######## design 1 ########
File: src/rtl/ddr3_rx_lane_align.sv
// DDR3 RX lane read-capture alignment: trains bit-slip and delay taps against a fixed MPR word.
// Optional DDR3_RX_ALIGN_CENTER_EN: scan the whole passing tap window and finish at its centre.
module ddr3_rx_lane_align #(
    parameter logic [3:0]  TRAIN_PATTERN = 4'b0011,
    parameter int unsigned SETTLE_CYCLES = 8,
    parameter int unsigned MATCH_CYCLES  = 16,
    parameter int unsigned MAX_TAPS      = 127
) (
    input  logic       FAB_CLK,
    input  logic       ARST_N,
    input  logic [3:0] RX_DATA_0,
    input  logic       TRAIN_START,
    input  logic       DELAY_LINE_OUT_OF_RANGE_0,
    output logic       RX_BIT_SLIP_0,
    output logic       DELAY_LINE_LOAD_0,
    output logic       DELAY_LINE_MOVE_0,
    output logic       DELAY_LINE_DIRECTION_0,
    output logic [3:0] RX_DATA_OUT,
    output logic       RX_VALID,
    output logic       TRAIN_DONE,
    output logic       TRAIN_ERR
);
    localparam int unsigned TAP_W = $clog2(MAX_TAPS + 1);
    localparam int unsigned CNT_W = 8;

    localparam logic [2:0] S_IDLE    = 3'd0;
    localparam logic [2:0] S_LOAD    = 3'd1;
    localparam logic [2:0] S_SETTLE  = 3'd2;
    localparam logic [2:0] S_COMPARE = 3'd3;
    localparam logic [2:0] S_SLIP    = 3'd4;
    localparam logic [2:0] S_MOVE    = 3'd5;
    localparam logic [2:0] S_DONE    = 3'd6;
    localparam logic [2:0] S_FAIL    = 3'd7;

    logic [2:0]       r_state, w_state_n;
    logic [CNT_W-1:0] r_settle_cnt, w_settle_n;
    logic [CNT_W-1:0] r_match_cnt, w_match_n;
    logic [1:0]       r_slip_cnt, w_slip_n;
    logic [TAP_W-1:0] r_tap_cnt, w_tap_n;
    logic             w_match, w_limit, w_dir_n;
    logic             r_slip, r_load, r_move, r_dir, r_valid, r_done, r_err;
    logic [3:0]       r_data;
`ifdef DDR3_RX_ALIGN_CENTER_EN
    logic             r_found, w_found_n, r_ret_mode, w_ret_mode_n, w_end_window;
    logic [TAP_W-1:0] r_win_lo, w_win_lo_n, r_ret_cnt, w_ret_n, w_center, w_ret_len;
`endif

    assign w_match = (RX_DATA_0 == TRAIN_PATTERN);
    assign w_limit = (r_tap_cnt == TAP_W'(MAX_TAPS)) || DELAY_LINE_OUT_OF_RANGE_0;
`ifdef DDR3_RX_ALIGN_CENTER_EN
    // Current tap is B (first failing / limit tap); window is [lo, B-1].
    assign w_center  = w_win_lo_n + ((r_tap_cnt - w_win_lo_n - TAP_W'(1)) >> 1);
    assign w_ret_len = r_tap_cnt - w_center;
`endif

    // Next-state and counter updates
    always_comb begin
        w_state_n  = r_state;
        w_settle_n = r_settle_cnt;
        w_match_n  = r_match_cnt;
        w_slip_n   = r_slip_cnt;
        w_tap_n    = r_tap_cnt;
`ifdef DDR3_RX_ALIGN_CENTER_EN
        w_found_n    = r_found;
        w_win_lo_n   = r_win_lo;
        w_ret_mode_n = r_ret_mode;
        w_ret_n      = r_ret_cnt;
        w_end_window = 1'b0;
`endif
        case (r_state)
            S_IDLE, S_DONE, S_FAIL: begin
                if (TRAIN_START) begin
                    w_state_n = S_LOAD;
                    w_match_n = '0;
                    w_slip_n  = '0;
                    w_tap_n   = '0;
`ifdef DDR3_RX_ALIGN_CENTER_EN
                    w_found_n    = 1'b0;
                    w_ret_mode_n = 1'b0;
                    w_ret_n      = '0;
`endif
                end
            end
            S_LOAD: begin
                w_state_n  = S_SETTLE;
                w_settle_n = '0;
            end
            S_SETTLE: begin
                if (r_settle_cnt == CNT_W'(SETTLE_CYCLES - 1)) begin
                    w_state_n = S_COMPARE;
`ifdef DDR3_RX_ALIGN_CENTER_EN
                    if (r_ret_mode) w_state_n = (r_ret_cnt == '0) ? S_DONE : S_MOVE;
`endif
                end else begin
                    w_settle_n = r_settle_cnt + CNT_W'(1);
                end
            end
            S_COMPARE: begin
                if (w_match) begin
                    w_match_n = r_match_cnt + CNT_W'(1);
                    if (r_match_cnt == CNT_W'(MATCH_CYCLES - 1)) begin
`ifdef DDR3_RX_ALIGN_CENTER_EN
                        w_match_n = '0;
                        if (!r_found) begin
                            w_found_n  = 1'b1;
                            w_win_lo_n = r_tap_cnt;
                        end
                        if (w_limit) w_end_window = 1'b1;
                        else         w_state_n    = S_MOVE;
`else
                        w_state_n = S_DONE;
`endif
                    end
                end else begin
                    w_match_n = '0;
`ifdef DDR3_RX_ALIGN_CENTER_EN
                    if (r_found)                 w_end_window = 1'b1;
                    else
`endif
                    if (r_slip_cnt != 2'd3)      w_state_n = S_SLIP;
                    else if (w_limit)            w_state_n = S_FAIL;
                    else                         w_state_n = S_MOVE;
                end
            end
            S_SLIP: begin
                w_slip_n   = r_slip_cnt + 2'd1;
                w_state_n  = S_SETTLE;
                w_settle_n = '0;
            end
            S_MOVE: begin
                w_state_n  = S_SETTLE;
                w_settle_n = '0;
                w_slip_n   = '0;
                w_tap_n    = r_tap_cnt + TAP_W'(1);
`ifdef DDR3_RX_ALIGN_CENTER_EN
                if (r_ret_mode) begin
                    w_tap_n = r_tap_cnt - TAP_W'(1);
                    w_ret_n = r_ret_cnt - TAP_W'(1);
                end
`endif
            end
            default: w_state_n = S_IDLE;
        endcase
`ifdef DDR3_RX_ALIGN_CENTER_EN
        // Window closed: walk back down to its centre, or finish if it is a single tap at the limit.
        if (w_end_window) begin
            if (r_tap_cnt == w_win_lo_n) begin
                w_state_n = S_DONE;
            end else begin
                w_ret_mode_n = 1'b1;
                w_ret_n      = w_ret_len;
                w_state_n    = S_MOVE;
            end
        end
        w_dir_n = !((w_state_n == S_MOVE) && w_ret_mode_n);
`else
        w_dir_n = 1'b1;
`endif
    end

    // State, counters and registered outputs
    always_ff @(posedge FAB_CLK or negedge ARST_N) begin
        if (!ARST_N) begin
            r_state      <= S_IDLE;
            r_settle_cnt <= '0;
            r_match_cnt  <= '0;
            r_slip_cnt   <= '0;
            r_tap_cnt    <= '0;
            r_slip       <= 1'b0;
            r_load       <= 1'b0;
            r_move       <= 1'b0;
            r_dir        <= 1'b1;
            r_valid      <= 1'b0;
            r_done       <= 1'b0;
            r_err        <= 1'b0;
            r_data       <= '0;
`ifdef DDR3_RX_ALIGN_CENTER_EN
            r_found      <= 1'b0;
            r_ret_mode   <= 1'b0;
            r_win_lo     <= '0;
            r_ret_cnt    <= '0;
`endif
        end else begin
            r_state      <= w_state_n;
            r_settle_cnt <= w_settle_n;
            r_match_cnt  <= w_match_n;
            r_slip_cnt   <= w_slip_n;
            r_tap_cnt    <= w_tap_n;
            r_slip       <= (w_state_n == S_SLIP);
            r_load       <= (w_state_n == S_LOAD);
            r_move       <= (w_state_n == S_MOVE);
            r_dir        <= w_dir_n;
            r_valid      <= (w_state_n == S_DONE);
            r_done       <= (w_state_n == S_DONE);
            r_err        <= (w_state_n == S_FAIL);
            r_data       <= (w_state_n == S_DONE) ? RX_DATA_0 : 4'd0;
`ifdef DDR3_RX_ALIGN_CENTER_EN
            r_found      <= w_found_n;
            r_ret_mode   <= w_ret_mode_n;
            r_win_lo     <= w_win_lo_n;
            r_ret_cnt    <= w_ret_n;
`endif
        end
    end

    assign RX_BIT_SLIP_0          = r_slip;
    assign DELAY_LINE_LOAD_0      = r_load;
    assign DELAY_LINE_MOVE_0      = r_move;
    assign DELAY_LINE_DIRECTION_0 = r_dir;
    assign RX_DATA_OUT            = r_data;
    assign RX_VALID               = r_valid;
    assign TRAIN_DONE             = r_done;
    assign TRAIN_ERR              = r_err;
endmodule

File: config.mk
export PLATFORM = sky130hd
export DESIGN_NAME = ddr3_rx_lane_align
export DESIGN_NICKNAME = d
export VERILOG_FILES = /design/src/rtl/ddr3_rx_lane_align.sv
export SDC_FILE = /design/constraint.sdc
export NUM_CORES = 1
export LEC_CHECK = 0
export ABC_AREA = 1
export ABC_CLOCK_PERIOD_IN_PS = 1900
export CAP_MARGIN = 10
export CORE_UTILIZATION = 56
export DETAILED_ROUTE_END_ITERATION = 12
export GPL_TIMING_DRIVEN = 0
export PLACE_DENSITY = 0.85
export SLEW_MARGIN = 10
export SYNTH_ARGS = -nofsm -noshare
export SYNTH_HDL_FRONTEND = slang
export SYNTH_SLANG_ARGS = --single-unit
File: constraint.sdc
create_clock -name FAB_CLK -period 1.9 [get_ports FAB_CLK]
set_clock_uncertainty 0.05 [all_clocks]
set_input_delay 0.38 -clock FAB_CLK [delete_from_list [all_inputs] [get_ports FAB_CLK]]
set_output_delay 0.38 -clock FAB_CLK [all_outputs]
set_load 0.005 [all_outputs]
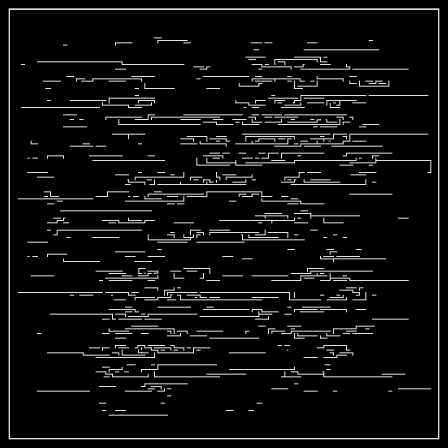
(design_1/m1.png)
The layer carries 1470 um of wire. 232 nets have wire on it.
GR Util met1: 27.9%
number of vias in the routed layout: 1560
Detailed Route WL: 3.50 mm

==> run notes <==
Status of the implementation.

- In this run, power in combinational logic comes to 940 uW.
- Clock latency on the worst-skew pair, taken at its later pin, is approximately 350 ps.
- For reference, simple AND, OR, NAND and NOR cells occupy 27.4% of the area reported after synthesis.
- Based on the critical path, the design can be clocked at up to around 570 MHz.
- The net count after synthesis is about 240, for reference.
- Per the finish-stage timing summary, setup violations number 0.
- The required time at the endpoint of the critical path is 2080 ps, for reference.
- The clock net sink count is 37, for reference.
- The via count of the first global-routing pass is between 1000 and 1500, for reference.
- The startpoint of the worst register-to-register path is r_settle_cnt[0], for reference.
- The critical path in this run is classified as reg2reg.
- The initial antenna violation count came to 0.
- In this run the most used layer during global routing was met2.
- The dominant power group is sequential cells, for reference.
- The static leakage is between 1 and 1.5 nW, for reference.
- In the synthesized netlist, mux cells make up 0.521% of the area.
- The count of multi-input gates is about 150, for reference.
- The number of buffers created by CTS is 5, for reference.
- Summing the areas of all compound-gate instances in the mapped netlist gives between 10% and 20% of the synthesized area.
- Post-route period utilization is reported as approximately 92%.
- The clock tree root buffer cell is sky130_fd_sc_hd__clkbuf_4, for reference.
- The power share of the sequential group is approximately two fifths, for reference.
- The pin closest to its max-slew limit shows a slew of between 700 and 800 ps.
- Once detail routing completed, the nets flagged for antenna violations numbered 0.
- The final critical delay including setup and external delays is around 1700 ps, for reference.
- The flow ran to the end, and the final reports show no timing, DRC or antenna violations.
- Sequential cells placed in the final layout were counted as 37.

######## design 2 ########
==> design_2/m4.png <==
The bar under the picture is 50 um long.
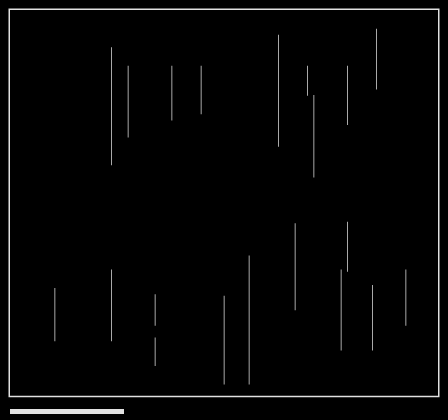
==> design_2/m3.png <==
The bar under the picture is 50 um long.
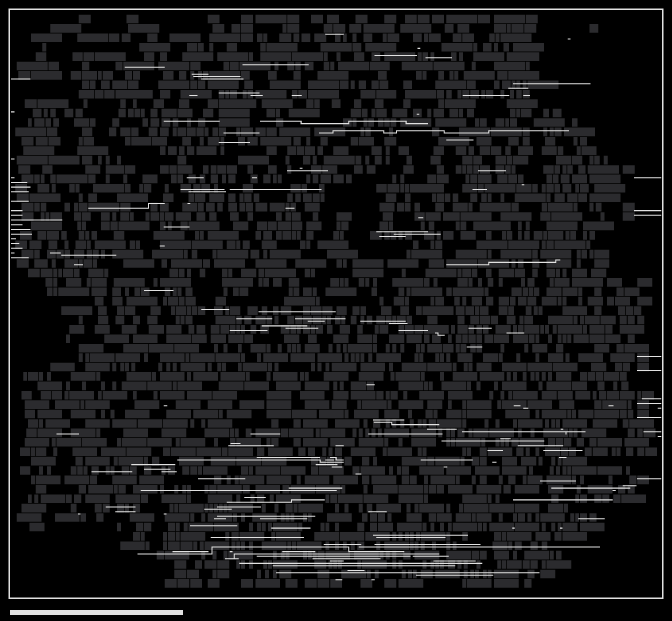
### src/rtl/pe_pkg.sv
// Shared types and helpers for the PE MAC accumulator (pe_mac_accum).
// Width helpers assume 2*DWd <= PROD_MAX_WD and AccWd <= ACC_MAX_WD.
package pe_pkg;

  localparam int DWD_DEF     = 16;
  localparam int ACC_WD_DEF  = 40;
  localparam int CNT_WD_DEF  = 16;
  localparam int PROD_MAX_WD = 64;
  localparam int ACC_MAX_WD  = 128;

  typedef enum logic [1:0] {
    IDLE  = 2'd0,
    RUN   = 2'd1,
    FLUSH = 2'd2
  } MacState;

  // Sign-extends a product; callers size-cast in and out to their own widths.
  function automatic logic signed [ACC_MAX_WD-1:0] sext_prod(
    input logic signed [PROD_MAX_WD-1:0] prod
  );
    return ACC_MAX_WD'(prod);
  endfunction

endpackage

### src/rtl/pe_mult_reg.sv
// Stage-1 signed multiplier and product register of the PE MAC.
// Optional zero-operand gating is enabled by defining PE_MAC_ZERO_SKIP_EN.
module pe_mult_reg
  import pe_pkg::*;
#(
  parameter int DWd = DWD_DEF
) (
  input  logic                  i_clk,
  input  logic                  i_rstn,
  input  logic                  clr,
  input  logic                  stall,
  input  logic                  fire,
  input  logic                  last,
  input  logic signed [DWd-1:0] a,
  input  logic signed [DWd-1:0] b,
  input  logic                  a_zero,
  input  logic                  b_zero,
  output logic signed [2*DWd-1:0] prod_r,
  output logic                  p_valid,
  output logic                  p_last,
  output logic                  skip_fire
);

  logic                  skip;
  logic                  use_mul;
  logic signed [DWd-1:0] mul_a;
  logic signed [DWd-1:0] mul_b;

`ifdef PE_MAC_ZERO_SKIP_EN
  assign skip = a_zero | b_zero;
`else
  logic unused_zero;
  assign unused_zero = a_zero ^ b_zero;
  assign skip        = 1'b0;
`endif

  // Operands are isolated to zero whenever no real product is needed.
  assign use_mul   = fire && !skip;
  assign mul_a     = use_mul ? a : '0;
  assign mul_b     = use_mul ? b : '0;
  assign skip_fire = fire && skip;

  // NOTE: clocked state uses non-blocking assignments so every register
  // samples pre-edge values regardless of statement order.
  always_ff @(posedge i_clk or negedge i_rstn) begin
    if (!i_rstn) begin
      prod_r  <= '0;
      p_valid <= 1'b0;
      p_last  <= 1'b0;
    end else if (clr) begin
      prod_r  <= '0;
      p_valid <= 1'b0;
      p_last  <= 1'b0;
    end else if (!stall) begin
      p_valid <= fire;
      if (fire) begin
        prod_r <= (2*DWd)'(mul_a) * (2*DWd)'(mul_b);
        p_last <= last;
      end
    end
  end

endmodule

### src/rtl/pe_mac_accum.sv
// PE MAC: signed ipix*wpix products accumulated per window into a registered psum.
// Optional zero-skip (o_skip_cnt, operand gating) via PE_MAC_ZERO_SKIP_EN.
module pe_mac_accum
  import pe_pkg::*;
#(
  parameter int DWd   = DWD_DEF,
  parameter int AccWd = ACC_WD_DEF,
  parameter int CntWd = CNT_WD_DEF
) (
  input  logic             i_clk,
  input  logic             i_rstn,
  input  logic             i_cont_reset,
  input  logic             i_cont_stall,
  input  logic             i_cont_start,
  input  logic             i_cont_done,
  input  logic             i_cont_lastPix,
  input  logic             i_ipix_valid,
  input  logic [DWd-1:0]   i_ipix_data,
  input  logic             i_ipix_zero,
  output logic             o_ipix_ready,
  input  logic             i_wpix_valid,
  input  logic [DWd-1:0]   i_wpix_data,
  input  logic             i_wpix_zero,
  output logic             o_wpix_ready,
  output logic             o_psum_valid,
  output logic [AccWd-1:0] o_psum_data,
  input  logic             i_psum_ready,
  output logic             o_busy
`ifdef PE_MAC_ZERO_SKIP_EN
  ,
  output logic [CntWd-1:0] o_skip_cnt
`endif
);

  MacState                 state, state_nxt;
  logic                    done_pend, done_pend_nxt;
  logic                    first;
  logic signed [AccWd-1:0] acc;
  logic signed [AccWd-1:0] acc_add;
  logic signed [AccWd-1:0] acc_sum;
  logic signed [2*DWd-1:0] prod_r;
  logic                    p_valid, p_last, skip_fire;
  logic                    ready, fire, psum_hs, win_idle;

  // Holding off pairs while a psum is unread keeps it from being overwritten.
  assign ready        = (state == RUN) && !i_cont_stall && !o_psum_valid;
  assign o_ipix_ready = ready;
  assign o_wpix_ready = ready;
  assign fire         = ready && i_ipix_valid && i_wpix_valid;
  assign psum_hs      = o_psum_valid && i_psum_ready && !i_cont_stall;
  assign win_idle     = first && !p_valid;
  assign o_busy       = (state != IDLE);

  pe_mult_reg #(.DWd(DWd)) u_mult (
    .i_clk     (i_clk),
    .i_rstn    (i_rstn),
    .clr       (i_cont_reset),
    .stall     (i_cont_stall),
    .fire      (fire),
    .last      (i_cont_lastPix),
    .a         ($signed(i_ipix_data)),
    .b         ($signed(i_wpix_data)),
    .a_zero    (i_ipix_zero),
    .b_zero    (i_wpix_zero),
    .prod_r    (prod_r),
    .p_valid   (p_valid),
    .p_last    (p_last),
    .skip_fire (skip_fire)
  );

  assign acc_add = AccWd'(sext_prod(PROD_MAX_WD'(prod_r)));
  assign acc_sum = (first ? '0 : acc) + acc_add;

  // NOTE: every always_comb output gets a default first, so no path
  // leaves a signal unassigned and no latch is inferred.
  always_comb begin
    state_nxt     = state;
    done_pend_nxt = done_pend;
    if (!i_cont_stall) begin
      case (state)
        IDLE: begin
          if (i_cont_start) begin
            state_nxt     = RUN;
            done_pend_nxt = 1'b0;
          end
        end
        RUN: begin
          if (fire && i_cont_lastPix) begin
            state_nxt = FLUSH;
            if (i_cont_done) done_pend_nxt = 1'b1;
          end else if (i_cont_done) begin
            if (win_idle && !fire) state_nxt = IDLE;
            else                   done_pend_nxt = 1'b1;
          end
        end
        FLUSH: begin
          if (i_cont_done) done_pend_nxt = 1'b1;
          if (psum_hs) begin
            state_nxt     = (done_pend || i_cont_done) ? IDLE : RUN;
            done_pend_nxt = 1'b0;
          end
        end
        default: state_nxt = IDLE;
      endcase
    end
  end

  always_ff @(posedge i_clk or negedge i_rstn) begin
    if (!i_rstn) begin
      state        <= IDLE;
      done_pend    <= 1'b0;
      first        <= 1'b1;
      acc          <= '0;
      o_psum_valid <= 1'b0;
      o_psum_data  <= '0;
    end else if (i_cont_reset) begin
      state        <= IDLE;
      done_pend    <= 1'b0;
      first        <= 1'b1;
      acc          <= '0;
      o_psum_valid <= 1'b0;
      o_psum_data  <= '0;
    end else begin
      state     <= state_nxt;
      done_pend <= done_pend_nxt;
      if (!i_cont_stall) begin
        if (psum_hs) o_psum_valid <= 1'b0;
        if (p_valid) begin
          acc <= acc_sum;
          if (p_last) begin
            o_psum_data  <= acc_sum;
            o_psum_valid <= 1'b1;
            first        <= 1'b1;
          end else begin
            first <= 1'b0;
          end
        end
      end
    end
  end

`ifdef PE_MAC_ZERO_SKIP_EN
  always_ff @(posedge i_clk or negedge i_rstn) begin
    if (!i_rstn) begin
      o_skip_cnt <= '0;
    end else if (i_cont_reset) begin
      o_skip_cnt <= '0;
    end else if (!i_cont_stall) begin
      if (state == IDLE && i_cont_start)      o_skip_cnt <= '0;
      else if (skip_fire && o_skip_cnt != '1) o_skip_cnt <= o_skip_cnt + 1'b1;
    end
  end
`else
  logic [CntWd:0] unused_skip;
  assign unused_skip = {skip_fire, {CntWd{1'b0}}};
`endif

endmodule
### config.mk
export PLATFORM = sky130hd
export DESIGN_NAME = pe_mac_accum
export DESIGN_NICKNAME = d
export VERILOG_FILES = /design/src/rtl/pe_pkg.sv /design/src/rtl/pe_mult_reg.sv /design/src/rtl/pe_mac_accum.sv
export SDC_FILE = /design/constraint.sdc
export NUM_CORES = 1
export LEC_CHECK = 0
export CORE_ASPECT_RATIO = 0.9
export CORE_UTILIZATION = 55
export CTS_CLUSTER_DIAMETER = 40
export DETAILED_ROUTE_END_ITERATION = 8
export PLACE_DENSITY = 0.74
export SLEW_MARGIN = 20
export SYNTH_ARGS = -nofsm -noshare
export SYNTH_HDL_FRONTEND = slang
export SYNTH_SLANG_ARGS = --single-unit
### constraint.sdc
create_clock -name i_clk -period 14.8 [get_ports i_clk]
set_input_delay 1.48 -clock i_clk [delete_from_list [all_inputs] [get_ports i_clk]]
set_output_delay 1.48 -clock i_clk [all_outputs]
set_load 0.03 [all_outputs]
==> run notes <==
Status of the implementation.

- The flow ran to the end, and the final reports show no timing, DRC or antenna violations.
- The most critical setup path has its startpoint at i_cont_stall.
- The total setup buffers inserted after CTS is 0, for reference.
- The count of warning messages emitted by the tools is 31, for reference.
- The power report shows net switching accounting for between 20 and 30% of the total.
- The first global-routing pass estimated a little under 70 mm of wire.
- Among logic cells in the layout, the one with the most instances is sky130_fd_sc_hd__inv_1.
- The number of endpoints failing setup at the final stage is 0, for reference.
- Per the synthesis report, the XOR/XNOR share of the synthesized area is 3.46%.
- Measured on the final layout, buffering overhead outside the clock network stands at around 5%.
- The flow inserted 409 tap cells.
- After detailed routing, the wire length on met1 is 17.8 mm.
- Routing resource usage on met1 recorded by global route was a little under two fifths.
- At the pin with the least slew margin, the transition time is approximately 950 ps.
- The path with the worst hold slack has its endpoint at acc[9].
- The via count of the first global-routing pass is 14000, for reference.
- The total global routing track utilization is 27.1%, for reference.
- The post-layout instance area is ~19000 um2, for reference.
- The final layout report lists a filler cell count of around 2700.
- The count of cells resized by post-cts repair is 0, for reference.
- Per the gpl log, the routability congestion estimate is about 0.95.
- The synthesized netlist devotes around 18% of its cell area to simple gates.
- The power in combinational cells is 188 uW, for reference.
- The number of clock buffer instances in the layout is 18, for reference.
- The count of cells in the finished layout, fillers not included, comes to approximately 2400.
- Clock network power for this build is 430 uW.
- The launch point of the worst register-to-register path is recorded as state[1].
- Leaving out the clock tree, the finished layout contains an inverter count of ~300.
- The starting utilization of the core area is approximately 56%, for reference.
- The internal power of the cells totals ~670 uW.
- In the detailed route, the total length drawn on met2 is around 20 mm.
- The leading cell type by number of instances after synthesis is sky130_fd_sc_hd__inv_1, for reference.
- The maximum operating frequency is ~110 MHz, for reference.
- The die is 170 um tall.
- The startpoint identified for the worst hold timing path is acc[9].
- Global routing put the most usage on met2.
- The fraction of power consumed by combinational cells is approximately 20%, for reference.
- Setup repair after global routing left no endpoint under its margin.
- Signal nets in the final route climb as high as met4.
- After floorplanning, the core was sized to cover 30800 um2.
- The critical path is of the in2reg type.
- The proportion of netlist area held by the largest area contributor is between 30% and 40%, for reference.
- The diode insertion count for antenna repair is 0, for reference.
- Multi-input logic gates represent a cell area share of 67.3%.
- The worst setup path endpoint is u_mult.prod_r[31], for reference.
- The timing report attributes the biggest portion of critical-path delay to adder cells.
- The script parses the final routing iteration and logs DRC violations as 0.
- Looking at the group totals, the largest power group turns out to be clock.
- The setup TNS is 0 ps, for reference.
- The longest clock path from root to sink contains 2 buffers.
- The analysis attributes to net switching a power of between 200 and 300 uW.
- On the final layout, the worst hold slack is around 470 ps.
- The largest net degree at the start of global routing is 100, for reference.
- The synthesis stat section lists a flop and latch total of ~120.
## Picture notes: design_2/m4.png
The wires run mostly vertical. The longest straight run is 56.4 um. The layer holds 1.5% of the routed length. 17 nets have wire on it. The layer carries 602 um of wire.
Detailed Route WL: 40.5 mm
number of vias in the routed layout: 13400

## Picture notes: design_2/m3.png
116 nets have wire on it. The longest straight run is 75.9 um.
met3 track demand over resource: 3.90%


######## design 3 ########
`src/rtl/uart_pkg.sv`:
```
// Shared UART definitions: receiver state encoding, default bit divider and
// frame shape (8 data bits, 1 stop bit) common to the transmitter and receiver.
package uart_pkg;

  typedef enum logic [2:0] {
    IDLE,
    START,
    DATA,
    STOP,
    WAIT_HIGH
  } rx_state_e;

  localparam int DEFAULT_DIVIDER = 434;  // 50 MHz / 434 ~= 115200 baud
  localparam int DATA_BITS       = 8;
  localparam int STOP_BITS       = 1;
  localparam int TIMER_W         = 9;    // holds DIVIDER-1 for DIVIDER up to 511
  localparam int INDEX_W         = 3;    // counts data bits 0..7

endpackage

```
`src/rtl/uart_rx_sync.sv`:
```
// Two-flop synchronizer for the asynchronous serial line. Both stages come out
// of reset high so that a reset never looks like a start bit.
module uart_rx_sync (
  input  logic clk,
  input  logic rst,
  input  logic line,
  output logic rxs
);

  logic meta;

  // Capture the raw line and re-register it to settle metastability.
  always_ff @(posedge clk) begin
    // NOTE: sequential state uses non-blocking (<=) so every flop samples the
    // pre-edge value of its source; blocking here would collapse the chain.
    if (rst) begin
      meta <= 1'b1;
      rxs  <= 1'b1;
    end else begin
      meta <= line;
      rxs  <= meta;
    end
  end

endmodule

```
`src/rtl/uart_rx.sv`:
```
// 8N1 UART receiver. A restartable bit timer is loaded on the start edge and
// reloaded on every sample point, so timing error never accumulates.
// Optional macro UART_RX_MAJORITY_EN: each sample point takes the 2-of-3
// majority of rxs around it, which moves every decision and pulse one cycle later.
module uart_rx
  import uart_pkg::*;
#(
  parameter int DIVIDER = DEFAULT_DIVIDER
) (
  input  logic       CLK,
  input  logic       RST,
  input  logic       RX_PIN,
  output logic [7:0] RX_DATA,
  output logic       RX_VALID,
  output logic       RX_ERR,
  output logic       RX_BUSY
);

  localparam logic [TIMER_W-1:0] BIT_LOAD   = TIMER_W'(DIVIDER - 1);
  localparam logic [INDEX_W-1:0] LAST_INDEX = INDEX_W'(DATA_BITS - 1);

  rx_state_e              state, state_d;
  logic [TIMER_W-1:0]     timer, timer_d;
  logic [INDEX_W-1:0]     index, index_d;
  logic [DATA_BITS-1:0]   shift, shift_d, data_d;
  logic                   valid_d, err_d;
  logic                   rxs;
  logic                   bit_val;
  logic                   timer_zero;

  uart_rx_sync u_sync (
    .clk  (CLK),
    .rst  (RST),
    .line (RX_PIN),
    .rxs  (rxs)
  );

`ifdef UART_RX_MAJORITY_EN
  // First sample lands one cycle late so rxs at sample+1 is available.
  localparam logic [TIMER_W-1:0] START_LOAD = TIMER_W'(DIVIDER / 2);

  logic [1:0] hist;

  // History of rxs: hist[0] is one cycle old, hist[1] two cycles old.
  always_ff @(posedge CLK) begin
    if (RST) hist <= 2'b11;
    else     hist <= {hist[0], rxs};
  end

  assign bit_val = (hist[1] & hist[0]) | (hist[1] & rxs) | (hist[0] & rxs);
`else
  localparam logic [TIMER_W-1:0] START_LOAD = TIMER_W'(DIVIDER / 2 - 1);

  assign bit_val = rxs;
`endif

  assign timer_zero = (timer == '0);
  assign RX_BUSY    = (state != IDLE);

  // Next-state, timer, bit index, shift register and output pulse decode.
  always_comb begin
    // NOTE: every signal gets a default before the case so no path leaves
    // one unassigned; that is what keeps this block free of latches.
    state_d = state;
    timer_d = timer;
    index_d = index;
    shift_d = shift;
    data_d  = RX_DATA;
    valid_d = 1'b0;
    err_d   = 1'b0;
    case (state)
      IDLE: begin
        if (!rxs) begin
          state_d = START;
          timer_d = START_LOAD;
        end
      end
      START: begin
        if (!timer_zero) begin
          timer_d = timer - 1'b1;
        end else if (!bit_val) begin
          state_d = DATA;
          index_d = '0;
          timer_d = BIT_LOAD;
        end else begin
          state_d = IDLE;  // glitch shorter than half a bit: ignore silently
        end
      end
      DATA: begin
        if (!timer_zero) begin
          timer_d = timer - 1'b1;
        end else begin
          shift_d = {bit_val, shift[DATA_BITS-1:1]};
          timer_d = BIT_LOAD;
          if (index == LAST_INDEX) state_d = STOP;
          else                     index_d = index + 1'b1;
        end
      end
      STOP: begin
        if (!timer_zero) begin
          timer_d = timer - 1'b1;
        end else if (bit_val) begin
          data_d  = shift;
          valid_d = 1'b1;
          state_d = IDLE;  // re-armed at once for back-to-back frames
        end else begin
          err_d   = 1'b1;
          state_d = WAIT_HIGH;
        end
      end
      WAIT_HIGH: begin
        if (rxs) state_d = IDLE;  // a held break yields a single error pulse
      end
      default: state_d = IDLE;
    endcase
  end

  // State and datapath registers with synchronous reset.
  always_ff @(posedge CLK) begin
    // NOTE: the shift register and RX_DATA are reset along with the control
    // state, so a reset mid-frame leaves no stale partial byte behind.
    if (RST) begin
      state    <= IDLE;
      timer    <= '0;
      index    <= '0;
      shift    <= '0;
      RX_DATA  <= '0;
      RX_VALID <= 1'b0;
      RX_ERR   <= 1'b0;
    end else begin
      state    <= state_d;
      timer    <= timer_d;
      index    <= index_d;
      shift    <= shift_d;
      RX_DATA  <= data_d;
      RX_VALID <= valid_d;
      RX_ERR   <= err_d;
    end
  end

endmodule

```
`config.mk`:
```
export PLATFORM = sky130hd
export DESIGN_NAME = uart_rx
export DESIGN_NICKNAME = d
export VERILOG_FILES = /design/src/rtl/uart_pkg.sv /design/src/rtl/uart_rx_sync.sv /design/src/rtl/uart_rx.sv
export SDC_FILE = /design/constraint.sdc
export NUM_CORES = 1
export LEC_CHECK = 0
export ABC_AREA = 1
export ABC_CLOCK_PERIOD_IN_PS = 1700
export CORE_MARGIN = 1.5
export CORE_UTILIZATION = 50
export DETAILED_ROUTE_END_ITERATION = 7
export MAX_ROUTING_LAYER = met4
export PLACE_DENSITY_LB_ADDON = 0.1
export SETUP_SLACK_MARGIN = 0.5
export SYNTH_ARGS = -nofsm -noshare
export SYNTH_HDL_FRONTEND = slang
export SYNTH_HIERARCHICAL = 1
export SYNTH_SLANG_ARGS = --single-unit
```
`constraint.sdc`:
```
create_clock -name CLK -period 1.7 [get_ports CLK]
set_input_delay 0.34 -clock CLK [delete_from_list [all_inputs] [get_ports CLK]]
set_output_delay 0.34 -clock CLK [all_outputs]
set_load 0.03 [all_outputs]
```
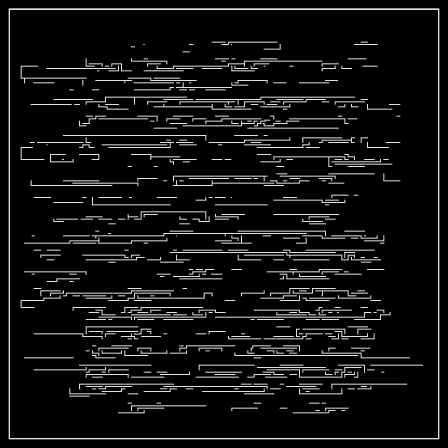
(design_3/m1.png)
The layer carries 1840 um of wire. 257 nets have wire on it. The longest straight run is 21.2 um. The layer holds 45% of the routed length. The wires run mostly horizontal.
GR Util met1: 29.2%
Detailed Route WL: 4.05 mm
number of vias in the routed layout: 1622

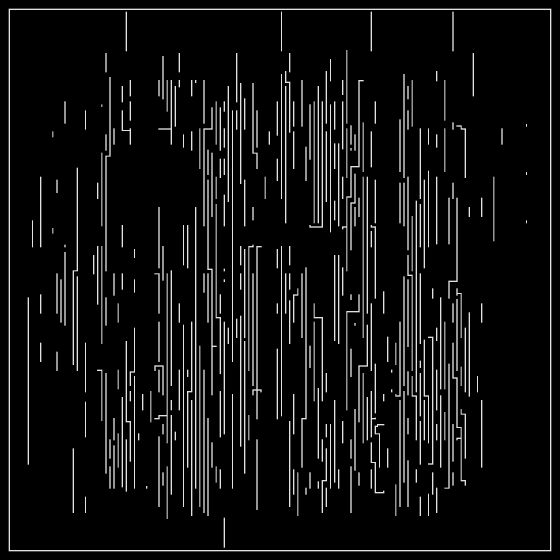
(design_3/m2.png)
The layer carries 1920 um of wire. 220 nets have wire on it.
met2 track demand over resource in global routing: 35.2%

==> run notes <==
Status of the implementation.

- The overall overflow remaining after global route is 0, for reference.
- For reference, the mux area share after synthesis is 0%.
- met3 track demand over resource after global routing is 7.04%.
- The run finished with clean final reports.
- The count of multi-input gates is between 150 and 200, for reference.
- The proportion of netlist area held by the largest area contributor is a little over two fifths, for reference.
- TritonCTS built the clock tree.
- The width of the die is roughly 60 um, for reference.
- The timing report lists the critical path depth as 3 cells.
- The highest-utilization routing layer at the global route stage is met2, for reference.
- Net switching is between 30% and 40% of the power.
- The footprint of the flip-flops and latches is 736 um2, for reference.
- The first TritonRoute pass finished after 4 iterations.
- The synthesis area per yosys is between 1500 and 2000 um2, for reference.
- Prior to clock tree synthesis, the placed netlist has a worst setup slack of ~170 ps.
- The clock net sink count is 35, for reference.
- In the layout the commonest cells are sky130_fd_sc_hd__nand2_1, sky130_fd_sc_hd__nor2_1, sky130_fd_sc_hd__inv_1.
- Of the total synthesized cell area, the portion taken by XOR and XNOR cells is between 2 and 2.5%.
- Summing every instance area after synthesis gives approximately 1700 um2.
- Across the run, the number of max-cap violations was 0.

######## design 4 ########
File: src/rtl/fetch_pkg.sv
// Shared types and constants for the fetch stage.
// State encoding, NOP word and PC increment.
package fetch_pkg;

  typedef enum logic [1:0] {
    FETCH,
    HOLD,
    DROP
  } state_t;

  localparam logic [31:0] NOP_WORD = 32'h0000_0000;
  localparam logic [31:0] PC_INC   = 32'd4;

endpackage

File: src/rtl/fetch_stage_if_id_reg.sv
// IF/ID pipeline register: {instr, pc_plus4, valid}.
// Hold on !en, clear to a bubble on clr.
module if_id_reg
  import fetch_pkg::*;
#(
  parameter logic [31:0] NOP_INSTR = NOP_WORD
) (
  input  logic        clk,
  input  logic        rst_n,
  input  logic        en,
  input  logic        clr,
  input  logic [31:0] instr,
  input  logic [31:0] pc_plus4,
  input  logic        valid,
  output logic [31:0] instr_q,
  output logic [31:0] pc_plus4_q,
  output logic        valid_q
);

  localparam logic [64:0] BUBBLE = {NOP_INSTR, 32'h0, 1'b0};

  logic [64:0] r;

  assign {instr_q, pc_plus4_q, valid_q} = r;

  // Reset wins, then hold, then clear, then load.
  always_ff @(posedge clk) begin
    if (!rst_n) begin
      r <= BUBBLE;
    end else if (en) begin
      r <= clr ? BUBBLE : {instr, pc_plus4, valid};
    end
  end

endmodule

File: src/rtl/fetch_stage.sv
// IF stage: PC, one-outstanding imem handshake,
// 1-entry stall buffer and IF/ID register.
module fetch_stage
  import fetch_pkg::*;
#(
  parameter logic [31:0] RESET_PC  = 32'h0000_0000,
  parameter logic [31:0] NOP_INSTR = NOP_WORD
) (
  input  logic        clk,
  input  logic        rst_n,
  input  logic        stall_f,
  input  logic        stall_d,
  input  logic        flush_d,
  input  logic        redirect_valid,
  input  logic [31:0] redirect_pc,
  output logic        imem_req,
  output logic [31:0] imem_addr,
  input  logic        imem_ready,
  input  logic [31:0] imem_rdata,
  output logic [31:0] instr_d,
  output logic [31:0] pc_plus4_d,
  output logic        valid_d
);

  state_t      state;
  state_t      state_n;
  logic [31:0] pc;
  logic [31:0] pc_n;
  logic [31:0] held;
  logic [31:0] tgt;
  logic [31:0] word;
  logic        xfer;
  logic        stall;
  logic        take;
  logic        load;

  // Next state / PC; a redirect always wins over stall_f.
  always_comb begin
    xfer    = imem_req & imem_ready;
    stall   = stall_f | stall_d;
    tgt     = {redirect_pc[31:2], 2'b00};
    state_n = state;
    pc_n    = pc;
    take    = 1'b0;
    load    = 1'b0;
    case (state)
      FETCH: begin
        if (redirect_valid) begin
          pc_n = tgt;
          if (imem_req && !xfer) state_n = DROP;
        end else if (xfer) begin
          if (stall) begin
            state_n = HOLD;
            take    = 1'b1;
          end else begin
            load = 1'b1;
            pc_n = pc + PC_INC;
          end
        end
      end
      HOLD: begin
        if (redirect_valid) begin
          state_n = FETCH;
          pc_n    = tgt;
        end else if (!stall) begin
          state_n = FETCH;
          load    = 1'b1;
          pc_n    = pc + PC_INC;
        end
      end
      DROP: begin
        if (redirect_valid) pc_n = tgt;
        if (xfer) state_n = FETCH;
      end
      default: state_n = FETCH;
    endcase
    word = (state == HOLD) ? held : imem_rdata;
  end

  // FSM with registered request/address; DROP keeps the stale address.
  always_ff @(posedge clk) begin
    if (!rst_n) begin
      state     <= FETCH;
      pc        <= RESET_PC;
      imem_req  <= 1'b0;
      imem_addr <= RESET_PC;
      held      <= NOP_INSTR;
    end else begin
      state    <= state_n;
      pc       <= pc_n;
      imem_req <= (state_n != HOLD);
      if (state_n != DROP) imem_addr <= pc_n;
      if (take) held <= imem_rdata;
    end
  end

  if_id_reg #(
    .NOP_INSTR(NOP_INSTR)
  ) u_if_id (
    .clk       (clk),
    .rst_n     (rst_n),
    .en        (!stall_d),
    .clr       (flush_d | !load),
    .instr     (word),
    .pc_plus4  (pc + PC_INC),
    .valid     (1'b1),
    .instr_q   (instr_d),
    .pc_plus4_q(pc_plus4_d),
    .valid_q   (valid_d)
  );

endmodule

File: config.mk
export PLATFORM = sky130hd
export DESIGN_NAME = fetch_stage
export DESIGN_NICKNAME = d
export VERILOG_FILES = /design/src/rtl/fetch_pkg.sv /design/src/rtl/fetch_stage_if_id_reg.sv /design/src/rtl/fetch_stage.sv
export SDC_FILE = /design/constraint.sdc
export NUM_CORES = 1
export LEC_CHECK = 0
export ABC_AREA = 0
export CORE_UTILIZATION = 52
export CTS_BUF_LIST = sky130_fd_sc_hd__clkbuf_16
export CTS_CLUSTER_SIZE = 10
export DETAILED_ROUTE_END_ITERATION = 10
export HOLD_SLACK_MARGIN = 0.08
export PLACE_DENSITY = 0.93
export SYNTH_ARGS = -nofsm -noshare
export SYNTH_HDL_FRONTEND = slang
export SYNTH_SLANG_ARGS = --single-unit
File: constraint.sdc
create_clock -name clk -period 2.85 [get_ports clk]
set_input_delay 0.4275 -clock clk [delete_from_list [all_inputs] [get_ports clk]]
set_output_delay 0.4275 -clock clk [all_outputs]
set_load 0.1 [all_outputs]
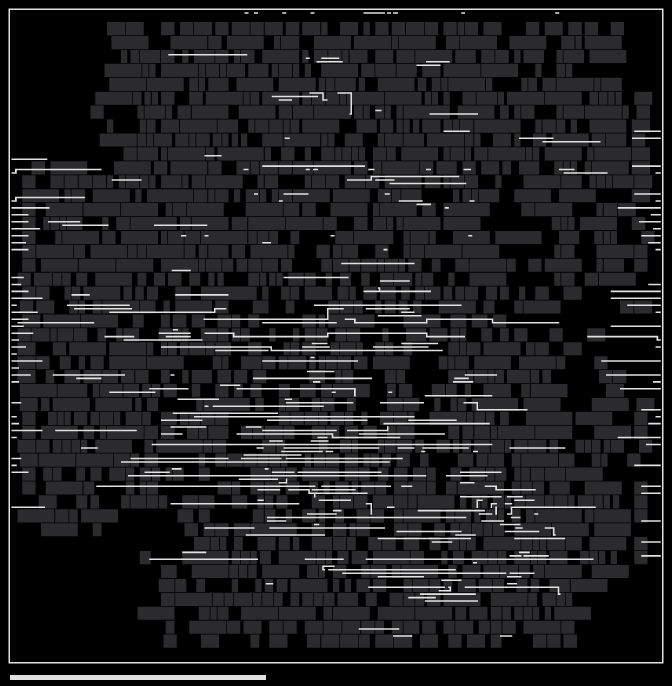
(design_4/m3.png)
The bar under the picture is 50 um long.
203 nets have wire on it. The layer holds 8.6% of the routed length. The layer carries 2320 um of wire. The wires run mostly horizontal.

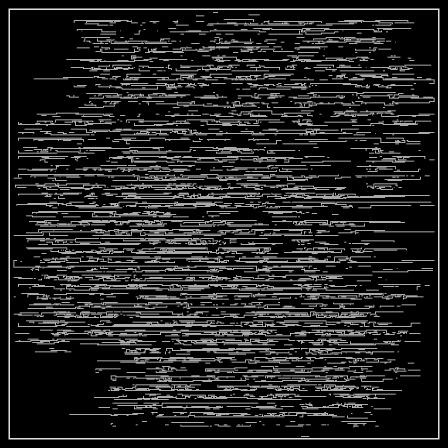
(design_4/m1.png)
The layer carries 11100 um of wire. The wires run mostly horizontal.

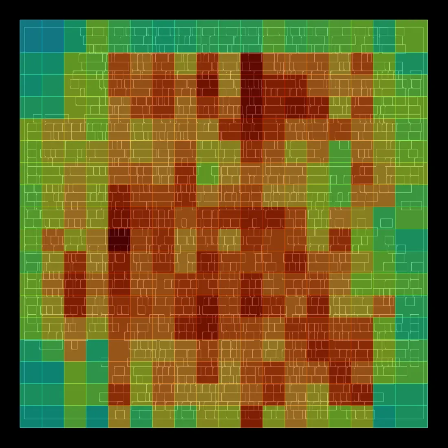
(design_4/congestion_map.png)
overall fraction of global-route tracks in use: 33.3%
utilization of the core after routing: 68.8%
met3 track demand over resource: 7.29%
average wire per standard cell: 19.4 um

==> run notes <==
Status of the implementation.

- The clock network area share is between 5 and 6%, for reference.
- met2 track demand over resource after global routing is a little over half.
- The net count after synthesis is between 1000 and 1500, for reference.
- The top-level I/O count is approximately 170, for reference.
- Along the worst hold path, the cell count comes to 2.
- The area fraction in full adders, half adders and majority gates is less than 1%, for reference.
- The dominant power group is sequential cells, for reference.
- The fraction of power consumed by combinational cells is around a fifth, for reference.
- Counting I/O delays and the setup requirement, the final critical path takes 2520 ps.
- The relative contribution of the clock network to total power is 37.6%, for reference.
- The number of cells in the design after placement is between 1000 and 1500, for reference.
- Per the layout report, the design carries about 220 non-clock buffers.
- The post-route netlist has 20.2% of its cells at a drive strength greater than 1.
- The final non-filler cell total is 1387, for reference.
- The highest-utilization routing layer at the global route stage is met2, for reference.
- The data-path buffer share of cell area in the final layout is 17.7%, for reference.
- The run finished with clean final reports.
- For this block, the via count after detailed routing is approximately 8600.
- The total routed wire length on the met1 layer is around 11 mm, for reference.
- The area growth from synthesis to layout is 28.3%, for reference.
- For the final database, setup skew stands at 7.88 ps.
- Ranked by total cell area, the synthesized netlist is headed by sky130_fd_sc_hd__dfxtp_1, sky130_fd_sc_hd__nand2_1, sky130_fd_sc_hd__mux2_2, sky130_fd_sc_hd__a21oi_1, sky130_fd_sc_hd__a22oi_1.
- The top cell types in the final layout, fill and taps aside, are sky130_fd_sc_hd__dfxtp_1, sky130_fd_sc_hd__buf_4, sky130_fd_sc_hd__nand2_1.
- More flip-flops sit in one register than any other, and that register is u_if_id.r.

######## design 5 ########
==> design_5/m1.png <==
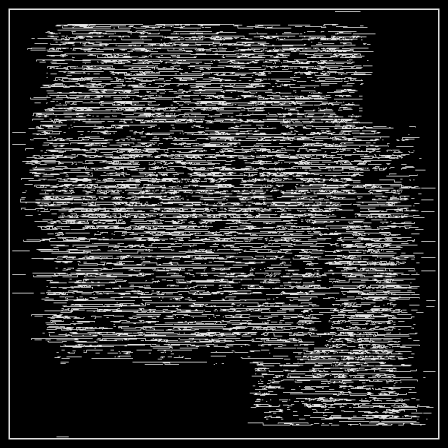
==> design_5/m4.png <==
The bar under the picture is 50 um long.
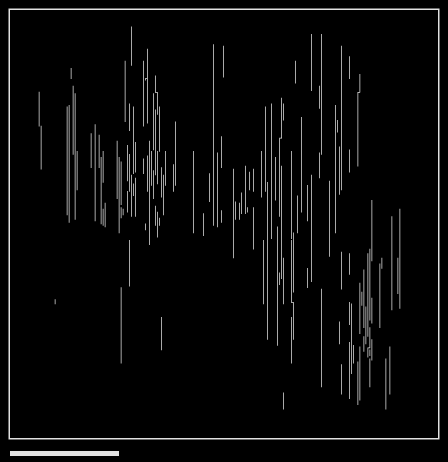
==> design_5/congestion_map.png <==
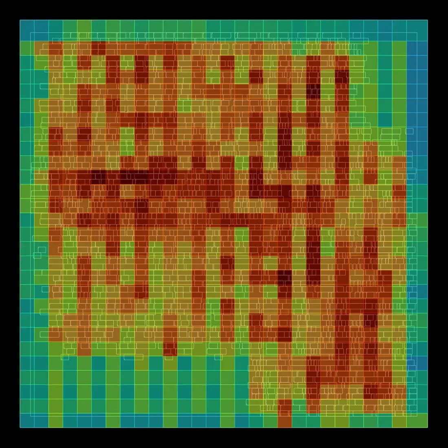
## src/rtl/pifo_pkg.sv

```systemverilog
// Shared constants for the PIFO rank queue: default sizing and entry field layout.
// Entries are packed as {queue, priority, pkt_length} with pkt_length in the low bits.
package pifo_pkg;

  localparam int DEF_DEPTH              = 16;
  localparam int DEF_QUEUE_COUNT        = 64;
  localparam int DEF_QUEUE_INDEX_WIDTH  = 6;
  localparam int DEF_PER_PRIORITY_WIDTH = 3;
  localparam int DEF_PACKET_WIDTH       = 7;
  localparam int ENTRY_WIDTH = DEF_QUEUE_INDEX_WIDTH + DEF_PER_PRIORITY_WIDTH + DEF_PACKET_WIDTH;

  function automatic int prio_lsb(input int len_w);
    return len_w;
  endfunction

  function automatic int queue_lsb(input int prio_w, input int len_w);
    return prio_w + len_w;
  endfunction

endpackage

```

## src/rtl/pifo_cell.sv

```systemverilog
// One PIFO slot: holds an entry plus valid bit, loads from the new entry or a neighbour,
// and flags whether its rank is strictly greater than the incoming rank.
module pifo_cell
  import pifo_pkg::*;
#(
  parameter int QW = DEF_QUEUE_INDEX_WIDTH,
  parameter int PW = DEF_PER_PRIORITY_WIDTH,
  parameter int LW = DEF_PACKET_WIDTH,
  localparam int EW = QW + PW + LW
) (
  input  logic          clk,
  input  logic          rst,
  input  logic [EW-1:0] left_entry,
  input  logic          left_valid,
  input  logic [EW-1:0] right_entry,
  input  logic          right_valid,
  input  logic [EW-1:0] new_entry,
  input  logic          insert_here,
  input  logic          shift_up,
  input  logic          shift_down,
  output logic [EW-1:0] entry,
  output logic          valid,
  output logic          greater_than_new
);

  localparam int PL = prio_lsb(LW);

  always_ff @(posedge clk or posedge rst) begin
    if (rst) begin
      entry <= '0;
      valid <= 1'b0;
    end else if (insert_here) begin
      entry <= new_entry;
      valid <= 1'b1;
    end else if (shift_up) begin
      entry <= left_entry;
      valid <= left_valid;
    end else if (shift_down) begin
      entry <= right_entry;
      valid <= right_valid;
    end
  end

  assign greater_than_new = valid && (entry[PL +: PW] > new_entry[PL +: PW]);

endmodule

```

## src/rtl/pifo_rank_queue.sv

```systemverilog
// Push-in-first-out rank queue: sorted insert by priority (FIFO among equal ranks), head pop
// with per-queue toggle signal. Optional empty-queue bypass under PIFO_EMPTY_BYPASS_EN.
module pifo_rank_queue
  import pifo_pkg::*;
#(
  parameter int DEPTH              = DEF_DEPTH,
  parameter int QUEUE_COUNT        = DEF_QUEUE_COUNT,
  parameter int QUEUE_INDEX_WIDTH  = DEF_QUEUE_INDEX_WIDTH,
  parameter int PER_PRIORITY_WIDTH = DEF_PER_PRIORITY_WIDTH,
  parameter int PACKET_WIDTH       = DEF_PACKET_WIDTH,
  localparam int CW = $clog2(DEPTH) + 1
) (
  input  logic                          clk,
  input  logic                          rst,
  input  logic [QUEUE_INDEX_WIDTH-1:0]  s_axis_doorbell_queue,
  input  logic                          s_axis_doorbell_valid,
  input  logic [PER_PRIORITY_WIDTH-1:0] s_axis_doorbell_priority,
  input  logic [PACKET_WIDTH-1:0]       s_axis_doorbell_pkt_length,
  output logic                          s_axis_doorbell_ready,
  input  logic                          m_axis_pop_req,
  output logic                          m_axis_pop_valid,
  output logic [QUEUE_INDEX_WIDTH-1:0]  m_axis_pop_queue,
  output logic [PER_PRIORITY_WIDTH-1:0] m_axis_pop_priority,
  output logic [PACKET_WIDTH-1:0]       m_axis_pop_pkt_length,
  output logic [QUEUE_COUNT-1:0]        pifo_pop_signal,
  output logic [CW-1:0]                 status_count
);

  localparam int QW = QUEUE_INDEX_WIDTH;
  localparam int PW = PER_PRIORITY_WIDTH;
  localparam int LW = PACKET_WIDTH;
  localparam int EW = QW + PW + LW;
  localparam int PL = prio_lsb(LW);
  localparam int QL = queue_lsb(PW, LW);
  localparam logic [CW-1:0] FULL = CW'(DEPTH);

  logic [EW-1:0]    slot_entry [DEPTH];
  logic [EW-1:0]    left_e     [DEPTH];
  logic [EW-1:0]    right_e    [DEPTH];
  logic [DEPTH-1:0] slot_valid, slot_gt, left_v, right_v;
  logic [DEPTH-1:0] ins_here, up, down;
  logic [DEPTH:0]   cond, here;
  logic [EW-1:0]    new_entry;
  logic [CW-1:0]    count;
  logic             do_ins, do_pop, bypass, ins_store;

  assign new_entry             = {s_axis_doorbell_queue, s_axis_doorbell_priority, s_axis_doorbell_pkt_length};
  assign s_axis_doorbell_ready = (count < FULL);
  assign status_count          = count;
  assign do_ins                = s_axis_doorbell_valid && s_axis_doorbell_ready;
  assign do_pop                = m_axis_pop_req && (count != '0);

`ifdef PIFO_EMPTY_BYPASS_EN
  assign bypass = do_ins && m_axis_pop_req && (count == '0);
`else
  assign bypass = 1'b0;
`endif

  assign ins_store = do_ins && !bypass;

  always_comb begin
    for (int i = 0; i < DEPTH; i++) begin
      left_e[i]  = (i == 0) ? '0 : slot_entry[(i == 0) ? 0 : i-1];
      left_v[i]  = (i == 0) ? 1'b0 : slot_valid[(i == 0) ? 0 : i-1];
      right_e[i] = (i == DEPTH-1) ? '0 : slot_entry[(i == DEPTH-1) ? i : i+1];
      right_v[i] = (i == DEPTH-1) ? 1'b0 : slot_valid[(i == DEPTH-1) ? i : i+1];
    end
  end

  // cond is a thermometer (0s then 1s): slot i is at or past the insert point.
  // here is its one-hot edge, i.e. the insert position on the current array.
  always_comb begin
    cond = '1;
    for (int i = 0; i < DEPTH; i++)
      cond[i] = slot_gt[i] | ~slot_valid[i];
    here    = '0;
    here[0] = cond[0];
    for (int i = 1; i <= DEPTH; i++)
      here[i] = cond[i] & ~cond[i-1];
  end

  // With a concurrent pop the insert lands one slot lower (floored at 0); slots below it
  // shift down and slots above it keep their contents.
  always_comb begin
    ins_here = '0;
    up       = '0;
    down     = '0;
    if (do_pop && ins_store) begin
      for (int i = 0; i < DEPTH; i++) begin
        ins_here[i] = here[i+1] | ((i == 0) & here[0]);
        down[i]     = ~cond[i+1];
      end
    end else if (ins_store) begin
      for (int i = 0; i < DEPTH; i++) begin
        ins_here[i] = here[i];
        if (i > 0) up[i] = cond[i-1];
      end
    end else if (do_pop) begin
      down = '1;
    end
  end

  for (genvar g = 0; g < DEPTH; g++) begin : g_cell
    pifo_cell #(.QW(QW), .PW(PW), .LW(LW)) u_cell (
      .clk              (clk),
      .rst              (rst),
      .left_entry       (left_e[g]),
      .left_valid       (left_v[g]),
      .right_entry      (right_e[g]),
      .right_valid      (right_v[g]),
      .new_entry        (new_entry),
      .insert_here      (ins_here[g]),
      .shift_up         (up[g]),
      .shift_down       (down[g]),
      .entry            (slot_entry[g]),
      .valid            (slot_valid[g]),
      .greater_than_new (slot_gt[g])
    );
  end

  always_ff @(posedge clk or posedge rst) begin
    if (rst) begin
      count                 <= '0;
      m_axis_pop_valid      <= 1'b0;
      m_axis_pop_queue      <= '0;
      m_axis_pop_priority   <= '0;
      m_axis_pop_pkt_length <= '0;
      pifo_pop_signal       <= '0;
    end else begin
      m_axis_pop_valid <= do_pop | bypass;
      if (do_pop) begin
        m_axis_pop_queue      <= slot_entry[0][QL +: QW];
        m_axis_pop_priority   <= slot_entry[0][PL +: PW];
        m_axis_pop_pkt_length <= slot_entry[0][0 +: LW];
        pifo_pop_signal[slot_entry[0][QL +: QW]] <= ~pifo_pop_signal[slot_entry[0][QL +: QW]];
      end else if (bypass) begin
        m_axis_pop_queue      <= s_axis_doorbell_queue;
        m_axis_pop_priority   <= s_axis_doorbell_priority;
        m_axis_pop_pkt_length <= s_axis_doorbell_pkt_length;
        pifo_pop_signal[s_axis_doorbell_queue] <= ~pifo_pop_signal[s_axis_doorbell_queue];
      end
      if (ins_store && !do_pop)
        count <= count + CW'(1);
      else if (do_pop && !ins_store)
        count <= count - CW'(1);
    end
  end

endmodule

```

## config.mk

```make
export PLATFORM = sky130hd
export DESIGN_NAME = pifo_rank_queue
export DESIGN_NICKNAME = d
export VERILOG_FILES = /design/src/rtl/pifo_pkg.sv /design/src/rtl/pifo_cell.sv /design/src/rtl/pifo_rank_queue.sv
export SDC_FILE = /design/constraint.sdc
export NUM_CORES = 1
export LEC_CHECK = 0
export CAP_MARGIN = 20
export CORE_MARGIN = 5
export CORE_UTILIZATION = 63
export CTS_CLUSTER_DIAMETER = 120
export DETAILED_ROUTE_END_ITERATION = 10
export GPL_TIMING_DRIVEN = 0
export HOLD_SLACK_MARGIN = 0.03
export PLACE_DENSITY = 0.94
export SYNTH_ARGS = -nofsm -noshare
export SYNTH_HDL_FRONTEND = slang
export SYNTH_SLANG_ARGS = --single-unit
```

## constraint.sdc

```tcl
create_clock -name clk -period 38 [get_ports clk]
set_clock_uncertainty 0.15 [all_clocks]
set_input_delay 7.6 -clock clk [delete_from_list [all_inputs] [get_ports clk]]
set_output_delay 7.6 -clock clk [all_outputs]
set_load 0.03 [all_outputs]
```

==> run notes <==
Status of the implementation.

- The area used by multi-input combinational logic is 12100 um2, for reference.
- Per the synth log, the flip-flop and latch total comes to 358.
- Hold-check failures listed in the final report amount to 0.
- The clock tree root buffer cell is sky130_fd_sc_hd__clkbuf_16, for reference.
- The switching power summed over all nets is slightly above 1 mW, for reference.
- The flow ran to the end, and the final reports show no timing, DRC or antenna violations.
- The total power consumption of the routed design is between 2 and 2.5 mW, for reference.
- Between the synthesized netlist and the finished layout, the area growth was recorded as 13.9%.
- The startpoint of the lowest-slack hold path is g_cell[15].u_cell.entry[7], for reference.
- The detailed-route via count is 17600, for reference.
- The count of multi-input gates is 1385, for reference.
- The highest layer touched by signal routing is met4.
- After layout, the worst setup slack is 25830 ps.
- The clock network power reported by the tool is around 390 uW.
- Power spread over the standard cell area amounts to around 96 nW/um2.
- The number of iterations in the first detailed-routing pass is 6, for reference.
- In this build the clock could be raised as far as ~82 MHz.
- The destination of the worst register-to-register timing path is g_cell[2].u_cell.entry[6], for reference.
- The pre-CTS worst setup slack is about 25000 ps, for reference.
- The warning tally printed by Yosys for this design is 0.
- The largest stage delay on the critical path is ~870 ps, for reference.
- The first global-routing pass estimated about 100 mm of wire.
- The layout report lists the non-clock buffer share of cell area as 7.07%.
- The power report lists the combinational group at 1.30 mW.
- The hold path endpoint is g_cell[15].u_cell.entry[7], for reference.
- The register with the most flip-flops is g_cell.u_cell.entry, for reference.
- The placeable core region is around 34000 um2, for reference.
- The area fraction in full adders, half adders and majority gates is under 10%, for reference.
- Looking at the setup timing report, the critical path kind is in2reg.
- The worst-case vdd ir drop is just under 0.06 mV, for reference.
- After routing the design area is approximately 25000 um2.
- The registers of the reported paths see a clock transition of about 60 ps.
- The stage logs contain a warning count of 36.
## Picture notes: design_5/m1.png
The layer carries 23.7 mm of wire. The layer holds 38% of the routed length. The wires run mostly horizontal. The longest straight run is 83.3 um.

## Picture notes: design_5/m4.png
The wires run mostly vertical. The layer carries 3170 um of wire. The layer holds 5.0% of the routed length.

## Picture notes: design_5/congestion_map.png
average wire per standard cell: 24.4 um
GR Util met1: 40.0%
met2 track demand over resource in global routing: 53.8%
utilization of the core after routing: 72.4%
overall fraction of global-route tracks in use: 32.1%


######## design 6 ########
==> design_6/m1.png <==
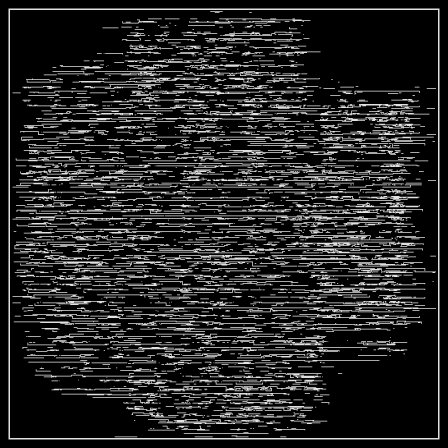
--- src/rtl/coupler_2_to_4.sv ---
// Packs pairs of 64-bit merger tuples into 128-bit tuples.
// Handles terminators, odd-run padding and a ready-throttled skid FIFO.
module coupler_2_to_4 #(
  parameter int REC_W        = 32,
  parameter int IN_RECS      = 2,
  parameter int BUF_DEPTH    = 4,
  parameter int READY_THRESH = 2
) (
  input  logic                         i_clk,
  input  logic                         i_rst,
  input  logic                         i_write,
  input  logic [IN_RECS*REC_W-1:0]     i_data,
  output logic                         o_ready,
  input  logic                         i_out_ready,
  output logic                         o_write,
  output logic [2*IN_RECS*REC_W-1:0]   o_data,
  output logic                         o_overrun,
  output logic [15:0]                  o_pair_count
);

  localparam int IN_W  = IN_RECS * REC_W;
  localparam int OUT_W = 2 * IN_W;
  localparam int AW    = $clog2(BUF_DEPTH);

  localparam logic [AW:0] FULL_C = (AW + 1)'(BUF_DEPTH);
  localparam logic [AW:0] THR_C  = (AW + 1)'(READY_THRESH);

  typedef enum logic [1:0] {
    EMPTY,
    HAVE_LOW,
    FLUSH_TERM
  } state_t;

  logic [IN_W-1:0]  mem [BUF_DEPTH];
  logic [AW-1:0]    wr_ptr;
  logic [AW-1:0]    rd_ptr;
  logic [AW:0]      count;
  logic             full;
  logic             empty;
  logic             push;
  logic             pop;
  logic [IN_W-1:0]  head;
  logic             head_zero;
  logic [IN_W-1:0]  low;
  logic             load_low;
  logic             emit;
  logic [OUT_W-1:0] emit_data;
  state_t           state;
  state_t           state_n;

  assign full      = (count == FULL_C);
  assign empty     = (count == '0);
  assign push      = i_write && !full;
  assign head      = mem[rd_ptr];
  assign head_zero = (head == '0);
  assign o_ready   = (count <= THR_C);

  always_ff @(posedge i_clk) begin
    if (push) begin
      mem[wr_ptr] <= i_data;
    end
  end

  always_ff @(posedge i_clk) begin
    if (i_rst) begin
      wr_ptr <= '0;
      rd_ptr <= '0;
      count  <= '0;
    end else begin
      if (push) begin
        wr_ptr <= wr_ptr + 1'b1;
      end
      if (pop) begin
        rd_ptr <= rd_ptr + 1'b1;
      end
      case ({push, pop})
        2'b10:   count <= count + 1'b1;
        2'b01:   count <= count - 1'b1;
        default: count <= count;
      endcase
    end
  end

  // Nothing moves unless downstream can take a tuple.
  always_comb begin
    state_n   = state;
    pop       = 1'b0;
    load_low  = 1'b0;
    emit      = 1'b0;
    emit_data = '0;
    unique case (state)
      EMPTY: begin
        if (!empty && i_out_ready) begin
          pop = 1'b1;
          if (head_zero) begin
            emit = 1'b1;
          end else begin
            load_low = 1'b1;
            state_n  = HAVE_LOW;
          end
        end
      end
      HAVE_LOW: begin
        if (!empty && i_out_ready) begin
          emit = 1'b1;
          if (head_zero) begin
            emit_data = {{IN_W{1'b0}}, low};
            state_n   = FLUSH_TERM;
          end else begin
            pop       = 1'b1;
            emit_data = {head, low};
            state_n   = EMPTY;
          end
        end
      end
      FLUSH_TERM: begin
        if (!empty && i_out_ready) begin
          pop     = 1'b1;
          emit    = 1'b1;
          state_n = EMPTY;
        end
      end
      default: begin
        state_n = EMPTY;
      end
    endcase
  end

  always_ff @(posedge i_clk) begin
    if (i_rst) begin
      state        <= EMPTY;
      low          <= '0;
      o_write      <= 1'b0;
      o_data       <= '0;
      o_overrun    <= 1'b0;
      o_pair_count <= '0;
    end else begin
      state   <= state_n;
      o_write <= emit;
      if (load_low) begin
        low <= head;
      end
      if (emit) begin
        o_data       <= emit_data;
        o_pair_count <= o_pair_count + 16'd1;
      end
      if (i_write && full) begin
        o_overrun <= 1'b1;
      end
    end
  end

endmodule

--- config.mk ---
export PLATFORM = sky130hd
export DESIGN_NAME = coupler_2_to_4
export DESIGN_NICKNAME = d
export VERILOG_FILES = /design/src/rtl/coupler_2_to_4.sv
export SDC_FILE = /design/constraint.sdc
export NUM_CORES = 1
export LEC_CHECK = 0
export CORE_MARGIN = 2
export CORE_UTILIZATION = 60
export CTS_CLUSTER_DIAMETER = 100
export CTS_CLUSTER_SIZE = 24
export DETAILED_ROUTE_END_ITERATION = 6
export GPL_ROUTABILITY_DRIVEN = 0
export HOLD_SLACK_MARGIN = 0.15
export PLACE_DENSITY = 0.9
export SKIP_LAST_GASP = 1
export SLEW_MARGIN = 5
export SYNTH_ARGS = -nofsm -noshare
export SYNTH_HDL_FRONTEND = slang
export SYNTH_SLANG_ARGS = --single-unit
--- constraint.sdc ---
create_clock -name i_clk -period 5.8 [get_ports i_clk]
set_clock_uncertainty 0.2 [all_clocks]
set_input_delay 1.74 -clock i_clk [delete_from_list [all_inputs] [get_ports i_clk]]
set_output_delay 1.74 -clock i_clk [all_outputs]
set_load 0.02 [all_outputs]
==> run notes <==
Status of the implementation.

- The run finished with clean final reports.
- By area the synthesized netlist is led by sky130_fd_sc_hd__edfxtp_1, sky130_fd_sc_hd__dfxtp_1, sky130_fd_sc_hd__mux4_2, sky130_fd_sc_hd__nand2b_1, sky130_fd_sc_hd__nand3_1.
- Per the run report, area growth between synthesis and finish was 17.1%.
- As logged by OpenROAD, the buffers inserted on ports number about 210.
- Of the total synthesized cell area, the portion taken by XOR and XNOR cells is 0.194%.
- The last timing report of the flow puts the setup violation total at 0.
- The portion of the clock cycle consumed by the worst path in the final layout is 83.9%, for reference.
- The number of hold violations in the final report is 0, for reference.
- After synthesis, the share of flip-flops with an asynchronous set or reset is 0%.
- The dominant power group is sequential cells, for reference.
- The placeable core region is slightly below 30000 um2, for reference.
- The wire length on met2 is roughly 22 mm, for reference.
- The uppermost signal routing layer after detailed routing is met5, for reference.
- In this run the biggest area consumer among cell types represents between 40 and 50% of the synthesized area.
- The width of the die is around 180 um, for reference.
- Yosys reports that the most numerous cell types are sky130_fd_sc_hd__edfxtp_1, sky130_fd_sc_hd__dfxtp_1, sky130_fd_sc_hd__nand3_1.
- The count of warning messages emitted by the tools is 32, for reference.
- The CTS log lists the clock sinks for this run as 477.
- Of the total synthesized cell area, the portion taken by AND-OR and OR-AND cells is under 10%.
- After clock tree synthesis, the flow added hold-fix buffers numbering 0.
- The number of buffers created by CTS is 23, for reference.
- The flip-flop and latch count after synthesis is about 480, for reference.
- For this run, the post-layout net count is 1554.
- The total clock network power is around 1.8 mW, for reference.
- The startpoint of the lowest-slack hold path is low[61], for reference.
- The inverter count of the layout excluding clock inverters is 9, for reference.
- The sequential power is around 4.1 mW, for reference.
- Across the run, the number of max-cap violations was 0.
- The timing report lists the critical path depth as 13 cells.
- The post-layout worst setup margin is 933 ps, for reference.
- The total setup buffers inserted after CTS is 0, for reference.
- Across all layers, the routed design uses roughly 12000 vias.
- The number of standard-cell rows in the floorplan is approximately 63, for reference.
- The number of cells on the worst reg-to-reg path is 13.
- Walking the worst path, the cells encountered are buf_4 -> mux4_2 -> nor4_1 -> nand4_1 -> or4_4 -> a211oi_1 -> nor3_1 -> ha_1 -> inv_1 -> fa_1 -> xor2_1 -> or3_1 -> a21oi_1.
- In this run the cell area of the synthesized design comes to 18000 um2.
- Once the floorplan was initialized, standard cells occupied between 60% and 70% of the core.
- The routed design shows a wire length per standard cell of 23.3 um.
- 732 cells are multi-input combinational gates.
- Per the CTS log, the buffer count on the longest clock path is 3.
- The endpoint identified for the worst register-to-register timing path is count[2].
- The count of cells resized by post-cts repair is 0, for reference.
- The data-path buffer share of cell area in the final layout is a little over a tenth, for reference.
- The critical path endpoint has a required time of about 6100 ps.
- The overall die size recorded for this design is between 30000 and 40000 um2.
## Picture notes: design_6/m1.png
1432 nets have wire on it. The layer carries 16800 um of wire. The layer holds 38% of the routed length.
GR Util met1: 37.5%
Detailed Route WL: 44.0 mm


######## design 7 ########
==> design_7/m1.png <==
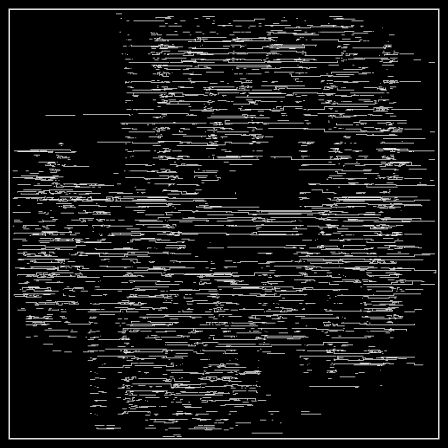
==> design_7/m2.png <==
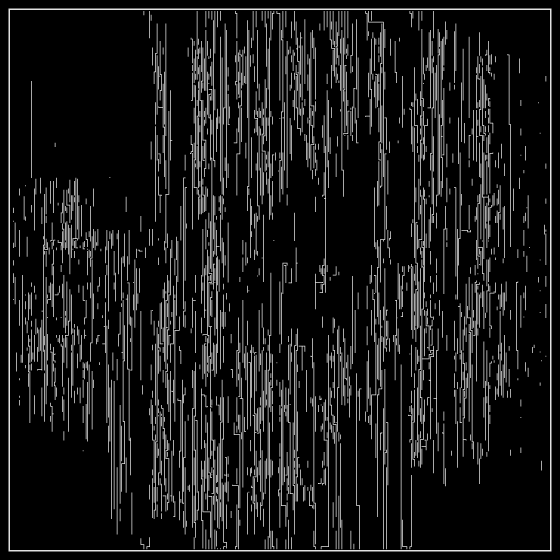
$ cat config.mk
export PLATFORM = sky130hd
export DESIGN_NAME = ctrl_instr_prefetch
export DESIGN_NICKNAME = d
export VERILOG_FILES = /design/src/rtl/ctrl_instr_prefetch.sv
export SDC_FILE = /design/constraint.sdc
export NUM_CORES = 1
export LEC_CHECK = 0
export ABC_AREA = 1
export CORE_UTILIZATION = 45
export CTS_CLUSTER_DIAMETER = 120
export CTS_CLUSTER_SIZE = 25
export DETAILED_ROUTE_END_ITERATION = 10
export PLACE_DENSITY = 0.76
export SETUP_SLACK_MARGIN = 0.15
export SYNTH_ARGS = -nofsm -noshare
export SYNTH_HDL_FRONTEND = slang
export SYNTH_SLANG_ARGS = --single-unit
export TNS_END_PERCENT = 20
$ cat constraint.sdc
create_clock -name clk -period 4.6 [get_ports clk]
set_input_delay 0.92 -clock clk [delete_from_list [all_inputs] [get_ports clk]]
set_output_delay 0.92 -clock clk [all_outputs]
set_load 0.02 [all_outputs]
$ cat src/rtl/ctrl_instr_prefetch.sv
// Prefetching instruction fetch unit: walks a cyclic program in synchronous ROM,
// buffers words with their addresses in a small queue and pops decoded fields on demand.
module ctrl_instr_prefetch #(
  parameter int VIDWIDTH = 5,
  parameter int RFAWIDTH = 5,
  parameter int DAWIDTH  = 12,
  parameter int IAWIDTH  = 6,
  parameter int DEPTH    = 4
) (
  input  logic                                           clk,
  input  logic                                           rst,
  input  logic                                           start,
  input  logic                                           flush,
  input  logic [IAWIDTH-1:0]                             prog_last,
  output logic                                           imem_en,
  output logic [IAWIDTH-1:0]                             imem_addr,
  input  logic [2+VIDWIDTH+2*RFAWIDTH+3*DAWIDTH-1:0]     imem_rdata,
  input  logic                                           fetch,
  output logic                                           instr_valid,
  output logic                                           underrun,
  output logic [$clog2(DEPTH):0]                         level,
  output logic [IAWIDTH-1:0]                             instr_pc,
  output logic                                           lstg_f,
  output logic                                           upse_f,
  output logic [VIDWIDTH-1:0]                            vector_id,
  output logic [RFAWIDTH-1:0]                            result_reg,
  output logic [RFAWIDTH-1:0]                            error_reg,
  output logic [DAWIDTH-1:0]                             data_uptr,
  output logic [DAWIDTH-1:0]                             data_lptr,
  output logic [DAWIDTH-1:0]                             coef_ptr
);

  localparam int INSTRWIDTH = 2 + VIDWIDTH + 2*RFAWIDTH + 3*DAWIDTH;
  localparam int PTRW       = $clog2(DEPTH);
  localparam int LVLW       = PTRW + 1;
  localparam int ENTW       = IAWIDTH + INSTRWIDTH;

  typedef enum logic {IDLE, RUN} state_t;

  state_t               state_q;
  logic [IAWIDTH-1:0]   pc_q, last_q, infl_addr_q, instr_pc_q;
  logic                 inflight_q, valid_q, underrun_q;
  logic [PTRW-1:0]      wr_ptr_q, rd_ptr_q;
  logic [LVLW-1:0]      level_q, level_d;
  logic [INSTRWIDTH-1:0] fields_q;
  logic [ENTW-1:0]      mem_q [DEPTH];

  logic                 issue, wr_en, pop;
  logic [LVLW:0]        occ;
  logic [ENTW-1:0]      head;

  // Credit check counts the read still in flight so the queue can never overflow.
  assign occ   = {1'b0, level_q} + (LVLW+1)'(inflight_q);
  assign issue = (state_q == RUN) && !flush && (occ < (LVLW+1)'(DEPTH));
  assign wr_en = inflight_q && !flush;
  assign pop   = fetch && !flush && (level_q != '0);
  assign head  = mem_q[rd_ptr_q];

  always_comb begin
    level_d = level_q;
    case ({wr_en, pop})
      2'b10:   level_d = level_q + LVLW'(1);
      2'b01:   level_d = level_q - LVLW'(1);
      default: level_d = level_q;
    endcase
  end

  always_ff @(posedge clk) begin
    if (wr_en) mem_q[wr_ptr_q] <= {infl_addr_q, imem_rdata};
  end

  always_ff @(posedge clk or negedge rst) begin
    if (!rst) begin
      state_q     <= IDLE;
      pc_q        <= '0;
      last_q      <= '0;
      infl_addr_q <= '0;
      inflight_q  <= 1'b0;
      wr_ptr_q    <= '0;
      rd_ptr_q    <= '0;
      level_q     <= '0;
      valid_q     <= 1'b0;
      underrun_q  <= 1'b0;
      instr_pc_q  <= '0;
      fields_q    <= '0;
    end else if (flush) begin
      // Field registers deliberately keep their last values.
      state_q    <= IDLE;
      pc_q       <= '0;
      inflight_q <= 1'b0;
      wr_ptr_q   <= '0;
      rd_ptr_q   <= '0;
      level_q    <= '0;
      valid_q    <= 1'b0;
      underrun_q <= 1'b0;
    end else begin
      if (state_q == IDLE && start) begin
        state_q <= RUN;
        pc_q    <= '0;
        last_q  <= prog_last;
      end
      inflight_q <= issue;
      if (issue) begin
        infl_addr_q <= pc_q;
        pc_q        <= (pc_q == last_q) ? '0 : pc_q + IAWIDTH'(1);
      end
      if (wr_en) wr_ptr_q <= wr_ptr_q + PTRW'(1);
      if (pop) begin
        rd_ptr_q   <= rd_ptr_q + PTRW'(1);
        instr_pc_q <= head[ENTW-1 -: IAWIDTH];
        fields_q   <= head[INSTRWIDTH-1:0];
        valid_q    <= 1'b1;
      end
      level_q    <= level_d;
      underrun_q <= fetch && (level_q == '0);
    end
  end

  assign imem_en     = issue;
  assign imem_addr   = pc_q;
  assign instr_valid = valid_q;
  assign underrun    = underrun_q;
  assign level       = level_q;
  assign instr_pc    = instr_pc_q;
  assign {lstg_f, upse_f, vector_id, result_reg, error_reg,
          data_uptr, data_lptr, coef_ptr} = fields_q;

endmodule

==> run notes <==
Status of the implementation.

- Per the post-synthesis report, the number of cells in the design is around 1000.
- The hold path endpoint is instr_valid, for reference.
- The well-tap cell count is about 340, for reference.
- The number of different library cells used by synthesis comes to 25.
- The cell-mix breakdown from Yosys lists the compound-gate area share as under 10%.
- The HPWL after detailed placement is ~15 mm.
- Dividing the synthesized area by the synthesized cell count gives roughly 12 um2.
- The setup TNS is 0 ps, for reference.
- In this run the critical path is formed by clkdlybuf4s50_1 -> nor2_1 -> nand3_1 -> inv_2 -> clkdlybuf4s50_1.
- Measured along the y axis, the die boundary spans about 170 um.
- The run finished with clean final reports.
- The switching share of power is around 31%, for reference.
- The post-synth register bit count is about 320.
- Counting the buffers created by CTS gives 16.
- The fraction of power consumed by combinational cells is 27.7%, for reference.
- The first-pass GRT wire length is 40.3 mm, for reference.
- The count of cells along the worst register-to-register path is 4, for reference.
- The number of clock buffer instances in the layout is 28, for reference.
- The power density over the cells is around 500 nW/um2, for reference.
Notes on design_7/m1.png above:
The longest straight run is 36.8 um. The layer carries 10300 um of wire. The layer holds 41% of the routed length. The wires run mostly horizontal.
Detailed Route WL: 25.1 mm
number of vias in the routed layout: 7643
GR Util met1: 23.0%

Notes on design_7/m2.png above:
The layer holds 51% of the routed length. The layer carries 12900 um of wire. The wires run mostly vertical. The longest straight run is 65.8 um.
met2 track demand over resource in global routing: 32.8%


######## design 8 ########
File: src/rtl/demux_stream_feeder.sv
// Serialises tagged parallel words onto a 1-to-2 demux (a = data, e = enable, s = select).
// Optional: define DEMUX_FEED_PARITY_EN to append an even-parity bit after each word.
module demux_stream_feeder #(
  parameter int WIDTH      = 8,
  parameter int GAP_CYCLES = 1,
  parameter int MSB_FIRST  = 1
) (
  input  logic             clk,
  input  logic             rst_n,
  input  logic [WIDTH-1:0] in_data,
  input  logic             in_dest,
  input  logic             in_valid,
  output logic             in_ready,
  output logic             a,
  output logic             e,
  output logic             s,
  output logic             busy,
  output logic             word_done
);

`ifdef DEMUX_FEED_PARITY_EN
  localparam int BITS = WIDTH + 1;
`else
  localparam int BITS = WIDTH;
`endif
  localparam int CW       = $clog2(BITS + 1);
  localparam int GW       = (GAP_CYCLES > 1) ? $clog2(GAP_CYCLES) : 1;
  localparam int GAP_LOAD = (GAP_CYCLES > 0) ? GAP_CYCLES - 1 : 0;

  typedef enum logic [1:0] {IDLE, SHIFT, GAP} state_t;

  state_t           state_q, state_d;
  logic [WIDTH-1:0] sreg_q, sreg_d;
  logic [CW-1:0]    cnt_q, cnt_d;
  logic [GW-1:0]    gap_q, gap_d;
  logic             a_q, a_d, e_q, e_d, s_q, s_d, wd_q, wd_d;
`ifdef DEMUX_FEED_PARITY_EN
  logic             par_q, par_d;
`endif

  function automatic logic head_bit(input logic [WIDTH-1:0] v);
    return (MSB_FIRST != 0) ? v[WIDTH-1] : v[0];
  endfunction

  function automatic logic [WIDTH-1:0] shift_on(input logic [WIDTH-1:0] v);
    return (MSB_FIRST != 0) ? {v[WIDTH-2:0], 1'b0} : {1'b0, v[WIDTH-1:1]};
  endfunction

  // cnt_q counts bits still to be presented after the one currently on a
  always_comb begin
    state_d = state_q;
    sreg_d  = sreg_q;
    cnt_d   = cnt_q;
    gap_d   = gap_q;
    a_d     = 1'b0;
    e_d     = 1'b0;
    s_d     = s_q;
    wd_d    = 1'b0;
`ifdef DEMUX_FEED_PARITY_EN
    par_d   = par_q;
`endif
    case (state_q)
      IDLE: begin
        if (in_valid) begin
          state_d = SHIFT;
          a_d     = head_bit(in_data);
          e_d     = 1'b1;
          s_d     = in_dest;
          sreg_d  = shift_on(in_data);
          cnt_d   = CW'(BITS - 1);
`ifdef DEMUX_FEED_PARITY_EN
          par_d   = ^in_data;
`endif
        end
      end
      SHIFT: begin
        if (cnt_q != '0) begin
          e_d    = 1'b1;
          a_d    = head_bit(sreg_q);
          sreg_d = shift_on(sreg_q);
          cnt_d  = cnt_q - CW'(1);
`ifdef DEMUX_FEED_PARITY_EN
          if (cnt_q == CW'(1)) a_d = par_q;
`endif
        end else begin
          wd_d = 1'b1;
          if (GAP_CYCLES > 0) begin
            state_d = GAP;
            gap_d   = GW'(GAP_LOAD);
          end else begin
            state_d = IDLE;
          end
        end
      end
      GAP: begin
        if (gap_q == '0) state_d = IDLE;
        else             gap_d   = gap_q - GW'(1);
      end
      default: state_d = IDLE;
    endcase
  end

  always_ff @(posedge clk or negedge rst_n) begin
    if (!rst_n) begin
      state_q <= IDLE;
      sreg_q  <= '0;
      cnt_q   <= '0;
      gap_q   <= '0;
      a_q     <= 1'b0;
      e_q     <= 1'b0;
      s_q     <= 1'b0;
      wd_q    <= 1'b0;
`ifdef DEMUX_FEED_PARITY_EN
      par_q   <= 1'b0;
`endif
    end else begin
      state_q <= state_d;
      sreg_q  <= sreg_d;
      cnt_q   <= cnt_d;
      gap_q   <= gap_d;
      a_q     <= a_d;
      e_q     <= e_d;
      s_q     <= s_d;
      wd_q    <= wd_d;
`ifdef DEMUX_FEED_PARITY_EN
      par_q   <= par_d;
`endif
    end
  end

  assign in_ready  = (state_q == IDLE) && rst_n;
  assign busy      = (state_q != IDLE);
  assign a         = a_q;
  assign e         = e_q;
  assign s         = s_q;
  assign word_done = wd_q;

endmodule

File: config.mk
export PLATFORM = sky130hd
export DESIGN_NAME = demux_stream_feeder
export DESIGN_NICKNAME = d
export VERILOG_FILES = /design/src/rtl/demux_stream_feeder.sv
export SDC_FILE = /design/constraint.sdc
export NUM_CORES = 1
export LEC_CHECK = 0
export ABC_AREA = 1
export CAP_MARGIN = 25
export CORE_ASPECT_RATIO = 0.9
export CORE_UTILIZATION = 48
export DETAILED_ROUTE_END_ITERATION = 6
export GPL_TIMING_DRIVEN = 0
export PLACE_DENSITY = 0.75
export SYNTH_ARGS = -nofsm -noshare
export SYNTH_HDL_FRONTEND = slang
export SYNTH_SLANG_ARGS = --single-unit
File: constraint.sdc
create_clock -name clk -period 1.9 [get_ports clk]
set_clock_uncertainty 0.2 [all_clocks]
set_input_delay 0.285 -clock clk [delete_from_list [all_inputs] [get_ports clk]]
set_output_delay 0.285 -clock clk [all_outputs]
set_load 0.1 [all_outputs]
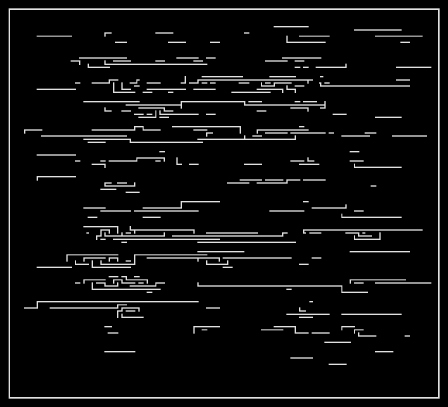
(design_8/m1.png)
The layer holds 44% of the routed length. The longest straight run is 17.5 um.
number of vias in the routed layout: 665
Detailed Route WL: 1.52 mm
GR Util met1: 25.0%

==> run notes <==
Status of the implementation.

- The run finished with clean final reports.
- Looking at area per cell type in the netlist, the leader is sky130_fd_sc_hd__dfrtp_1.
- Warnings raised by the tools during the run amount to 27.
- The leading cell type by number of instances after synthesis is sky130_fd_sc_hd__nand2_1, for reference.
- For the worst-skew pair, the clock arrives at the later sink with an insertion delay of ~290 ps.
- After synthesis, the mean cell area works out to roughly 9.2 um2.
- The well-tap cell count is 24, for reference.
- The power report lists cell-internal power as 1.01 mW.
- The power in combinational cells is between 1 and 1.5 mW, for reference.
- The register with the most flip-flops in the final layout is sreg_q.
- Among logic cells in the layout, the one with the most instances is sky130_fd_sc_hd__nand2_1.
- Across the whole layout, storage elements account for 425 um2.
- For this run, the number of Yosys warnings is 0.
- The detailed-routed wire length on met3 is between 90 and 100 um, for reference.
- The cell family contributing the most delay on the critical path is buffers and inverters.
- Summing the areas of all xor and xnor instances in the mapped netlist gives 0% of the synthesized area.
- In the final layout, non-clock buffers account for a little under a fifth of the cell area.
- The clock network area share is around 2.5%, for reference.
- The startpoint of the worst register-to-register path is cnt_q[1], for reference.
- The worst setup path is launched from a register.
- The met3 track demand over resource is under 10%, for reference.
- The post-layout worst setup margin is 56.2 ps, for reference.
- After detailed routing, the number of remaining DRC violations is 0.
- Global routing used a little over a quarter of the available met2 tracks.
- The power density over the cells is 1910 nW/um2, for reference.
- Measured on the finished design, the core utilization comes to about 66%.
- The count of cells resized by post-cts repair is 28, for reference.
- The synthesis area per yosys is about 860 um2, for reference.
- The post-layout instance area is 1110 um2, for reference.
- The cell count after synthesis is 93, for reference.
- Looking at the power breakdown, combinational cells take between 60% and 70% of the total.
- The main area contributors are sky130_fd_sc_hd__dfrtp_1, sky130_fd_sc_hd__nand2_1, sky130_fd_sc_hd__o21ai_2, sky130_fd_sc_hd__inv_1, sky130_fd_sc_hd__nand2_8.
- met2 is the most crowded layer.
- Between the synthesized netlist and the finished layout, the area growth was recorded as 29.4%.
- The starting utilization of the core area is around 51%, for reference.
- The tool flagged a number of max-cap violations equal to 0.
- The startpoint-to-endpoint class of the critical path is reg2out, for reference.
- Based on the critical path, the design can be clocked at up to around 540 MHz.
- The total setup buffers inserted after CTS is 0, for reference.
- The register with the most flip-flops in the layout has 7 of them.
- The yosys cell count is between 90 and 100, for reference.
- The count of cell instances traversed by the critical path is 3, for reference.
- The number of hold violations in the final report is 0, for reference.
- The pin closest to its max-slew limit shows a slew of 738 ps.
- Of the total synthesized cell area, the portion taken by AND-OR and OR-AND cells is around 14%.
- Input and output buffers added on the ports amount to 17.
- The worst-case vdd ir drop is 1.01 mV, for reference.
- Leaving out fill and tap cells, the most frequent cells in the layout are sky130_fd_sc_hd__nand2_1, sky130_fd_sc_hd__dfrtp_1, sky130_fd_sc_hd__inv_1.
- The largest stage delay on the critical path is 440 ps, for reference.
- The initial antenna violation count came to 0.

######## design 9 ########
## config.mk

```make
export PLATFORM = sky130hd
export DESIGN_NAME = serial_mag_comparator
export DESIGN_NICKNAME = d
export VERILOG_FILES = /design/src/rtl/serial_mag_comparator.sv
export SDC_FILE = /design/constraint.sdc
export NUM_CORES = 1
export LEC_CHECK = 0
export CAP_MARGIN = 20
export CORE_AREA = 5 5 44 46
export CTS_CLUSTER_DIAMETER = 200
export DETAILED_ROUTE_END_ITERATION = 8
export DIE_AREA = 0 0 49 51
export HOLD_SLACK_MARGIN = 0.05
export MAX_ROUTING_LAYER = met4
export PLACE_DENSITY = 0.68
export SYNTH_ARGS = -nofsm -noshare
export SYNTH_HDL_FRONTEND = slang
export SYNTH_SLANG_ARGS = --single-unit
```

## constraint.sdc

```tcl
create_clock -name clk -period 1.3 [get_ports clk]
set_input_delay 0.26 -clock clk [delete_from_list [all_inputs] [get_ports clk]]
set_output_delay 0.26 -clock clk [all_outputs]
set_load 0.02 [all_outputs]
```

## src/rtl/serial_mag_comparator.sv

```systemverilog
// rtl/serial_mag_comparator.sv - MSB-first accumulator turning per-bit compare flags into a word result
module serial_mag_comparator #(
  parameter int WIDTH = 8,
  localparam int CW = $clog2(WIDTH)
) (
  input  logic clk,
  input  logic rst,
  input  logic start,
  input  logic in_valid,
  input  logic in_aeb,
  input  logic in_alb,
  input  logic in_agb,
  output logic busy,
  output logic done,
  output logic aeb,
  output logic alb,
  output logic agb,
  output logic err
);

  typedef enum logic [1:0] {IDLE, RUN, DONE} state_t;
  typedef enum logic [1:0] {DEC_EQ, DEC_LT, DEC_GT} dec_t;

  localparam logic [CW-1:0] LAST = CW'(WIDTH - 1);

  state_t         state, state_n;
  dec_t           decision, dec_n;
  logic [CW-1:0]  count;
  logic [2:0]     flags;
  logic           one_hot;
  logic           last_beat;

  assign flags     = {in_aeb, in_alb, in_agb};
  assign one_hot   = (flags == 3'b100) || (flags == 3'b010) || (flags == 3'b001);
  assign last_beat = in_valid && (count == LAST);

  // Only the first non-equal beat may move the decision away from EQ.
  always_comb begin
    dec_n = decision;
    if (decision == DEC_EQ) begin
      if (flags == 3'b010)      dec_n = DEC_LT;
      else if (flags == 3'b001) dec_n = DEC_GT;
    end
  end

  always_ff @(posedge clk or posedge rst) begin
    if (rst) state <= IDLE;
    else     state <= state_n;
  end

  always_comb begin
    state_n = state;
    case (state)
      IDLE:    if (start) state_n = RUN;
      RUN:     if (last_beat) state_n = DONE;
      DONE:    state_n = start ? RUN : IDLE;
      default: state_n = IDLE;
    endcase
  end

  assign busy = (state == RUN);
  assign done = (state == DONE);

  always_ff @(posedge clk or posedge rst) begin
    if (rst) begin
      count    <= '0;
      decision <= DEC_EQ;
      aeb      <= 1'b0;
      alb      <= 1'b0;
      agb      <= 1'b0;
      err      <= 1'b0;
    end else begin
      case (state)
        IDLE, DONE: begin
          if (start) begin
            count    <= '0;
            decision <= DEC_EQ;
            aeb      <= 1'b0;
            alb      <= 1'b0;
            agb      <= 1'b0;
            err      <= 1'b0;
          end
        end
        RUN: begin
          if (in_valid) begin
            if (!one_hot) err <= 1'b1;
            decision <= dec_n;
            if (last_beat) begin
              count <= '0;
              aeb   <= (dec_n == DEC_EQ);
              alb   <= (dec_n == DEC_LT);
              agb   <= (dec_n == DEC_GT);
            end else begin
              count <= count + 1'b1;
            end
          end
        end
        default: ;
      endcase
    end
  end

endmodule

```

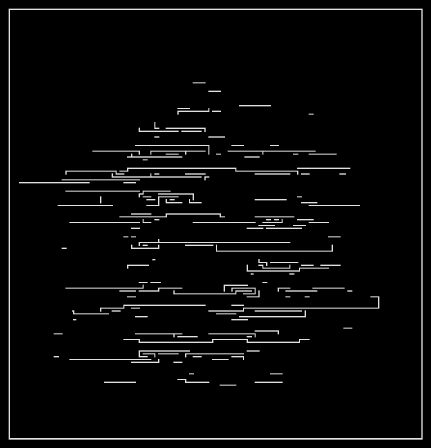
(design_9/m1.png)
The wires run mostly horizontal. 76 nets have wire on it. The layer holds 47% of the routed length. The layer carries 541 um of wire. The longest straight run is 17.9 um.

==> run notes <==
Status of the implementation.

- The final layout report lists a filler cell count of between 100 and 150.
- Per the post-synthesis report, the nets total around 66.
- The clock-pin slew reported for the worst setup and hold paths after clock tree synthesis is ~70 ps, for reference.
- The critical path ends at alb.
- The mapped netlist covers 587 um2.
- Buffers inserted to repair hold after CTS numbered 0.
- The area-dominant cell class after layout is combinational gates, for reference.
- The sequential power is 559 uW, for reference.
- The final critical delay including setup and external delays is ~1200 ps, for reference.
- Yosys reported that registers with async set or reset make up 100%.
- The cell type with the largest total area is sky130_fd_sc_hd__dfrtp_1, for reference.
- The flip-flop and latch count after synthesis is 11, for reference.
- The synthesized netlist devotes roughly 3.0% of its cell area to XOR and XNOR gates.
- The sequential-to-total area share from yosys stat is 46.9%, for reference.
- The logic share of the area is between 30% and 40%, for reference.
- The buffer and inverter count on the worst path is 1, for reference.
- The area recorded from the Yosys report for this design is roughly 590 um2.
- The leakage power in the latest report is 0.397 nW.
- The post-detailed-route wirelength per cell is roughly 12 um, for reference.
- STA classifies the critical path endpoint as an output port.
- The met2 layer usage reported by global route is about 16%, for reference.
- Setup repair after global routing could not meet its margin everywhere.
- The via count of the first global-routing pass is ~470, for reference.
- The final weighted congestion recorded by global placement is approximately 0.77.
- The destination of the worst register-to-register timing path is agb, for reference.
- Per the CTS log, the root buffer master is sky130_fd_sc_hd__clkbuf_4.
- The die footprint is about 2500 um2, for reference.
- The commonest cells after synthesis are sky130_fd_sc_hd__dfrtp_1, sky130_fd_sc_hd__nand2_1, sky130_fd_sc_hd__nand3_1.
- The register with the most flip-flops in the layout has 3 of them.
- The pre-CTS worst setup slack is -124 ps, for reference.
- Of the available clock period, the critical path in the final layout requires between 90% and 100%.
- The area fraction in full adders, half adders and majority gates is around 4.3%, for reference.
- No sink is reached through more buffers than the 2 on the longest clock path.
- The number of nets in the layout is between 80 and 90, for reference.
- The proportion of netlist area held by the largest area contributor is a little under half, for reference.
- Entering global routing, the biggest net connects 12 pins.
- The inverter count of the layout excluding clock inverters is 5, for reference.
- The total global routing track utilization is about a tenth, for reference.
- In this run, synthesis inferred 0 flip-flops with an integrated enable.
- Non-clock buffers make up about a fifth of the layout cell area.
- The wire length on met2 is ~530 um, for reference.
- Per the GRT congestion report, total overflow comes to 0.
- The worst setup path startpoint is alb, for reference.
- The yosys cell count is ~57, for reference.
- The area growth from synthesis to layout is 36.0%, for reference.
- By area the synthesized netlist is led by sky130_fd_sc_hd__dfrtp_1, sky130_fd_sc_hd__nand3_1, sky130_fd_sc_hd__nand2_1, sky130_fd_sc_hd__ha_1, sky130_fd_sc_hd__nand4b_4.
- The transition time recorded at the tightest slew-check pin is 438 ps.
- The initial antenna violation count was 0.
- The total power consumption of the routed design is 1.34 mW, for reference.
- The power report attributes to the sequential group a share of a little over two fifths.
- The fraction of power consumed by combinational cells is between 40% and 50%, for reference.
- TritonCTS built the clock tree.
- The worst-case vdd ir drop is 0.997 mV, for reference.
- TritonCTS reports the number of clock sinks as 11.
- The average instance in the mapped netlist occupies ~10 um2.
- The count of cells resized by post-cts repair is 13, for reference.
- STA classifies the critical path startpoint as a register.
- Signal nets in the final route climb as high as met4.
- From bottom edge to top edge, the die measures 51 um.
- The maximum operating frequency is 810 MHz, for reference.
- The number of endpoints failing setup at the final stage is 0, for reference.
- The run finished with clean final reports.
- Looking at the global route congestion table, the highest-usage layer is met2.
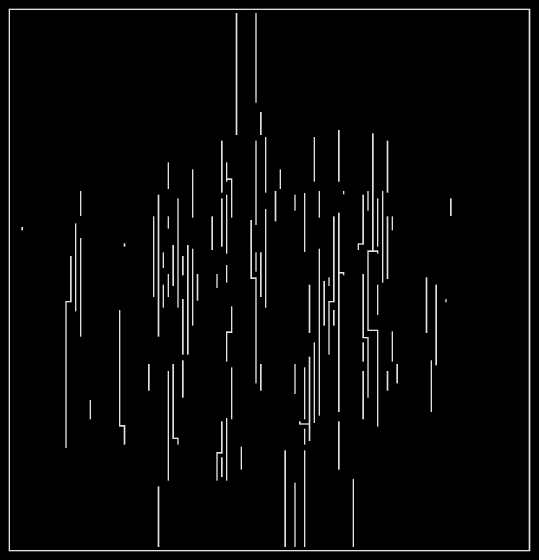
(design_9/m2.png)
The layer carries 526 um of wire. The wires run mostly vertical. The longest straight run is 18.7 um. 75 nets have wire on it. The layer holds 46% of the routed length.


######## design 10 ########
==> design_10/m1.png <==
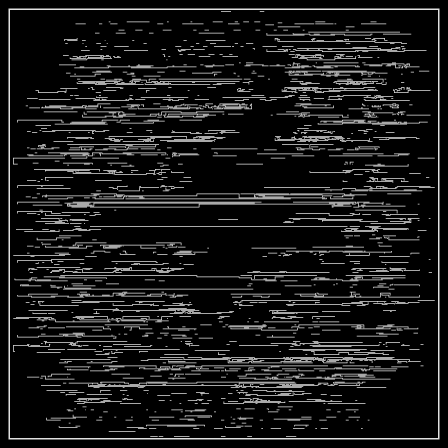
==> design_10/m2.png <==
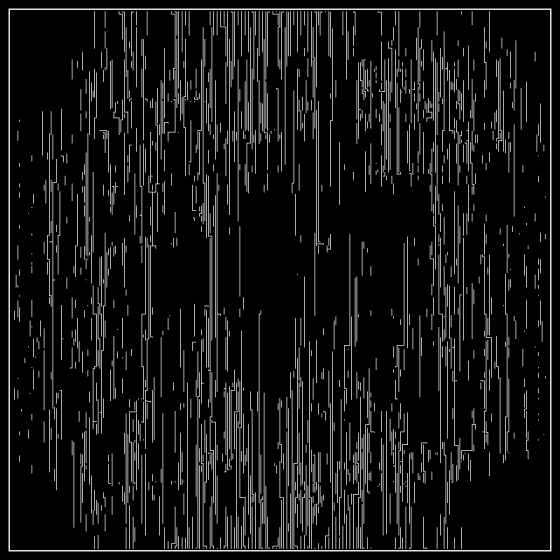
## src/rtl/pipe_stage_chain.sv

```systemverilog
// pipe_stage_chain: parametrised chain of pipeline registers with per-stage
// hold/flush, automatic bubble insertion, occupancy and a bubble counter.
module pipe_stage_chain #(
    parameter int               WIDTH     = 32,
    parameter int               DEPTH     = 4,
    parameter logic [WIDTH-1:0] NOP_VALUE = '0,
    parameter int               CW        = 16
) (
    input  logic                       CLK,
    input  logic                       CLR,
    input  logic [WIDTH-1:0]           in_data,
    input  logic                       in_valid,
    output logic                       in_ready,
    input  logic [DEPTH-1:0]           hold,
    input  logic [DEPTH-1:0]           flush,
    input  logic                       clr_stats,
    output logic [DEPTH*WIDTH-1:0]     stage_data,
    output logic [DEPTH-1:0]           stage_valid,
    output logic [WIDTH-1:0]           out_data,
    output logic                       out_valid,
    output logic [$clog2(DEPTH+1)-1:0] occupancy,
    output logic [CW-1:0]              bubble_cnt
);

    localparam int OW = $clog2(DEPTH+1);

    logic [WIDTH-1:0] data_q [DEPTH];
    logic [DEPTH-1:0] valid_q;
    logic [DEPTH-1:0] heff;
    logic [DEPTH-2:0] boundary;
    logic             bubble;

    // Effective hold: a stall in any older stage freezes all younger ones.
    always_comb begin
        logic acc;
        acc  = 1'b0;
        heff = '0;
        for (int k = DEPTH-1; k >= 0; k--) begin
            acc     = acc | hold[k];
            heff[k] = acc;
        end
    end

    // A bubble enters the first stage that advances behind a held one,
    // unless that stage is being squashed anyway.
    assign boundary = heff[DEPTH-2:0] & ~heff[DEPTH-1:1] & ~flush[DEPTH-1:1];
    assign bubble   = |boundary;
    assign in_ready = ~heff[0];

    // Stage registers: flush beats hold, hold beats bubble, bubble beats shift.
    always_ff @(posedge CLK or posedge CLR) begin
        if (CLR) begin
            for (int k = 0; k < DEPTH; k++) begin
                data_q[k] <= NOP_VALUE;
            end
            valid_q <= '0;
        end else begin
            if (flush[0]) begin
                data_q[0]  <= NOP_VALUE;
                valid_q[0] <= 1'b0;
            end else if (!heff[0]) begin
                data_q[0]  <= in_valid ? in_data : NOP_VALUE;
                valid_q[0] <= in_valid;
            end
            for (int k = 1; k < DEPTH; k++) begin
                if (flush[k]) begin
                    data_q[k]  <= NOP_VALUE;
                    valid_q[k] <= 1'b0;
                end else if (!heff[k]) begin
                    if (heff[k-1]) begin
                        data_q[k]  <= NOP_VALUE;
                        valid_q[k] <= 1'b0;
                    end else begin
                        data_q[k]  <= data_q[k-1];
                        valid_q[k] <= valid_q[k-1];
                    end
                end
            end
        end
    end

    // Saturating bubble counter; a stats clear wins over a same-edge bubble.
    always_ff @(posedge CLK or posedge CLR) begin
        if (CLR) begin
            bubble_cnt <= '0;
        end else if (clr_stats) begin
            bubble_cnt <= '0;
        end else if (bubble && (bubble_cnt != {CW{1'b1}})) begin
            bubble_cnt <= bubble_cnt + CW'(1);
        end
    end

    // Occupancy is a population count of the valid bits.
    always_comb begin
        occupancy = '0;
        for (int k = 0; k < DEPTH; k++) begin
            occupancy = occupancy + OW'(valid_q[k]);
        end
    end

    for (genvar k = 0; k < DEPTH; k++) begin : g_out
        assign stage_data[k*WIDTH +: WIDTH] = data_q[k];
    end

    assign stage_valid = valid_q;
    assign out_data    = data_q[DEPTH-1];
    assign out_valid   = valid_q[DEPTH-1];

endmodule

```

## config.mk

```make
export PLATFORM = sky130hd
export DESIGN_NAME = pipe_stage_chain
export DESIGN_NICKNAME = d
export VERILOG_FILES = /design/src/rtl/pipe_stage_chain.sv
export SDC_FILE = /design/constraint.sdc
export NUM_CORES = 1
export LEC_CHECK = 0
export ABC_AREA = 1
export CORE_UTILIZATION = 34
export CTS_CLUSTER_DIAMETER = 30
export CTS_CLUSTER_SIZE = 12
export DETAILED_ROUTE_END_ITERATION = 8
export GPL_ROUTABILITY_DRIVEN = 0
export HOLD_SLACK_MARGIN = 0.15
export SETUP_SLACK_MARGIN = 0.4
export SLEW_MARGIN = 20
export SYNTH_ARGS = -nofsm -noshare
export SYNTH_HDL_FRONTEND = slang
export SYNTH_SLANG_ARGS = --single-unit
```

## constraint.sdc

```tcl
create_clock -name CLK -period 9.4 [get_ports CLK]
set_clock_uncertainty 0.2 [all_clocks]
set_input_delay 0.94 -clock CLK [delete_from_list [all_inputs] [get_ports CLK]]
set_output_delay 0.94 -clock CLK [all_outputs]
set_load 0.03 [all_outputs]
```

==> run notes <==
Status of the implementation.

- The internal power is around 1.1 mW, for reference.
- The dominant register cell in the synthesized netlist is sky130_fd_sc_hd__dfrtp_1, for reference.
- Counting stages on the worst path, the most repeated cell is sky130_fd_sc_hd__clkdlybuf4s50_1.
- Of all power groups, the one with the highest power is clock.
- The type of destination of the critical path is an output port, for reference.
- The setup TNS is 0 ps, for reference.
- The fraction of the mapped netlist area in simple logic gates is between 10% and 20%, for reference.
- The area fraction in full adders, half adders and majority gates is less than 1%, for reference.
- In this run the number of H-tree levels came out at 4.
- The power share of the sequential group is 44.6%, for reference.
- The actual slew at the worst max-slew pin is around 860 ps, for reference.
- Of all the cell area in the finished design, non-clock buffers hold 24.5%.
- The required time at the endpoint of the critical path is just over 8000 ps, for reference.
- The analysis attributes to cell leakage a power of between 3 and 4 nW.
- The worst setup path endpoint is in_ready, for reference.
- The count of warning messages emitted by the tools is 26, for reference.
- The number of cells in the design after placement is 1108, for reference.
- The synthesis area per yosys is roughly 6700 um2, for reference.
- Leaving out fill and tap cells, the most frequent cells in the layout are sky130_fd_sc_hd__clkdlybuf4s50_1, sky130_fd_sc_hd__inv_1, sky130_fd_sc_hd__dfrtp_1.
- For this run, the detailed router's first-pass iteration total came to 5.
- The floorplan has 50 rows.
- The post-synthesis compound-gate area fraction is roughly 16%, for reference.
- In this run the maximum-capacitance check reported violations numbering 0.
- The buffer and inverter count on the worst path is 3, for reference.
- The final routed wirelength across all metal layers is between 15 and 20 mm, for reference.
- The global routing report lists met3 layer usage as under 10%.
- The mean area per synthesized cell is ~9.7 um2, for reference.
- The post-synthesis mux area share is 0%, for reference.
- Per the STA report, the cell with the highest stage delay on the worst path is sky130_fd_sc_hd__clkdlybuf4s50_1.
- For this sky-water flow run, the detailed-routed wirelength per cell is reported as about 17 um.
- The leading cell type by number of instances after synthesis is sky130_fd_sc_hd__inv_1, for reference.
- The analysis attributes to net switching a power of approximately 340 uW.
- The worst path in the final design needs a cycle of approximately 4400 ps, including I/O delays and setup.
- The count of cells along the worst register-to-register path is 9, for reference.
- The wire length on met2 is around 9.0 mm, for reference.
- The post-route utilization of the core is recorded as roughly 50%.
- The arrival time of data at the worst endpoint is listed as 3240 ps.
- Looking at the VDD voltage map, the peak drop is about 0.11 mV.
- The run finished with clean final reports.
- The initial antenna violation count is 1, for reference.
- The number of clock buffer instances in the layout is 19, for reference.
- After detailed routing, the met3 layer carries approximately 1.2 mm of wire.
- The insertion delay at the late pin of the worst-skew pair is about 420 ps, for reference.
- After synthesis, the most frequently instantiated cells are sky130_fd_sc_hd__inv_1, sky130_fd_sc_hd__dfrtp_1, sky130_fd_sc_hd__nand2_1.
- Routing resource usage on met1 recorded by global route was 26.1%.
- The maximum root-to-sink buffer count is 2, for reference.
- Per the OpenROAD floorplan log, the area of the core is ~19000 um2.
- The number of endpoints failing setup at the final stage is 0, for reference.
- The total placed instance area is around 9000 um2, for reference.
- Setup repair after global routing left no endpoint under its margin.
- Summing the sequential cell areas from Yosys gives 55.5% of the chip area.
- Pins over their slew limit in the final report were tallied at 0.
- The startpoint-to-endpoint class of the critical path is in2out, for reference.
- The fraction of layout cells with a size suffix above 1 is 6.02%, for reference.
- The detail-routed via count per cell is ~4.8, for reference.
- The synthesized netlist occupies a cell area of 6680 um2.
- In this run, post-CTS hold repair placed 0 buffers.
- The fraction of registers with async set/reset is 100%, for reference.
- The number of cells reported by Yosys stat comes to 690.
- For reference, XOR and XNOR gates occupy 0.262% of the area reported after synthesis.
- The count of plain and timing-repair buffers in the layout is 235, for reference.
- For this block, wires on met1 add up to 8.55 mm.
Notes on design_10/m1.png above:
The layer holds 45% of the routed length. The wires run mostly horizontal. The layer carries 8550 um of wire. 796 nets have wire on it.

Notes on design_10/m2.png above:
The layer holds 47% of the routed length. The wires run mostly vertical. The longest straight run is 59.5 um. The layer carries 9010 um of wire. 744 nets have wire on it.


######## design 11 ########
==> design_11/m4.png <==
The bar under the picture is 50 um long.
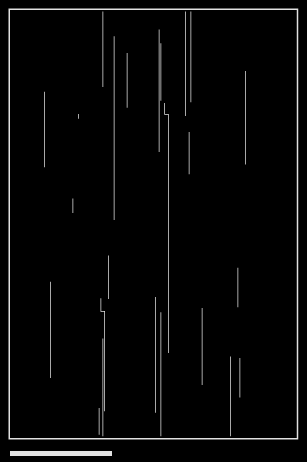
==> design_11/m2.png <==
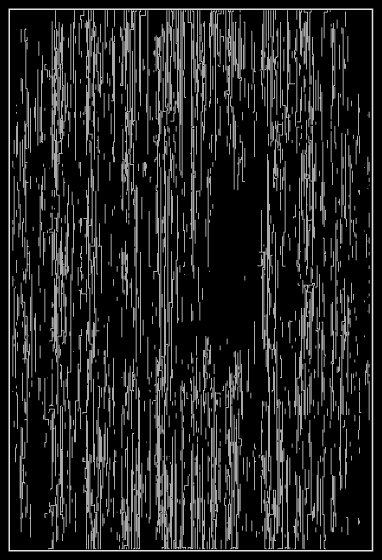
==> design_11/congestion_map.png <==
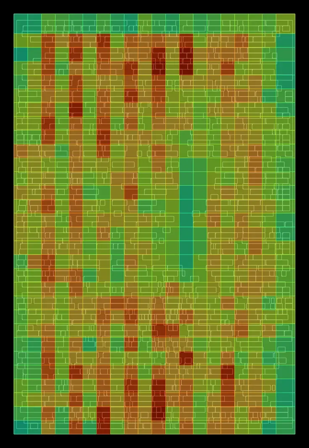
[config.mk]
export PLATFORM = sky130hd
export DESIGN_NAME = fetch_queue
export DESIGN_NICKNAME = d
export VERILOG_FILES = /design/src/rtl/fetch_pkg.sv /design/src/rtl/fetch_queue.sv
export SDC_FILE = /design/constraint.sdc
export NUM_CORES = 1
export LEC_CHECK = 0
export CAP_MARGIN = 20
export CORE_ASPECT_RATIO = 1.5
export CORE_UTILIZATION = 55
export DETAILED_ROUTE_END_ITERATION = 10
export GPL_TIMING_DRIVEN = 0
export PLACE_DENSITY_LB_ADDON = 0.3
export SYNTH_ARGS = -nofsm -noshare
export SYNTH_HDL_FRONTEND = slang
export SYNTH_SLANG_ARGS = --single-unit
[constraint.sdc]
create_clock -name clk -period 4.6 [get_ports clk]
set_clock_uncertainty 0.15 [all_clocks]
set_input_delay 0.69 -clock clk [delete_from_list [all_inputs] [get_ports clk]]
set_output_delay 0.69 -clock clk [all_outputs]
set_load 0.05 [all_outputs]
[src/rtl/fetch_pkg.sv]
// rtl/fetch_pkg.sv - fetch packet type and epoch width shared by the fetch queue
package fetch_pkg;

  localparam int FETCH_EPOCH_W = 3;

  typedef struct packed {
    logic [31:0]              pc;
    logic [31:0]              inst;
    logic [FETCH_EPOCH_W-1:0] epoch;
    logic                     pred_taken;
    logic [31:0]              pred_target;
  } fetch_pkt_t;

endpackage

[src/rtl/fetch_queue.sv]
// rtl/fetch_queue.sv - in-order fetch-to-decode buffer with epoch filtering and redirect flush
module fetch_queue
  import fetch_pkg::*;
#(
  parameter int DEPTH   = 4,
  parameter int EPOCH_W = FETCH_EPOCH_W
) (
  input  logic                     clk,
  input  logic                     rst_n,
  input  logic                     in_valid,
  output logic                     in_ready,
  input  logic [31:0]              in_pc,
  input  logic [31:0]              in_inst,
  input  logic [EPOCH_W-1:0]       in_epoch,
  input  logic                     in_pred_taken,
  input  logic [31:0]              in_pred_target,
  input  logic                     redirect_valid,
  output logic                     out_valid,
  input  logic                     out_ready,
  output logic [31:0]              out_pc,
  output logic [31:0]              out_inst,
  output logic [EPOCH_W-1:0]       out_epoch,
  output logic                     out_pred_taken,
  output logic [31:0]              out_pred_target,
  output logic [$clog2(DEPTH):0]   count
);

  localparam int PW = $clog2(DEPTH);
  localparam int CW = PW + 1;

  fetch_pkt_t         mem_q [DEPTH];
  logic [PW-1:0]      head_q, head_d, tail_q, tail_d;
  logic [CW-1:0]      count_q, count_d;
  logic [EPOCH_W-1:0] epoch_q, epoch_d;

  logic       stale, full, empty, enq, deq;
  fetch_pkt_t in_pkt, head_pkt;

  assign stale = (in_epoch != epoch_q);
  assign full  = (count_q == CW'(DEPTH));
  assign empty = (count_q == '0);

  // A stale packet is always swallowed so the fetch stage never stalls on dead work.
  assign in_ready  = !full || stale;
  assign enq       = in_valid && in_ready && !stale && !redirect_valid;
  assign out_valid = !empty && !redirect_valid;
  assign deq       = out_valid && out_ready;

  always_comb begin
    in_pkt             = '0;
    in_pkt.pc          = in_pc;
    in_pkt.inst        = in_inst;
    in_pkt.epoch       = in_epoch;
    in_pkt.pred_taken  = in_pred_taken;
    in_pkt.pred_target = in_pred_target;
  end

  always_comb begin
    head_d  = head_q;
    tail_d  = tail_q;
    count_d = count_q;
    epoch_d = epoch_q;
    if (redirect_valid) begin
      head_d  = '0;
      tail_d  = '0;
      count_d = '0;
      epoch_d = epoch_q + EPOCH_W'(1);
    end else begin
      if (enq) tail_d = tail_q + PW'(1);
      if (deq) head_d = head_q + PW'(1);
      case ({enq, deq})
        2'b10:   count_d = count_q + CW'(1);
        2'b01:   count_d = count_q - CW'(1);
        default: count_d = count_q;
      endcase
    end
  end

  always_ff @(posedge clk) begin
    if (!rst_n) begin
      head_q  <= '0;
      tail_q  <= '0;
      count_q <= '0;
      epoch_q <= '0;
    end else begin
      head_q  <= head_d;
      tail_q  <= tail_d;
      count_q <= count_d;
      epoch_q <= epoch_d;
    end
  end

  // Entries are never cleared; occupancy alone decides what is valid.
  always_ff @(posedge clk) begin
    if (enq) mem_q[tail_q] <= in_pkt;
  end

  always_comb begin
    head_pkt = '0;
    if (!empty) head_pkt = mem_q[head_q];
  end

  assign out_pc          = head_pkt.pc;
  assign out_inst        = head_pkt.inst;
  assign out_epoch       = head_pkt.epoch;
  assign out_pred_taken  = head_pkt.pred_taken;
  assign out_pred_target = head_pkt.pred_target;
  assign count           = count_q;

endmodule
==> run notes <==
Status of the implementation.

- The flow ran to the end, and the final reports show no timing, DRC or antenna violations.
- The count of cell instances traversed by the critical path is 5, for reference.
- The register with the most flip-flops in the final layout is mem_q.
- The first-pass GRT wire length is between 40 and 50 mm, for reference.
- At the worst endpoint, the required time is 3760 ps.
- The placeable core region is between 20000 and 30000 um2, for reference.
- For this run, the post-layout net count is 1068.
- The flop-to-flop setup slack is around 1900 ps, for reference.
- The number of routed nets with antenna violations is 0, for reference.
- The power in combinational cells is ~220 uW, for reference.
- In the global route stage, met3 resource usage came out at between 4 and 5%.
- The startpoint of the lowest-slack hold path is tail_q[0], for reference.
- The synthesized netlist devotes less than 1% of its cell area to compound gates.
- The diode insertion count for antenna repair is 3, for reference.
- After layout, the minimum clock period comes to just under 4000 ps.
- Leaving out the clock tree, the finished layout contains an inverter count of 7.
- The number of setup buffers added after CTS is 0.
- The cell count after synthesis is approximately 700, for reference.
- The flip-flop count of the largest register, all copies and words added is 400, for reference.
- Setup repair after global routing left no endpoint under its margin.
- The vertical die size is 210 um, for reference.
- The number of cells in the design after placement is about 1300, for reference.
- When the netlist entered floorplanning its net count stood at approximately 820.
- STA shows the worst reg2reg path with a cell count of 4.
- The sequential power is between 4 and 5 mW, for reference.
- In the layout the commonest cells are sky130_fd_sc_hd__edfxtp_1, sky130_fd_sc_hd__clkdlybuf4s50_1, sky130_fd_sc_hd__and2_1.
- The portion of the clock cycle consumed by the worst path in the final layout is between 80% and 90%, for reference.
- The design draws roughly 7.4 mW.
- The tally of yosys warning messages is 0, for reference.
- Of the synthesized area, sequential elements account for 77.3%.
About design_11/m4.png:
The longest straight run is 117 um. The layer carries 988 um of wire.

About design_11/m2.png:
The layer holds 54% of the routed length. The wires run mostly vertical. 990 nets have wire on it. The longest straight run is 84.7 um. The layer carries 15900 um of wire.

About design_11/congestion_map.png:
overall fraction of global-route tracks in use: 20.7%
GR Util met1: 23.9%
average wire per standard cell: 22.0 um


######## design 12 ########
==> src/rtl/mem_copy_dma_pkg.sv <==
// mem_copy_dma_pkg: shared state encoding and word size for the copy engine
package mem_copy_dma_pkg;
  typedef enum logic [1:0] {IDLE, RD, WR, FIN} state_t;
  localparam logic [31:0] WORD_BYTES = 32'd4;
endpackage

==> src/rtl/mem_copy_dma.sv <==
// mem_copy_dma: word-by-word memory copy engine, one read then one write per word
module mem_copy_dma
  import mem_copy_dma_pkg::*;
#(
  parameter int CNT_W = 6
) (
  input  logic             clock,
  input  logic             reset,
  input  logic             start,
  input  logic [31:0]      src_addr,
  input  logic [31:0]      dst_addr,
  input  logic [CNT_W-1:0] count,
  output logic             mem_we,
  output logic [31:0]      mem_addr,
  output logic [31:0]      mem_wdata,
  input  logic [31:0]      mem_rdata,
  output logic             busy,
  output logic             done
);
  state_t           state, state_d;
  logic [31:0]      src_ptr, dst_ptr;
  logic [CNT_W-1:0] cnt;
  logic             last;

  assign last = cnt == CNT_W'(1);
  assign busy = state != IDLE;
  assign done = state == FIN;

  // state register
  always_ff @(posedge clock or posedge reset)
    if (reset) state <= IDLE;
    else state <= state_d;

  // next state: a zero-length request goes straight to FIN without touching memory
  always_comb begin
    state_d = state == IDLE ? (start ? (count == '0 ? FIN : RD) : IDLE)
            : state == RD   ? WR
            : state == WR   ? (last ? FIN : RD)
            :                 IDLE;
  end

  // pointers, count and bus registers; the bus is set up one edge ahead so every output is registered
  always_ff @(posedge clock or posedge reset)
    if (reset) begin
      src_ptr   <= '0;
      dst_ptr   <= '0;
      cnt       <= '0;
      mem_we    <= 1'b0;
      mem_addr  <= '0;
      mem_wdata <= '0;
    end else begin
      case (state)
        IDLE: if (start && count != '0) begin
          src_ptr  <= src_addr & ~(WORD_BYTES - 32'd1);
          dst_ptr  <= dst_addr & ~(WORD_BYTES - 32'd1);
          cnt      <= count;
          mem_addr <= src_addr & ~(WORD_BYTES - 32'd1);
        end
        RD: begin
          mem_wdata <= mem_rdata;
          mem_addr  <= dst_ptr;
          mem_we    <= 1'b1;
        end
        WR: begin
          src_ptr <= src_ptr + WORD_BYTES;
          dst_ptr <= dst_ptr + WORD_BYTES;
          cnt     <= cnt - CNT_W'(1);
          mem_we  <= 1'b0;
          if (!last) mem_addr <= src_ptr + WORD_BYTES;
        end
        default: ;
      endcase
    end
endmodule

==> config.mk <==
export PLATFORM = sky130hd
export DESIGN_NAME = mem_copy_dma
export DESIGN_NICKNAME = d
export VERILOG_FILES = /design/src/rtl/mem_copy_dma_pkg.sv /design/src/rtl/mem_copy_dma.sv
export SDC_FILE = /design/constraint.sdc
export NUM_CORES = 1
export LEC_CHECK = 0
export CORE_MARGIN = 2
export CORE_UTILIZATION = 25
export CTS_CLUSTER_DIAMETER = 30
export CTS_CLUSTER_SIZE = 12
export DETAILED_ROUTE_END_ITERATION = 8
export PLACE_DENSITY = 0.56
export REMOVE_ABC_BUFFERS = 1
export SYNTH_ARGS = -nofsm -noshare
export SYNTH_HDL_FRONTEND = slang
export SYNTH_SLANG_ARGS = --single-unit
==> constraint.sdc <==
create_clock -name clock -period 6.1 [get_ports clock]
set_clock_uncertainty 0.15 [all_clocks]
set_input_delay 0.915 -clock clock [delete_from_list [all_inputs] [get_ports clock]]
set_output_delay 0.915 -clock clock [all_outputs]
set_load 0.02 [all_outputs]
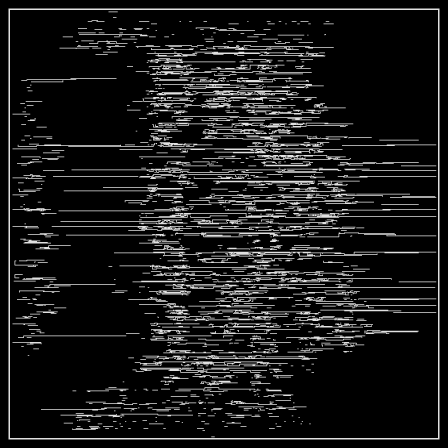
(design_12/m1.png)
The longest straight run is 53.8 um. The wires run mostly horizontal. The layer carries 11400 um of wire. The layer holds 46% of the routed length. 976 nets have wire on it.

==> run notes <==
Status of the implementation.

- The run finished with clean final reports.
- Post-CTS repair ended up resizing 0 cells.
- The max-slew violation count is 0, for reference.
- The largest driver fanout on the critical path is between 90 and 100, for reference.
- The area-dominant cell class after layout is combinational gates, for reference.
- Hold-check failures listed in the final report amount to 0.
- The register with the most flip-flops is mem_wdata, for reference.
- approximately 170 I/O pins were placed.
- The number of maximum-capacitance violations is 0, for reference.
- The clock tree root buffer cell is sky130_fd_sc_hd__clkbuf_16, for reference.
- Per the synth stats, the proportion of register bits with asynchronous set or reset is 100%.
- The overall overflow remaining after global route is 0, for reference.
- For this run, the script counts the antenna cells in the layout as 0.
- Setup repair after global routing left no endpoint under its margin.
- The die footprint is approximately 33000 um2, for reference.
- Entering global routing, the biggest net connects around 100 pins.
- Per STA, the highest per-stage delay on the worst path measures around 750 ps.
- Per the post-run analysis, buffers plus inverters along the critical path come to 2.
- The first-pass GRT wire length is around 40 mm, for reference.
- The most common logic cells in the final layout are sky130_fd_sc_hd__clkdlybuf4s50_1, sky130_fd_sc_hd__dfrtp_1, sky130_fd_sc_hd__nand2_1.
- The number of remaining DRC errors is 0, for reference.
- The net switching power in the latest report is around 2.6 mW.
- The setup TNS is 0 ps, for reference.
- The post-synthesis mux area share is about 7.5%, for reference.
- The share of total power dissipated in combinational logic is roughly 53%.
- The number of standard-cell rows in the floorplan is roughly 64, for reference.
- Clock tree buffers and inverters occupy 5.48% of the routed design's cell area.
- The clock network power reported by the tool is 989 uW.
- The number of routed nets with antenna violations is 0, for reference.
- Global routing used about 15% of the available tracks.
- The initial utilization of the core area, before any placement, comes to about 25%.
- The number of multi-input combinational cells in the layout is about 640.
- In the placement report, post-DP HPWL is listed as about 17 mm.
- The distinct cell type count after synthesis is about 63, for reference.
- Looking at the max-slew report, the worst-margin pin has a slew of 1230 ps.
- The area taken by multi-input combinational cells is reported as 4110 um2.
- The area growth from synthesis to layout is 31.9%, for reference.
- The share of total power dissipated in sequential elements is a little under a third.
- The area fraction in full adders, half adders and majority gates is 1.45%, for reference.
- After clock tree synthesis, the setup repair step added 0 buffers.
- The number of design-rule violations left by the first detailed-router iteration is between 400 and 500, for reference.
- The worst register-to-register path depth is 8.
- The largest registers in the layout are mem_wdata x32, mem_addr x31.
- The total placed instance area is a little under 10000 um2, for reference.
- After detailed routing, the average wire length per cell comes to roughly 18 um.
- The post-layout instance area is between 10000 and 15000 um2, for reference.
- The worst hold path passes through 2 cells.
- The type of the most critical hold path is reg2reg, for reference.
- The startpoint-to-endpoint class of the critical path is reg2reg, for reference.
- The tally of yosys warning messages is 0, for reference.
- Summing internal, switching and leakage power gives roughly 6 mW.
- The TritonCTS clock tree is built, for reference.
- CTS reports a maximum clock tree buffer depth of 2.
- The total routed wire length on the met1 layer is 11.4 mm, for reference.
- The critical path starts at state[0].
- The initial antenna violation count is 3, for reference.
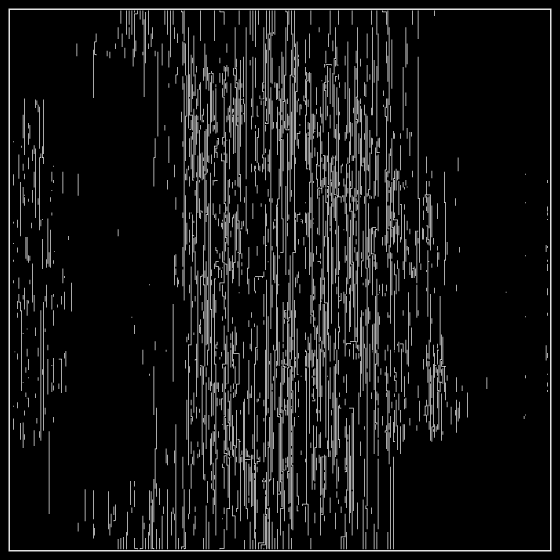
(design_12/m2.png)
The wires run mostly vertical. The layer holds 47% of the routed length. The layer carries 11700 um of wire. 893 nets have wire on it. The longest straight run is 80.6 um.
Detailed Route WL: 24.8 mm
met2 track demand over resource in global routing: 24.8%
number of vias in the routed layout: 7168


######## design 13 ########
## config.mk

```make
export PLATFORM = sky130hd
export DESIGN_NAME = byte_deser
export DESIGN_NICKNAME = d
export VERILOG_FILES = /design/src/rtl/byte_deser.sv
export SDC_FILE = /design/constraint.sdc
export NUM_CORES = 1
export LEC_CHECK = 0
export CAP_MARGIN = 10
export CORE_ASPECT_RATIO = 1.75
export CORE_UTILIZATION = 45
export CTS_CLUSTER_SIZE = 28
export DETAILED_ROUTE_END_ITERATION = 6
export GPL_ROUTABILITY_DRIVEN = 1
export HOLD_SLACK_MARGIN = 0.1
export PLACE_DENSITY = 0.75
export SYNTH_ARGS = -nofsm -noshare
export SYNTH_HDL_FRONTEND = slang
export SYNTH_SLANG_ARGS = --single-unit
```

## constraint.sdc

```tcl
create_clock -name clk -period 3.1 [get_ports clk]
set_clock_uncertainty 0.2 [all_clocks]
set_input_delay 0.465 -clock clk [delete_from_list [all_inputs] [get_ports clk]]
set_output_delay 0.465 -clock clk [all_outputs]
set_load 0.01 [all_outputs]
```

## src/rtl/byte_deser.sv

```systemverilog
// byte_deser: byte-wide deserializer. Collects din_bytecount+1 bytes LSB-first
// into dout and presents the word with a valid/ready handshake.
// Optional build macro BYTE_DESER_TIMEOUT_EN adds an inter-byte gap timeout
// that aborts a stalled reception and raises the sticky err_timeout output.
//
// state | meaning
// ------+--------------------------------------------------------------
// IDLE  | waiting for recv_begin; incoming bytes are overruns
// RECV  | collecting bytes; remaining counts down to zero
// DONE  | word complete, dout_valid held until dout_ready
module byte_deser #(
   parameter int DATA_W      = 256,
   parameter int CNT_W       = 4,
   parameter int TIMEOUT_CYC = 255
) (
   input  logic              clk,
   input  logic              reset,
   input  logic [7:0]        din,
   input  logic              din_valid,
   input  logic [CNT_W-1:0]  din_bytecount,
   input  logic              recv_begin,
   output logic [DATA_W-1:0] dout,
   output logic              dout_valid,
   input  logic              dout_ready,
   output logic              busy,
   output logic              err_overrun
`ifdef BYTE_DESER_TIMEOUT_EN
   ,
   output logic              err_timeout
`endif
);

   typedef enum logic [1:0] {
      IDLE = 2'd0,
      RECV = 2'd1,
      DONE = 2'd2
   } state_t;

   localparam int OFF_W = $clog2(DATA_W);

   // Parameter sanity: the byte index must always land inside dout.
   if ((DATA_W % 8) != 0 || (1 << CNT_W) > (DATA_W / 8)) begin : g_bad_size
      $error("byte_deser: DATA_W must be a multiple of 8 and hold 2**CNT_W bytes");
   end
   if (TIMEOUT_CYC < 1) begin : g_bad_timeout
      $error("byte_deser: TIMEOUT_CYC must be at least 1");
   end

   state_t            state, next_state;
   logic [CNT_W-1:0]  idx;
   logic [CNT_W:0]    remaining;
   logic [OFF_W-1:0]  bit_off;
   logic              start, take_byte, last_byte, abort;

   assign bit_off   = OFF_W'(idx) << 3;
   assign start     = (state == IDLE) && recv_begin;
   assign take_byte = (state == RECV) && din_valid;
   assign last_byte = take_byte && (remaining == (CNT_W+1)'(1));

`ifdef BYTE_DESER_TIMEOUT_EN
   localparam int GAP_W = $clog2(TIMEOUT_CYC + 1);

   logic [GAP_W-1:0] gap_cnt;

   // Idle cycles in RECV count down from TIMEOUT_CYC; the last one aborts.
   assign abort = (state == RECV) && !din_valid && (gap_cnt == GAP_W'(1));

   // Gap down-counter reloads on entry to RECV and on every accepted byte.
   always_ff @(posedge clk or negedge reset) begin
      if (!reset) begin
         gap_cnt     <= '0;
         err_timeout <= 1'b0;
      end else begin
         if (start || take_byte)
            gap_cnt <= GAP_W'(TIMEOUT_CYC);
         else if (state == RECV && gap_cnt != '0)
            gap_cnt <= gap_cnt - 1'b1;
         if (abort)
            err_timeout <= 1'b1;
      end
   end
`else
   assign abort = 1'b0;
`endif

   // Next-state decode.
   always_comb begin
      next_state = state;
      case (state)
         IDLE:    if (recv_begin) next_state = RECV;
         RECV: begin
            if (last_byte)  next_state = DONE;
            else if (abort) next_state = IDLE;
         end
         DONE:    if (dout_ready) next_state = IDLE;
         default: next_state = IDLE;
      endcase
   end

   // State register; busy and dout_valid are registered alongside it.
   always_ff @(posedge clk or negedge reset) begin
      if (!reset) begin
         state      <= IDLE;
         busy       <= 1'b0;
         dout_valid <= 1'b0;
      end else begin
         state      <= next_state;
         busy       <= (next_state != IDLE);
         dout_valid <= (next_state == DONE);
      end
   end

   // Word assembly: clear on arm, place each byte at its index.
   always_ff @(posedge clk or negedge reset) begin
      if (!reset) begin
         dout      <= '0;
         idx       <= '0;
         remaining <= '0;
      end else if (start) begin
         dout      <= '0;
         idx       <= '0;
         remaining <= (CNT_W+1)'(din_bytecount) + 1'b1;
      end else if (abort) begin
         dout      <= '0;
         idx       <= '0;
         remaining <= '0;
      end else if (take_byte) begin
         dout[bit_off +: 8] <= din;
         remaining          <= remaining - 1'b1;
         // Holding idx on the final byte keeps it within 0..2**CNT_W-1.
         if (!last_byte)
            idx <= idx + 1'b1;
      end
   end

   // Sticky overrun: any byte offered outside RECV is dropped and flagged.
   always_ff @(posedge clk or negedge reset) begin
      if (!reset)
         err_overrun <= 1'b0;
      else if (din_valid && state != RECV)
         err_overrun <= 1'b1;
   end

endmodule

```

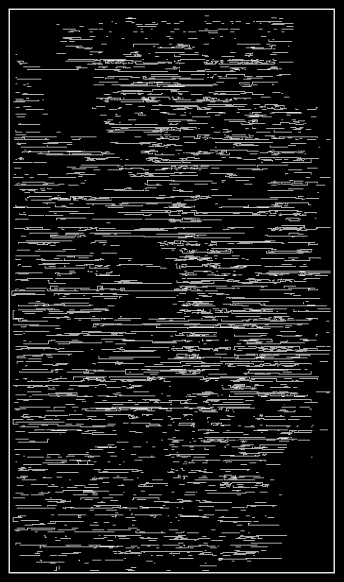
(design_13/m1.png)
1027 nets have wire on it. The layer holds 38% of the routed length. The longest straight run is 47.4 um. The wires run mostly horizontal.
Detailed Route WL: 28.1 mm
GR Util met1: 28.4%
number of vias in the routed layout: 7619

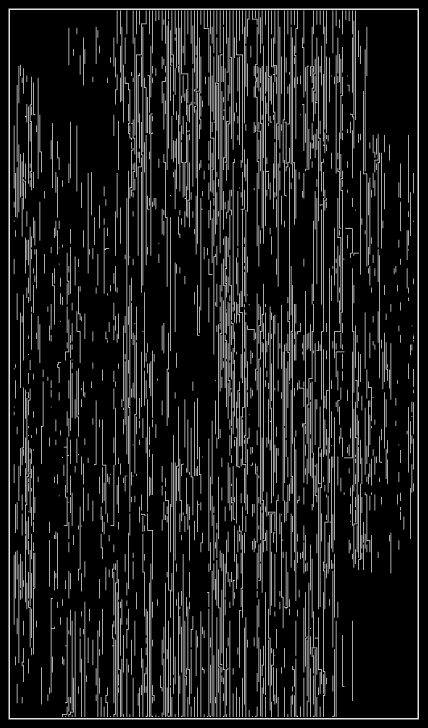
(design_13/m2.png)
The layer holds 52% of the routed length. The layer carries 14500 um of wire. The longest straight run is 73.1 um.

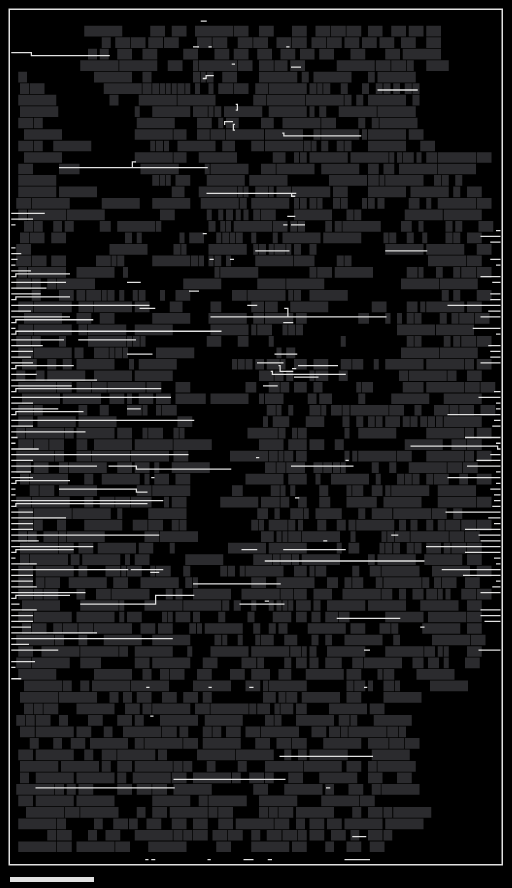
(design_13/m3.png)
The bar under the picture is 20 um long.
The wires run mostly horizontal. The layer holds 6.2% of the routed length. The layer carries 1750 um of wire.
met3 track demand over resource: 5.70%

==> run notes <==
Status of the implementation.

- The width of the die is about 120 um, for reference.
- The footprint of the flip-flops and latches is between 6000 and 7000 um2, for reference.
- The dominant non-sequential cell family after synthesis is simple AND/OR/NAND/NOR gates, for reference.
- The clock-pin slew reported for the worst setup and hold paths after clock tree synthesis is about 70 ps, for reference.
- Multi-input gates account for between 20% and 30% of the area.
- Switching power as a fraction of the total was reported as a little under a third.
- The initial antenna violation count is 0, for reference.
- The slowest stage of the critical path belongs to the cell sky130_fd_sc_hd__dfrtp_1.
- The proportion of netlist area held by the largest area contributor is 65.6%, for reference.
- The fraction of registers with async set/reset is 100%, for reference.
- The run finished with clean final reports.
- The largest registers in the layout are dout x256, remaining x5, idx x4.
- The number of nets in the layout is roughly 1200, for reference.
- The clock net in this run drives a total of between 200 and 300 sinks.
- The switching power summed over all nets is 2.75 mW, for reference.
- In this run, the synthesized area fraction spent on adder and majority cells is recorded as 0.971%.
- The worst setup path endpoint is dout[93], for reference.
- The number of hold violations in the final report is 0, for reference.
- The worst-case vdd ir drop is 0.489 mV, for reference.
- Synthesis produced 889 cells.
- Across the placement rows, the number of tap cells is around 300.
- The total setup buffers inserted after CTS is 0, for reference.
- The synthesis area per yosys is around 10000 um2, for reference.
- Per the CTS log, the buffer count on the longest clock path is 3.
- The die footprint is between 20000 and 25000 um2, for reference.
- The largest driver fanout on the critical path is 9, for reference.
- The dominant register cell in the synthesized netlist is sky130_fd_sc_hd__dfrtp_1, for reference.
- Hold timing on the final database bottoms out at a slack of ~280 ps.
- In the log, the iteration count for the first detailed-route pass is 5.
- The static leakage is ~6.4 nW, for reference.
- The number of endpoints failing setup at the final stage is 0, for reference.
- The worst hold path cell count is 2, for reference.
- The post-synthesis mux area share is 1.65%, for reference.
- The repair_antennas step left the layout with diodes totalling 0.
- The flip-flop and latch count after synthesis is ~270, for reference.
- The post-layout worst setup margin is about 500 ps, for reference.
- For the worst reg-to-reg path, the startpoint reported by OpenROAD is idx[1].
- The count of warning messages emitted by the tools is 31, for reference.
- Per the OpenROAD floorplan log, the height of the die is approximately 200 um.
- Per the OpenROAD timing report, the critical path contains 7 cells.
- The remaining max-slew budget at the tightest pin is 47.6%, for reference.
- Per the GRT congestion report, total overflow comes to 0.
- Including well taps, the total number of placed cells is 1428.
- Per report_power, the clock group accounts for around 33% of the total.
- The required time at the endpoint of the critical path is around 3300 ps, for reference.
- In the layout the commonest cells are sky130_fd_sc_hd__clkdlybuf4s50_1, sky130_fd_sc_hd__dfrtp_1, sky130_fd_sc_hd__and2_1.
- According to the timing report, the arrival time at the worst endpoint equals ~2800 ps.
- The global placer's final weighted congestion is slightly below 0.9, for reference.
- Signal nets in the final route climb as high as met4.
- The buffer and inverter count on the worst path is 1, for reference.
- The total placed instance area is around 13000 um2, for reference.
- Combinational power for this build is 2.03 mW.
- Power comes to a little under 9 mW.
- Per the post-route antenna check, the number of violating nets is 0.
- The number of remaining DRC errors is 0, for reference.
- The final critical delay including setup and external delays is approximately 2600 ps, for reference.
- The count of cells in the finished layout, fillers not included, comes to between 1000 and 1500.
- Input and output buffers added on the ports amount to ~280.
- Entering global routing, the biggest net connects slightly below 100 pins.
- The first global-routing pass estimated ~44 mm of wire.
- The type of destination of the critical path is a register, for reference.

######## design 14 ########
==> design_14/m1.png <==
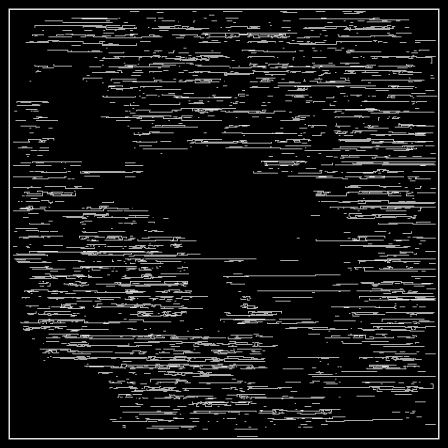
==> design_14/congestion_map.png <==
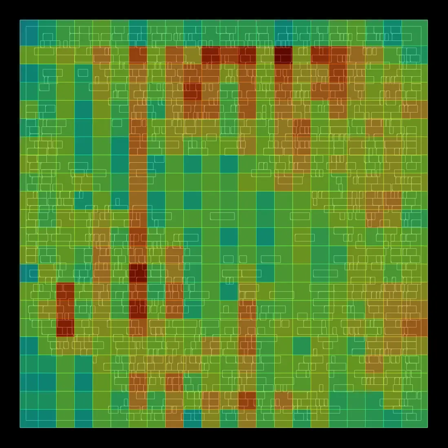
**src/rtl/flight_pkg.sv**
```systemverilog
`default_nettype none
// ============================================================================
//  Module      : flight_pkg
//  Description : Shared constants, the Q16.16 operand type and the step
//                sequencer state encoding for the flight simulation datapath.
//  Ports       : none (package)
//  Revision    : 1.0  initial release
// ============================================================================
package flight_pkg;

  localparam int FLIGHT_DATA_WIDTH     = 32;      // Q16.16 velocity width
  localparam int FLIGHT_INPUT_WIDTH    = 8;       // pitch/roll/throttle width
  localparam int FLIGHT_TICK_CYCLES    = 833333;  // 60 Hz at 50 MHz
  localparam int FLIGHT_TIMEOUT_CYCLES = 65536;   // watchdog limit

  // Signed Q16.16 fixed point: 16 integer bits, 16 fractional bits.
  typedef logic signed [FLIGHT_DATA_WIDTH-1:0] q16_16_t;

  typedef enum logic [2:0] {
    ST_IDLE     = 3'd0,
    ST_RUN      = 3'd1,
    ST_IN_RDY   = 3'd2,
    ST_VEL_WAIT = 3'd3,
    ST_VEL_RDY  = 3'd4
  } seq_state_t;

endpackage
`default_nettype wire

```
**src/rtl/sim_tick_gen.sv**
```systemverilog
`default_nettype none
// ============================================================================
//  Module      : sim_tick_gen
//  Description : Free-running simulation tick generator. Counts
//                0..TICK_CYCLES-1 while run_en is high and asserts tick for
//                one cycle on the last count. Held at 0 while run_en is low.
//  Ports       : clk    in  system clock
//                reset  in  synchronous, active-high
//                run_en in  1 = count
//                tick   out 1-cycle pulse every TICK_CYCLES cycles
//  Revision    : 1.0  initial release
// ============================================================================
module sim_tick_gen
  import flight_pkg::*;
#(
  parameter int TICK_CYCLES = FLIGHT_TICK_CYCLES
) (
  input  logic clk,
  input  logic reset,
  input  logic run_en,
  output logic tick
);

  localparam int            CW   = (TICK_CYCLES > 1) ? $clog2(TICK_CYCLES) : 1;
  localparam logic [CW-1:0] LAST = CW'(TICK_CYCLES - 1);

  logic [CW-1:0] count;

  always_ff @(posedge clk) begin
    if (reset || !run_en) begin
      count <= '0;
    end else if (count == LAST) begin
      count <= '0;
    end else begin
      count <= count + CW'(1);
    end
  end

  assign tick = run_en && (count == LAST);

endmodule
`default_nettype wire

```
**src/rtl/flight_step_sequencer.sv**
```systemverilog
`default_nettype none
// ============================================================================
//  Module      : flight_step_sequencer
//  Description : Fixed-rate scheduler for one plane_state simulation step.
//                Launches a step on each sim tick, serves the pilot-input and
//                velocity handshakes of plane_state, and presents latched,
//                stable operands. Counts completed steps and dropped ticks.
//  Config      : FLIGHT_SEQ_WATCHDOG_EN - when defined, a step still busy
//                after TIMEOUT_CYCLES cycles is aborted and timeout is set.
//  Ports       : clk, reset                  clock, sync active-high reset
//                run_en                      launch steps on ticks
//                pilot_pitch/roll/throttle   raw pilot inputs
//                update_enable, update_done  step window / completion pulse
//                request_input, input_ready  pilot-input handshake
//                pitch_change/roll_change/throttle  latched pilot inputs
//                request_velocities, velocities_ready  velocity handshake
//                vel_start, vel_done, vel_*_in  velocity unit interface
//                v_x/v_y/v_z                 latched velocities
//                busy, step_done             status
//                frame_count, overrun_count  step / dropped-tick counters
//                proto_err, timeout          sticky error flags
//  Revision    : 1.0  initial release
// ============================================================================
module flight_step_sequencer
  import flight_pkg::*;
#(
  parameter int DATA_WIDTH     = FLIGHT_DATA_WIDTH,
  parameter int INPUT_WIDTH    = FLIGHT_INPUT_WIDTH,
  parameter int TICK_CYCLES    = FLIGHT_TICK_CYCLES,
  parameter int TIMEOUT_CYCLES = FLIGHT_TIMEOUT_CYCLES
) (
  input  logic                   clk,
  input  logic                   reset,
  input  logic                   run_en,
  input  logic [INPUT_WIDTH-1:0] pilot_pitch,
  input  logic [INPUT_WIDTH-1:0] pilot_roll,
  input  logic [INPUT_WIDTH-1:0] pilot_throttle,
  output logic                   update_enable,
  input  logic                   update_done,
  input  logic                   request_input,
  output logic                   input_ready,
  output logic [INPUT_WIDTH-1:0] pitch_change,
  output logic [INPUT_WIDTH-1:0] roll_change,
  output logic [INPUT_WIDTH-1:0] throttle,
  input  logic                   request_velocities,
  output logic                   velocities_ready,
  output logic                   vel_start,
  input  logic                   vel_done,
  input  logic [DATA_WIDTH-1:0]  vel_x_in,
  input  logic [DATA_WIDTH-1:0]  vel_y_in,
  input  logic [DATA_WIDTH-1:0]  vel_z_in,
  output logic [DATA_WIDTH-1:0]  v_x,
  output logic [DATA_WIDTH-1:0]  v_y,
  output logic [DATA_WIDTH-1:0]  v_z,
  output logic                   busy,
  output logic                   step_done,
  output logic [15:0]            frame_count,
  output logic [7:0]             overrun_count,
  output logic                   proto_err,
  output logic                   timeout
);

  seq_state_t state, state_next;

  logic tick;
  logic launch;       // IDLE -> RUN this edge
  logic latch_in;     // capture pilot inputs this edge
  logic latch_vel;    // capture velocity results this edge
  logic start_vel;    // issue vel_start next cycle
  logic complete;     // step finishes this edge
  logic proto_hit;
  logic overrun_hit;
  logic wd_expire;

  sim_tick_gen #(
    .TICK_CYCLES (TICK_CYCLES)
  ) u_tick (
    .clk    (clk),
    .reset  (reset),
    .run_en (run_en),
    .tick   (tick)
  );

  // --------------------------------------------------------------------------
  // State register
  // --------------------------------------------------------------------------
  always_ff @(posedge clk) begin
    if (reset) begin
      state <= ST_IDLE;
    end else begin
      state <= state_next;
    end
  end

  // --------------------------------------------------------------------------
  // Next state and per-edge strobes
  // --------------------------------------------------------------------------
  always_comb begin
    state_next = state;
    launch     = 1'b0;
    latch_in   = 1'b0;
    latch_vel  = 1'b0;
    start_vel  = 1'b0;
    complete   = 1'b0;

    case (state)
      ST_IDLE: begin
        if (tick) begin
          launch     = 1'b1;
          state_next = ST_RUN;
        end
      end
      ST_RUN: begin
        // Completion wins over both requests; input is served before velocity.
        if (update_done) begin
          complete   = 1'b1;
          state_next = ST_IDLE;
        end else if (request_input) begin
          latch_in   = 1'b1;
          state_next = ST_IN_RDY;
        end else if (request_velocities) begin
          start_vel  = 1'b1;
          state_next = ST_VEL_WAIT;
        end
      end
      ST_IN_RDY: begin
        if (!request_input) begin
          state_next = ST_RUN;
        end
      end
      ST_VEL_WAIT: begin
        if (vel_done) begin
          latch_vel  = 1'b1;
          state_next = ST_VEL_RDY;
        end
      end
      ST_VEL_RDY: begin
        if (!request_velocities) begin
          state_next = ST_RUN;
        end
      end
      default: begin
        state_next = ST_IDLE;
      end
    endcase

    // Watchdog abort overrides any progress made this cycle.
    if (wd_expire) begin
      state_next = ST_IDLE;
      latch_in   = 1'b0;
      latch_vel  = 1'b0;
      start_vel  = 1'b0;
      complete   = 1'b0;
    end
  end

  assign proto_hit   = (update_done && (state != ST_RUN)) ||
                       (vel_done && (state != ST_VEL_WAIT));
  assign overrun_hit = tick && (state != ST_IDLE);

  // Level outputs follow the registered state directly.
  assign busy             = (state != ST_IDLE);
  assign update_enable    = (state != ST_IDLE);
  assign input_ready      = (state == ST_IN_RDY);
  assign velocities_ready = (state == ST_VEL_RDY);

  // --------------------------------------------------------------------------
  // Operand latches, pulses and counters
  // --------------------------------------------------------------------------
  always_ff @(posedge clk) begin
    if (reset) begin
      pitch_change  <= '0;
      roll_change   <= '0;
      throttle      <= '0;
      v_x           <= '0;
      v_y           <= '0;
      v_z           <= '0;
      vel_start     <= 1'b0;
      step_done     <= 1'b0;
      frame_count   <= '0;
      overrun_count <= '0;
      proto_err     <= 1'b0;
    end else begin
      if (latch_in) begin
        pitch_change <= pilot_pitch;
        roll_change  <= pilot_roll;
        throttle     <= pilot_throttle;
      end
      if (latch_vel) begin
        v_x <= vel_x_in;
        v_y <= vel_y_in;
        v_z <= vel_z_in;
      end
      vel_start <= start_vel;
      step_done <= complete;
      if (complete) begin
        frame_count <= frame_count + 16'd1;
      end
      if (overrun_hit && (overrun_count != 8'hFF)) begin
        overrun_count <= overrun_count + 8'd1;
      end
      if (proto_hit) begin
        proto_err <= 1'b1;
      end
    end
  end

  // --------------------------------------------------------------------------
  // Optional step watchdog
  // --------------------------------------------------------------------------
`ifdef FLIGHT_SEQ_WATCHDOG_EN
  localparam int             WDW     = $clog2(TIMEOUT_CYCLES + 1);
  localparam logic [WDW-1:0] WD_LAST = WDW'(TIMEOUT_CYCLES - 1);

  logic [WDW-1:0] wd_count;
  logic           timeout_flag;

  // wd_count holds the number of busy cycles already elapsed, so expiry on
  // WD_LAST keeps the step window exactly TIMEOUT_CYCLES cycles long.
  assign wd_expire = (state != ST_IDLE) && (wd_count == WD_LAST);

  always_ff @(posedge clk) begin
    if (reset) begin
      wd_count     <= '0;
      timeout_flag <= 1'b0;
    end else begin
      if (launch) begin
        wd_count <= '0;
      end else if (state != ST_IDLE) begin
        wd_count <= wd_count + WDW'(1);
      end
      if (wd_expire) begin
        timeout_flag <= 1'b1;
      end
    end
  end

  assign timeout = timeout_flag;
`else
  logic unused_timeout_cfg;
  logic unused_launch;

  assign wd_expire          = 1'b0;
  assign timeout            = 1'b0;
  assign unused_timeout_cfg = (TIMEOUT_CYCLES != 0);
  assign unused_launch      = launch;
`endif

endmodule
`default_nettype wire
```
**config.mk**
```make
export PLATFORM = sky130hd
export DESIGN_NAME = flight_step_sequencer
export DESIGN_NICKNAME = d
export VERILOG_FILES = /design/src/rtl/flight_pkg.sv /design/src/rtl/sim_tick_gen.sv /design/src/rtl/flight_step_sequencer.sv
export SDC_FILE = /design/constraint.sdc
export NUM_CORES = 1
export LEC_CHECK = 0
export CORE_MARGIN = 2
export CORE_UTILIZATION = 29
export DETAILED_ROUTE_END_ITERATION = 12
export PLACE_DENSITY = 0.61
export SLEW_MARGIN = 20
export SYNTH_ARGS = -nofsm -noshare
export SYNTH_HDL_FRONTEND = slang
export SYNTH_SLANG_ARGS = --single-unit
```
**constraint.sdc**
```tcl
create_clock -name clk -period 2.1 [get_ports clk]
set_input_delay 0.42 -clock clk [delete_from_list [all_inputs] [get_ports clk]]
set_output_delay 0.42 -clock clk [all_outputs]
set_load 0.01 [all_outputs]
```
==> run notes <==
Status of the implementation.

- The fraction of area in registers is between 30% and 40%, for reference.
- The count of multi-input gates is between 500 and 600, for reference.
- Combinational logic is responsible for ~5.1% of the overall power.
- Looking at the power breakdown, the clock network takes a little under half of the total.
- The flop-to-flop setup slack is -30 ps, for reference.
- The pre-antenna-repair detailed-routing pass consisted of 7 iterations.
- For reference, the most critical setup path is categorized as reg2reg.
- Detailed routing placed a total of ~1.1 mm of wire on met3.
- The maximum root-to-sink buffer count is 2, for reference.
- The worst setup path is launched from a register.
- In this run the top signal layer used is met4.
- The post-layout worst setup margin is -30.2 ps, for reference.
- The run finished, with violations left.
- The portion of the clock cycle consumed by the worst path in the final layout is 101%, for reference.
- The count of cells resized by post-cts repair is 16, for reference.
- The most common logic cells in the final layout are sky130_fd_sc_hd__clkdlybuf4s50_1, sky130_fd_sc_hd__nand2_1, sky130_fd_sc_hd__dfxtp_1.
- The final layout reports a setup TNS of -73.7 ps.
- The clock net sink count is about 170, for reference.
- Setup repair after global routing could not meet its margin everywhere.
- The number of endpoints failing setup at the final stage is 3, for reference.
- The worst register-to-register path depth is 5.
- The top-level I/O count is ~280, for reference.
- The power share of the sequential group is between 40% and 50%, for reference.
- The switching component of the power was reported as approximately 1.6 mW.
- The final reports fail on setup timing.
- Summing every instance area after synthesis gives about 6600 um2.
- In the Yosys report the total cell count is just under 800.
Notes on design_14/m1.png above:
1106 nets have wire on it. The longest straight run is 44.6 um. The wires run mostly horizontal. The layer carries 8970 um of wire. The layer holds 44% of the routed length.
GR Util met1: 20.4%
number of vias in the routed layout: 6374
Detailed Route WL: 20.5 mm

Notes on design_14/congestion_map.png above:
utilization of the core after routing: 47.4%
peak-usage layer in the global routing report: met2
met3 track demand over resource: 4.34%
average wire per standard cell: 14.9 um
met2 track demand over resource in global routing: 28.1%


######## design 15 ########
$ cat src/rtl/fir_tap_sequencer.sv
`default_nettype none
// +----------------------------------------------------------------------------+
// | Module      : fir_tap_sequencer                                            |
// | Description : Serial FIR control and MAC datapath. Accepts one sample per  |
// |               handshake, sweeps the tap delay line and coefficient ROM,    |
// |               accumulates signed products, shifts the sample into the      |
// |               line, and presents one saturated output per input.           |
// | Revision    : 1.0 - initial release                                        |
// +----------------------------------------------------------------------------+
module fir_tap_sequencer #(
  parameter int WIDTH_DATA = 8,
  parameter int WIDTH_COEF = 8,
  parameter int N_TAPS     = 16,
  parameter int WIDTH_ACC  = WIDTH_DATA + WIDTH_COEF + $clog2(N_TAPS),
  parameter int WIDTH_OUT  = 8,
  parameter int OUT_SHIFT  = WIDTH_COEF - 1
) (
  input  logic                        clk,
  input  logic                        clr,
  input  logic                        in_valid,
  output logic                        in_ready,
  input  logic [WIDTH_DATA-1:0]       in_data,
  output logic                        asr_clr,
  output logic                        asr_en,
  output logic [$clog2(N_TAPS)-1:0]   asr_add,
  output logic [WIDTH_DATA-1:0]       asr_d,
  input  logic [WIDTH_DATA-1:0]       asr_q,
  output logic [$clog2(N_TAPS)-1:0]   coef_add,
  input  logic [WIDTH_COEF-1:0]       coef,
  output logic                        out_valid,
  input  logic                        out_ready,
  output logic [WIDTH_OUT-1:0]        out_data
);

  localparam int C_ADDR_W = $clog2(N_TAPS);
  localparam int C_PROD_W = WIDTH_DATA + WIDTH_COEF;
  localparam logic [C_ADDR_W-1:0] C_LAST_TAP = C_ADDR_W'(N_TAPS - 1);
  localparam logic [C_ADDR_W-1:0] C_TAP_ONE  = C_ADDR_W'(1);
  localparam logic signed [WIDTH_ACC-1:0] C_SAT_MAX = WIDTH_ACC'((2 ** (WIDTH_OUT - 1)) - 1);
  // Bitwise inverse of the positive limit is the negative limit in two's complement
  localparam logic signed [WIDTH_ACC-1:0] C_SAT_MIN = ~C_SAT_MAX;

  typedef enum logic [1:0] {
    S_IDLE  = 2'd0,
    S_MAC   = 2'd1,
    S_SHIFT = 2'd2,
    S_OUT   = 2'd3
  } state_t;

  state_t                       state_q, state_d;
  logic [C_ADDR_W-1:0]          tap_q, tap_d;
  logic signed [WIDTH_ACC-1:0]  acc_q, acc_d;
  logic [WIDTH_DATA-1:0]        samp_q, samp_d;
  logic [WIDTH_OUT-1:0]         out_data_q, out_data_d;
  logic                         out_valid_q, out_valid_d;

  logic signed [C_PROD_W-1:0]   w_q_ext;
  logic signed [C_PROD_W-1:0]   w_c_ext;
  logic signed [C_PROD_W-1:0]   w_prod;
  logic signed [WIDTH_ACC-1:0]  w_prod_ext;
  logic signed [WIDTH_ACC-1:0]  w_shifted;
  logic [WIDTH_OUT-1:0]         w_sat;

  // Full-precision signed product of the addressed tap and coefficient
  always_comb begin
    w_q_ext    = {{WIDTH_COEF{asr_q[WIDTH_DATA-1]}}, asr_q};
    w_c_ext    = {{WIDTH_DATA{coef[WIDTH_COEF-1]}}, coef};
    w_prod     = w_q_ext * w_c_ext;
    w_prod_ext = {{(WIDTH_ACC - C_PROD_W){w_prod[C_PROD_W-1]}}, w_prod};
  end

  // Floor-scale the accumulator and clamp it to the output range
  always_comb begin
    w_shifted = acc_q >>> OUT_SHIFT;
    if (w_shifted > C_SAT_MAX) begin
      w_sat = C_SAT_MAX[WIDTH_OUT-1:0];
    end else if (w_shifted < C_SAT_MIN) begin
      w_sat = C_SAT_MIN[WIDTH_OUT-1:0];
    end else begin
      w_sat = w_shifted[WIDTH_OUT-1:0];
    end
  end

  // State and datapath registers with synchronous clear
  always_ff @(posedge clk) begin
    if (clr) begin
      state_q     <= S_IDLE;
      tap_q       <= '0;
      acc_q       <= '0;
      samp_q      <= '0;
      out_data_q  <= '0;
      out_valid_q <= 1'b0;
    end else begin
      state_q     <= state_d;
      tap_q       <= tap_d;
      acc_q       <= acc_d;
      samp_q      <= samp_d;
      out_data_q  <= out_data_d;
      out_valid_q <= out_valid_d;
    end
  end

  // Next-state and datapath update for the accept / MAC / shift / output cycle
  always_comb begin
    state_d     = state_q;
    tap_d       = tap_q;
    acc_d       = acc_q;
    samp_d      = samp_q;
    out_data_d  = out_data_q;
    out_valid_d = out_valid_q;
    case (state_q)
      S_IDLE: begin
        if (in_valid) begin
          samp_d  = in_data;
          acc_d   = '0;
          tap_d   = '0;
          state_d = S_MAC;
        end
      end
      S_MAC: begin
        acc_d = acc_q + w_prod_ext;
        tap_d = tap_q + C_TAP_ONE;
        if (tap_q == C_LAST_TAP) begin
          state_d = S_SHIFT;
        end
      end
      S_SHIFT: begin
        out_data_d  = w_sat;
        out_valid_d = 1'b1;
        state_d     = S_OUT;
      end
      S_OUT: begin
        if (out_ready) begin
          out_valid_d = 1'b0;
          state_d     = S_IDLE;
        end
      end
      default: begin
        state_d = S_IDLE;
      end
    endcase
  end

  // Port drive; clr masks the handshake and the shift pulse in the clear cycle
  always_comb begin
    in_ready  = (state_q == S_IDLE) && !clr;
    asr_en    = (state_q == S_SHIFT) && !clr;
    asr_clr   = clr;
    asr_d     = samp_q;
    asr_add   = (state_q == S_MAC) ? tap_q : '0;
    coef_add  = (state_q == S_MAC) ? tap_q : '0;
    out_valid = out_valid_q;
    out_data  = out_data_q;
  end

endmodule
`default_nettype wire

$ cat config.mk
export PLATFORM = sky130hd
export DESIGN_NAME = fir_tap_sequencer
export DESIGN_NICKNAME = d
export VERILOG_FILES = /design/src/rtl/fir_tap_sequencer.sv
export SDC_FILE = /design/constraint.sdc
export NUM_CORES = 1
export LEC_CHECK = 0
export CELL_PAD_IN_SITES_DETAIL_PLACEMENT = 1
export CELL_PAD_IN_SITES_GLOBAL_PLACEMENT = 1
export CORE_UTILIZATION = 50
export CTS_BUF_LIST = sky130_fd_sc_hd__clkbuf_8
export DETAILED_ROUTE_END_ITERATION = 10
export PLACE_DENSITY_LB_ADDON = 0.12
export SYNTH_ARGS = -nofsm -noshare
export SYNTH_HDL_FRONTEND = slang
export SYNTH_SLANG_ARGS = --single-unit
$ cat constraint.sdc
create_clock -name clk -period 17.9 [get_ports clk]
set_input_delay 3.58 -clock clk [delete_from_list [all_inputs] [get_ports clk]]
set_output_delay 3.58 -clock clk [all_outputs]
set_load 0.005 [all_outputs]
==> run notes <==
Status of the implementation.

- The flow ran to the end, and the final reports show no timing, DRC or antenna violations.
- Summing all multiplexer cells gives an area fraction of 0.566%.
- The final non-filler cell total is about 750, for reference.
- The met1 track demand over resource in global routing is 32.3%, for reference.
- The flop-to-flop setup slack is around 13000 ps, for reference.
- The flip-flop count of the largest register, all copies and words added is 20, for reference.
- Per STA, the startpoint of the critical path is coef[0].
- The uppermost signal routing layer after detailed routing is met4, for reference.
- The dominant register cell in the synthesized netlist is sky130_fd_sc_hd__dfxtp_1, for reference.
- The via count of the first global-routing pass is 4679, for reference.
- The TritonCTS clock tree is built, for reference.
- The tree built by TritonCTS fans out to roughly 43 sinks.
- The leading cell type by number of instances after synthesis is sky130_fd_sc_hd__inv_1, for reference.
- The synthesis area per yosys is 5310 um2, for reference.
- The share of the core area taken by cells at floorplan is between 50 and 60%.
- Entering global routing, the biggest net connects 31 pins.
- The number of buffers created by CTS is 5, for reference.
- The yosys cell count is approximately 570, for reference.
- In this run, synthesis inferred 0 flip-flops with an integrated enable.
- Among logic cells in the layout, the one with the most instances is sky130_fd_sc_hd__inv_1.
- The slowest stage of the critical path belongs to the cell sky130_fd_sc_hd__clkdlybuf4s50_1.
- The remaining max-slew budget at the tightest pin is between 40% and 50%, for reference.
- Measured on the finished design, the core utilization comes to around three fifths.
- The highest-utilization routing layer at the global route stage is met2, for reference.
- The total number of H-tree levels is 2, for reference.
- The maximum root-to-sink buffer count is 2, for reference.
- The biggest area contributor in the post-synthesis netlist is sky130_fd_sc_hd__fa_1.
- The count of cells along the worst register-to-register path is 13, for reference.
- The data-path buffer share of cell area in the final layout is a little under a tenth, for reference.
- The detailed-routed wire length on met3 is 310 um, for reference.
- The proportion of netlist area held by the largest area contributor is approximately a third, for reference.
- Per the CTS log, the root buffer master is sky130_fd_sc_hd__clkbuf_8.
- The cell count after synthesis is about 570, for reference.
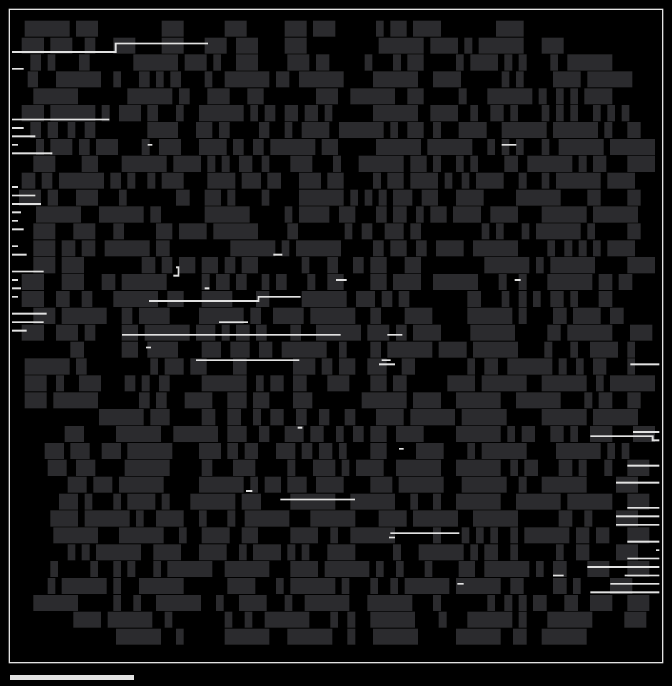
(design_15/m3.png)
The bar under the picture is 20 um long.
The layer carries 311 um of wire. The wires run mostly horizontal. The layer holds 2.4% of the routed length.
number of vias in the routed layout: 4038
Detailed Route WL: 12.8 mm


######## design 16 ########
==> design_16/m1.png <==
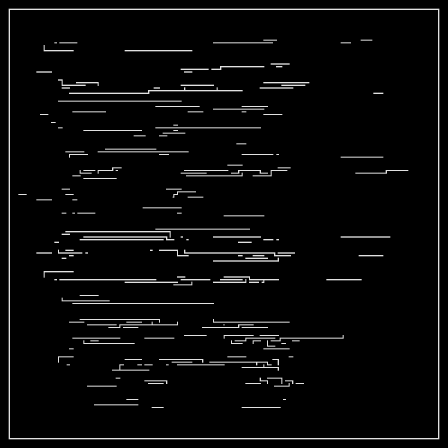
`src/rtl/forward_registered_pipe.sv`:
```
// Forward-registered valid/data pipeline slice; ready path stays combinational.
// Optional synchronous flush input enabled by defining FWD_PIPE_FLUSH_EN.
module forward_registered_pipe #(
   parameter int WIDTH  = 8,
   parameter int STAGES = 2,
   localparam int CW    = $clog2(STAGES + 1)
) (
   input  logic             clk,
   input  logic             rst,
   input  logic             m_valid,
   input  logic [WIDTH-1:0] m_data,
   output logic             m_ready,
   output logic             s_valid,
   output logic [WIDTH-1:0] s_data,
   input  logic             s_ready,
`ifdef FWD_PIPE_FLUSH_EN
   input  logic             flush,
`endif
   output logic [CW-1:0]    level
);

   localparam logic [CW-1:0] ONE = CW'(1);

   logic [STAGES-1:0] v;
   logic [WIDTH-1:0]  d [STAGES];
   logic [STAGES-1:0] v_in;
   logic [WIDTH-1:0]  d_in [STAGES];
   logic [STAGES-1:0] rdy;
   logic              all_v;
   logic              m_fire;
   logic              s_fire;

   // A stage may load when some stage at or after it is empty, or the sink drains.
   always_comb begin
      rdy   = '0;
      all_v = 1'b1;
      for (int i = STAGES - 1; i >= 0; i--) begin
         all_v  = all_v & v[i];
         rdy[i] = s_ready | ~all_v;
      end
   end

   always_comb begin
      v_in    = '0;
      v_in[0] = m_valid;
      d_in[0] = m_data;
      for (int i = 1; i < STAGES; i++) begin
         v_in[i] = v[i-1];
         d_in[i] = d[i-1];
      end
   end

`ifdef FWD_PIPE_FLUSH_EN
   assign m_ready = rdy[0] & ~flush;
`else
   assign m_ready = rdy[0];
`endif

   assign s_valid = v[STAGES-1];
   assign s_data  = d[STAGES-1];
   assign m_fire  = m_valid & m_ready;
   assign s_fire  = v[STAGES-1] & s_ready;

   always_ff @(posedge clk) begin
      if (rst) begin
         v     <= '0;
         level <= '0;
         for (int i = 0; i < STAGES; i++) begin
            d[i] <= '0;
         end
      end
`ifdef FWD_PIPE_FLUSH_EN
      else if (flush) begin
         v     <= '0;
         level <= '0;
      end
`endif
      else begin
         for (int i = 0; i < STAGES; i++) begin
            if (rdy[i]) begin
               v[i] <= v_in[i];
               // bubbles leave the data register untouched
               if (v_in[i]) begin
                  d[i] <= d_in[i];
               end
            end
         end
         case ({m_fire, s_fire})
            2'b10:   level <= level + ONE;
            2'b01:   level <= level - ONE;
            default: level <= level;
         endcase
      end
   end

endmodule
```
`config.mk`:
```
export PLATFORM = sky130hd
export DESIGN_NAME = forward_registered_pipe
export DESIGN_NICKNAME = d
export VERILOG_FILES = /design/src/rtl/forward_registered_pipe.sv
export SDC_FILE = /design/constraint.sdc
export NUM_CORES = 1
export LEC_CHECK = 0
export ABC_AREA = 1
export ABC_CLOCK_PERIOD_IN_PS = 1600
export CAP_MARGIN = 20
export CORE_MARGIN = 1
export CORE_UTILIZATION = 35
export CTS_CLUSTER_SIZE = 28
export DETAILED_ROUTE_END_ITERATION = 12
export DONT_BUFFER_PORTS = 1
export GPL_TIMING_DRIVEN = 0
export PLACE_DENSITY = 0.5
export SLEW_MARGIN = 40
export SYNTH_ARGS = -nofsm -noshare
export SYNTH_HDL_FRONTEND = slang
export SYNTH_SLANG_ARGS = --single-unit
```
`constraint.sdc`:
```
create_clock -name clk -period 1.6 [get_ports clk]
set_clock_uncertainty 0.2 [all_clocks]
set_input_delay 0.16 -clock clk [delete_from_list [all_inputs] [get_ports clk]]
set_output_delay 0.16 -clock clk [all_outputs]
set_load 0.005 [all_outputs]
```
==> run notes <==
Status of the implementation.

- A synthesized cell averages between 10 and 15 um2.
- Power attributed to sequential cells is around 630 uW.
- Global routing used between 10% and 20% of the available met2 tracks.
- The worst setup path endpoint is v[0], for reference.
- The routed design shows a via density per instance of ~4.6.
- The dominant non-sequential cell family after synthesis is AND-OR/OR-AND gates, for reference.
- The area growth from synthesis to layout is 22.8%, for reference.
- In this run the count of I/O pins placed on the die edge is 24.
- The placeable core region is approximately 2500 um2, for reference.
- The total number of H-tree levels is 1, for reference.
- The checks that failed: hold timing.
- The largest net degree at the start of global routing is 12, for reference.
- Per the final report, the share of cell area in non-clock buffers is 18.6%.
- The footprint of the flip-flops and latches is ~570 um2, for reference.
- The switching power summed over all nets is approximately 230 uW, for reference.
- Once synthesis finished, the tally of register bits stood at 20.
- Summed over its instances, the top area cell type makes up between 40% and 50% of the synthesized netlist area.
- The number of clock buffers added by TritonCTS is 3.
- Per the synthesis report, the AND-OR/OR-AND share of the synthesized area is between 10% and 20%.
- The power share of the sequential group is between 50% and 60%, for reference.
- The type of destination of the critical path is a register, for reference.
- The yosys cell count is 75, for reference.
- Buffers placed on the I/O ports in this run total 0.
- The largest registers in the layout are d x16, level x2, v x2.
- Logic depth along the worst register-to-register path is recorded as 3.
- The run finished, with violations left.
- Hold-check failures listed in the final report amount to 1.
- For met3 alone, demand over resource in global routing was between 3 and 4%.
- The post-layout worst setup margin is 107 ps, for reference.
- On the final layout, the worst hold slack is -17.5 ps.
- Clock cells make up under 10% of the layout cell area.
- The count of cells resized by post-cts repair is 2, for reference.
Notes on design_16/m1.png above:
The layer holds 44% of the routed length. The wires run mostly horizontal. 88 nets have wire on it. The layer carries 635 um of wire. The longest straight run is 17.9 um.


######## design 17 ########
==> design_17/m1.png <==
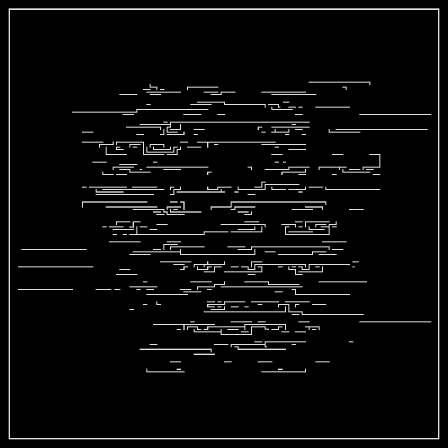
==> design_17/m2.png <==
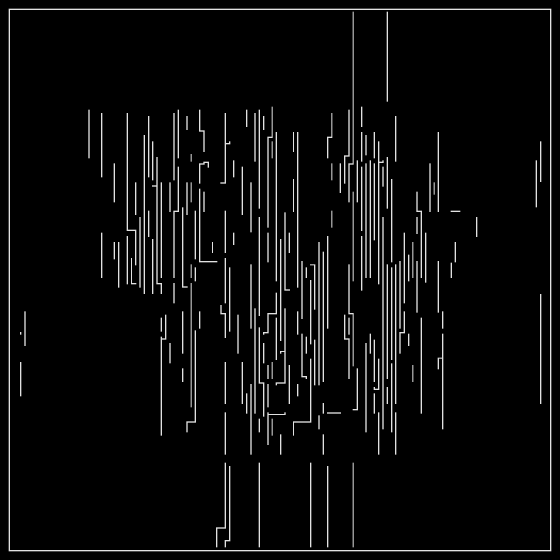
==> design_17/m3.png <==
The bar under the picture is 20 um long.
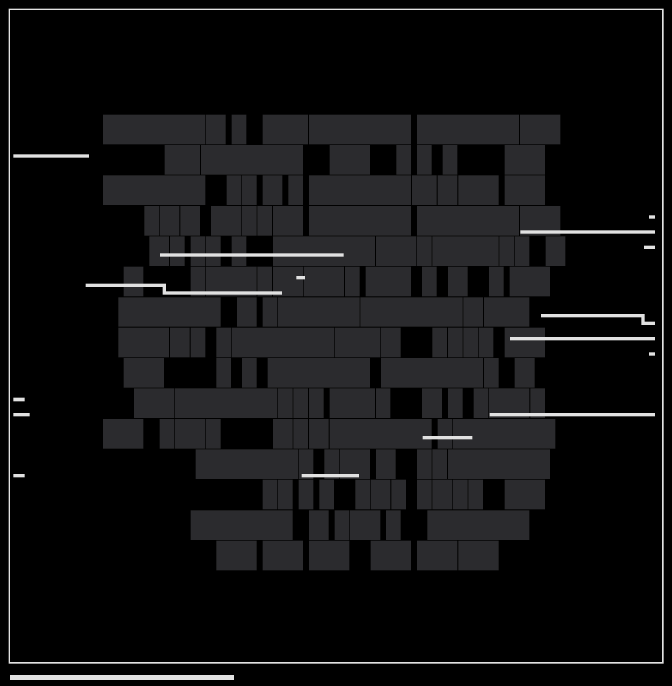
--- config.mk ---
export PLATFORM = sky130hd
export DESIGN_NAME = piso_shift_tx_flat
export DESIGN_NICKNAME = d
export VERILOG_FILES = /design/src/rtl/piso_pkg.sv /design/src/rtl/piso_shift_tx_if.sv /design/src/rtl/piso_bit_counter.sv /design/src/rtl/piso_shift_tx.sv /design/src/flat_wrapper.sv
export SDC_FILE = /design/constraint.sdc
export NUM_CORES = 1
export LEC_CHECK = 0
export ABC_AREA = 1
export CORE_MARGIN = 8
export CORE_UTILIZATION = 57
export CTS_BUF_LIST = sky130_fd_sc_hd__clkbuf_2 sky130_fd_sc_hd__clkbuf_4 sky130_fd_sc_hd__clkbuf_8
export CTS_CLUSTER_DIAMETER = 50
export CTS_CLUSTER_SIZE = 8
export DETAILED_ROUTE_END_ITERATION = 12
export PLACE_DENSITY = 0.95
export SYNTH_ARGS = -nofsm -noshare
export SYNTH_HDL_FRONTEND = slang
export SYNTH_SLANG_ARGS = --single-unit
--- constraint.sdc ---
create_clock -name clk -period 2 [get_ports clk]
set_input_delay 0.2 -clock clk [delete_from_list [all_inputs] [get_ports clk]]
set_output_delay 0.2 -clock clk [all_outputs]
set_load 0.02 [all_outputs]
--- src/rtl/piso_pkg.sv ---
`default_nettype none
// +--------------------------------------------------------------------+
// | piso_pkg : shared types/constants for the PISO serial transmitter  |
// | PISO_TX_PARITY_EN adds the PARITY state.            Revision: 1.0  |
// +--------------------------------------------------------------------+
package piso_pkg;

    localparam int PISO_DEFAULT_WIDTH = 10;

`ifdef PISO_TX_PARITY_EN
    typedef enum logic [1:0] {
        ST_IDLE   = 2'd0,
        ST_SHIFT  = 2'd1,
        ST_DONE   = 2'd2,
        ST_PARITY = 2'd3
    } piso_state_t;
`else
    typedef enum logic [1:0] {
        ST_IDLE   = 2'd0,
        ST_SHIFT  = 2'd1,
        ST_DONE   = 2'd2
    } piso_state_t;
`endif

    // Counter holds WIDTH-1 down to 0.
    function automatic int piso_cnt_width(input int width);
        return (width < 2) ? 1 : $clog2(width);
    endfunction

endpackage
`default_nettype wire

--- src/rtl/piso_shift_tx_if.sv ---
`default_nettype none
// +--------------------------------------------------------------------+
// | piso_shift_tx_if : load handshake + serial side of piso_shift_tx   |
// | Revision: 1.0                                                      |
// +--------------------------------------------------------------------+
interface piso_shift_tx_if #(
    parameter int WIDTH = piso_pkg::PISO_DEFAULT_WIDTH
);
    logic             load_valid;
    logic             load_ready;
    logic [WIDTH-1:0] load_data;
    logic             ser_ready;
    logic             ser_valid;
    logic             ser_out;
    logic             busy;
    logic             done;

    modport master (
        output load_valid, load_data, ser_ready,
        input  load_ready, ser_valid, ser_out, busy, done
    );

    modport slave (
        input  load_valid, load_data, ser_ready,
        output load_ready, ser_valid, ser_out, busy, done
    );
endinterface
`default_nettype wire

--- src/rtl/piso_bit_counter.sv ---
`default_nettype none
// +--------------------------------------------------------------------+
// | piso_bit_counter : loadable down-counter with zero flag            |
// | Revision: 1.0                                                      |
// +--------------------------------------------------------------------+
module piso_bit_counter #(
    parameter int CNT_W = 4
) (
    input  wire              clk,
    input  wire              reset,
    input  wire              load,
    input  wire              dec,
    input  wire  [CNT_W-1:0] load_value,
    output logic             zero
);
    logic [CNT_W-1:0] count_q;
    logic [CNT_W-1:0] count_d;

    always_comb begin
        count_d = count_q;
        if (load) begin
            count_d = load_value;
        end else if (dec && (count_q != '0)) begin
            count_d = count_q - 1'b1;
        end
    end

    always_ff @(posedge clk or posedge reset) begin
        if (reset) begin
            count_q <= '0;
        end else begin
            count_q <= count_d;
        end
    end

    assign zero = (count_q == '0);
endmodule
`default_nettype wire

--- src/rtl/piso_shift_tx.sv ---
`default_nettype none
// +--------------------------------------------------------------------+
// | piso_shift_tx : parallel-in serial-out transmitter, MSB first      |
// | PISO_TX_PARITY_EN appends an even-parity bit.       Revision: 1.0  |
// +--------------------------------------------------------------------+
module piso_shift_tx
    import piso_pkg::*;
#(
    parameter int WIDTH = PISO_DEFAULT_WIDTH
) (
    input  wire            clk,
    input  wire            reset,
    piso_shift_tx_if.slave bus
);
    localparam int               CNT_W      = piso_cnt_width(WIDTH);
    localparam logic [CNT_W-1:0] C_LAST_IDX = CNT_W'(WIDTH - 1);

    piso_state_t      state_q, state_d;
    logic [WIDTH-1:0] shift_q, shift_d;
    logic             load_ready_q, load_ready_d;
    logic             ser_valid_q, ser_valid_d;
    logic             ser_out_q, ser_out_d;
    logic             busy_q, busy_d;
    logic             done_q, done_d;
    logic             accept;
    logic             beat;
    logic             cnt_zero;
`ifdef PISO_TX_PARITY_EN
    logic             parity_q, parity_d;
`endif

    // Accept only once load_ready is visible, so the first edge after reset is never an accept.
    assign accept = (state_q == ST_IDLE) && load_ready_q && bus.load_valid;
    assign beat   = ser_valid_q && bus.ser_ready;

    piso_bit_counter #(
        .CNT_W (CNT_W)
    ) u_bit_counter (
        .clk        (clk),
        .reset      (reset),
        .load       (accept),
        .dec        (beat && (state_q == ST_SHIFT)),
        .load_value (C_LAST_IDX),
        .zero       (cnt_zero)
    );

    always_comb begin
        state_d = state_q;
        shift_d = shift_q;
        case (state_q)
            ST_IDLE: begin
                if (accept) begin
                    state_d = ST_SHIFT;
                    shift_d = bus.load_data;
                end
            end
            ST_SHIFT: begin
                if (beat) begin
                    shift_d = {shift_q[WIDTH-2:0], 1'b0};
                    if (cnt_zero) begin
`ifdef PISO_TX_PARITY_EN
                        state_d = ST_PARITY;
`else
                        state_d = ST_DONE;
`endif
                    end
                end
            end
`ifdef PISO_TX_PARITY_EN
            ST_PARITY: begin
                if (beat) begin
                    state_d = ST_DONE;
                end
            end
`endif
            ST_DONE: state_d = ST_IDLE;
            default: state_d = ST_IDLE;
        endcase

        // Outputs are decoded from the next state so every port comes straight off a flop.
        load_ready_d = (state_d == ST_IDLE);
        ser_valid_d  = (state_d == ST_SHIFT);
        ser_out_d    = (state_d == ST_SHIFT) ? shift_d[WIDTH-1] : 1'b0;
        busy_d       = (state_d != ST_IDLE);
        done_d       = (state_d == ST_DONE);
`ifdef PISO_TX_PARITY_EN
        parity_d = accept ? ^bus.load_data : parity_q;
        if (state_d == ST_PARITY) begin
            ser_valid_d = 1'b1;
            ser_out_d   = parity_q;
        end
`endif
    end

    always_ff @(posedge clk or posedge reset) begin
        if (reset) begin
            state_q      <= ST_IDLE;
            shift_q      <= '0;
            load_ready_q <= 1'b0;
            ser_valid_q  <= 1'b0;
            ser_out_q    <= 1'b0;
            busy_q       <= 1'b0;
            done_q       <= 1'b0;
        end else begin
            state_q      <= state_d;
            shift_q      <= shift_d;
            load_ready_q <= load_ready_d;
            ser_valid_q  <= ser_valid_d;
            ser_out_q    <= ser_out_d;
            busy_q       <= busy_d;
            done_q       <= done_d;
        end
    end

`ifdef PISO_TX_PARITY_EN
    always_ff @(posedge clk or posedge reset) begin
        if (reset) begin
            parity_q <= 1'b0;
        end else begin
            parity_q <= parity_d;
        end
    end
`endif

    assign bus.load_ready = load_ready_q;
    assign bus.ser_valid  = ser_valid_q;
    assign bus.ser_out    = ser_out_q;
    assign bus.busy       = busy_q;
    assign bus.done       = done_q;
endmodule
`default_nettype wire

--- src/flat_wrapper.sv ---
// flat-port wrapper written by rule: the top's interface ports become plain ports
module piso_shift_tx_flat import piso_pkg::*;
#(
    parameter int WIDTH = PISO_DEFAULT_WIDTH
)
  (clk, reset, bus_load_valid, bus_load_data, bus_ser_ready, bus_load_ready, bus_ser_valid, bus_ser_out, bus_busy, bus_done);
  piso_shift_tx_if #(.WIDTH(WIDTH)) bus_i ();
  input  wire clk;
  input  wire reset;
  input wire logic [$bits(bus_i.load_valid)-1:0] bus_load_valid;
  input wire logic [$bits(bus_i.load_data)-1:0] bus_load_data;
  input wire logic [$bits(bus_i.ser_ready)-1:0] bus_ser_ready;
  output wire logic [$bits(bus_i.load_ready)-1:0] bus_load_ready;
  output wire logic [$bits(bus_i.ser_valid)-1:0] bus_ser_valid;
  output wire logic [$bits(bus_i.ser_out)-1:0] bus_ser_out;
  output wire logic [$bits(bus_i.busy)-1:0] bus_busy;
  output wire logic [$bits(bus_i.done)-1:0] bus_done;
  assign bus_i.load_valid = bus_load_valid;
  assign bus_i.load_data = bus_load_data;
  assign bus_i.ser_ready = bus_ser_ready;
  assign bus_load_ready = bus_i.load_ready;
  assign bus_ser_valid = bus_i.ser_valid;
  assign bus_ser_out = bus_i.ser_out;
  assign bus_busy = bus_i.busy;
  assign bus_done = bus_i.done;
  piso_shift_tx #(.WIDTH(WIDTH)) u_core (.clk(clk), .reset(reset), .bus(bus_i));
endmodule
==> run notes <==
Status of the implementation.

- The starting utilization of the core area is about three fifths, for reference.
- Setup repair after global routing left no endpoint under its margin.
- The wire length on met2 is 1.05 mm, for reference.
- The number of clock buffer instances in the layout is 4, for reference.
- The power share of the sequential group is between 40% and 50%, for reference.
- The pre-CTS worst setup slack is between 300 and 400 ps, for reference.
- Leaving out fill and tap cells, the most frequent cells in the layout are sky130_fd_sc_hd__nand2_1, sky130_fd_sc_hd__dfrtp_1, sky130_fd_sc_hd__nand3_1.
- The number of gates resized after CTS was 0.
- The TritonCTS clock tree is built, for reference.
- The final layout reports a setup TNS of 0 ps.
- The required time at the endpoint of the critical path is approximately 1800 ps, for reference.
- The worst hold margin is 211 ps, for reference.
- Summing all multi-input logic gate instances after layout gives between 400 and 500 um2.
- The critical path goes through clkdlybuf4s50_1.
- The portion of the clock cycle consumed by the worst path in the final layout is 77.5%, for reference.
- The flow ran to the end, and the final reports show no timing, DRC or antenna violations.
- The first-pass GRT wire length is roughly 3.3 mm, for reference.
- Summed over all routing layers, the global router reports a total usage of about 13%.
- The total setup buffers inserted after CTS is 0, for reference.
- The count of port buffers added during placement is 18, for reference.
- CTS placed an instance of sky130_fd_sc_hd__clkbuf_4 at the clock tree root.
- The detail-routed via count per cell is approximately 5.0, for reference.
- The OpenROAD report gives the critical path a data arrival time of 1350 ps.
- Entering global routing, the biggest net connects 22 pins.
Notes on design_17/m1.png above:
136 nets have wire on it. The wires run mostly horizontal. The layer holds 42% of the routed length.
Detailed Route WL: 2.06 mm
number of vias in the routed layout: 823

Notes on design_17/m2.png above:
The wires run mostly vertical. The longest straight run is 22.8 um.
met2 track demand over resource in global routing: 20.3%

Notes on design_17/m3.png above:
The longest straight run is 16.1 um. 14 nets have wire on it. The layer holds 5.0% of the routed length.
met3 track demand over resource: 3.53%


######## design 18 ########
==> design_18/m1.png <==
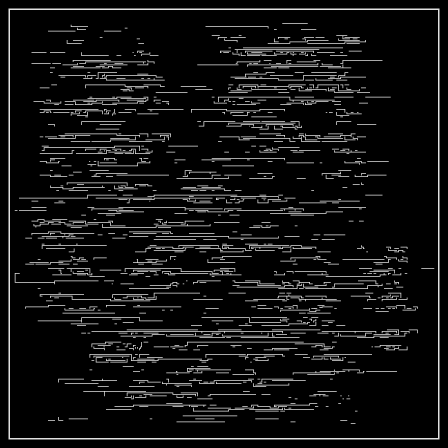
==> design_18/m2.png <==
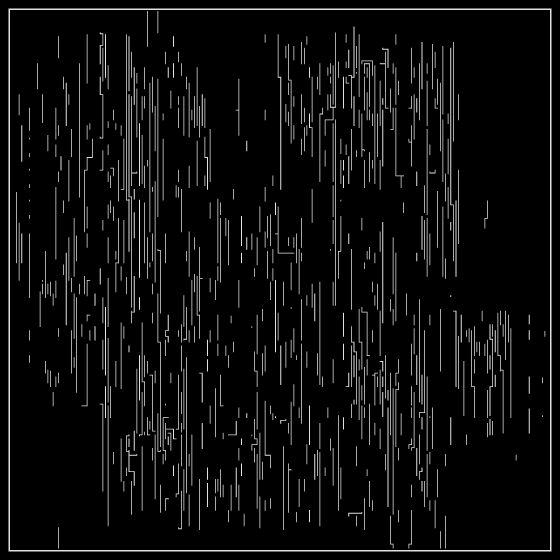
==> design_18/m3.png <==
The bar under the picture is 20 um long.
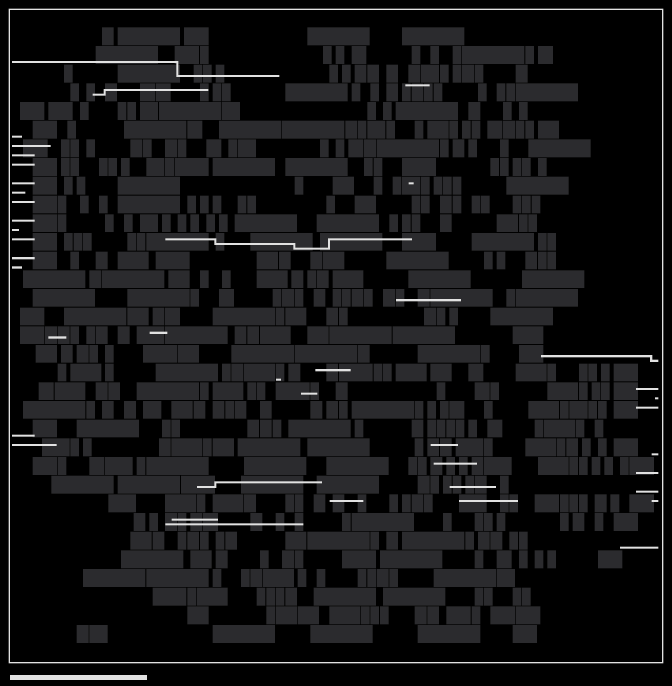
### config.mk
export PLATFORM = sky130hd
export DESIGN_NAME = ssd_scan_controller_flat
export DESIGN_NICKNAME = d
export VERILOG_FILES = /design/src/rtl/ssd_scan_controller_if.sv /design/src/rtl/ssd_scan_controller.sv /design/src/flat_wrapper.sv
export SDC_FILE = /design/constraint.sdc
export NUM_CORES = 1
export LEC_CHECK = 0
export ABC_AREA = 1
export CAP_MARGIN = 10
export CELL_PAD_IN_SITES_DETAIL_PLACEMENT = 0
export CELL_PAD_IN_SITES_GLOBAL_PLACEMENT = 1
export CORE_UTILIZATION = 47
export DETAILED_ROUTE_END_ITERATION = 7
export HOLD_SLACK_MARGIN = 0.15
export PLACE_DENSITY = 0.92
export SLEW_MARGIN = 20
export SYNTH_ARGS = -nofsm -noshare
export SYNTH_HDL_FRONTEND = slang
export SYNTH_SLANG_ARGS = --single-unit
### constraint.sdc
create_clock -name clk -period 4.7 [get_ports clk]
set_input_delay 0.47 -clock clk [delete_from_list [all_inputs] [get_ports clk]]
set_output_delay 0.47 -clock clk [all_outputs]
set_load 0.03 [all_outputs]
### src/rtl/ssd_scan_controller_if.sv
// ssd_scan_controller_if: value handshake from the measurement logic into the display controller
interface ssd_scan_controller_if #(
   parameter int VAL_W = 14
);
   logic [VAL_W-1:0] value_in;
   logic             value_valid;
   logic             value_ready;
   modport master (output value_in, value_valid, input value_ready);
   modport slave (input value_in, value_valid, output value_ready);
endinterface

### src/rtl/ssd_scan_controller.sv
// ssd_scan_controller: binary-to-BCD via shift-and-add-3, atomic display register, multiplexed 4-digit scan
module seven_segment_digit (
   input  logic [3:0] digit,
   output logic [6:0] seg
);
   always_comb
      case (digit)
         4'd0: seg = 7'h3f;
         4'd1: seg = 7'h06;
         4'd2: seg = 7'h5b;
         4'd3: seg = 7'h4f;
         4'd4: seg = 7'h66;
         4'd5: seg = 7'h6d;
         4'd6: seg = 7'h7d;
         4'd7: seg = 7'h07;
         4'd8: seg = 7'h7f;
         4'd9: seg = 7'h6f;
         default: seg = 7'h00;
      endcase
endmodule

module ssd_scan_controller #(
   parameter int SCAN_DIV = 50000,
   parameter int VAL_W    = 14
) (
   input  logic                  clk,
   input  logic                  reset_n,
   ssd_scan_controller_if.slave  bus,
   input  logic                  blank_lz,
   output logic [6:0]            seg_out,
   output logic [3:0]            dig_en,
   output logic                  update_done
);
   localparam int PW = SCAN_DIV > 1 ? $clog2(SCAN_DIV) : 1;
   typedef enum logic [1:0] {IDLE, SHIFT, COMMIT} state_t;
   state_t state, state_nx;
   logic [VAL_W-1:0] bin, clipped;
   logic [15:0] bcd, bcd_adj, disp;
   logic [4:0] cnt;
   logic [PW-1:0] presc;
   logic [1:0] idx;
   logic [3:0] digit;
   logic last_iter, wrap, z1, z2, z3, blanked;
   assign clipped   = bus.value_in > VAL_W'(9999) ? VAL_W'(9999) : bus.value_in;
   assign last_iter = cnt == 5'(VAL_W - 1);
   assign wrap      = presc == PW'(SCAN_DIV - 1);
   for (genvar i = 0; i < 4; i++) begin : g_adj
      assign bcd_adj[4*i +: 4] = bcd[4*i +: 4] >= 4'd5 ? bcd[4*i +: 4] + 4'd3 : bcd[4*i +: 4];
   end
   always_ff @(posedge clk or negedge reset_n)
      if (!reset_n) state <= IDLE;
      else state <= state_nx;
   always_comb
      state_nx = state == IDLE  ? (bus.value_valid ? SHIFT : IDLE) :
                 state == SHIFT ? (last_iter ? COMMIT : SHIFT) : IDLE;
   always_comb
      bus.value_ready = state == IDLE;
   always_ff @(posedge clk or negedge reset_n)
      if (!reset_n) begin
         bin         <= '0;
         bcd         <= '0;
         cnt         <= '0;
         disp        <= '0;
         update_done <= 1'b0;
      end else begin
         update_done <= state == COMMIT;
         if (state == IDLE && bus.value_valid) begin
            bin <= clipped;
            bcd <= '0;
            cnt <= '0;
         end else if (state == SHIFT) begin
            {bcd, bin} <= {bcd_adj, bin} << 1;
            cnt        <= cnt + 5'd1;
         end
         if (state == COMMIT) disp <= bcd;
      end
   // free-running scan, deliberately decoupled from the conversion FSM
   always_ff @(posedge clk or negedge reset_n)
      if (!reset_n) begin
         presc <= '0;
         idx   <= '0;
      end else begin
         presc <= wrap ? '0 : presc + 1'b1;
         idx   <= idx + {1'b0, wrap};
      end
   assign digit   = disp[{idx, 2'b00} +: 4];
   assign z3      = disp[15:12] == 4'd0;
   assign z2      = z3 && disp[11:8] == 4'd0;
   assign z1      = z2 && disp[7:4] == 4'd0;
   assign blanked = blank_lz && (idx == 2'd3 ? z3 : idx == 2'd2 ? z2 : idx == 2'd1 ? z1 : 1'b0);
   assign dig_en  = blanked ? 4'b0000 : 4'b0001 << idx;
   seven_segment_digit u_dec (.digit(digit), .seg(seg_out));
endmodule
### src/flat_wrapper.sv
// flat-port wrapper written by rule: the top's interface ports become plain ports
module ssd_scan_controller_flat 
#(
   parameter int SCAN_DIV = 50000,
   parameter int VAL_W    = 14
)
  (clk, reset_n, blank_lz, seg_out, dig_en, update_done, bus_value_in, bus_value_valid, bus_value_ready);
  ssd_scan_controller_if #(.VAL_W(VAL_W)) bus_i ();
  input  logic clk;
  input  logic reset_n;
  input  logic blank_lz;
  output logic [6:0] seg_out;
  output logic [3:0] dig_en;
  output logic update_done;
  input wire logic [$bits(bus_i.value_in)-1:0] bus_value_in;
  input wire logic [$bits(bus_i.value_valid)-1:0] bus_value_valid;
  output wire logic [$bits(bus_i.value_ready)-1:0] bus_value_ready;
  assign bus_i.value_in = bus_value_in;
  assign bus_i.value_valid = bus_value_valid;
  assign bus_value_ready = bus_i.value_ready;
  ssd_scan_controller #(.SCAN_DIV(SCAN_DIV), .VAL_W(VAL_W)) u_core (.clk(clk), .reset_n(reset_n), .bus(bus_i), .blank_lz(blank_lz), .seg_out(seg_out), .dig_en(dig_en), .update_done(update_done));
endmodule
==> run notes <==
Status of the implementation.

- The flow ran to the end, and the final reports show no timing, DRC or antenna violations.
- Summing the areas of all and, or, nand and nor instances in the mapped netlist gives 25.7% of the synthesized area.
- The via count of the first global-routing pass is between 3000 and 4000.
- The first-pass GRT wire length is around 14 mm, for reference.
- Counting the clock-network buffers in the layout gives 13.
- met3 track demand over resource after global routing is between 3 and 4%.
- The sequential power is 975 uW, for reference.
- The fraction of registers with async set/reset is 100%, for reference.
- After synthesis, the cell types taking the most area are sky130_fd_sc_hd__dfrtp_1, sky130_fd_sc_hd__nand2_1, sky130_fd_sc_hd__inv_1, sky130_fd_sc_hd__ha_1, sky130_fd_sc_hd__o21ai_0.
- Per report_power, the top consumer among the power groups is combinational cells.
- The cell type with the largest total area is sky130_fd_sc_hd__dfrtp_1, for reference.
- The sequential-to-total area share from yosys stat is roughly 44%, for reference.
- The dominant register cell in the synthesized netlist is sky130_fd_sc_hd__dfrtp_1, for reference.
- Leaving out fill and tap cells, the most frequent cells in the layout are sky130_fd_sc_hd__nand2_1, sky130_fd_sc_hd__dfrtp_1, sky130_fd_sc_hd__inv_1.
- For this run, the share of the core covered by cells in the final layout is 55.0%.
- Sorting the synthesized cells by how often they occur yields sky130_fd_sc_hd__nand2_1, sky130_fd_sc_hd__dfrtp_1, sky130_fd_sc_hd__inv_1.
- Per the post-place timing report, worst setup slack is 1450 ps.
- The number of nets in the layout is about 580, for reference.
- The global placer's final weighted congestion is 0.832, for reference.
- Setup slack on the critical path of the routed design comes to about 1100 ps.
- In this run the horizontal extent of the chip is around 95 um.
- The initial antenna violation count is 0, for reference.
- In this design, the largest share of critical-path delay is due to buffers and inverters.
- The area used by multi-input combinational logic is around 1900 um2, for reference.
- The synth_stat.txt file lists the number of cells as 511.
- Looking at the reg2reg group, the worst path ends at u_core.idx[1].
- After floorplanning, the core was sized to cover about 8300 um2.
- After Yosys synthesis, AND-OR and OR-AND compound gates account for between 10% and 20% of the synthesized area.
- The detailed router reports a met3 wire length of approximately 270 um.
- The proportion of netlist area held by the largest area contributor is 44.4%, for reference.
- The total setup buffers inserted after CTS is 0, for reference.
- After technology mapping, the gate count stands at ~510.
- For the worst-skew pair, the clock arrives at the later sink with an insertion delay of ~340 ps.
- Combinational cells consume a total of around 1.2 mW.
- The area fraction in full adders, half adders and majority gates is approximately 5.5%, for reference.
- The number of cells in the design after placement is 637, for reference.
- The number of routed nets with antenna violations is 0, for reference.
- The switching share of power is 42.0%, for reference.
- Detailed placement ended at an HPWL of 5.50 mm.
- The floorplan step set the die height to roughly 95 um.
- The worst hold margin is 336 ps, for reference.
- The total power consumption of the routed design is roughly 2.6 mW, for reference.
- The logic share of the area is 41.0%, for reference.
- In this run the tool buffered the top-level ports with 30 buffer cells.
- STA classifies the critical path endpoint as an output port.
- Clock tree synthesis inserted a total of 9 buffers.
Notes on design_18/m1.png above:
The layer carries 3810 um of wire. 526 nets have wire on it. The layer holds 50% of the routed length. The wires run mostly horizontal.

Notes on design_18/m2.png above:
The layer carries 3390 um of wire. The layer holds 45% of the routed length. 429 nets have wire on it. The wires run mostly vertical. The longest straight run is 32.6 um.
number of vias in the routed layout: 3224
Detailed Route WL: 7.56 mm

Notes on design_18/m3.png above:
The wires run mostly horizontal. The longest straight run is 23.9 um. 36 nets have wire on it. The layer carries 270 um of wire. The layer holds 3.6% of the routed length.


######## design 19 ########
==> design_19/m1.png <==
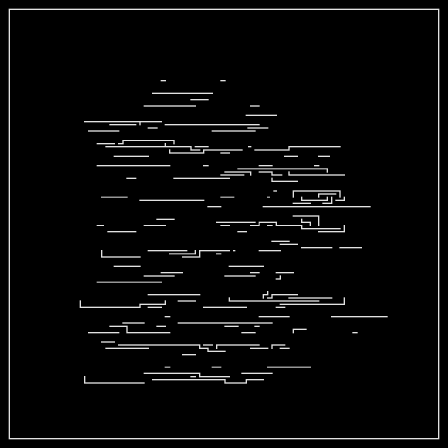
==> design_19/m2.png <==
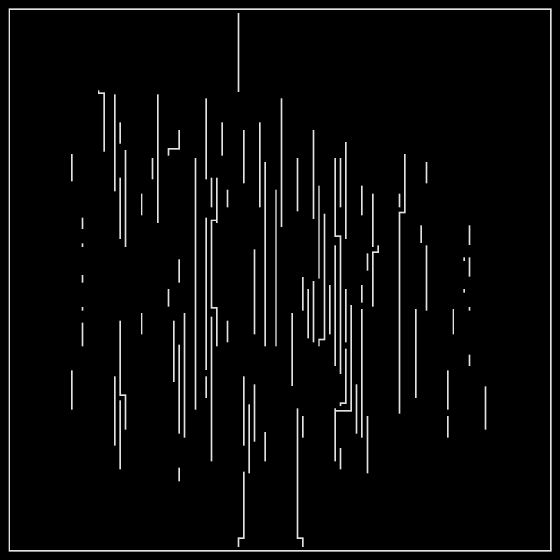
==> design_19/m3.png <==
The bar under the picture is 10 um long.
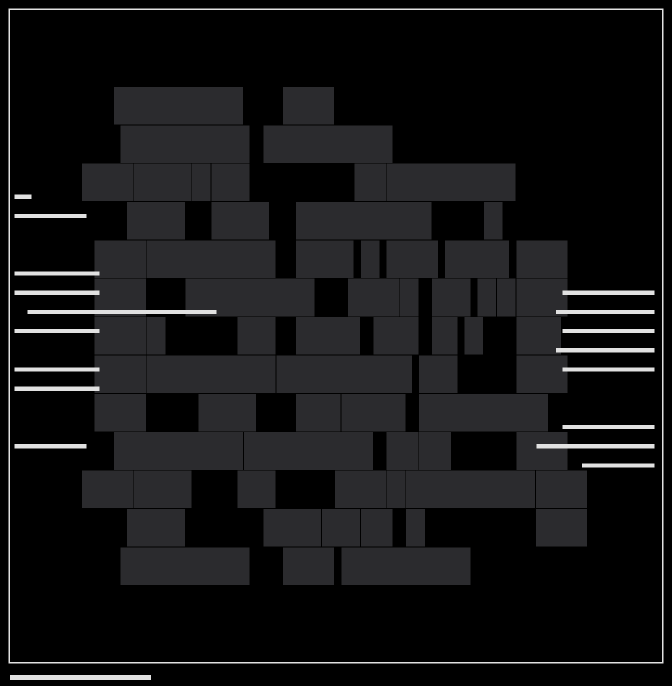
File: src/rtl/tdm_pkg.sv
`default_nettype none
// ============================================================================
// Module : tdm_pkg
// Purpose: Shared constants and types for the 8-slot TDM transmitter.
//          Provides the slot count, slot-index width, the default idle
//          line level and the transmitter state enumeration.
// Rev    : 1.0  initial release
// ============================================================================
package tdm_pkg;

  localparam int   SLOTS              = 8;
  localparam int   SEL_W              = 3;
  localparam logic IDLE_LEVEL_DEFAULT = 1'b0;

  typedef enum logic [0:0] {
    IDLE = 1'b0,
    SEND = 1'b1
  } tdm_state_t;

endpackage : tdm_pkg
`default_nettype wire

File: src/rtl/mux8_1.sv
`default_nettype none
// ============================================================================
// Module : mux8_1
// Purpose: Combinational 8:1 bit selector.
// Ports  : data    [SLOTS-1:0] in  - word to select from
//          sel     [SEL_W-1:0] in  - bit index
//          bit_out             out - data[sel]
// Rev    : 1.0  initial release
// ============================================================================
module mux8_1
  import tdm_pkg::*;
(
  input  logic [SLOTS-1:0] data,
  input  logic [SEL_W-1:0] sel,
  output logic             bit_out
);

  assign bit_out = data[sel];

endmodule : mux8_1
`default_nettype wire

File: src/rtl/tdm_mux8_tx.sv
`default_nettype none
// ============================================================================
// Module : tdm_mux8_tx
// Purpose: TDM transmitter. Captures an 8-bit word on an accepted start and
//          sends bit k in slot k, one slot per clock, driving the serial line
//          and slot index of a downstream 1-to-8 demultiplexer.
// Ports  : clk    in   system clock, rising edge
//          rst    in   asynchronous active-high reset
//          start  in   frame request (ignored while busy)
//          d[7:0] in   parallel word, captured when start is accepted
//          stall  in   holds the current slot while high (SEND only)
//          sout   out  serial data, IDLE_LEVEL when no frame is in flight
//          sel    out  current slot index (demux select)
//          frame  out  frame sync, high in slot 0 of a frame
//          busy   out  frame in flight
//          done   out  one-cycle pulse in the first idle cycle after slot 7
// Rev    : 1.0  initial release
// ============================================================================
module tdm_mux8_tx
  import tdm_pkg::*;
#(
  parameter logic IDLE_LEVEL = IDLE_LEVEL_DEFAULT
) (
  input  logic             clk,
  input  logic             rst,
  input  logic             start,
  input  logic [SLOTS-1:0] d,
  input  logic             stall,
  output logic             sout,
  output logic [SEL_W-1:0] sel,
  output logic             frame,
  output logic             busy,
  output logic             done
);

  localparam logic [SEL_W-1:0] LAST_SLOT = SEL_W'(SLOTS - 1);

  tdm_state_t       state, state_nxt;
  logic [SEL_W-1:0] sel_r, sel_nxt;
  logic [SLOTS-1:0] hold_reg, hold_nxt;
  logic             done_r, done_nxt;
  logic             slot_bit;

  // State register
  always_ff @(posedge clk or posedge rst) begin
    if (rst) begin
      state    <= IDLE;
      sel_r    <= '0;
      hold_reg <= '0;
      done_r   <= 1'b0;
    end else begin
      state    <= state_nxt;
      sel_r    <= sel_nxt;
      hold_reg <= hold_nxt;
      done_r   <= done_nxt;
    end
  end

  // Next-state logic. done is cleared by default, so it is high for exactly
  // the one cycle following the final unstalled slot-7 edge.
  always_comb begin
    state_nxt = state;
    sel_nxt   = sel_r;
    hold_nxt  = hold_reg;
    done_nxt  = 1'b0;
    case (state)
      IDLE: begin
        if (start) begin
          hold_nxt  = d;
          sel_nxt   = '0;
          state_nxt = SEND;
        end
      end
      SEND: begin
        if (!stall) begin
          if (sel_r == LAST_SLOT) begin
            state_nxt = IDLE;
            sel_nxt   = '0;
            done_nxt  = 1'b1;
          end else begin
            sel_nxt = sel_r + 1'b1;
          end
        end
      end
      default: begin
        state_nxt = IDLE;
        sel_nxt   = '0;
      end
    endcase
  end

  mux8_1 u_mux8_1 (
    .data    (hold_reg),
    .sel     (sel_r),
    .bit_out (slot_bit)
  );

  // Outputs depend on registered state only.
  assign busy  = (state == SEND);
  assign sel   = sel_r;
  assign frame = busy && (sel_r == '0);
  assign sout  = busy ? slot_bit : IDLE_LEVEL;
  assign done  = done_r;

endmodule : tdm_mux8_tx
`default_nettype wire

File: config.mk
export PLATFORM = sky130hd
export DESIGN_NAME = tdm_mux8_tx
export DESIGN_NICKNAME = d
export VERILOG_FILES = /design/src/rtl/tdm_pkg.sv /design/src/rtl/mux8_1.sv /design/src/rtl/tdm_mux8_tx.sv
export SDC_FILE = /design/constraint.sdc
export NUM_CORES = 1
export LEC_CHECK = 0
export CAP_MARGIN = 20
export CORE_MARGIN = 5
export CORE_UTILIZATION = 47
export DETAILED_ROUTE_END_ITERATION = 8
export GPL_TIMING_DRIVEN = 1
export PLACE_DENSITY = 0.8
export SLEW_MARGIN = 0
export SYNTH_ARGS = -nofsm -noshare
export SYNTH_HDL_FRONTEND = slang
export SYNTH_SLANG_ARGS = --single-unit
export TNS_END_PERCENT = 1
File: constraint.sdc
create_clock -name clk -period 2.5 [get_ports clk]
set_input_delay 0.375 -clock clk [delete_from_list [all_inputs] [get_ports clk]]
set_output_delay 0.375 -clock clk [all_outputs]
set_load 0.05 [all_outputs]
==> run notes <==
Status of the implementation.

- Detailed-route iteration 0 reported a violation count of 0.
- The cell count after synthesis is approximately 46, for reference.
- The area share of xor/xnor cells in the synthesized design is 0%, for reference.
- The flip-flop count of the largest register, all copies and words added is 8, for reference.
- The tally of yosys warning messages is 0, for reference.
- Per report_power, the Sequential row totals about 370 uW.
- The area-dominant cell class after layout is sequential cells, for reference.
- The count of cell instances traversed by the critical path is 5, for reference.
- The quantity of hold-fixing buffers added after cts is 0, for reference.
- The final worst clock skew is between 9 and 10 ps, for reference.
- The final report gives the standard cell area, fillers excluded, as 843 um2.
- The number of buffers created by CTS is 3, for reference.
- The run finished with clean final reports.
- The setup TNS is 0 ps, for reference.
- The area taken by multi-input combinational cells is reported as between 200 and 300 um2.
- The iteration count recorded for the first detailed-route pass is 1.
- The vertical die size is approximately 46 um, for reference.
- The launch point of the critical path was reported as sel[0].
- The static leakage is about 0.4 nW, for reference.
- Counting instances in the post-synthesis netlist gives the leading cell types as sky130_fd_sc_hd__dfrtp_1, sky130_fd_sc_hd__mux2_2, sky130_fd_sc_hd__inv_1.
- Across all register-to-register paths, the minimum setup slack is around 1200 ps.
- The detail-routed via count per cell is ~5, for reference.
- The overall overflow remaining after global route is 0, for reference.
- The top-level I/O count is 19, for reference.
- The detailed-route via count is 421, for reference.
- Per the placement report, the placed cell count is between 70 and 80.
- Power comes to around 1.0 mW.
- The worst-case vdd ir drop is approximately 0.6 mV, for reference.
- The area fraction in full adders, half adders and majority gates is slightly above 6%, for reference.
- The first global-routing pass estimated 1.75 mm of wire.
- The synthesis area per yosys is 617 um2, for reference.
- The power share of the sequential group is a little over a third, for reference.
- In the floorplan report the effective utilization is 48.6%.
- The total clock network power is ~130 uW, for reference.
- Looking at the clock tree report, the root buffer type is sky130_fd_sc_hd__clkbuf_4.
- Final hold analysis gives a worst-case slack of 416 ps.
- The synthesis stats list as the most numerous cell sky130_fd_sc_hd__dfrtp_1.
## Picture notes: design_19/m1.png
The longest straight run is 11.5 um. The wires run mostly horizontal. The layer carries 432 um of wire.

## Picture notes: design_19/m2.png
71 nets have wire on it. The wires run mostly vertical. The layer holds 48% of the routed length. The layer carries 499 um of wire. The longest straight run is 21.4 um.

## Picture notes: design_19/m3.png
16 nets have wire on it. The layer holds 9.9% of the routed length. The wires run mostly horizontal. The longest straight run is 13.1 um.


######## design 20 ########
==> design_20/m1.png <==
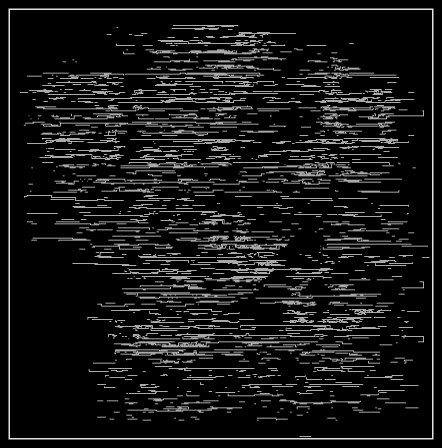
## config.mk

```make
export PLATFORM = sky130hd
export DESIGN_NAME = cam_gray_capture
export DESIGN_NICKNAME = d
export VERILOG_FILES = /design/src/rtl/cam_gray_capture.sv
export SDC_FILE = /design/constraint.sdc
export NUM_CORES = 1
export LEC_CHECK = 0
export ABC_AREA = 0
export CORE_AREA = 3 3 138 140
export DETAILED_ROUTE_END_ITERATION = 16
export DIE_AREA = 0 0 141 143
export HOLD_SLACK_MARGIN = 0.08
export PLACE_DENSITY = 0.68
export SYNTH_ARGS = -nofsm -noshare
export SYNTH_HDL_FRONTEND = slang
export SYNTH_SLANG_ARGS = --single-unit
```

## constraint.sdc

```tcl
create_clock -name clk -period 6.05 [get_ports clk]
set_input_delay 0.9075 -clock clk [delete_from_list [all_inputs] [get_ports clk]]
set_output_delay 0.9075 -clock clk [all_outputs]
set_load 0.02 [all_outputs]
```

## src/rtl/cam_gray_capture.sv

```systemverilog
// cam_gray_capture
//   Front end of the stereo pipeline. Samples an RGB565 camera byte stream
//   (vsync/href/din), pairs bytes into 16-bit pixels, converts each pixel to
//   8-bit luma and emits it with its row/column coordinates.
//
// Optional build macro: TEST_PATTERN_EN
//   When defined and test_mode=1, pix carries col[7:0]^row[7:0] of the pixel
//   slot instead of the camera luma. When undefined, test_mode is ignored.
//
// Parameters
//   H_ACTIVE  active pixels per line (extra pixels are dropped)
//   V_ACTIVE  active lines per frame (extra lines are dropped)
//   HI_FIRST  1: first byte of a pair is RGB565[15:8]; 0: first byte is [7:0]
//
// Ports
//   clk          pixel/byte clock, rising edge
//   rst_n        asynchronous active-low reset
//   vsync        frame sync, high between frames
//   href         line valid
//   din[7:0]     camera byte
//   test_mode    test pattern select (TEST_PATTERN_EN builds only)
//   pix[7:0]     luma pixel
//   row[12:0]    row of pix
//   col[12:0]    column of pix
//   pix_valid    pix/row/col valid this cycle
//   frame_start  one-cycle pulse on vsync falling edge
//   sync_err     sticky partial-pixel flag, cleared by frame_start
module cam_gray_capture #(
    parameter int H_ACTIVE = 640,
    parameter int V_ACTIVE = 480,
    parameter bit HI_FIRST = 1'b1
) (
    input  logic        clk,
    input  logic        rst_n,
    input  logic        vsync,
    input  logic        href,
    input  logic [7:0]  din,
    input  logic        test_mode,
    output logic [7:0]  pix,
    output logic [12:0] row,
    output logic [12:0] col,
    output logic        pix_valid,
    output logic        frame_start,
    output logic        sync_err
);

    localparam logic [12:0] H_MAX = 13'(H_ACTIVE);
    localparam logic [12:0] V_MAX = 13'(V_ACTIVE);

    typedef enum logic [1:0] {WAIT_FRAME, WAIT_LINE, HI, LO} state_t;

    state_t      state_reg, state_next;
    logic        vsync_q, vsync_prev, href_q;
    logic [7:0]  din_q;
    logic [7:0]  first_byte;
    logic [12:0] col_cnt, row_cnt;

    logic vsync_rise, vsync_fall;
    logic start_frame, latch_first, take_word, end_line, set_err;

    // Input registers; edges are taken against the previous registered sample
    always_ff @(posedge clk or negedge rst_n) begin
        if (!rst_n) begin
            vsync_q    <= 1'b0;
            vsync_prev <= 1'b0;
            href_q     <= 1'b0;
            din_q      <= 8'd0;
        end else begin
            vsync_q    <= vsync;
            vsync_prev <= vsync_q;
            href_q     <= href;
            din_q      <= din;
        end
    end

    assign vsync_rise = vsync_q & ~vsync_prev;
    assign vsync_fall = ~vsync_q & vsync_prev;

    always_ff @(posedge clk or negedge rst_n) begin
        if (!rst_n) state_reg <= WAIT_FRAME;
        else        state_reg <= state_next;
    end

    always_comb begin
        state_next  = state_reg;
        start_frame = 1'b0;
        latch_first = 1'b0;
        take_word   = 1'b0;
        end_line    = 1'b0;
        set_err     = 1'b0;
        if (vsync_rise) begin
            // Frame abort wins over everything, including a half-built pixel
            state_next = WAIT_FRAME;
        end else begin
            case (state_reg)
                WAIT_FRAME: if (vsync_fall) begin
                    start_frame = 1'b1;
                    state_next  = WAIT_LINE;
                end
                WAIT_LINE: if (href_q) begin
                    latch_first = 1'b1;
                    state_next  = LO;
                end
                HI: begin
                    if (href_q) begin
                        latch_first = 1'b1;
                        state_next  = LO;
                    end else begin
                        end_line   = 1'b1;
                        state_next = WAIT_LINE;
                    end
                end
                LO: begin
                    if (href_q) begin
                        take_word  = 1'b1;
                        state_next = HI;
                    end else begin
                        set_err    = 1'b1;
                        end_line   = 1'b1;
                        state_next = WAIT_LINE;
                    end
                end
                default: state_next = WAIT_FRAME;
            endcase
        end
    end

    // Position counters, byte latch and status flags
    always_ff @(posedge clk or negedge rst_n) begin
        if (!rst_n) begin
            first_byte  <= 8'd0;
            col_cnt     <= 13'd0;
            row_cnt     <= 13'd0;
            frame_start <= 1'b0;
            sync_err    <= 1'b0;
        end else begin
            frame_start <= start_frame;
            if (start_frame) begin
                col_cnt  <= 13'd0;
                row_cnt  <= 13'd0;
                sync_err <= 1'b0;
            end else begin
                if (set_err)     sync_err   <= 1'b1;
                if (latch_first) first_byte <= din_q;
                if (take_word && col_cnt < H_MAX) col_cnt <= col_cnt + 13'd1;
                // A line with no complete pixel does not consume a row
                if (end_line && col_cnt != 13'd0) begin
                    col_cnt <= 13'd0;
                    if (row_cnt < V_MAX) row_cnt <= row_cnt + 13'd1;
                end
            end
        end
    end

    // RGB565 -> RGB888 by replicating the channel MSBs into the low bits
    logic [15:0] word;
    logic [7:0]  r8, g8, b8;
    assign word = HI_FIRST ? {first_byte, din_q} : {din_q, first_byte};
    assign r8   = {word[15:11], word[15:13]};
    assign g8   = {word[10:5],  word[10:9]};
    assign b8   = {word[4:0],   word[4:2]};

    // Stage 1: weighted products and the slot coordinates
    logic        s1_valid;
    logic [12:0] s1_row, s1_col;
    logic [15:0] s1_pr, s1_pg, s1_pb;
`ifdef TEST_PATTERN_EN
    logic        s1_tp;
`endif

    always_ff @(posedge clk or negedge rst_n) begin
        if (!rst_n) begin
            s1_valid <= 1'b0;
            s1_row   <= 13'd0;
            s1_col   <= 13'd0;
            s1_pr    <= 16'd0;
            s1_pg    <= 16'd0;
            s1_pb    <= 16'd0;
`ifdef TEST_PATTERN_EN
            s1_tp    <= 1'b0;
`endif
        end else begin
            // Out-of-window slots still advance timing but never reach the output
            s1_valid <= take_word && (col_cnt < H_MAX) && (row_cnt < V_MAX);
            s1_row   <= row_cnt;
            s1_col   <= col_cnt;
            s1_pr    <= 16'(r8) * 16'd77;
            s1_pg    <= 16'(g8) * 16'd150;
            s1_pb    <= 16'(b8) * 16'd29;
`ifdef TEST_PATTERN_EN
            s1_tp    <= test_mode;
`endif
        end
    end

    // Stage 2: sum (peaks at 65280, fits 16 bits) and divide by 256
    logic [7:0] pix_next;
    always_comb begin
        pix_next = 8'((s1_pr + s1_pg + s1_pb) >> 8);
`ifdef TEST_PATTERN_EN
        if (s1_tp) pix_next = s1_col[7:0] ^ s1_row[7:0];
`endif
    end

`ifndef TEST_PATTERN_EN
    logic unused_test_mode;
    assign unused_test_mode = test_mode;
`endif

    always_ff @(posedge clk or negedge rst_n) begin
        if (!rst_n) begin
            pix_valid <= 1'b0;
            pix       <= 8'd0;
            row       <= 13'd0;
            col       <= 13'd0;
        end else begin
            pix_valid <= s1_valid;
            if (s1_valid) begin
                pix <= pix_next;
                row <= s1_row;
                col <= s1_col;
            end
        end
    end

endmodule

```

==> run notes <==
Status of the implementation.

- The run finished with clean final reports.
- Counting the fill cells in the layout gives between 1500 and 2000.
- The count of cell instances traversed by the critical path is 12, for reference.
- The inverter count of the layout excluding clock inverters is between 100 and 150, for reference.
- The placement report lists the number of port buffers as approximately 48.
- The diode insertion count for antenna repair is 0, for reference.
- The clock network area share is between 5 and 6%, for reference.
- The actual slew at the worst max-slew pin is 971 ps, for reference.
- The number of sequential cells in the layout is 154, for reference.
- The total overflow left after global routing is 0.
- The post-layout instance area is between 10000 and 15000 um2, for reference.
- In the routed layout, each cell is associated on average with a via count of around 5.3.
- The portion of the clock cycle consumed by the worst path in the final layout is a little over three fifths, for reference.
- Per the timing report, the achievable frequency comes out to 265 MHz.
- The most common logic cells in the final layout are sky130_fd_sc_hd__dfrtp_1, sky130_fd_sc_hd__ha_1, sky130_fd_sc_hd__inv_1.
- Non-clock buffering takes up 4.91% of total cell area after layout.
- Per the final timing report, the hold violations number 0.
- In this run the critical register-to-register path is launched from first_byte[1].
Notes on design_20/m1.png above:
The wires run mostly horizontal. The layer carries 7740 um of wire. The longest straight run is 35.0 um. 941 nets have wire on it. The layer holds 49% of the routed length.
GR Util met1: 23.9%
number of vias in the routed layout: 5701
Detailed Route WL: 15.7 mm


######## design 21 ########
[src/rtl/mem_ctrl_pkg.sv]
// Shared definitions for the data-memory burst initiator and the memory it drives.
package mem_ctrl_pkg;

    localparam int ADDR_W = 16;
    localparam int DATA_W = 16;
    localparam int LEN_W  = 4;

    typedef enum logic [2:0] {
        ST_IDLE,
        ST_RD,
        ST_RD_TAIL,
        ST_WR,
        ST_WR_TAIL
    } state_e;

    // A burst is legal only if its last word A + len stays below the limit.
    // The sum is one bit wider than the address so a base near 16'hFFFF
    // cannot wrap around into the legal range.
    function automatic logic burst_out_of_range(
        input logic [ADDR_W-1:0] base,
        input logic [LEN_W-1:0]  len,
        input logic [ADDR_W:0]   limit
    );
        logic [ADDR_W:0] last_word;
        last_word = {1'b0, base} + {{(ADDR_W + 1 - LEN_W){1'b0}}, len};
        return last_word >= limit;
    endfunction

endpackage

[src/rtl/mem_burst_master.sv]
// Burst initiator for the 16-bit synchronous data memory port. Accepts
// 1..16 word read/write bursts over valid/ready, sequences the memory port
// one access per cycle, streams write beats in and read words out, and
// signals completion (done) or a rejected out-of-range request (err).
module mem_burst_master
    import mem_ctrl_pkg::*;
#(
    parameter int ADDR_LIMIT = 256
) (
    input  logic              clk,
    input  logic              rst,
    input  logic              req_valid,
    output logic              req_ready,
    input  logic              req_we,
    input  logic [ADDR_W-1:0] req_addr,
    input  logic [LEN_W-1:0]  req_len,
    input  logic              wvalid,
    output logic              wready,
    input  logic [DATA_W-1:0] wdata,
    output logic              rvalid,
    output logic [DATA_W-1:0] rdata,
    output logic              done,
    output logic              err,
    output logic              mem_wenable,
    output logic [ADDR_W-1:0] mem_addr,
    output logic [DATA_W-1:0] mem_data_in,
    input  logic [DATA_W-1:0] mem_data_out
);

    localparam int                  LIMIT_W  = ADDR_W + 1;
    localparam logic [LIMIT_W-1:0]  LIMIT    = LIMIT_W'(ADDR_LIMIT);
    localparam logic [ADDR_W-1:0]   ADDR_ONE = ADDR_W'(1);
    localparam logic [LEN_W-1:0]    BEAT_ONE = LEN_W'(1);

    state_e              state_q;
    logic [ADDR_W-1:0]   base_q;
    logic [LEN_W-1:0]    len_q;
    logic [LEN_W-1:0]    beat_q;
    logic                mem_wenable_q;
    logic [ADDR_W-1:0]   mem_addr_q;
    logic [DATA_W-1:0]   mem_data_in_q;
    logic                rvalid_q;
    logic                done_q;
    logic                err_q;

    logic                range_err_d;
    logic                last_beat;
    logic [LEN_W-1:0]    beat_d;
    logic [ADDR_W-1:0]   rd_addr_d;
    logic [ADDR_W-1:0]   wr_addr_d;

    // Next-value helpers: range check of the incoming request, beat bookkeeping
    // and the two address sources (sequential read issue, base+beat for writes).
    assign range_err_d = burst_out_of_range(req_addr, req_len, LIMIT);
    assign last_beat   = (beat_q == len_q);
    assign beat_d      = beat_q + BEAT_ONE;
    assign rd_addr_d   = mem_addr_q + ADDR_ONE;
    assign wr_addr_d   = base_q + {{(ADDR_W - LEN_W){1'b0}}, beat_q};

    // Burst sequencer: state, beat counter and every registered port output.
    // NOTE: all state here is written with <= so every register samples the
    // pre-edge values of its neighbours; blocking writes would make the result
    // depend on statement order.
    always_ff @(posedge clk) begin
        // NOTE: reset is sampled synchronously inside the clocked block, so it
        // only takes effect on an edge; a write already on the port at that
        // edge still reaches the memory.
        if (rst) begin
            state_q       <= ST_IDLE;
            base_q        <= '0;
            len_q         <= '0;
            beat_q        <= '0;
            mem_wenable_q <= 1'b0;
            mem_addr_q    <= '0;
            mem_data_in_q <= '0;
            rvalid_q      <= 1'b0;
            done_q        <= 1'b0;
            err_q         <= 1'b0;
        end else begin
            // Pulses and the write strobe default low; the memory's registered
            // read makes a word valid the cycle after an RD issue.
            done_q        <= 1'b0;
            err_q         <= 1'b0;
            mem_wenable_q <= 1'b0;
            rvalid_q      <= (state_q == ST_RD);

            case (state_q)
                ST_IDLE: begin
                    if (req_valid) begin
                        if (range_err_d) begin
                            err_q <= 1'b1;
                        end else begin
                            base_q <= req_addr;
                            len_q  <= req_len;
                            beat_q <= '0;
                            if (req_we) begin
                                state_q <= ST_WR;
                            end else begin
                                state_q    <= ST_RD;
                                mem_addr_q <= req_addr;
                            end
                        end
                    end
                end

                ST_RD: begin
                    if (last_beat) begin
                        state_q <= ST_RD_TAIL;
                    end else begin
                        mem_addr_q <= rd_addr_d;
                        beat_q     <= beat_d;
                    end
                end

                ST_RD_TAIL: begin
                    state_q <= ST_IDLE;
                    done_q  <= 1'b1;
                end

                ST_WR: begin
                    if (wvalid) begin
                        mem_wenable_q <= 1'b1;
                        mem_addr_q    <= wr_addr_d;
                        mem_data_in_q <= wdata;
                        if (last_beat) begin
                            state_q <= ST_WR_TAIL;
                        end else begin
                            beat_q <= beat_d;
                        end
                    end
                end

                ST_WR_TAIL: begin
                    state_q <= ST_IDLE;
                    done_q  <= 1'b1;
                end

                default: begin
                    state_q <= ST_IDLE;
                end
            endcase
        end
    end

    // Handshake decodes and gated read data.
    assign req_ready   = (state_q == ST_IDLE);
    assign wready      = (state_q == ST_WR);
    assign rdata       = rvalid_q ? mem_data_out : '0;

    assign rvalid      = rvalid_q;
    assign done        = done_q;
    assign err         = err_q;
    assign mem_wenable = mem_wenable_q;
    assign mem_addr    = mem_addr_q;
    assign mem_data_in = mem_data_in_q;

endmodule
[config.mk]
export PLATFORM = sky130hd
export DESIGN_NAME = mem_burst_master
export DESIGN_NICKNAME = d
export VERILOG_FILES = /design/src/rtl/mem_ctrl_pkg.sv /design/src/rtl/mem_burst_master.sv
export SDC_FILE = /design/constraint.sdc
export NUM_CORES = 1
export LEC_CHECK = 0
export CAP_MARGIN = 25
export CORE_MARGIN = 2
export CORE_UTILIZATION = 47
export DETAILED_ROUTE_END_ITERATION = 16
export GPL_TIMING_DRIVEN = 0
export PLACE_DENSITY = 0.84
export SLEW_MARGIN = 5
export SYNTH_ARGS = -nofsm -noshare
export SYNTH_HDL_FRONTEND = slang
export SYNTH_SLANG_ARGS = --single-unit
[constraint.sdc]
create_clock -name clk -period 3.8 [get_ports clk]
set_clock_uncertainty 0.2 [all_clocks]
set_input_delay 0.76 -clock clk [delete_from_list [all_inputs] [get_ports clk]]
set_output_delay 0.76 -clock clk [all_outputs]
set_load 0.01 [all_outputs]
==> run notes <==
Status of the implementation.

- The worst path needs between 3000 and 4000 ps of the cycle, external delays included.
- The number of remaining DRC errors is 0, for reference.
- On the worst path, the slowest cell contributes a delay of about 480 ps.
- The startpoint of the worst register-to-register path is beat_q[0], for reference.
- The power in combinational cells is 131 uW, for reference.
- The script extracted a net switching power of approximately 360 uW.
- The main area contributors are sky130_fd_sc_hd__dfxtp_1, sky130_fd_sc_hd__mux2i_1, sky130_fd_sc_hd__nand2_1, sky130_fd_sc_hd__nor2_1, sky130_fd_sc_hd__a21oi_1.
- The number of sequential cells in the layout is ~63, for reference.
- Entering global routing, the biggest net connects 14 pins.
- OpenSTA, run right after detailed placement, puts the worst setup slack at -501 ps.
- The type of the most critical hold path is reg2reg, for reference.
- The net count after synthesis is ~510, for reference.
- Sequential cells were found to cover approximately 36% of the synthesized design area.
- The count of nets left with antenna violations once routing finished came out at 0.
- The highest layer touched by signal routing is met4.
- The static leakage is ~2.0 nW, for reference.
- The skew report gives the latency at the later pin of the worst-skew pair as about 360 ps.
- The most common cell type on the critical path is sky130_fd_sc_hd__buf_4, for reference.
- TritonCTS reports the number of clock sinks as about 63.
- The starting utilization of the core area is approximately 49%, for reference.
- The detail-routed via count per cell is 5.68, for reference.
- According to the report, the first pass of detailed routing completed in 5 iterations.
- Of all the cell area in the finished design, non-clock buffers hold 25.0%.
- The initial antenna violation count came to 0.
- For reference, the top cells by count after synthesis are sky130_fd_sc_hd__dfxtp_1, sky130_fd_sc_hd__nand2_1, sky130_fd_sc_hd__nor2_1.
- The post-route report lists met1 wire length as 4.53 mm.
- The flow ran to the end, and the final reports show no timing, DRC or antenna violations.
- The flip-flop and latch count after synthesis is approximately 63, for reference.
- The vertical die size is roughly 90 um, for reference.
- The yosys cell count is around 440, for reference.
- Per the timing report, the biggest fanout along the worst path comes to 5.
- The sort of element at the start of the critical path is an input port, for reference.
- Net switching is about a quarter of the power.
- Ranked by total area, the top cell class in this layout is combinational gates.
- The number of cells in the design after placement is 644, for reference.
- The met2 layer usage reported by global route is ~44%, for reference.
- The count of port buffers added during placement is between 100 and 150, for reference.
- According to the timing report, the arrival time at the worst endpoint equals 3790 ps.
- The total power consumption of the routed design is about 1.4 mW, for reference.
- The actual slew at the worst max-slew pin is between 500 and 600 ps, for reference.
- The critical path is of the in2reg type.
- Registers take roughly 1300 um2.
- The report puts the hold buffer count at CTS at 0.
- The top cell type in the final layout, fill and taps aside, is sky130_fd_sc_hd__clkdlybuf4s50_1.
- The die is 90.7 um wide.
- After floorplanning, the core was divided into 31 placement rows.
- The most critical setup path has its startpoint at req_addr[0].
- In this run the biggest area consumer among cell types represents ~36% of the synthesized area.
- The worst register-to-register path has a depth of 9.
- The number of design-rule violations left by the first detailed-router iteration is about 380, for reference.
- The overall overflow remaining after global route is 0, for reference.
- On the critical path, the stage with the largest delay is an instance of sky130_fd_sc_hd__clkdlybuf4s50_1.
- After Yosys synthesis, AND-OR and OR-AND compound gates account for around 16% of the synthesized area.
- The inverter count of the layout excluding clock inverters is 5, for reference.
- The TritonCTS clock tree is built, for reference.
- The detailed placer's ending HPWL is 8.27 mm, for reference.
- In this run the power density over the cells is roughly 280 nW/um2.
- The total number of H-tree levels is 3, for reference.
- Summing the areas of all xor and xnor instances in the mapped netlist gives 7.19% of the synthesized area.
- The area fraction in full adders, half adders and majority gates is under 10%, for reference.
- The logic share of the area is ~43%, for reference.
- The internal power is roughly 1.0 mW, for reference.
- The leading cell type by number of instances after synthesis is sky130_fd_sc_hd__dfxtp_1, for reference.
- The clock network area share is under 10%, for reference.
- The fraction of power consumed by combinational cells is a little under a tenth, for reference.
- The startpoint of the lowest-slack hold path is mem_data_in[9], for reference.
- Final hold analysis gives a worst-case slack of around 260 ps.
- The cell type with the largest total area is sky130_fd_sc_hd__dfxtp_1, for reference.
- Along the critical path, the tally of buffer and inverter instances is 4.
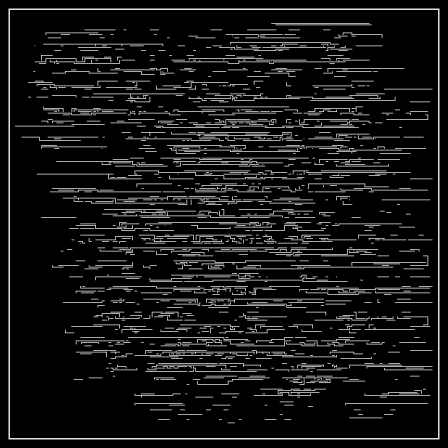
(design_21/m1.png)
The wires run mostly horizontal. The layer carries 4530 um of wire. The layer holds 41% of the routed length. 579 nets have wire on it. The longest straight run is 30.4 um.
GR Util met1: 31.6%
number of vias in the routed layout: 3780
Detailed Route WL: 11.1 mm

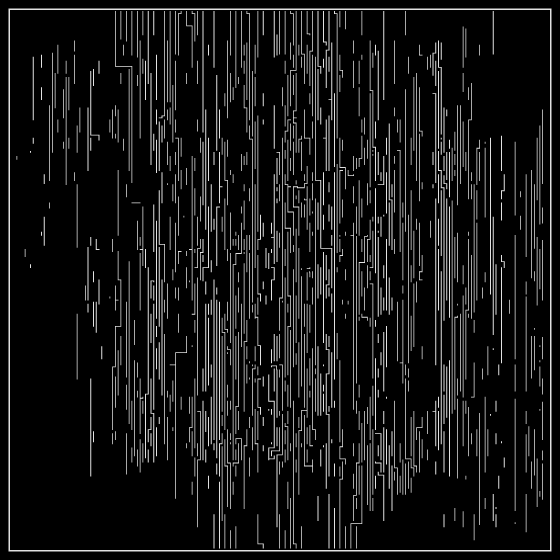
(design_21/m2.png)
The longest straight run is 35.7 um. The wires run mostly vertical. The layer carries 5350 um of wire. The layer holds 48% of the routed length.


######## design 22 ########
==> design_22/m1.png <==
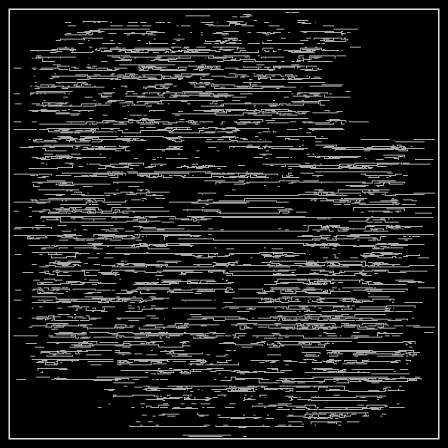
==> design_22/m2.png <==
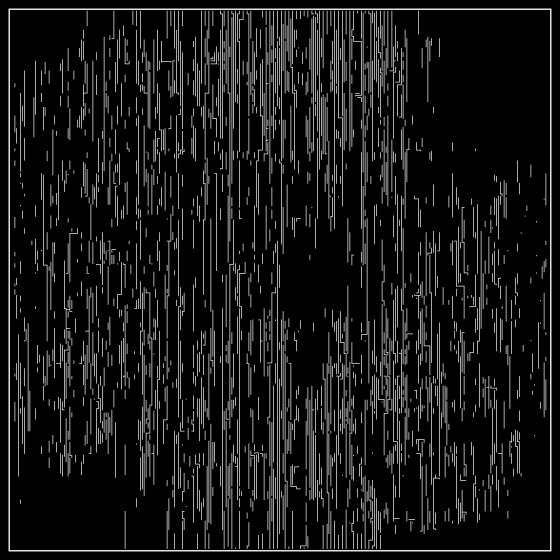
File: config.mk
export PLATFORM = sky130hd
export DESIGN_NAME = aes_out_stream
export DESIGN_NICKNAME = d
export VERILOG_FILES = /design/src/rtl/aes_out_stream_pkg.sv /design/src/rtl/aes_blk_serializer.sv /design/src/rtl/aes_out_stream.sv
export SDC_FILE = /design/constraint.sdc
export NUM_CORES = 1
export LEC_CHECK = 0
export CAP_MARGIN = 20
export CORE_MARGIN = 2
export CORE_UTILIZATION = 50
export CTS_BUF_LIST = sky130_fd_sc_hd__clkbuf_4
export DETAILED_ROUTE_END_ITERATION = 10
export PLACE_DENSITY = 0.8
export SKIP_LAST_GASP = 1
export SLEW_MARGIN = 10
export SYNTH_ARGS = -nofsm -noshare
export SYNTH_HDL_FRONTEND = slang
export SYNTH_HIERARCHICAL = 1
export SYNTH_SLANG_ARGS = --single-unit
File: constraint.sdc
create_clock -name clk -period 3.1 [get_ports clk]
set_input_delay 0.465 -clock clk [delete_from_list [all_inputs] [get_ports clk]]
set_output_delay 0.465 -clock clk [all_outputs]
set_load 0.02 [all_outputs]
File: src/rtl/aes_out_stream_pkg.sv
// Shared definitions for the AES output streamer: data widths, FSM state
// encoding and a small word-position helper.
package aes_out_stream_pkg;

    localparam int BYTE_S        = 8;
    localparam int WORD_S        = 32;
    localparam int BLK_S         = 128;
    localparam int WORDS_PER_BLK = BLK_S / WORD_S;

    typedef enum logic [2:0] {
        ST_IDLE = 3'd0,
        ST_RD   = 3'd1,
        ST_LOAD = 3'd2,
        ST_SEND = 3'd3,
        ST_FIN  = 3'd4
    } state_e;

    // True when the word index points at the least-significant (final) word
    // of a 128-bit block.
    function automatic logic word_is_last(input logic [1:0] word_idx);
        return (word_idx == 2'd3);
    endfunction

endpackage

File: src/rtl/aes_blk_serializer.sv
// 128->32 serializer: loads one block, presents the most-significant word
// first and shifts on every stream handshake. Produces a registered last-beat
// flag for the final word of the final block.
module aes_blk_serializer
    import aes_out_stream_pkg::*;
#(
    parameter int BLK_W  = BLK_S,
    parameter int WORD_W = WORD_S
) (
    input  logic              clk,
    input  logic              reset,
    input  logic              load,
    input  logic [BLK_W-1:0]  data,
    input  logic              ready,
    input  logic              last_blk,
    output logic              valid,
    output logic [WORD_W-1:0] word,
    output logic              last,
    output logic [1:0]        word_idx,
    output logic              handshake_last
);

    logic [BLK_W-1:0] shift_r;
    logic [1:0]       word_idx_r;
    logic             valid_r;
    logic             last_r;

    // Shift register, word counter, valid and last flags; all hold while stalled.
    always_ff @(posedge clk) begin
        if (reset) begin
            shift_r    <= {BLK_W{1'b0}};
            word_idx_r <= 2'd0;
            valid_r    <= 1'b0;
            last_r     <= 1'b0;
        end else if (load) begin
            shift_r    <= data;
            word_idx_r <= 2'd0;
            valid_r    <= 1'b1;
            last_r     <= 1'b0;
        end else if (valid_r && ready) begin
            shift_r    <= shift_r << WORD_W;
            word_idx_r <= word_idx_r + 2'd1;
            valid_r    <= !word_is_last(word_idx_r);
            // Next word is word 3: it carries TLAST only in the final block.
            last_r     <= (word_idx_r == 2'd2) && last_blk;
        end
    end

    assign valid          = valid_r;
    assign word           = shift_r[BLK_W-1 -: WORD_W];
    assign last           = last_r;
    assign word_idx       = word_idx_r;
    assign handshake_last = valid_r && ready && word_is_last(word_idx_r);

endmodule

File: src/rtl/aes_out_stream.sv
// Drains the AES output block RAM into an AXI4-Stream master as 32-bit beats,
// most-significant word first, with TLAST on the final beat of the final block.
module aes_out_stream
    import aes_out_stream_pkg::*;
#(
    parameter int FIFO_ADDR_WIDTH      = 9,
    parameter int FIFO_DATA_WIDTH      = BLK_S,
    parameter int C_M_AXIS_TDATA_WIDTH = WORD_S
) (
    input  logic                            clk,
    input  logic                            reset,
    input  logic                            start,
    input  logic [FIFO_ADDR_WIDTH-1:0]      blk_cnt,
    output logic                            fifo_r_e,
    output logic [FIFO_ADDR_WIDTH-1:0]      fifo_addr,
    input  logic [0:FIFO_DATA_WIDTH-1]      fifo_data,
    output logic                            m_axis_tvalid,
    output logic [0:C_M_AXIS_TDATA_WIDTH-1] m_axis_tdata,
    output logic [3:0]                      m_axis_tstrb,
    output logic                            m_axis_tlast,
    input  logic                            m_axis_tready,
    output logic                            busy,
    output logic                            done
);

    localparam logic [FIFO_ADDR_WIDTH-1:0] ADDR_ONE  = FIFO_ADDR_WIDTH'(1'b1);
    localparam logic [FIFO_ADDR_WIDTH-1:0] ADDR_ZERO = {FIFO_ADDR_WIDTH{1'b0}};

    state_e                     state_r;
    state_e                     state_next;
    logic [FIFO_ADDR_WIDTH-1:0] blk_idx_r;
    logic [FIFO_ADDR_WIDTH-1:0] blk_idx_next;
    logic [FIFO_ADDR_WIDTH-1:0] cnt_q_r;
    logic [FIFO_ADDR_WIDTH-1:0] cnt_q_next;
    logic                       fifo_r_e_r;
    logic [FIFO_ADDR_WIDTH-1:0] fifo_addr_r;
    logic                       busy_r;
    logic                       done_r;
    logic                       done_next;
    logic                       load_s;
    logic                       last_blk_s;
    logic                       hs_last_s;
    logic                       ser_valid_s;
    logic                       ser_last_s;
    logic [WORD_S-1:0]          ser_word_s;
    logic [1:0]                 ser_word_idx_s;

    // cnt_q is at least 1 whenever this is used, so the subtraction never wraps.
    assign last_blk_s = (blk_idx_r == (cnt_q_r - ADDR_ONE));

    aes_blk_serializer #(
        .BLK_W  (FIFO_DATA_WIDTH),
        .WORD_W (C_M_AXIS_TDATA_WIDTH)
    ) u_ser (
        .clk            (clk),
        .reset          (reset),
        .load           (load_s),
        .data           (fifo_data),
        .ready          (m_axis_tready),
        .last_blk       (last_blk_s),
        .valid          (ser_valid_s),
        .word           (ser_word_s),
        .last           (ser_last_s),
        .word_idx       (ser_word_idx_s),
        .handshake_last (hs_last_s)
    );

    // Next-state, block counter and strobe decode for the transfer FSM.
    always_comb begin
        state_next   = state_r;
        blk_idx_next = blk_idx_r;
        cnt_q_next   = cnt_q_r;
        done_next    = 1'b0;
        load_s       = 1'b0;
        case (state_r)
            ST_IDLE: begin
                if (start) begin
                    if (blk_cnt == ADDR_ZERO) begin
                        done_next = 1'b1;
                    end else begin
                        cnt_q_next   = blk_cnt;
                        blk_idx_next = ADDR_ZERO;
                        state_next   = ST_RD;
                    end
                end else begin
                    state_next = ST_IDLE;
                end
            end
            ST_RD: begin
                state_next = ST_LOAD;
            end
            ST_LOAD: begin
                load_s     = 1'b1;
                state_next = ST_SEND;
            end
            ST_SEND: begin
                if (hs_last_s) begin
                    if (last_blk_s) begin
                        state_next = ST_FIN;
                    end else begin
                        blk_idx_next = blk_idx_r + ADDR_ONE;
                        state_next   = ST_RD;
                    end
                end else begin
                    state_next = ST_SEND;
                end
            end
            ST_FIN: begin
                done_next  = 1'b1;
                state_next = ST_IDLE;
            end
            default: begin
                state_next = ST_IDLE;
            end
        endcase
    end

    // State, counters and registered RAM/status outputs (decoded from next state
    // so they line up with the state they belong to).
    always_ff @(posedge clk) begin
        if (reset) begin
            state_r     <= ST_IDLE;
            blk_idx_r   <= ADDR_ZERO;
            cnt_q_r     <= ADDR_ZERO;
            fifo_r_e_r  <= 1'b0;
            fifo_addr_r <= ADDR_ZERO;
            busy_r      <= 1'b0;
            done_r      <= 1'b0;
        end else begin
            state_r    <= state_next;
            blk_idx_r  <= blk_idx_next;
            cnt_q_r    <= cnt_q_next;
            fifo_r_e_r <= (state_next == ST_RD);
            if (state_next == ST_RD) begin
                fifo_addr_r <= blk_idx_next;
            end
            busy_r     <= (state_next != ST_IDLE);
            done_r     <= done_next;
        end
    end

    assign fifo_r_e      = fifo_r_e_r;
    assign fifo_addr     = fifo_addr_r;
    assign busy          = busy_r;
    assign done          = done_r;
    assign m_axis_tvalid = ser_valid_s;
    assign m_axis_tdata  = ser_word_s;
    assign m_axis_tlast  = ser_last_s;
    assign m_axis_tstrb  = 4'hF;

endmodule
==> run notes <==
Status of the implementation.

- Signal routing reaches up to met4.
- The count of warning messages emitted by the tools is 33, for reference.
- The flip-flop and latch count after synthesis is approximately 170, for reference.
- The tally of yosys warning messages is 6, for reference.
- Checking max transition, the worst relative margin is 57.2%.
- The met2 layer usage reported by global route is between 30% and 40%, for reference.
- In the hold report, the worst path ends at u_ser/valid.
- The clock network area share is 2.84%, for reference.
- The final report gives the standard cell area, fillers excluded, as between 9000 and 10000 um2.
- The post-layout worst setup margin is 492 ps, for reference.
- In the synthesis report, Yosys lists the chip area as between 7000 and 8000 um2.
- Setup repair after global routing left no endpoint under its margin.
- In this run, post-CTS hold repair placed 0 buffers.
- After clock tree synthesis, the repair step resized 0 gates.
- Summed over all routing layers, the global router reports a total usage of around a quarter.
- The power report attributes to the sequential group a share of roughly half.
- The final weighted congestion recorded by global placement is approximately 0.85.
- Summing all multiplexer cells gives an area fraction of 0%.
- Looking at area per cell type in the netlist, the leader is sky130_fd_sc_hd__dfxtp_1.
- At the worst endpoint, the required time is roughly 3600 ps.
- Power attributed to the clock group is between 1 and 1.5 mW.
- STA lists the endpoint of the worst register-to-register path as fifo_addr[6].
- For reference, the final report shows the hold violation count at 0.
- The largest stage delay on the critical path is a little over 500 ps, for reference.
- The DRC violation total left in the routed layout is recorded as 0.
- Synthesis produced a netlist whose cell count is between 900 and 1000.
- Across the VDD grid, the largest voltage drop is between 0.2 and 0.3 mV.
- The signal on the critical path passes through nor4_1 -> or4b_1 -> and3_4 -> o31ai_4 -> nand2_4 -> a221oi_1.
- For reference, simple AND, OR, NAND and NOR cells occupy 38.6% of the area reported after synthesis.
- The number of sequential cells in the layout is 165, for reference.
- In this run, synthesis inferred 0 flip-flops with an integrated enable.
- The flow ran to the end, and the final reports show no timing, DRC or antenna violations.
- The detailed placer's ending HPWL is between 10 and 15 mm, for reference.
- The longest clock path from root to sink contains 2 buffers.
- The static leakage is between 3 and 4 nW, for reference.
- After Yosys synthesis, XOR and XNOR cells account for roughly 1.1% of the synthesized area.
- Per the layout area report, the sequential fraction of cell area is approximately a third.
- In this run the tool buffered the top-level ports with between 150 and 200 buffer cells.
- The total routed wire length on the met1 layer is 9.68 mm, for reference.
- During I/O placement, the number of pins put on the boundary was about 190.
Notes on design_22/m1.png above:
The layer carries 9680 um of wire. The layer holds 48% of the routed length. The wires run mostly horizontal.
GR Util met1: 33.9%
Detailed Route WL: 20.3 mm
number of vias in the routed layout: 7049

Notes on design_22/m2.png above:
935 nets have wire on it. The layer holds 44% of the routed length.


######## design 23 ########
File: src/rtl/pdm_window_decimator_if.sv
// ---------------------------------------------------------------------------
// pdm_window_decimator_if
//   PCM output handshake of the PDM window decimator.
//
//   Signals:
//     pcm_out   [OUT_W]  decimated sample (latest completed window)
//     pcm_valid          pcm_out holds an unacknowledged sample
//     overrun            sticky: a sample completed while the previous one
//                        was still unacknowledged
//     pcm_ack            consumer accepts pcm_out while pcm_valid=1
//
//   Modports:
//     master  - the decimator (drives the sample, receives the ack)
//     slave   - the consumer  (receives the sample, drives the ack)
// ---------------------------------------------------------------------------
interface pdm_window_decimator_if #(
  parameter int OUT_W = 5
);
  logic [OUT_W-1:0] pcm_out;
  logic             pcm_valid;
  logic             overrun;
  logic             pcm_ack;

  modport master (
    output pcm_out,
    output pcm_valid,
    output overrun,
    input  pcm_ack
  );

  modport slave (
    input  pcm_out,
    input  pcm_valid,
    input  overrun,
    output pcm_ack
  );
endinterface

File: src/rtl/pdm_window_decimator.sv
// ---------------------------------------------------------------------------
// pdm_window_decimator
//   Turns a 1-bit PDM stream back into PCM words. Ones are counted over a
//   fixed window of 2^WIN_LOG2 clocks (boxcar / first-order CIC) and the
//   count is scaled down to OUT_W bits, saturating at 2^OUT_W-1. With the
//   default 64-clock window and 5-bit output, a generator level L reads
//   back as L.
//
//   Parameters:
//     WIN_LOG2  log2 of the window length N (must be >= OUT_W)
//     OUT_W     PCM output width
//
//   Ports:
//     clk     in   system clock, rising edge
//     reset   in   asynchronous active-low reset
//     en      in   1 = run; 0 = idle with window state cleared
//     align   in   1-cycle pulse restarting the window (RUN only)
//     pdm_in  in   PDM bitstream
//     busy    out  decimator is in RUN
//     pcm     master side of pdm_window_decimator_if
//                  (pcm_out, pcm_valid, overrun out; pcm_ack in)
//
//   Build option:
//     PDM_WINDOW_DECIMATOR_SYNC_EN  when defined, pdm_in and align each pass
//     through a 2-flop synchronizer first (all timing shifts by 2 clocks);
//     when undefined they are used directly with no added latency.
// ---------------------------------------------------------------------------
module pdm_window_decimator #(
  parameter int WIN_LOG2 = 6,
  parameter int OUT_W    = 5
) (
  input  logic                  clk,
  input  logic                  reset,
  input  logic                  en,
  input  logic                  align,
  input  logic                  pdm_in,
  output logic                  busy,
  pdm_window_decimator_if.master pcm
);

  localparam int unsigned       SHIFT   = WIN_LOG2 - OUT_W;
  localparam logic [WIN_LOG2:0] OUT_MAX = (WIN_LOG2 + 1)'((1 << OUT_W) - 1);

  // Scale a window count (0..N) to OUT_W bits. Only the all-ones window
  // (count == N) can exceed the output range, so it is clipped.
  function automatic logic [OUT_W-1:0] sat_scale(input logic [WIN_LOG2:0] sum);
    logic [WIN_LOG2:0] scaled;
    scaled = sum >> SHIFT;
    if (scaled > OUT_MAX) begin
      sat_scale = '1;
    end else begin
      sat_scale = scaled[OUT_W-1:0];
    end
  endfunction

  typedef enum logic {
    IDLE = 1'b0,
    RUN  = 1'b1
  } state_t;

  logic pdm_b;
  logic align_b;

`ifdef PDM_WINDOW_DECIMATOR_SYNC_EN
  // ---- stage p0/p1: input synchronizers ----
  logic pdm_p0, pdm_p1;
  logic align_p0, align_p1;

  always_ff @(posedge clk or negedge reset) begin
    if (!reset) begin
      pdm_p0   <= 1'b0;
      pdm_p1   <= 1'b0;
      align_p0 <= 1'b0;
      align_p1 <= 1'b0;
    end else begin
      pdm_p0   <= pdm_in;
      pdm_p1   <= pdm_p0;
      align_p0 <= align;
      align_p1 <= align_p0;
    end
  end

  assign pdm_b   = pdm_p1;
  assign align_b = align_p1;
`else
  assign pdm_b   = pdm_in;
  assign align_b = align;
`endif

  state_t                state_q, state_d;
  logic [WIN_LOG2-1:0]   cnt_q, cnt_d;
  logic [WIN_LOG2-1:0]   phase_q, phase_d;
  logic [OUT_W-1:0]      pcm_out_q, pcm_out_d;
  logic                  valid_q, valid_d;
  logic                  overrun_q, overrun_d;
  logic [WIN_LOG2:0]     sum;
  logic                  done;

  // ---- window accumulation / handshake ----
  always_ff @(posedge clk or negedge reset) begin
    if (!reset) begin
      state_q   <= IDLE;
      cnt_q     <= '0;
      phase_q   <= '0;
      pcm_out_q <= '0;
      valid_q   <= 1'b0;
      overrun_q <= 1'b0;
    end else begin
      state_q   <= state_d;
      cnt_q     <= cnt_d;
      phase_q   <= phase_d;
      pcm_out_q <= pcm_out_d;
      valid_q   <= valid_d;
      overrun_q <= overrun_d;
    end
  end

  always_comb begin
    state_d   = state_q;
    cnt_d     = cnt_q;
    phase_d   = phase_q;
    pcm_out_d = pcm_out_q;
    valid_d   = valid_q;
    overrun_d = overrun_q;
    done      = 1'b0;
    // The final bit of a window is folded in here rather than stored, so
    // cnt never needs to hold N itself.
    sum       = {1'b0, cnt_q} + (WIN_LOG2 + 1)'(pdm_b);

    case (state_q)
      IDLE: begin
        cnt_d   = '0;
        phase_d = '0;
        if (en) begin
          state_d = RUN;
        end
      end
      RUN: begin
        // Dropping en outranks align, which outranks window completion.
        if (!en) begin
          state_d = IDLE;
          cnt_d   = '0;
          phase_d = '0;
        end else if (align_b) begin
          cnt_d   = '0;
          phase_d = '0;
        end else if (phase_q == '1) begin
          done    = 1'b1;
          cnt_d   = '0;
          phase_d = '0;
        end else begin
          cnt_d   = cnt_q + WIN_LOG2'(pdm_b);
          phase_d = phase_q + WIN_LOG2'(1);
        end
      end
      default: begin
        state_d = IDLE;
      end
    endcase

    // A completing word always wins over an ack: the consumer sees the new
    // word on the same edge it took the old one.
    if (done) begin
      pcm_out_d = sat_scale(sum);
      valid_d   = 1'b1;
      if (valid_q && !pcm.pcm_ack) begin
        overrun_d = 1'b1;
      end
    end else if (valid_q && pcm.pcm_ack) begin
      valid_d = 1'b0;
    end
  end

  assign busy          = (state_q == RUN);
  assign pcm.pcm_out   = pcm_out_q;
  assign pcm.pcm_valid = valid_q;
  assign pcm.overrun   = overrun_q;

endmodule

File: src/flat_wrapper.sv
// flat-port wrapper written by rule: the top's interface ports become plain ports
module pdm_window_decimator_flat 
#(
  parameter int WIN_LOG2 = 6,
  parameter int OUT_W    = 5
)
  (clk, reset, en, align, pdm_in, busy, pcm_pcm_out, pcm_pcm_valid, pcm_overrun, pcm_pcm_ack);
  pdm_window_decimator_if #(.OUT_W(OUT_W)) pcm_i ();
  input  logic clk;
  input  logic reset;
  input  logic en;
  input  logic align;
  input  logic pdm_in;
  output logic busy;
  output wire logic [$bits(pcm_i.pcm_out)-1:0] pcm_pcm_out;
  output wire logic [$bits(pcm_i.pcm_valid)-1:0] pcm_pcm_valid;
  output wire logic [$bits(pcm_i.overrun)-1:0] pcm_overrun;
  input wire logic [$bits(pcm_i.pcm_ack)-1:0] pcm_pcm_ack;
  assign pcm_pcm_out = pcm_i.pcm_out;
  assign pcm_pcm_valid = pcm_i.pcm_valid;
  assign pcm_overrun = pcm_i.overrun;
  assign pcm_i.pcm_ack = pcm_pcm_ack;
  pdm_window_decimator #(.WIN_LOG2(WIN_LOG2), .OUT_W(OUT_W)) u_core (.clk(clk), .reset(reset), .en(en), .align(align), .pdm_in(pdm_in), .busy(busy), .pcm(pcm_i));
endmodule
File: config.mk
export PLATFORM = sky130hd
export DESIGN_NAME = pdm_window_decimator_flat
export DESIGN_NICKNAME = d
export VERILOG_FILES = /design/src/rtl/pdm_window_decimator_if.sv /design/src/rtl/pdm_window_decimator.sv /design/src/flat_wrapper.sv
export SDC_FILE = /design/constraint.sdc
export NUM_CORES = 1
export LEC_CHECK = 0
export CORE_ASPECT_RATIO = 0.75
export CORE_UTILIZATION = 45
export DETAILED_ROUTE_END_ITERATION = 7
export PLACE_DENSITY = 0.76
export SLEW_MARGIN = 20
export SYNTH_ARGS = -nofsm -noshare
export SYNTH_HDL_FRONTEND = slang
export SYNTH_SLANG_ARGS = --single-unit
File: constraint.sdc
create_clock -name clk -period 1.25 [get_ports clk]
set_input_delay 0.125 -clock clk [delete_from_list [all_inputs] [get_ports clk]]
set_output_delay 0.125 -clock clk [all_outputs]
set_load 0.1 [all_outputs]
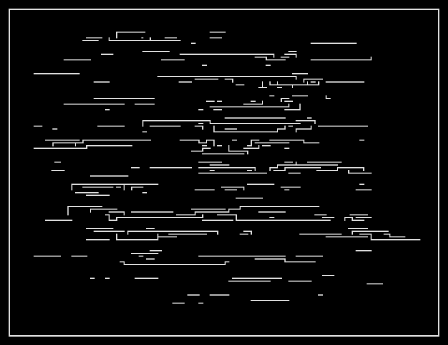
(design_23/m1.png)
The wires run mostly horizontal. The layer carries 624 um of wire. The longest straight run is 17.0 um. 95 nets have wire on it. The layer holds 42% of the routed length.

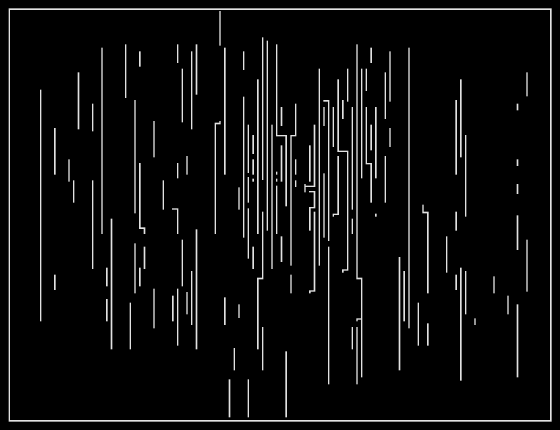
(design_23/m2.png)
The wires run mostly vertical. The longest straight run is 27.2 um. The layer holds 50% of the routed length.
met2 track demand over resource in global routing: 27.8%
Detailed Route WL: 1.47 mm

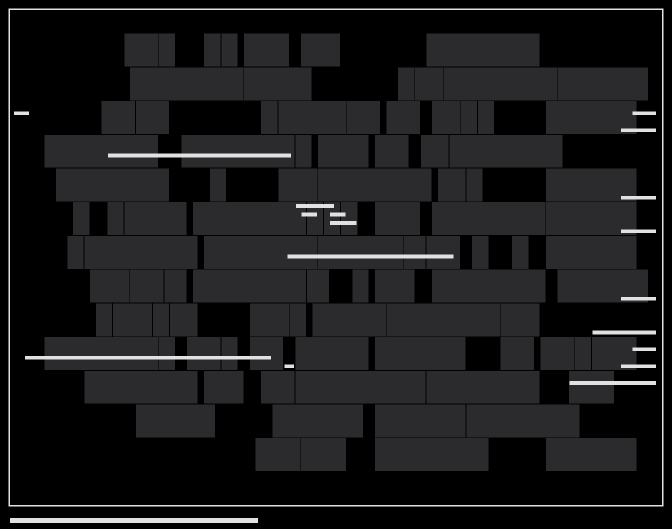
(design_23/m3.png)
The bar under the picture is 20 um long.
The layer carries 82.1 um of wire. The longest straight run is 19.5 um.
met3 track demand over resource: 6.82%
number of vias in the routed layout: 605

==> run notes <==
Status of the implementation.

- The number of endpoints failing setup at the final stage is 5, for reference.
- The script parses the final routing iteration and logs DRC violations as 0.
- The power in combinational cells is about 75 uW, for reference.
- The fraction of layout cells with a size suffix above 1 is 33.3%, for reference.
- The area used by multi-input combinational logic is between 300 and 400 um2, for reference.
- The post-synthesis compound-gate area fraction is 7.53%, for reference.
- The mean area per synthesized cell is ~12 um2, for reference.
- The type of destination of the critical path is a register, for reference.
- Clock latency on the worst-skew pair, taken at its later pin, is about 300 ps.
- The flow ran to the end, but the final reports show violations.
- The total routed wire length on the met1 layer is 623 um, for reference.
- The final layout report lists a non-clock buffer count of 21.
- Before CTS, the worst setup slack after placement is -291 ps.
- By instance count after routing, the leading logic cell types are sky130_fd_sc_hd__dfrtp_1, sky130_fd_sc_hd__nor2_1, sky130_fd_sc_hd__buf_12.
- The first routing iteration left 3 violations.
- The post-detailed-route wirelength per cell is around 12 um, for reference.
- The endpoint identified for the worst register-to-register timing path is u_core.pcm.pcm_out[3].
- The post-layout instance area is ~1200 um2, for reference.
- The filler cells instantiated in the layout total between 100 and 150.
- Of all nets on the critical path, the largest fanout is 4.
- The number of maximum-capacitance violations is 0, for reference.
- The checks that failed: setup timing.
- The post-placement cell area is 1160 um2.
- The family of cells with the greatest summed delay on the critical path is flip-flops, for reference.
- The critical path in the final layout is reported with a setup slack of -37.5 ps.
- Summing the areas of all and, or, nand and nor instances in the mapped netlist gives around a fifth of the synthesized area.
- In this run the post-CTS setup repair buffer count came out at 1.
- The clock-pin slew reported for the worst setup and hold paths after clock tree synthesis is ~100 ps, for reference.
- The tool warning count for the run is 29.
- According to the floorplan report, the die height is about 40 um.

######## design 24 ########
==> design_24/m3.png <==
The bar under the picture is 20 um long.
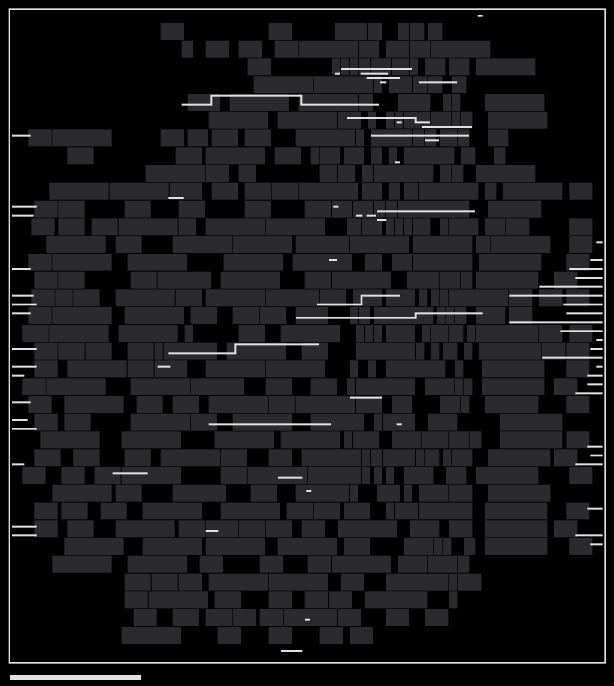
==> design_24/m4.png <==
The bar under the picture is 20 um long.
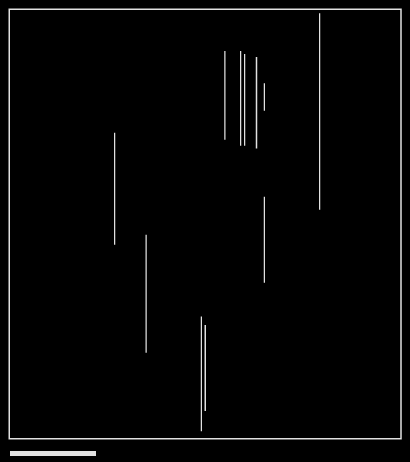
## config.mk

```make
export PLATFORM = sky130hd
export DESIGN_NAME = seg_scan_driver
export DESIGN_NICKNAME = d
export VERILOG_FILES = /design/src/rtl/seg_scan_driver_pkg.sv /design/src/rtl/seg_glyph_rom.sv /design/src/rtl/seg_scan_driver.sv
export SDC_FILE = /design/constraint.sdc
export NUM_CORES = 1
export LEC_CHECK = 0
export CORE_ASPECT_RATIO = 1.1
export CORE_MARGIN = 1.5
export CORE_UTILIZATION = 54
export DETAILED_ROUTE_END_ITERATION = 12
export PLACE_DENSITY = 0.87
export RECOVER_POWER = 25
export SETUP_SLACK_MARGIN = 0.2
export SLEW_MARGIN = 20
export SYNTH_ARGS = -nofsm -noshare
export SYNTH_HDL_FRONTEND = slang
export SYNTH_HIERARCHICAL = 1
export SYNTH_SLANG_ARGS = --single-unit
```

## constraint.sdc

```tcl
create_clock -name clk_in -period 4.1 [get_ports clk_in]
set_input_delay 0.41 -clock clk_in [delete_from_list [all_inputs] [get_ports clk_in]]
set_output_delay 0.41 -clock clk_in [all_outputs]
set_load 0.05 [all_outputs]
```

## src/rtl/seg_scan_driver_pkg.sv

```systemverilog
// rtl/seg_scan_driver_pkg.sv - shared constants and glyph table for the 7-segment scan driver
package seg_scan_driver_pkg;

  localparam int NUM_DIGITS = 8;
  localparam int NUM_GLYPHS = 16;
  localparam logic [6:0] SEG_BLANK = 7'h7F;

  // Active-low {a,b,c,d,e,f,g}, a in the MSB, hex digits 0-F
  localparam logic [6:0] GLYPH_TABLE [NUM_GLYPHS] = '{
    7'h01, 7'h4F, 7'h12, 7'h06, 7'h4C, 7'h24, 7'h20, 7'h0F,
    7'h00, 7'h04, 7'h08, 7'h60, 7'h31, 7'h42, 7'h30, 7'h38
  };

  typedef enum logic {
    PH_BLANK = 1'b0,
    PH_SHOW  = 1'b1
  } phase_t;

endpackage

```

## src/rtl/seg_glyph_rom.sv

```systemverilog
// rtl/seg_glyph_rom.sv - combinational nibble to active-low segment lookup
module seg_glyph_rom
  import seg_scan_driver_pkg::*;
(
  input  logic [3:0] nibble,
  output logic [6:0] seg
);

  assign seg = GLYPH_TABLE[nibble];

endmodule

```

## src/rtl/seg_scan_driver.sv

```systemverilog
// rtl/seg_scan_driver.sv - eight-digit multiplexed 7-segment driver with frame-aligned value updates
module seg_scan_driver
  import seg_scan_driver_pkg::*;
#(
  parameter int CLK_HZ    = 100_000_000,
  parameter int SCAN_HZ   = 4000,
  parameter int BLANK_CYC = 64
) (
  input  logic        clk_in,
  input  logic        reset,
  input  logic [31:0] value,
  input  logic        load,
  input  logic [7:0]  digit_en,
  input  logic [7:0]  dp_en,
  output logic [7:0]  anode,
  output logic [6:0]  seg,
  output logic        dp,
  output logic        frame_done
);

  localparam int DIV = CLK_HZ / SCAN_HZ;
  localparam int PW  = $clog2(DIV);

  logic [PW-1:0] pcnt;
  logic [PW-1:0] pcnt_next;
  logic [2:0]    idx;
  phase_t        phase;
  logic [31:0]   hold;
  logic [31:0]   shadow;
  logic          pending;
  logic          tick;
  logic          wrap;
  logic [6:0]    glyph;

  assign tick = (pcnt == PW'(DIV - 1));
  assign wrap = tick && (idx == 3'd7);

  always_comb begin
    pcnt_next = pcnt + PW'(1);
    if (tick) begin
      pcnt_next = '0;
    end
  end

  seg_glyph_rom u_glyph (
    .nibble (shadow[{idx, 2'b00} +: 4]),
    .seg    (glyph)
  );

  // Outputs are computed from the current slot state, so they trail pcnt/idx
  // by one clock; seg and anode stay aligned to the same digit.
  always_ff @(posedge clk_in or posedge reset) begin
    if (reset) begin
      pcnt       <= '0;
      idx        <= '0;
      phase      <= PH_BLANK;
      hold       <= '0;
      shadow     <= '0;
      pending    <= 1'b0;
      anode      <= 8'hFF;
      seg        <= SEG_BLANK;
      dp         <= 1'b1;
      frame_done <= 1'b0;
    end else begin
      pcnt  <= pcnt_next;
      phase <= (pcnt_next < PW'(BLANK_CYC)) ? PH_BLANK : PH_SHOW;
      if (tick) begin
        idx <= idx + 3'd1;
      end

      // A load landing on the frame tick stays pending for the next frame.
      if (wrap && pending) begin
        shadow <= hold;
      end
      if (load) begin
        hold    <= value;
        pending <= 1'b1;
      end else if (wrap) begin
        pending <= 1'b0;
      end

      anode      <= (phase == PH_SHOW && digit_en[idx]) ? ~(8'd1 << idx) : 8'hFF;
      seg        <= glyph;
      dp         <= ~dp_en[idx];
      frame_done <= wrap;
    end
  end

endmodule
```

==> run notes <==
Status of the implementation.

- The run finished, with violations left.
- The final reports fail on capacitance limit, slew limit.
- After detailed routing, the met2 layer carries about 4.7 mm of wire.
- The final hold violation count recorded for this run is 0.
- The detailed-routed wire length on met3 is 368 um, for reference.
- The count of port buffers added during placement is 67, for reference.
- The max-slew violation count is 38, for reference.
- The yosys cell count is 336, for reference.
- The uppermost signal routing layer after detailed routing is met4, for reference.
- Per the post-place timing report, worst setup slack is around 1300 ps.
- The count of cell instances traversed by the critical path is 3, for reference.
- At floorplan, the net count of the design was reported as 401.
- By area the synthesized netlist is led by sky130_fd_sc_hd__dfrtp_1, sky130_fd_sc_hd__mux2_2, sky130_fd_sc_hd__dfstp_2, sky130_fd_sc_hd__mux4_2, sky130_fd_sc_hd__ha_1.
- After clock tree synthesis, the clock-pin slew on the worst setup and hold paths is about 90 ps.
- Setup repair after global routing left no endpoint under its margin.
- The area share of xor/xnor cells in the synthesized design is 2.28%, for reference.
- The post-synthesis mux area share is between 20% and 30%, for reference.
- The share of total power dissipated in the clock network is 35.2%.
- The largest net degree at the start of global routing is 39, for reference.
- The total clock network power is about 630 uW, for reference.
- Global routing used 25.7% of the available met1 tracks.
- The via count of the first global-routing pass is 2992, for reference.
- Leaving out fill and tap cells, the most frequent cell in the layout is sky130_fd_sc_hd__dfrtp_1.
- The registers reported with the highest flop counts are hold x32, shadow x32, pcnt x15.
- Per the timing report, the most critical flop-to-flop path finishes at shadow[13].
- The post-synthesis compound-gate area fraction is between 3 and 4%, for reference.
- Per report_power, the Sequential row totals 1.05 mW.
- During synthesis, Yosys emitted a total of 6 warnings.
- The number of maximum-capacitance violations is 1, for reference.
- The maximum operating frequency is about 360 MHz, for reference.
- In the final layout, flip-flops and latches occupy around 2500 um2.
- Leaving out the clock tree, the finished layout contains a buffer count of 70.
- The top-level I/O count is 68, for reference.
- The logic share of the area is approximately a third, for reference.
- The flop-to-flop setup slack is 1370 ps, for reference.
- The initial antenna violation count came to 0.
Notes on design_24/m3.png above:
The layer carries 369 um of wire. The wires run mostly horizontal. The longest straight run is 18.4 um. The layer holds 4.2% of the routed length.
number of vias in the routed layout: 2890
Detailed Route WL: 8.75 mm

Notes on design_24/m4.png above:
The wires run mostly vertical. The layer carries 255 um of wire. 9 nets have wire on it. The layer holds 2.9% of the routed length.


######## design 25 ########
==> design_25/m1.png <==
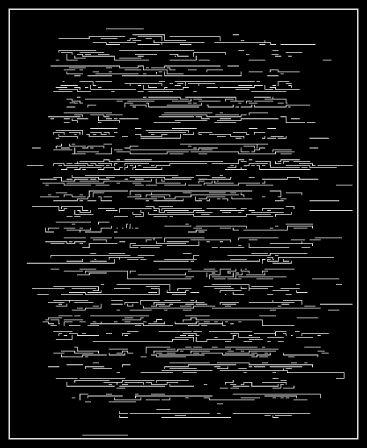
## config.mk

```make
export PLATFORM = sky130hd
export DESIGN_NAME = if_unit_gen2
export DESIGN_NICKNAME = d
export VERILOG_FILES = /design/src/rtl/if_unit_gen2.sv
export SDC_FILE = /design/constraint.sdc
export NUM_CORES = 1
export LEC_CHECK = 0
export CAP_MARGIN = 20
export CORE_ASPECT_RATIO = 1.25
export CORE_MARGIN = 2
export CORE_UTILIZATION = 54
export CTS_BUF_LIST = sky130_fd_sc_hd__clkbuf_8
export DETAILED_ROUTE_END_ITERATION = 16
export PLACE_DENSITY = 0.87
export RECOVER_POWER = 25
export SYNTH_ARGS = -nofsm -noshare
export SYNTH_HDL_FRONTEND = slang
export SYNTH_SLANG_ARGS = --single-unit
```

## constraint.sdc

```tcl
create_clock -name CLK -period 2.54 [get_ports CLK]
set_input_delay 0.508 -clock CLK [delete_from_list [all_inputs] [get_ports CLK]]
set_output_delay 0.508 -clock CLK [all_outputs]
set_load 0.01 [all_outputs]
```

## src/rtl/if_unit_gen2.sv

```systemverilog
// if_unit_gen2: parametrised instruction-fetch / program-counter unit.
// Drives the instruction-memory address (PC). The run/halt FSM moves through
// IDLE, RUN and HALT. Branch controls come from decode and ALU_zero from the ALU.
// Optional feature macro IF_RAS_EN adds a call/return address stack and the
// Call, Ret and Ras_err behaviour. When the macro is undefined, Call and Ret are
// ignored and Ras_err is tied low.
module if_unit_gen2 #(
    parameter int PC_W      = 16,
    parameter int START_PC  = 0,
    parameter int DONE_PC   = 300,
    parameter int RAS_DEPTH = 4
) (
    input  logic            CLK,
    input  logic            Init_n,
    input  logic            Start,
    input  logic            Stall,
    input  logic            Branch_abs,
    input  logic            Branch_rel_z,
    input  logic            Branch_rel_nz,
    input  logic            ALU_zero,
    input  logic            Call,
    input  logic            Ret,
    input  logic [PC_W-1:0] Target,
    output logic [PC_W-1:0] PC,
    output logic            DONE,
    output logic            Ras_err
);

    typedef enum logic [1:0] {
        IDLE = 2'd0,
        RUN  = 2'd1,
        HALT = 2'd2
    } state_t;

    localparam logic [PC_W-1:0] START_VAL = PC_W'(START_PC);
    localparam logic [PC_W-1:0] DONE_VAL  = PC_W'(DONE_PC);

    state_t          state;
    state_t          state_nxt;
    logic [PC_W-1:0] pc_nxt;
    logic            done_nxt;
    logic [PC_W-1:0] pc_plus1;
    logic [PC_W-1:0] pc_rel;

    // Both sums wrap modulo 2^PC_W; Target doubles as a two's-complement offset.
    assign pc_plus1 = PC + PC_W'(1);
    assign pc_rel   = PC + Target;

`ifdef IF_RAS_EN
    // The pointer counts 0..RAS_DEPTH. Storage is indexed by the low bits of the
    // pointer, which stay in range whenever the pointer is below RAS_DEPTH.
    localparam int SP_W  = $clog2(RAS_DEPTH + 1);
    localparam int IDX_W = (RAS_DEPTH > 1) ? $clog2(RAS_DEPTH) : 1;
    localparam int SLOTS = 2 ** IDX_W;

    logic [SP_W-1:0]  sp;
    logic [SP_W-1:0]  sp_m1;
    logic [IDX_W-1:0] push_idx;
    logic [IDX_W-1:0] pop_idx;
    logic [PC_W-1:0]  ras_mem [SLOTS];
    logic             ras_full;
    logic             ras_empty;
    logic             push;
    logic             pop;
    logic             err_set;

    assign sp_m1     = sp - SP_W'(1);
    assign push_idx  = sp[IDX_W-1:0];
    assign pop_idx   = sp_m1[IDX_W-1:0];
    assign ras_full  = (sp == SP_W'(RAS_DEPTH));
    assign ras_empty = (sp == '0);
`else
    // Without the stack, Call, Ret and RAS_DEPTH have no function.
    logic unused_ras;
    assign unused_ras = Call | Ret | (RAS_DEPTH < 1);
    assign Ras_err    = 1'b0;
`endif

    // State register.
    always_ff @(posedge CLK or negedge Init_n) begin
        // NOTE: clocked state uses non-blocking assignments so that every register samples pre-edge values.
        if (!Init_n) begin
            state <= IDLE;
        end else begin
            state <= state_nxt;
        end
    end

    // Next-state logic: Start wins everywhere; RUN halts on reaching DONE_PC.
    always_comb begin
        // NOTE: defaulting every comb output first keeps the block free of inferred latches.
        state_nxt = state;
        if (Start) begin
            state_nxt = RUN;
        end else begin
            case (state)
                RUN:     if (PC == DONE_VAL) state_nxt = HALT;
                default: state_nxt = state;
            endcase
        end
    end

    // Output logic: next PC, DONE, and stack operations in the priority order.
    always_comb begin
        pc_nxt   = PC;
        done_nxt = (state_nxt == HALT);
`ifdef IF_RAS_EN
        push     = 1'b0;
        pop      = 1'b0;
        err_set  = 1'b0;
`endif
        if (Start) begin
            pc_nxt = START_VAL;
        end else if (state == RUN && PC != DONE_VAL) begin
            if (Stall) begin
                pc_nxt = PC;
            end else if (Branch_abs) begin
                pc_nxt = Target;
`ifdef IF_RAS_EN
            end else if (Call) begin
                // The jump is taken even when the push has to be dropped.
                pc_nxt = Target;
                if (ras_full) err_set = 1'b1;
                else          push    = 1'b1;
            end else if (Ret) begin
                if (ras_empty) begin
                    pc_nxt  = pc_plus1;
                    err_set = 1'b1;
                end else begin
                    pc_nxt = ras_mem[pop_idx];
                    pop    = 1'b1;
                end
`endif
            end else if (Branch_rel_z && ALU_zero) begin
                pc_nxt = pc_rel;
            end else if (Branch_rel_nz && !ALU_zero) begin
                pc_nxt = pc_rel;
            end else begin
                pc_nxt = pc_plus1;
            end
        end
    end

    // PC and DONE registers.
    always_ff @(posedge CLK or negedge Init_n) begin
        if (!Init_n) begin
            PC   <= START_VAL;
            DONE <= 1'b0;
        end else begin
            PC   <= pc_nxt;
            DONE <= done_nxt;
        end
    end

`ifdef IF_RAS_EN
    // Stack pointer and sticky error flag; Start deliberately leaves both alone.
    always_ff @(posedge CLK or negedge Init_n) begin
        if (!Init_n) begin
            sp      <= '0;
            Ras_err <= 1'b0;
        end else begin
            if (push)      sp <= sp + SP_W'(1);
            else if (pop)  sp <= sp_m1;
            if (err_set)   Ras_err <= 1'b1;
        end
    end

    // Return-address storage; a pop leaves the old entry in place.
    always_ff @(posedge CLK) begin
        // NOTE: entries carry no reset; the pointer alone defines which entries are valid.
        if (push) ras_mem[push_idx] <= pc_plus1;
    end
`endif

endmodule

```

==> run notes <==
Status of the implementation.

- The flow ran to the end, and the final reports show no timing, DRC or antenna violations.
- The worst hold path begins at state[0].
- The skew report gives the latency at the later pin of the worst-skew pair as between 200 and 300 ps.
- Clock cells make up between 1.5 and 2% of the layout cell area.
- Ranked by total area, the top cell class in this layout is combinational gates.
- The mean area per synthesized cell is 8.02 um2, for reference.
- The largest registers in the layout are PC x16, state x2, DONE x1.
- The largest net degree at the start of global routing is 20, for reference.
- The footprint of the flip-flops and latches is about 480 um2, for reference.
- The global placer's final weighted congestion is approximately 0.90, for reference.
- The number of cells on the worst hold path is listed as 2.
- The number of hold violations in the final report is 0, for reference.
- The internal portion of the total power is between 700 and 800 uW.
- The area growth from synthesis to layout is 40.9%, for reference.
- Summing the areas of all and, or, nand and nor instances in the mapped netlist gives a little under a quarter of the synthesized area.
- The switching portion of total power comes to 38.5%.
- The setup TNS is 0 ps, for reference.
- The sequential power is approximately 360 uW, for reference.
- Fill cells in the final layout number ~250.
- More flip-flops sit in one register than any other, and that register is PC.
- The worst setup path startpoint is Target[4], for reference.
- The well-tap cell count is about 54, for reference.
- The number of cells in the design after placement is roughly 400, for reference.
- The top cell types in the final layout, fill and taps aside, are sky130_fd_sc_hd__buf_4, sky130_fd_sc_hd__clkdlybuf4s50_1, sky130_fd_sc_hd__nor2_1, sky130_fd_sc_hd__nand2_1, sky130_fd_sc_hd__a21oi_1.
- The diode insertion count for antenna repair is 0, for reference.
- The post-detailed-route wirelength per cell is about 18 um, for reference.
- The power in combinational cells is approximately 580 uW, for reference.
- For this run, the share of the core covered by cells in the final layout is around four fifths.
- The area used by multi-input combinational logic is between 1500 and 2000 um2, for reference.
- The proportion of netlist area held by the largest area contributor is between 20% and 30%, for reference.
- The dominant power group is combinational cells, for reference.
- Clock-pin slew was measured on the worst setup and hold paths at 90 ps.
- The number of design-rule violations left by the first detailed-router iteration is 190, for reference.
- The signal on the critical path passes through clkdlybuf4s50_1 -> ha_1 -> a21o_1 -> a21oi_1 -> nand2_2 -> a221o_1 -> a21oi_2 -> xor2_1 -> o32ai_1.
- Looking at the cell usage after synthesis, the top flip-flop cell is sky130_fd_sc_hd__dfrtp_1.
- The post-layout instance area is 3030 um2, for reference.
- Per the GRT log, the top usage layer is met2.
- The fraction of registers with async set/reset is 100%, for reference.
- The DRC violation total left in the routed layout is recorded as 0.
- The actual slew at the worst max-slew pin is around 1200 ps, for reference.
- OpenROAD emitted warnings numbering 29.
- Of the total synthesized cell area, the portion taken by XOR and XNOR cells is under 10%.
- The Yosys step of the flow raised 0 warnings.
- Per the STA report, the cell with the highest stage delay on the worst path is sky130_fd_sc_hd__clkdlybuf4s50_1.
- The count of cells resized by post-cts repair is 7, for reference.
- The startpoint-to-endpoint class of the critical path is in2reg, for reference.
- Per the OpenROAD timing report, the critical path contains 9 cells.
- The global routing report lists met2 layer usage as 54.1%.
- The count of cells along the worst register-to-register path is 10, for reference.
- The buffer and inverter count on the worst path is 1, for reference.
- Hold repair after CTS inserted 0 buffers.
- The sort of element at the start of the critical path is an input port, for reference.
- Derived from the worst setup path, the maximum achievable clock frequency is slightly above 400 MHz.
- The total routed wire length on the met1 layer is 2.73 mm, for reference.
- The mapped cell area is approximately 2100 um2, for reference.
- Per the synthesis report, the AND-OR/OR-AND share of the synthesized area is between 20 and 30%.
- The relative contribution of the clock network to total power is between 10% and 20%, for reference.
About design_25/m1.png:
The longest straight run is 21.2 um. The layer carries 2730 um of wire. 335 nets have wire on it. The wires run mostly horizontal.
number of vias in the routed layout: 2557
Detailed Route WL: 7.14 mm
GR Util met1: 40.5%



==> layout pictures side by side <==
Routing congestion map.
shot_01.png
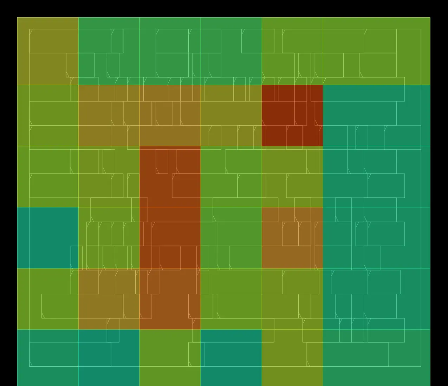
shot_02.png
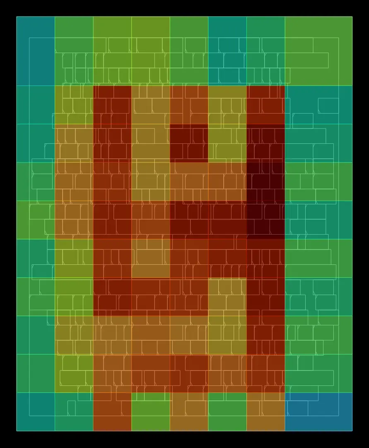
shot_03.png
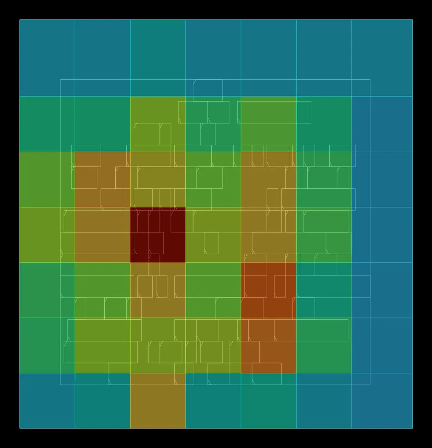
shot_04.png
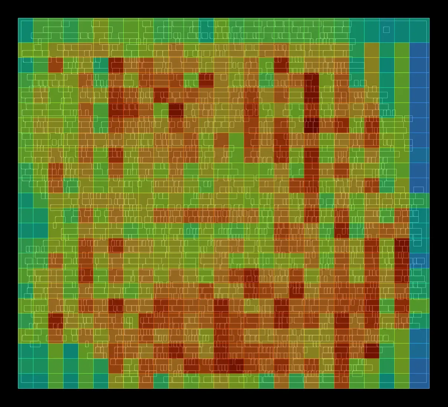
shot_05.png
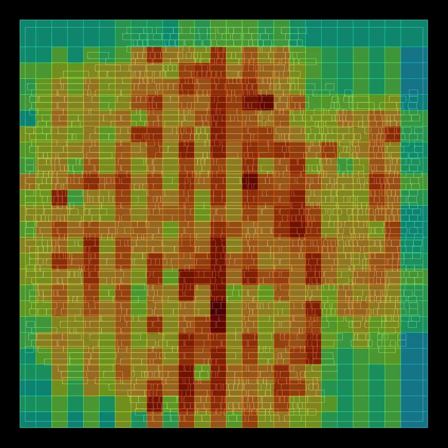
shot_06.png
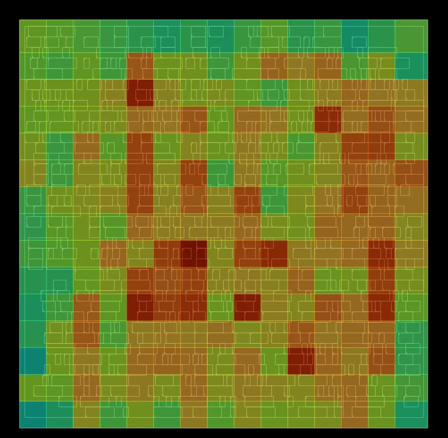
- shot_03.png = design 9
- shot_06.png = design 15
- shot_04.png = design 2
- shot_01.png = design 8
- shot_05.png = design 6
- shot_02.png = design 25
- most wire per cell: shot_05.png
- lowest track usage: shot_03.png


==> screenshots <==
The metal 3 layer.
Plate I
The bar under the picture is 20 um long.
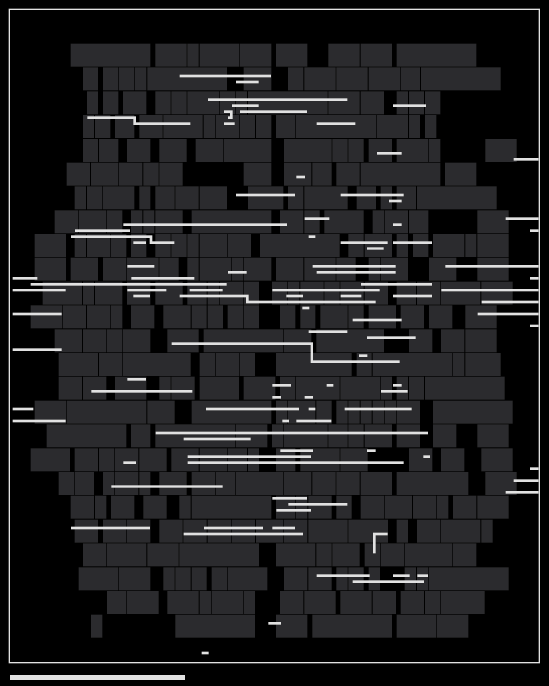
Plate II
The bar under the picture is 50 um long.
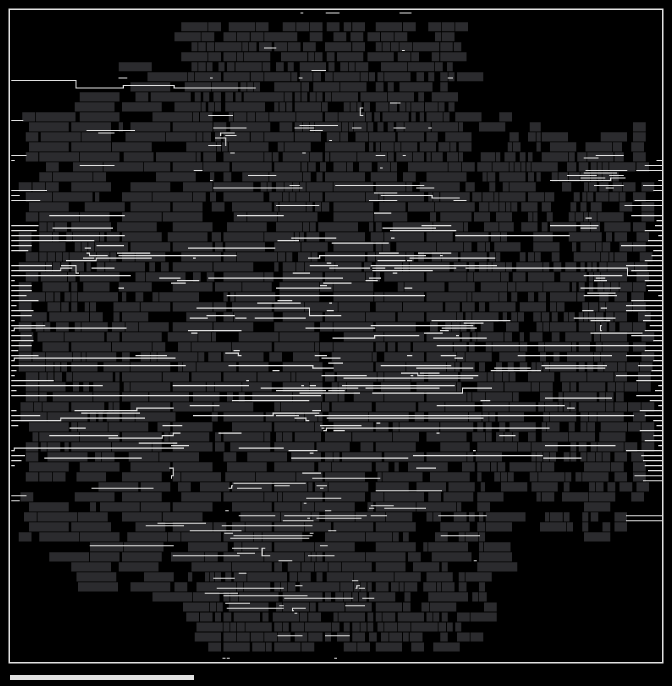
Plate III
The bar under the picture is 50 um long.
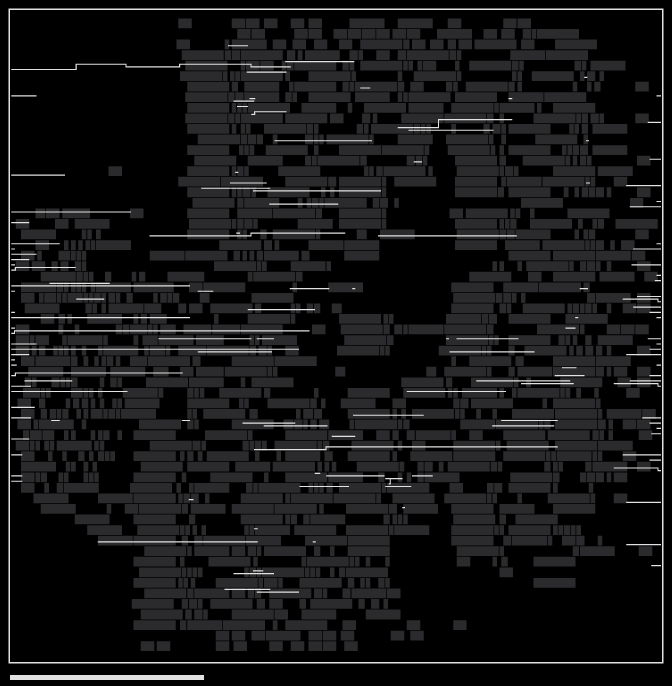
Plate IV
The bar under the picture is 10 um long.
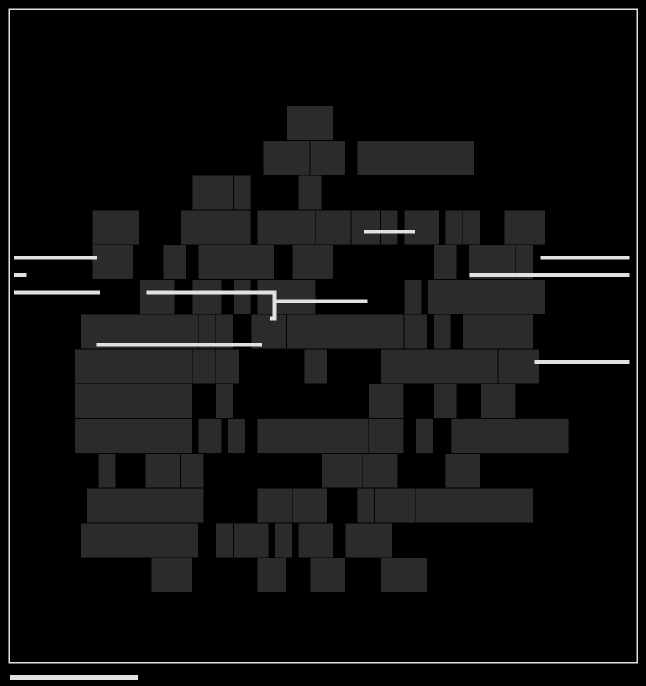
Of these, smallest die: Plate IV
design 25: Plate I
design 7: Plate III
design 6: Plate II
design 9: Plate IV

Key to Plate I:
The layer holds 7.9% of the routed length. The longest straight run is 30.8 um.

Power and IR drop assume default switching activity.
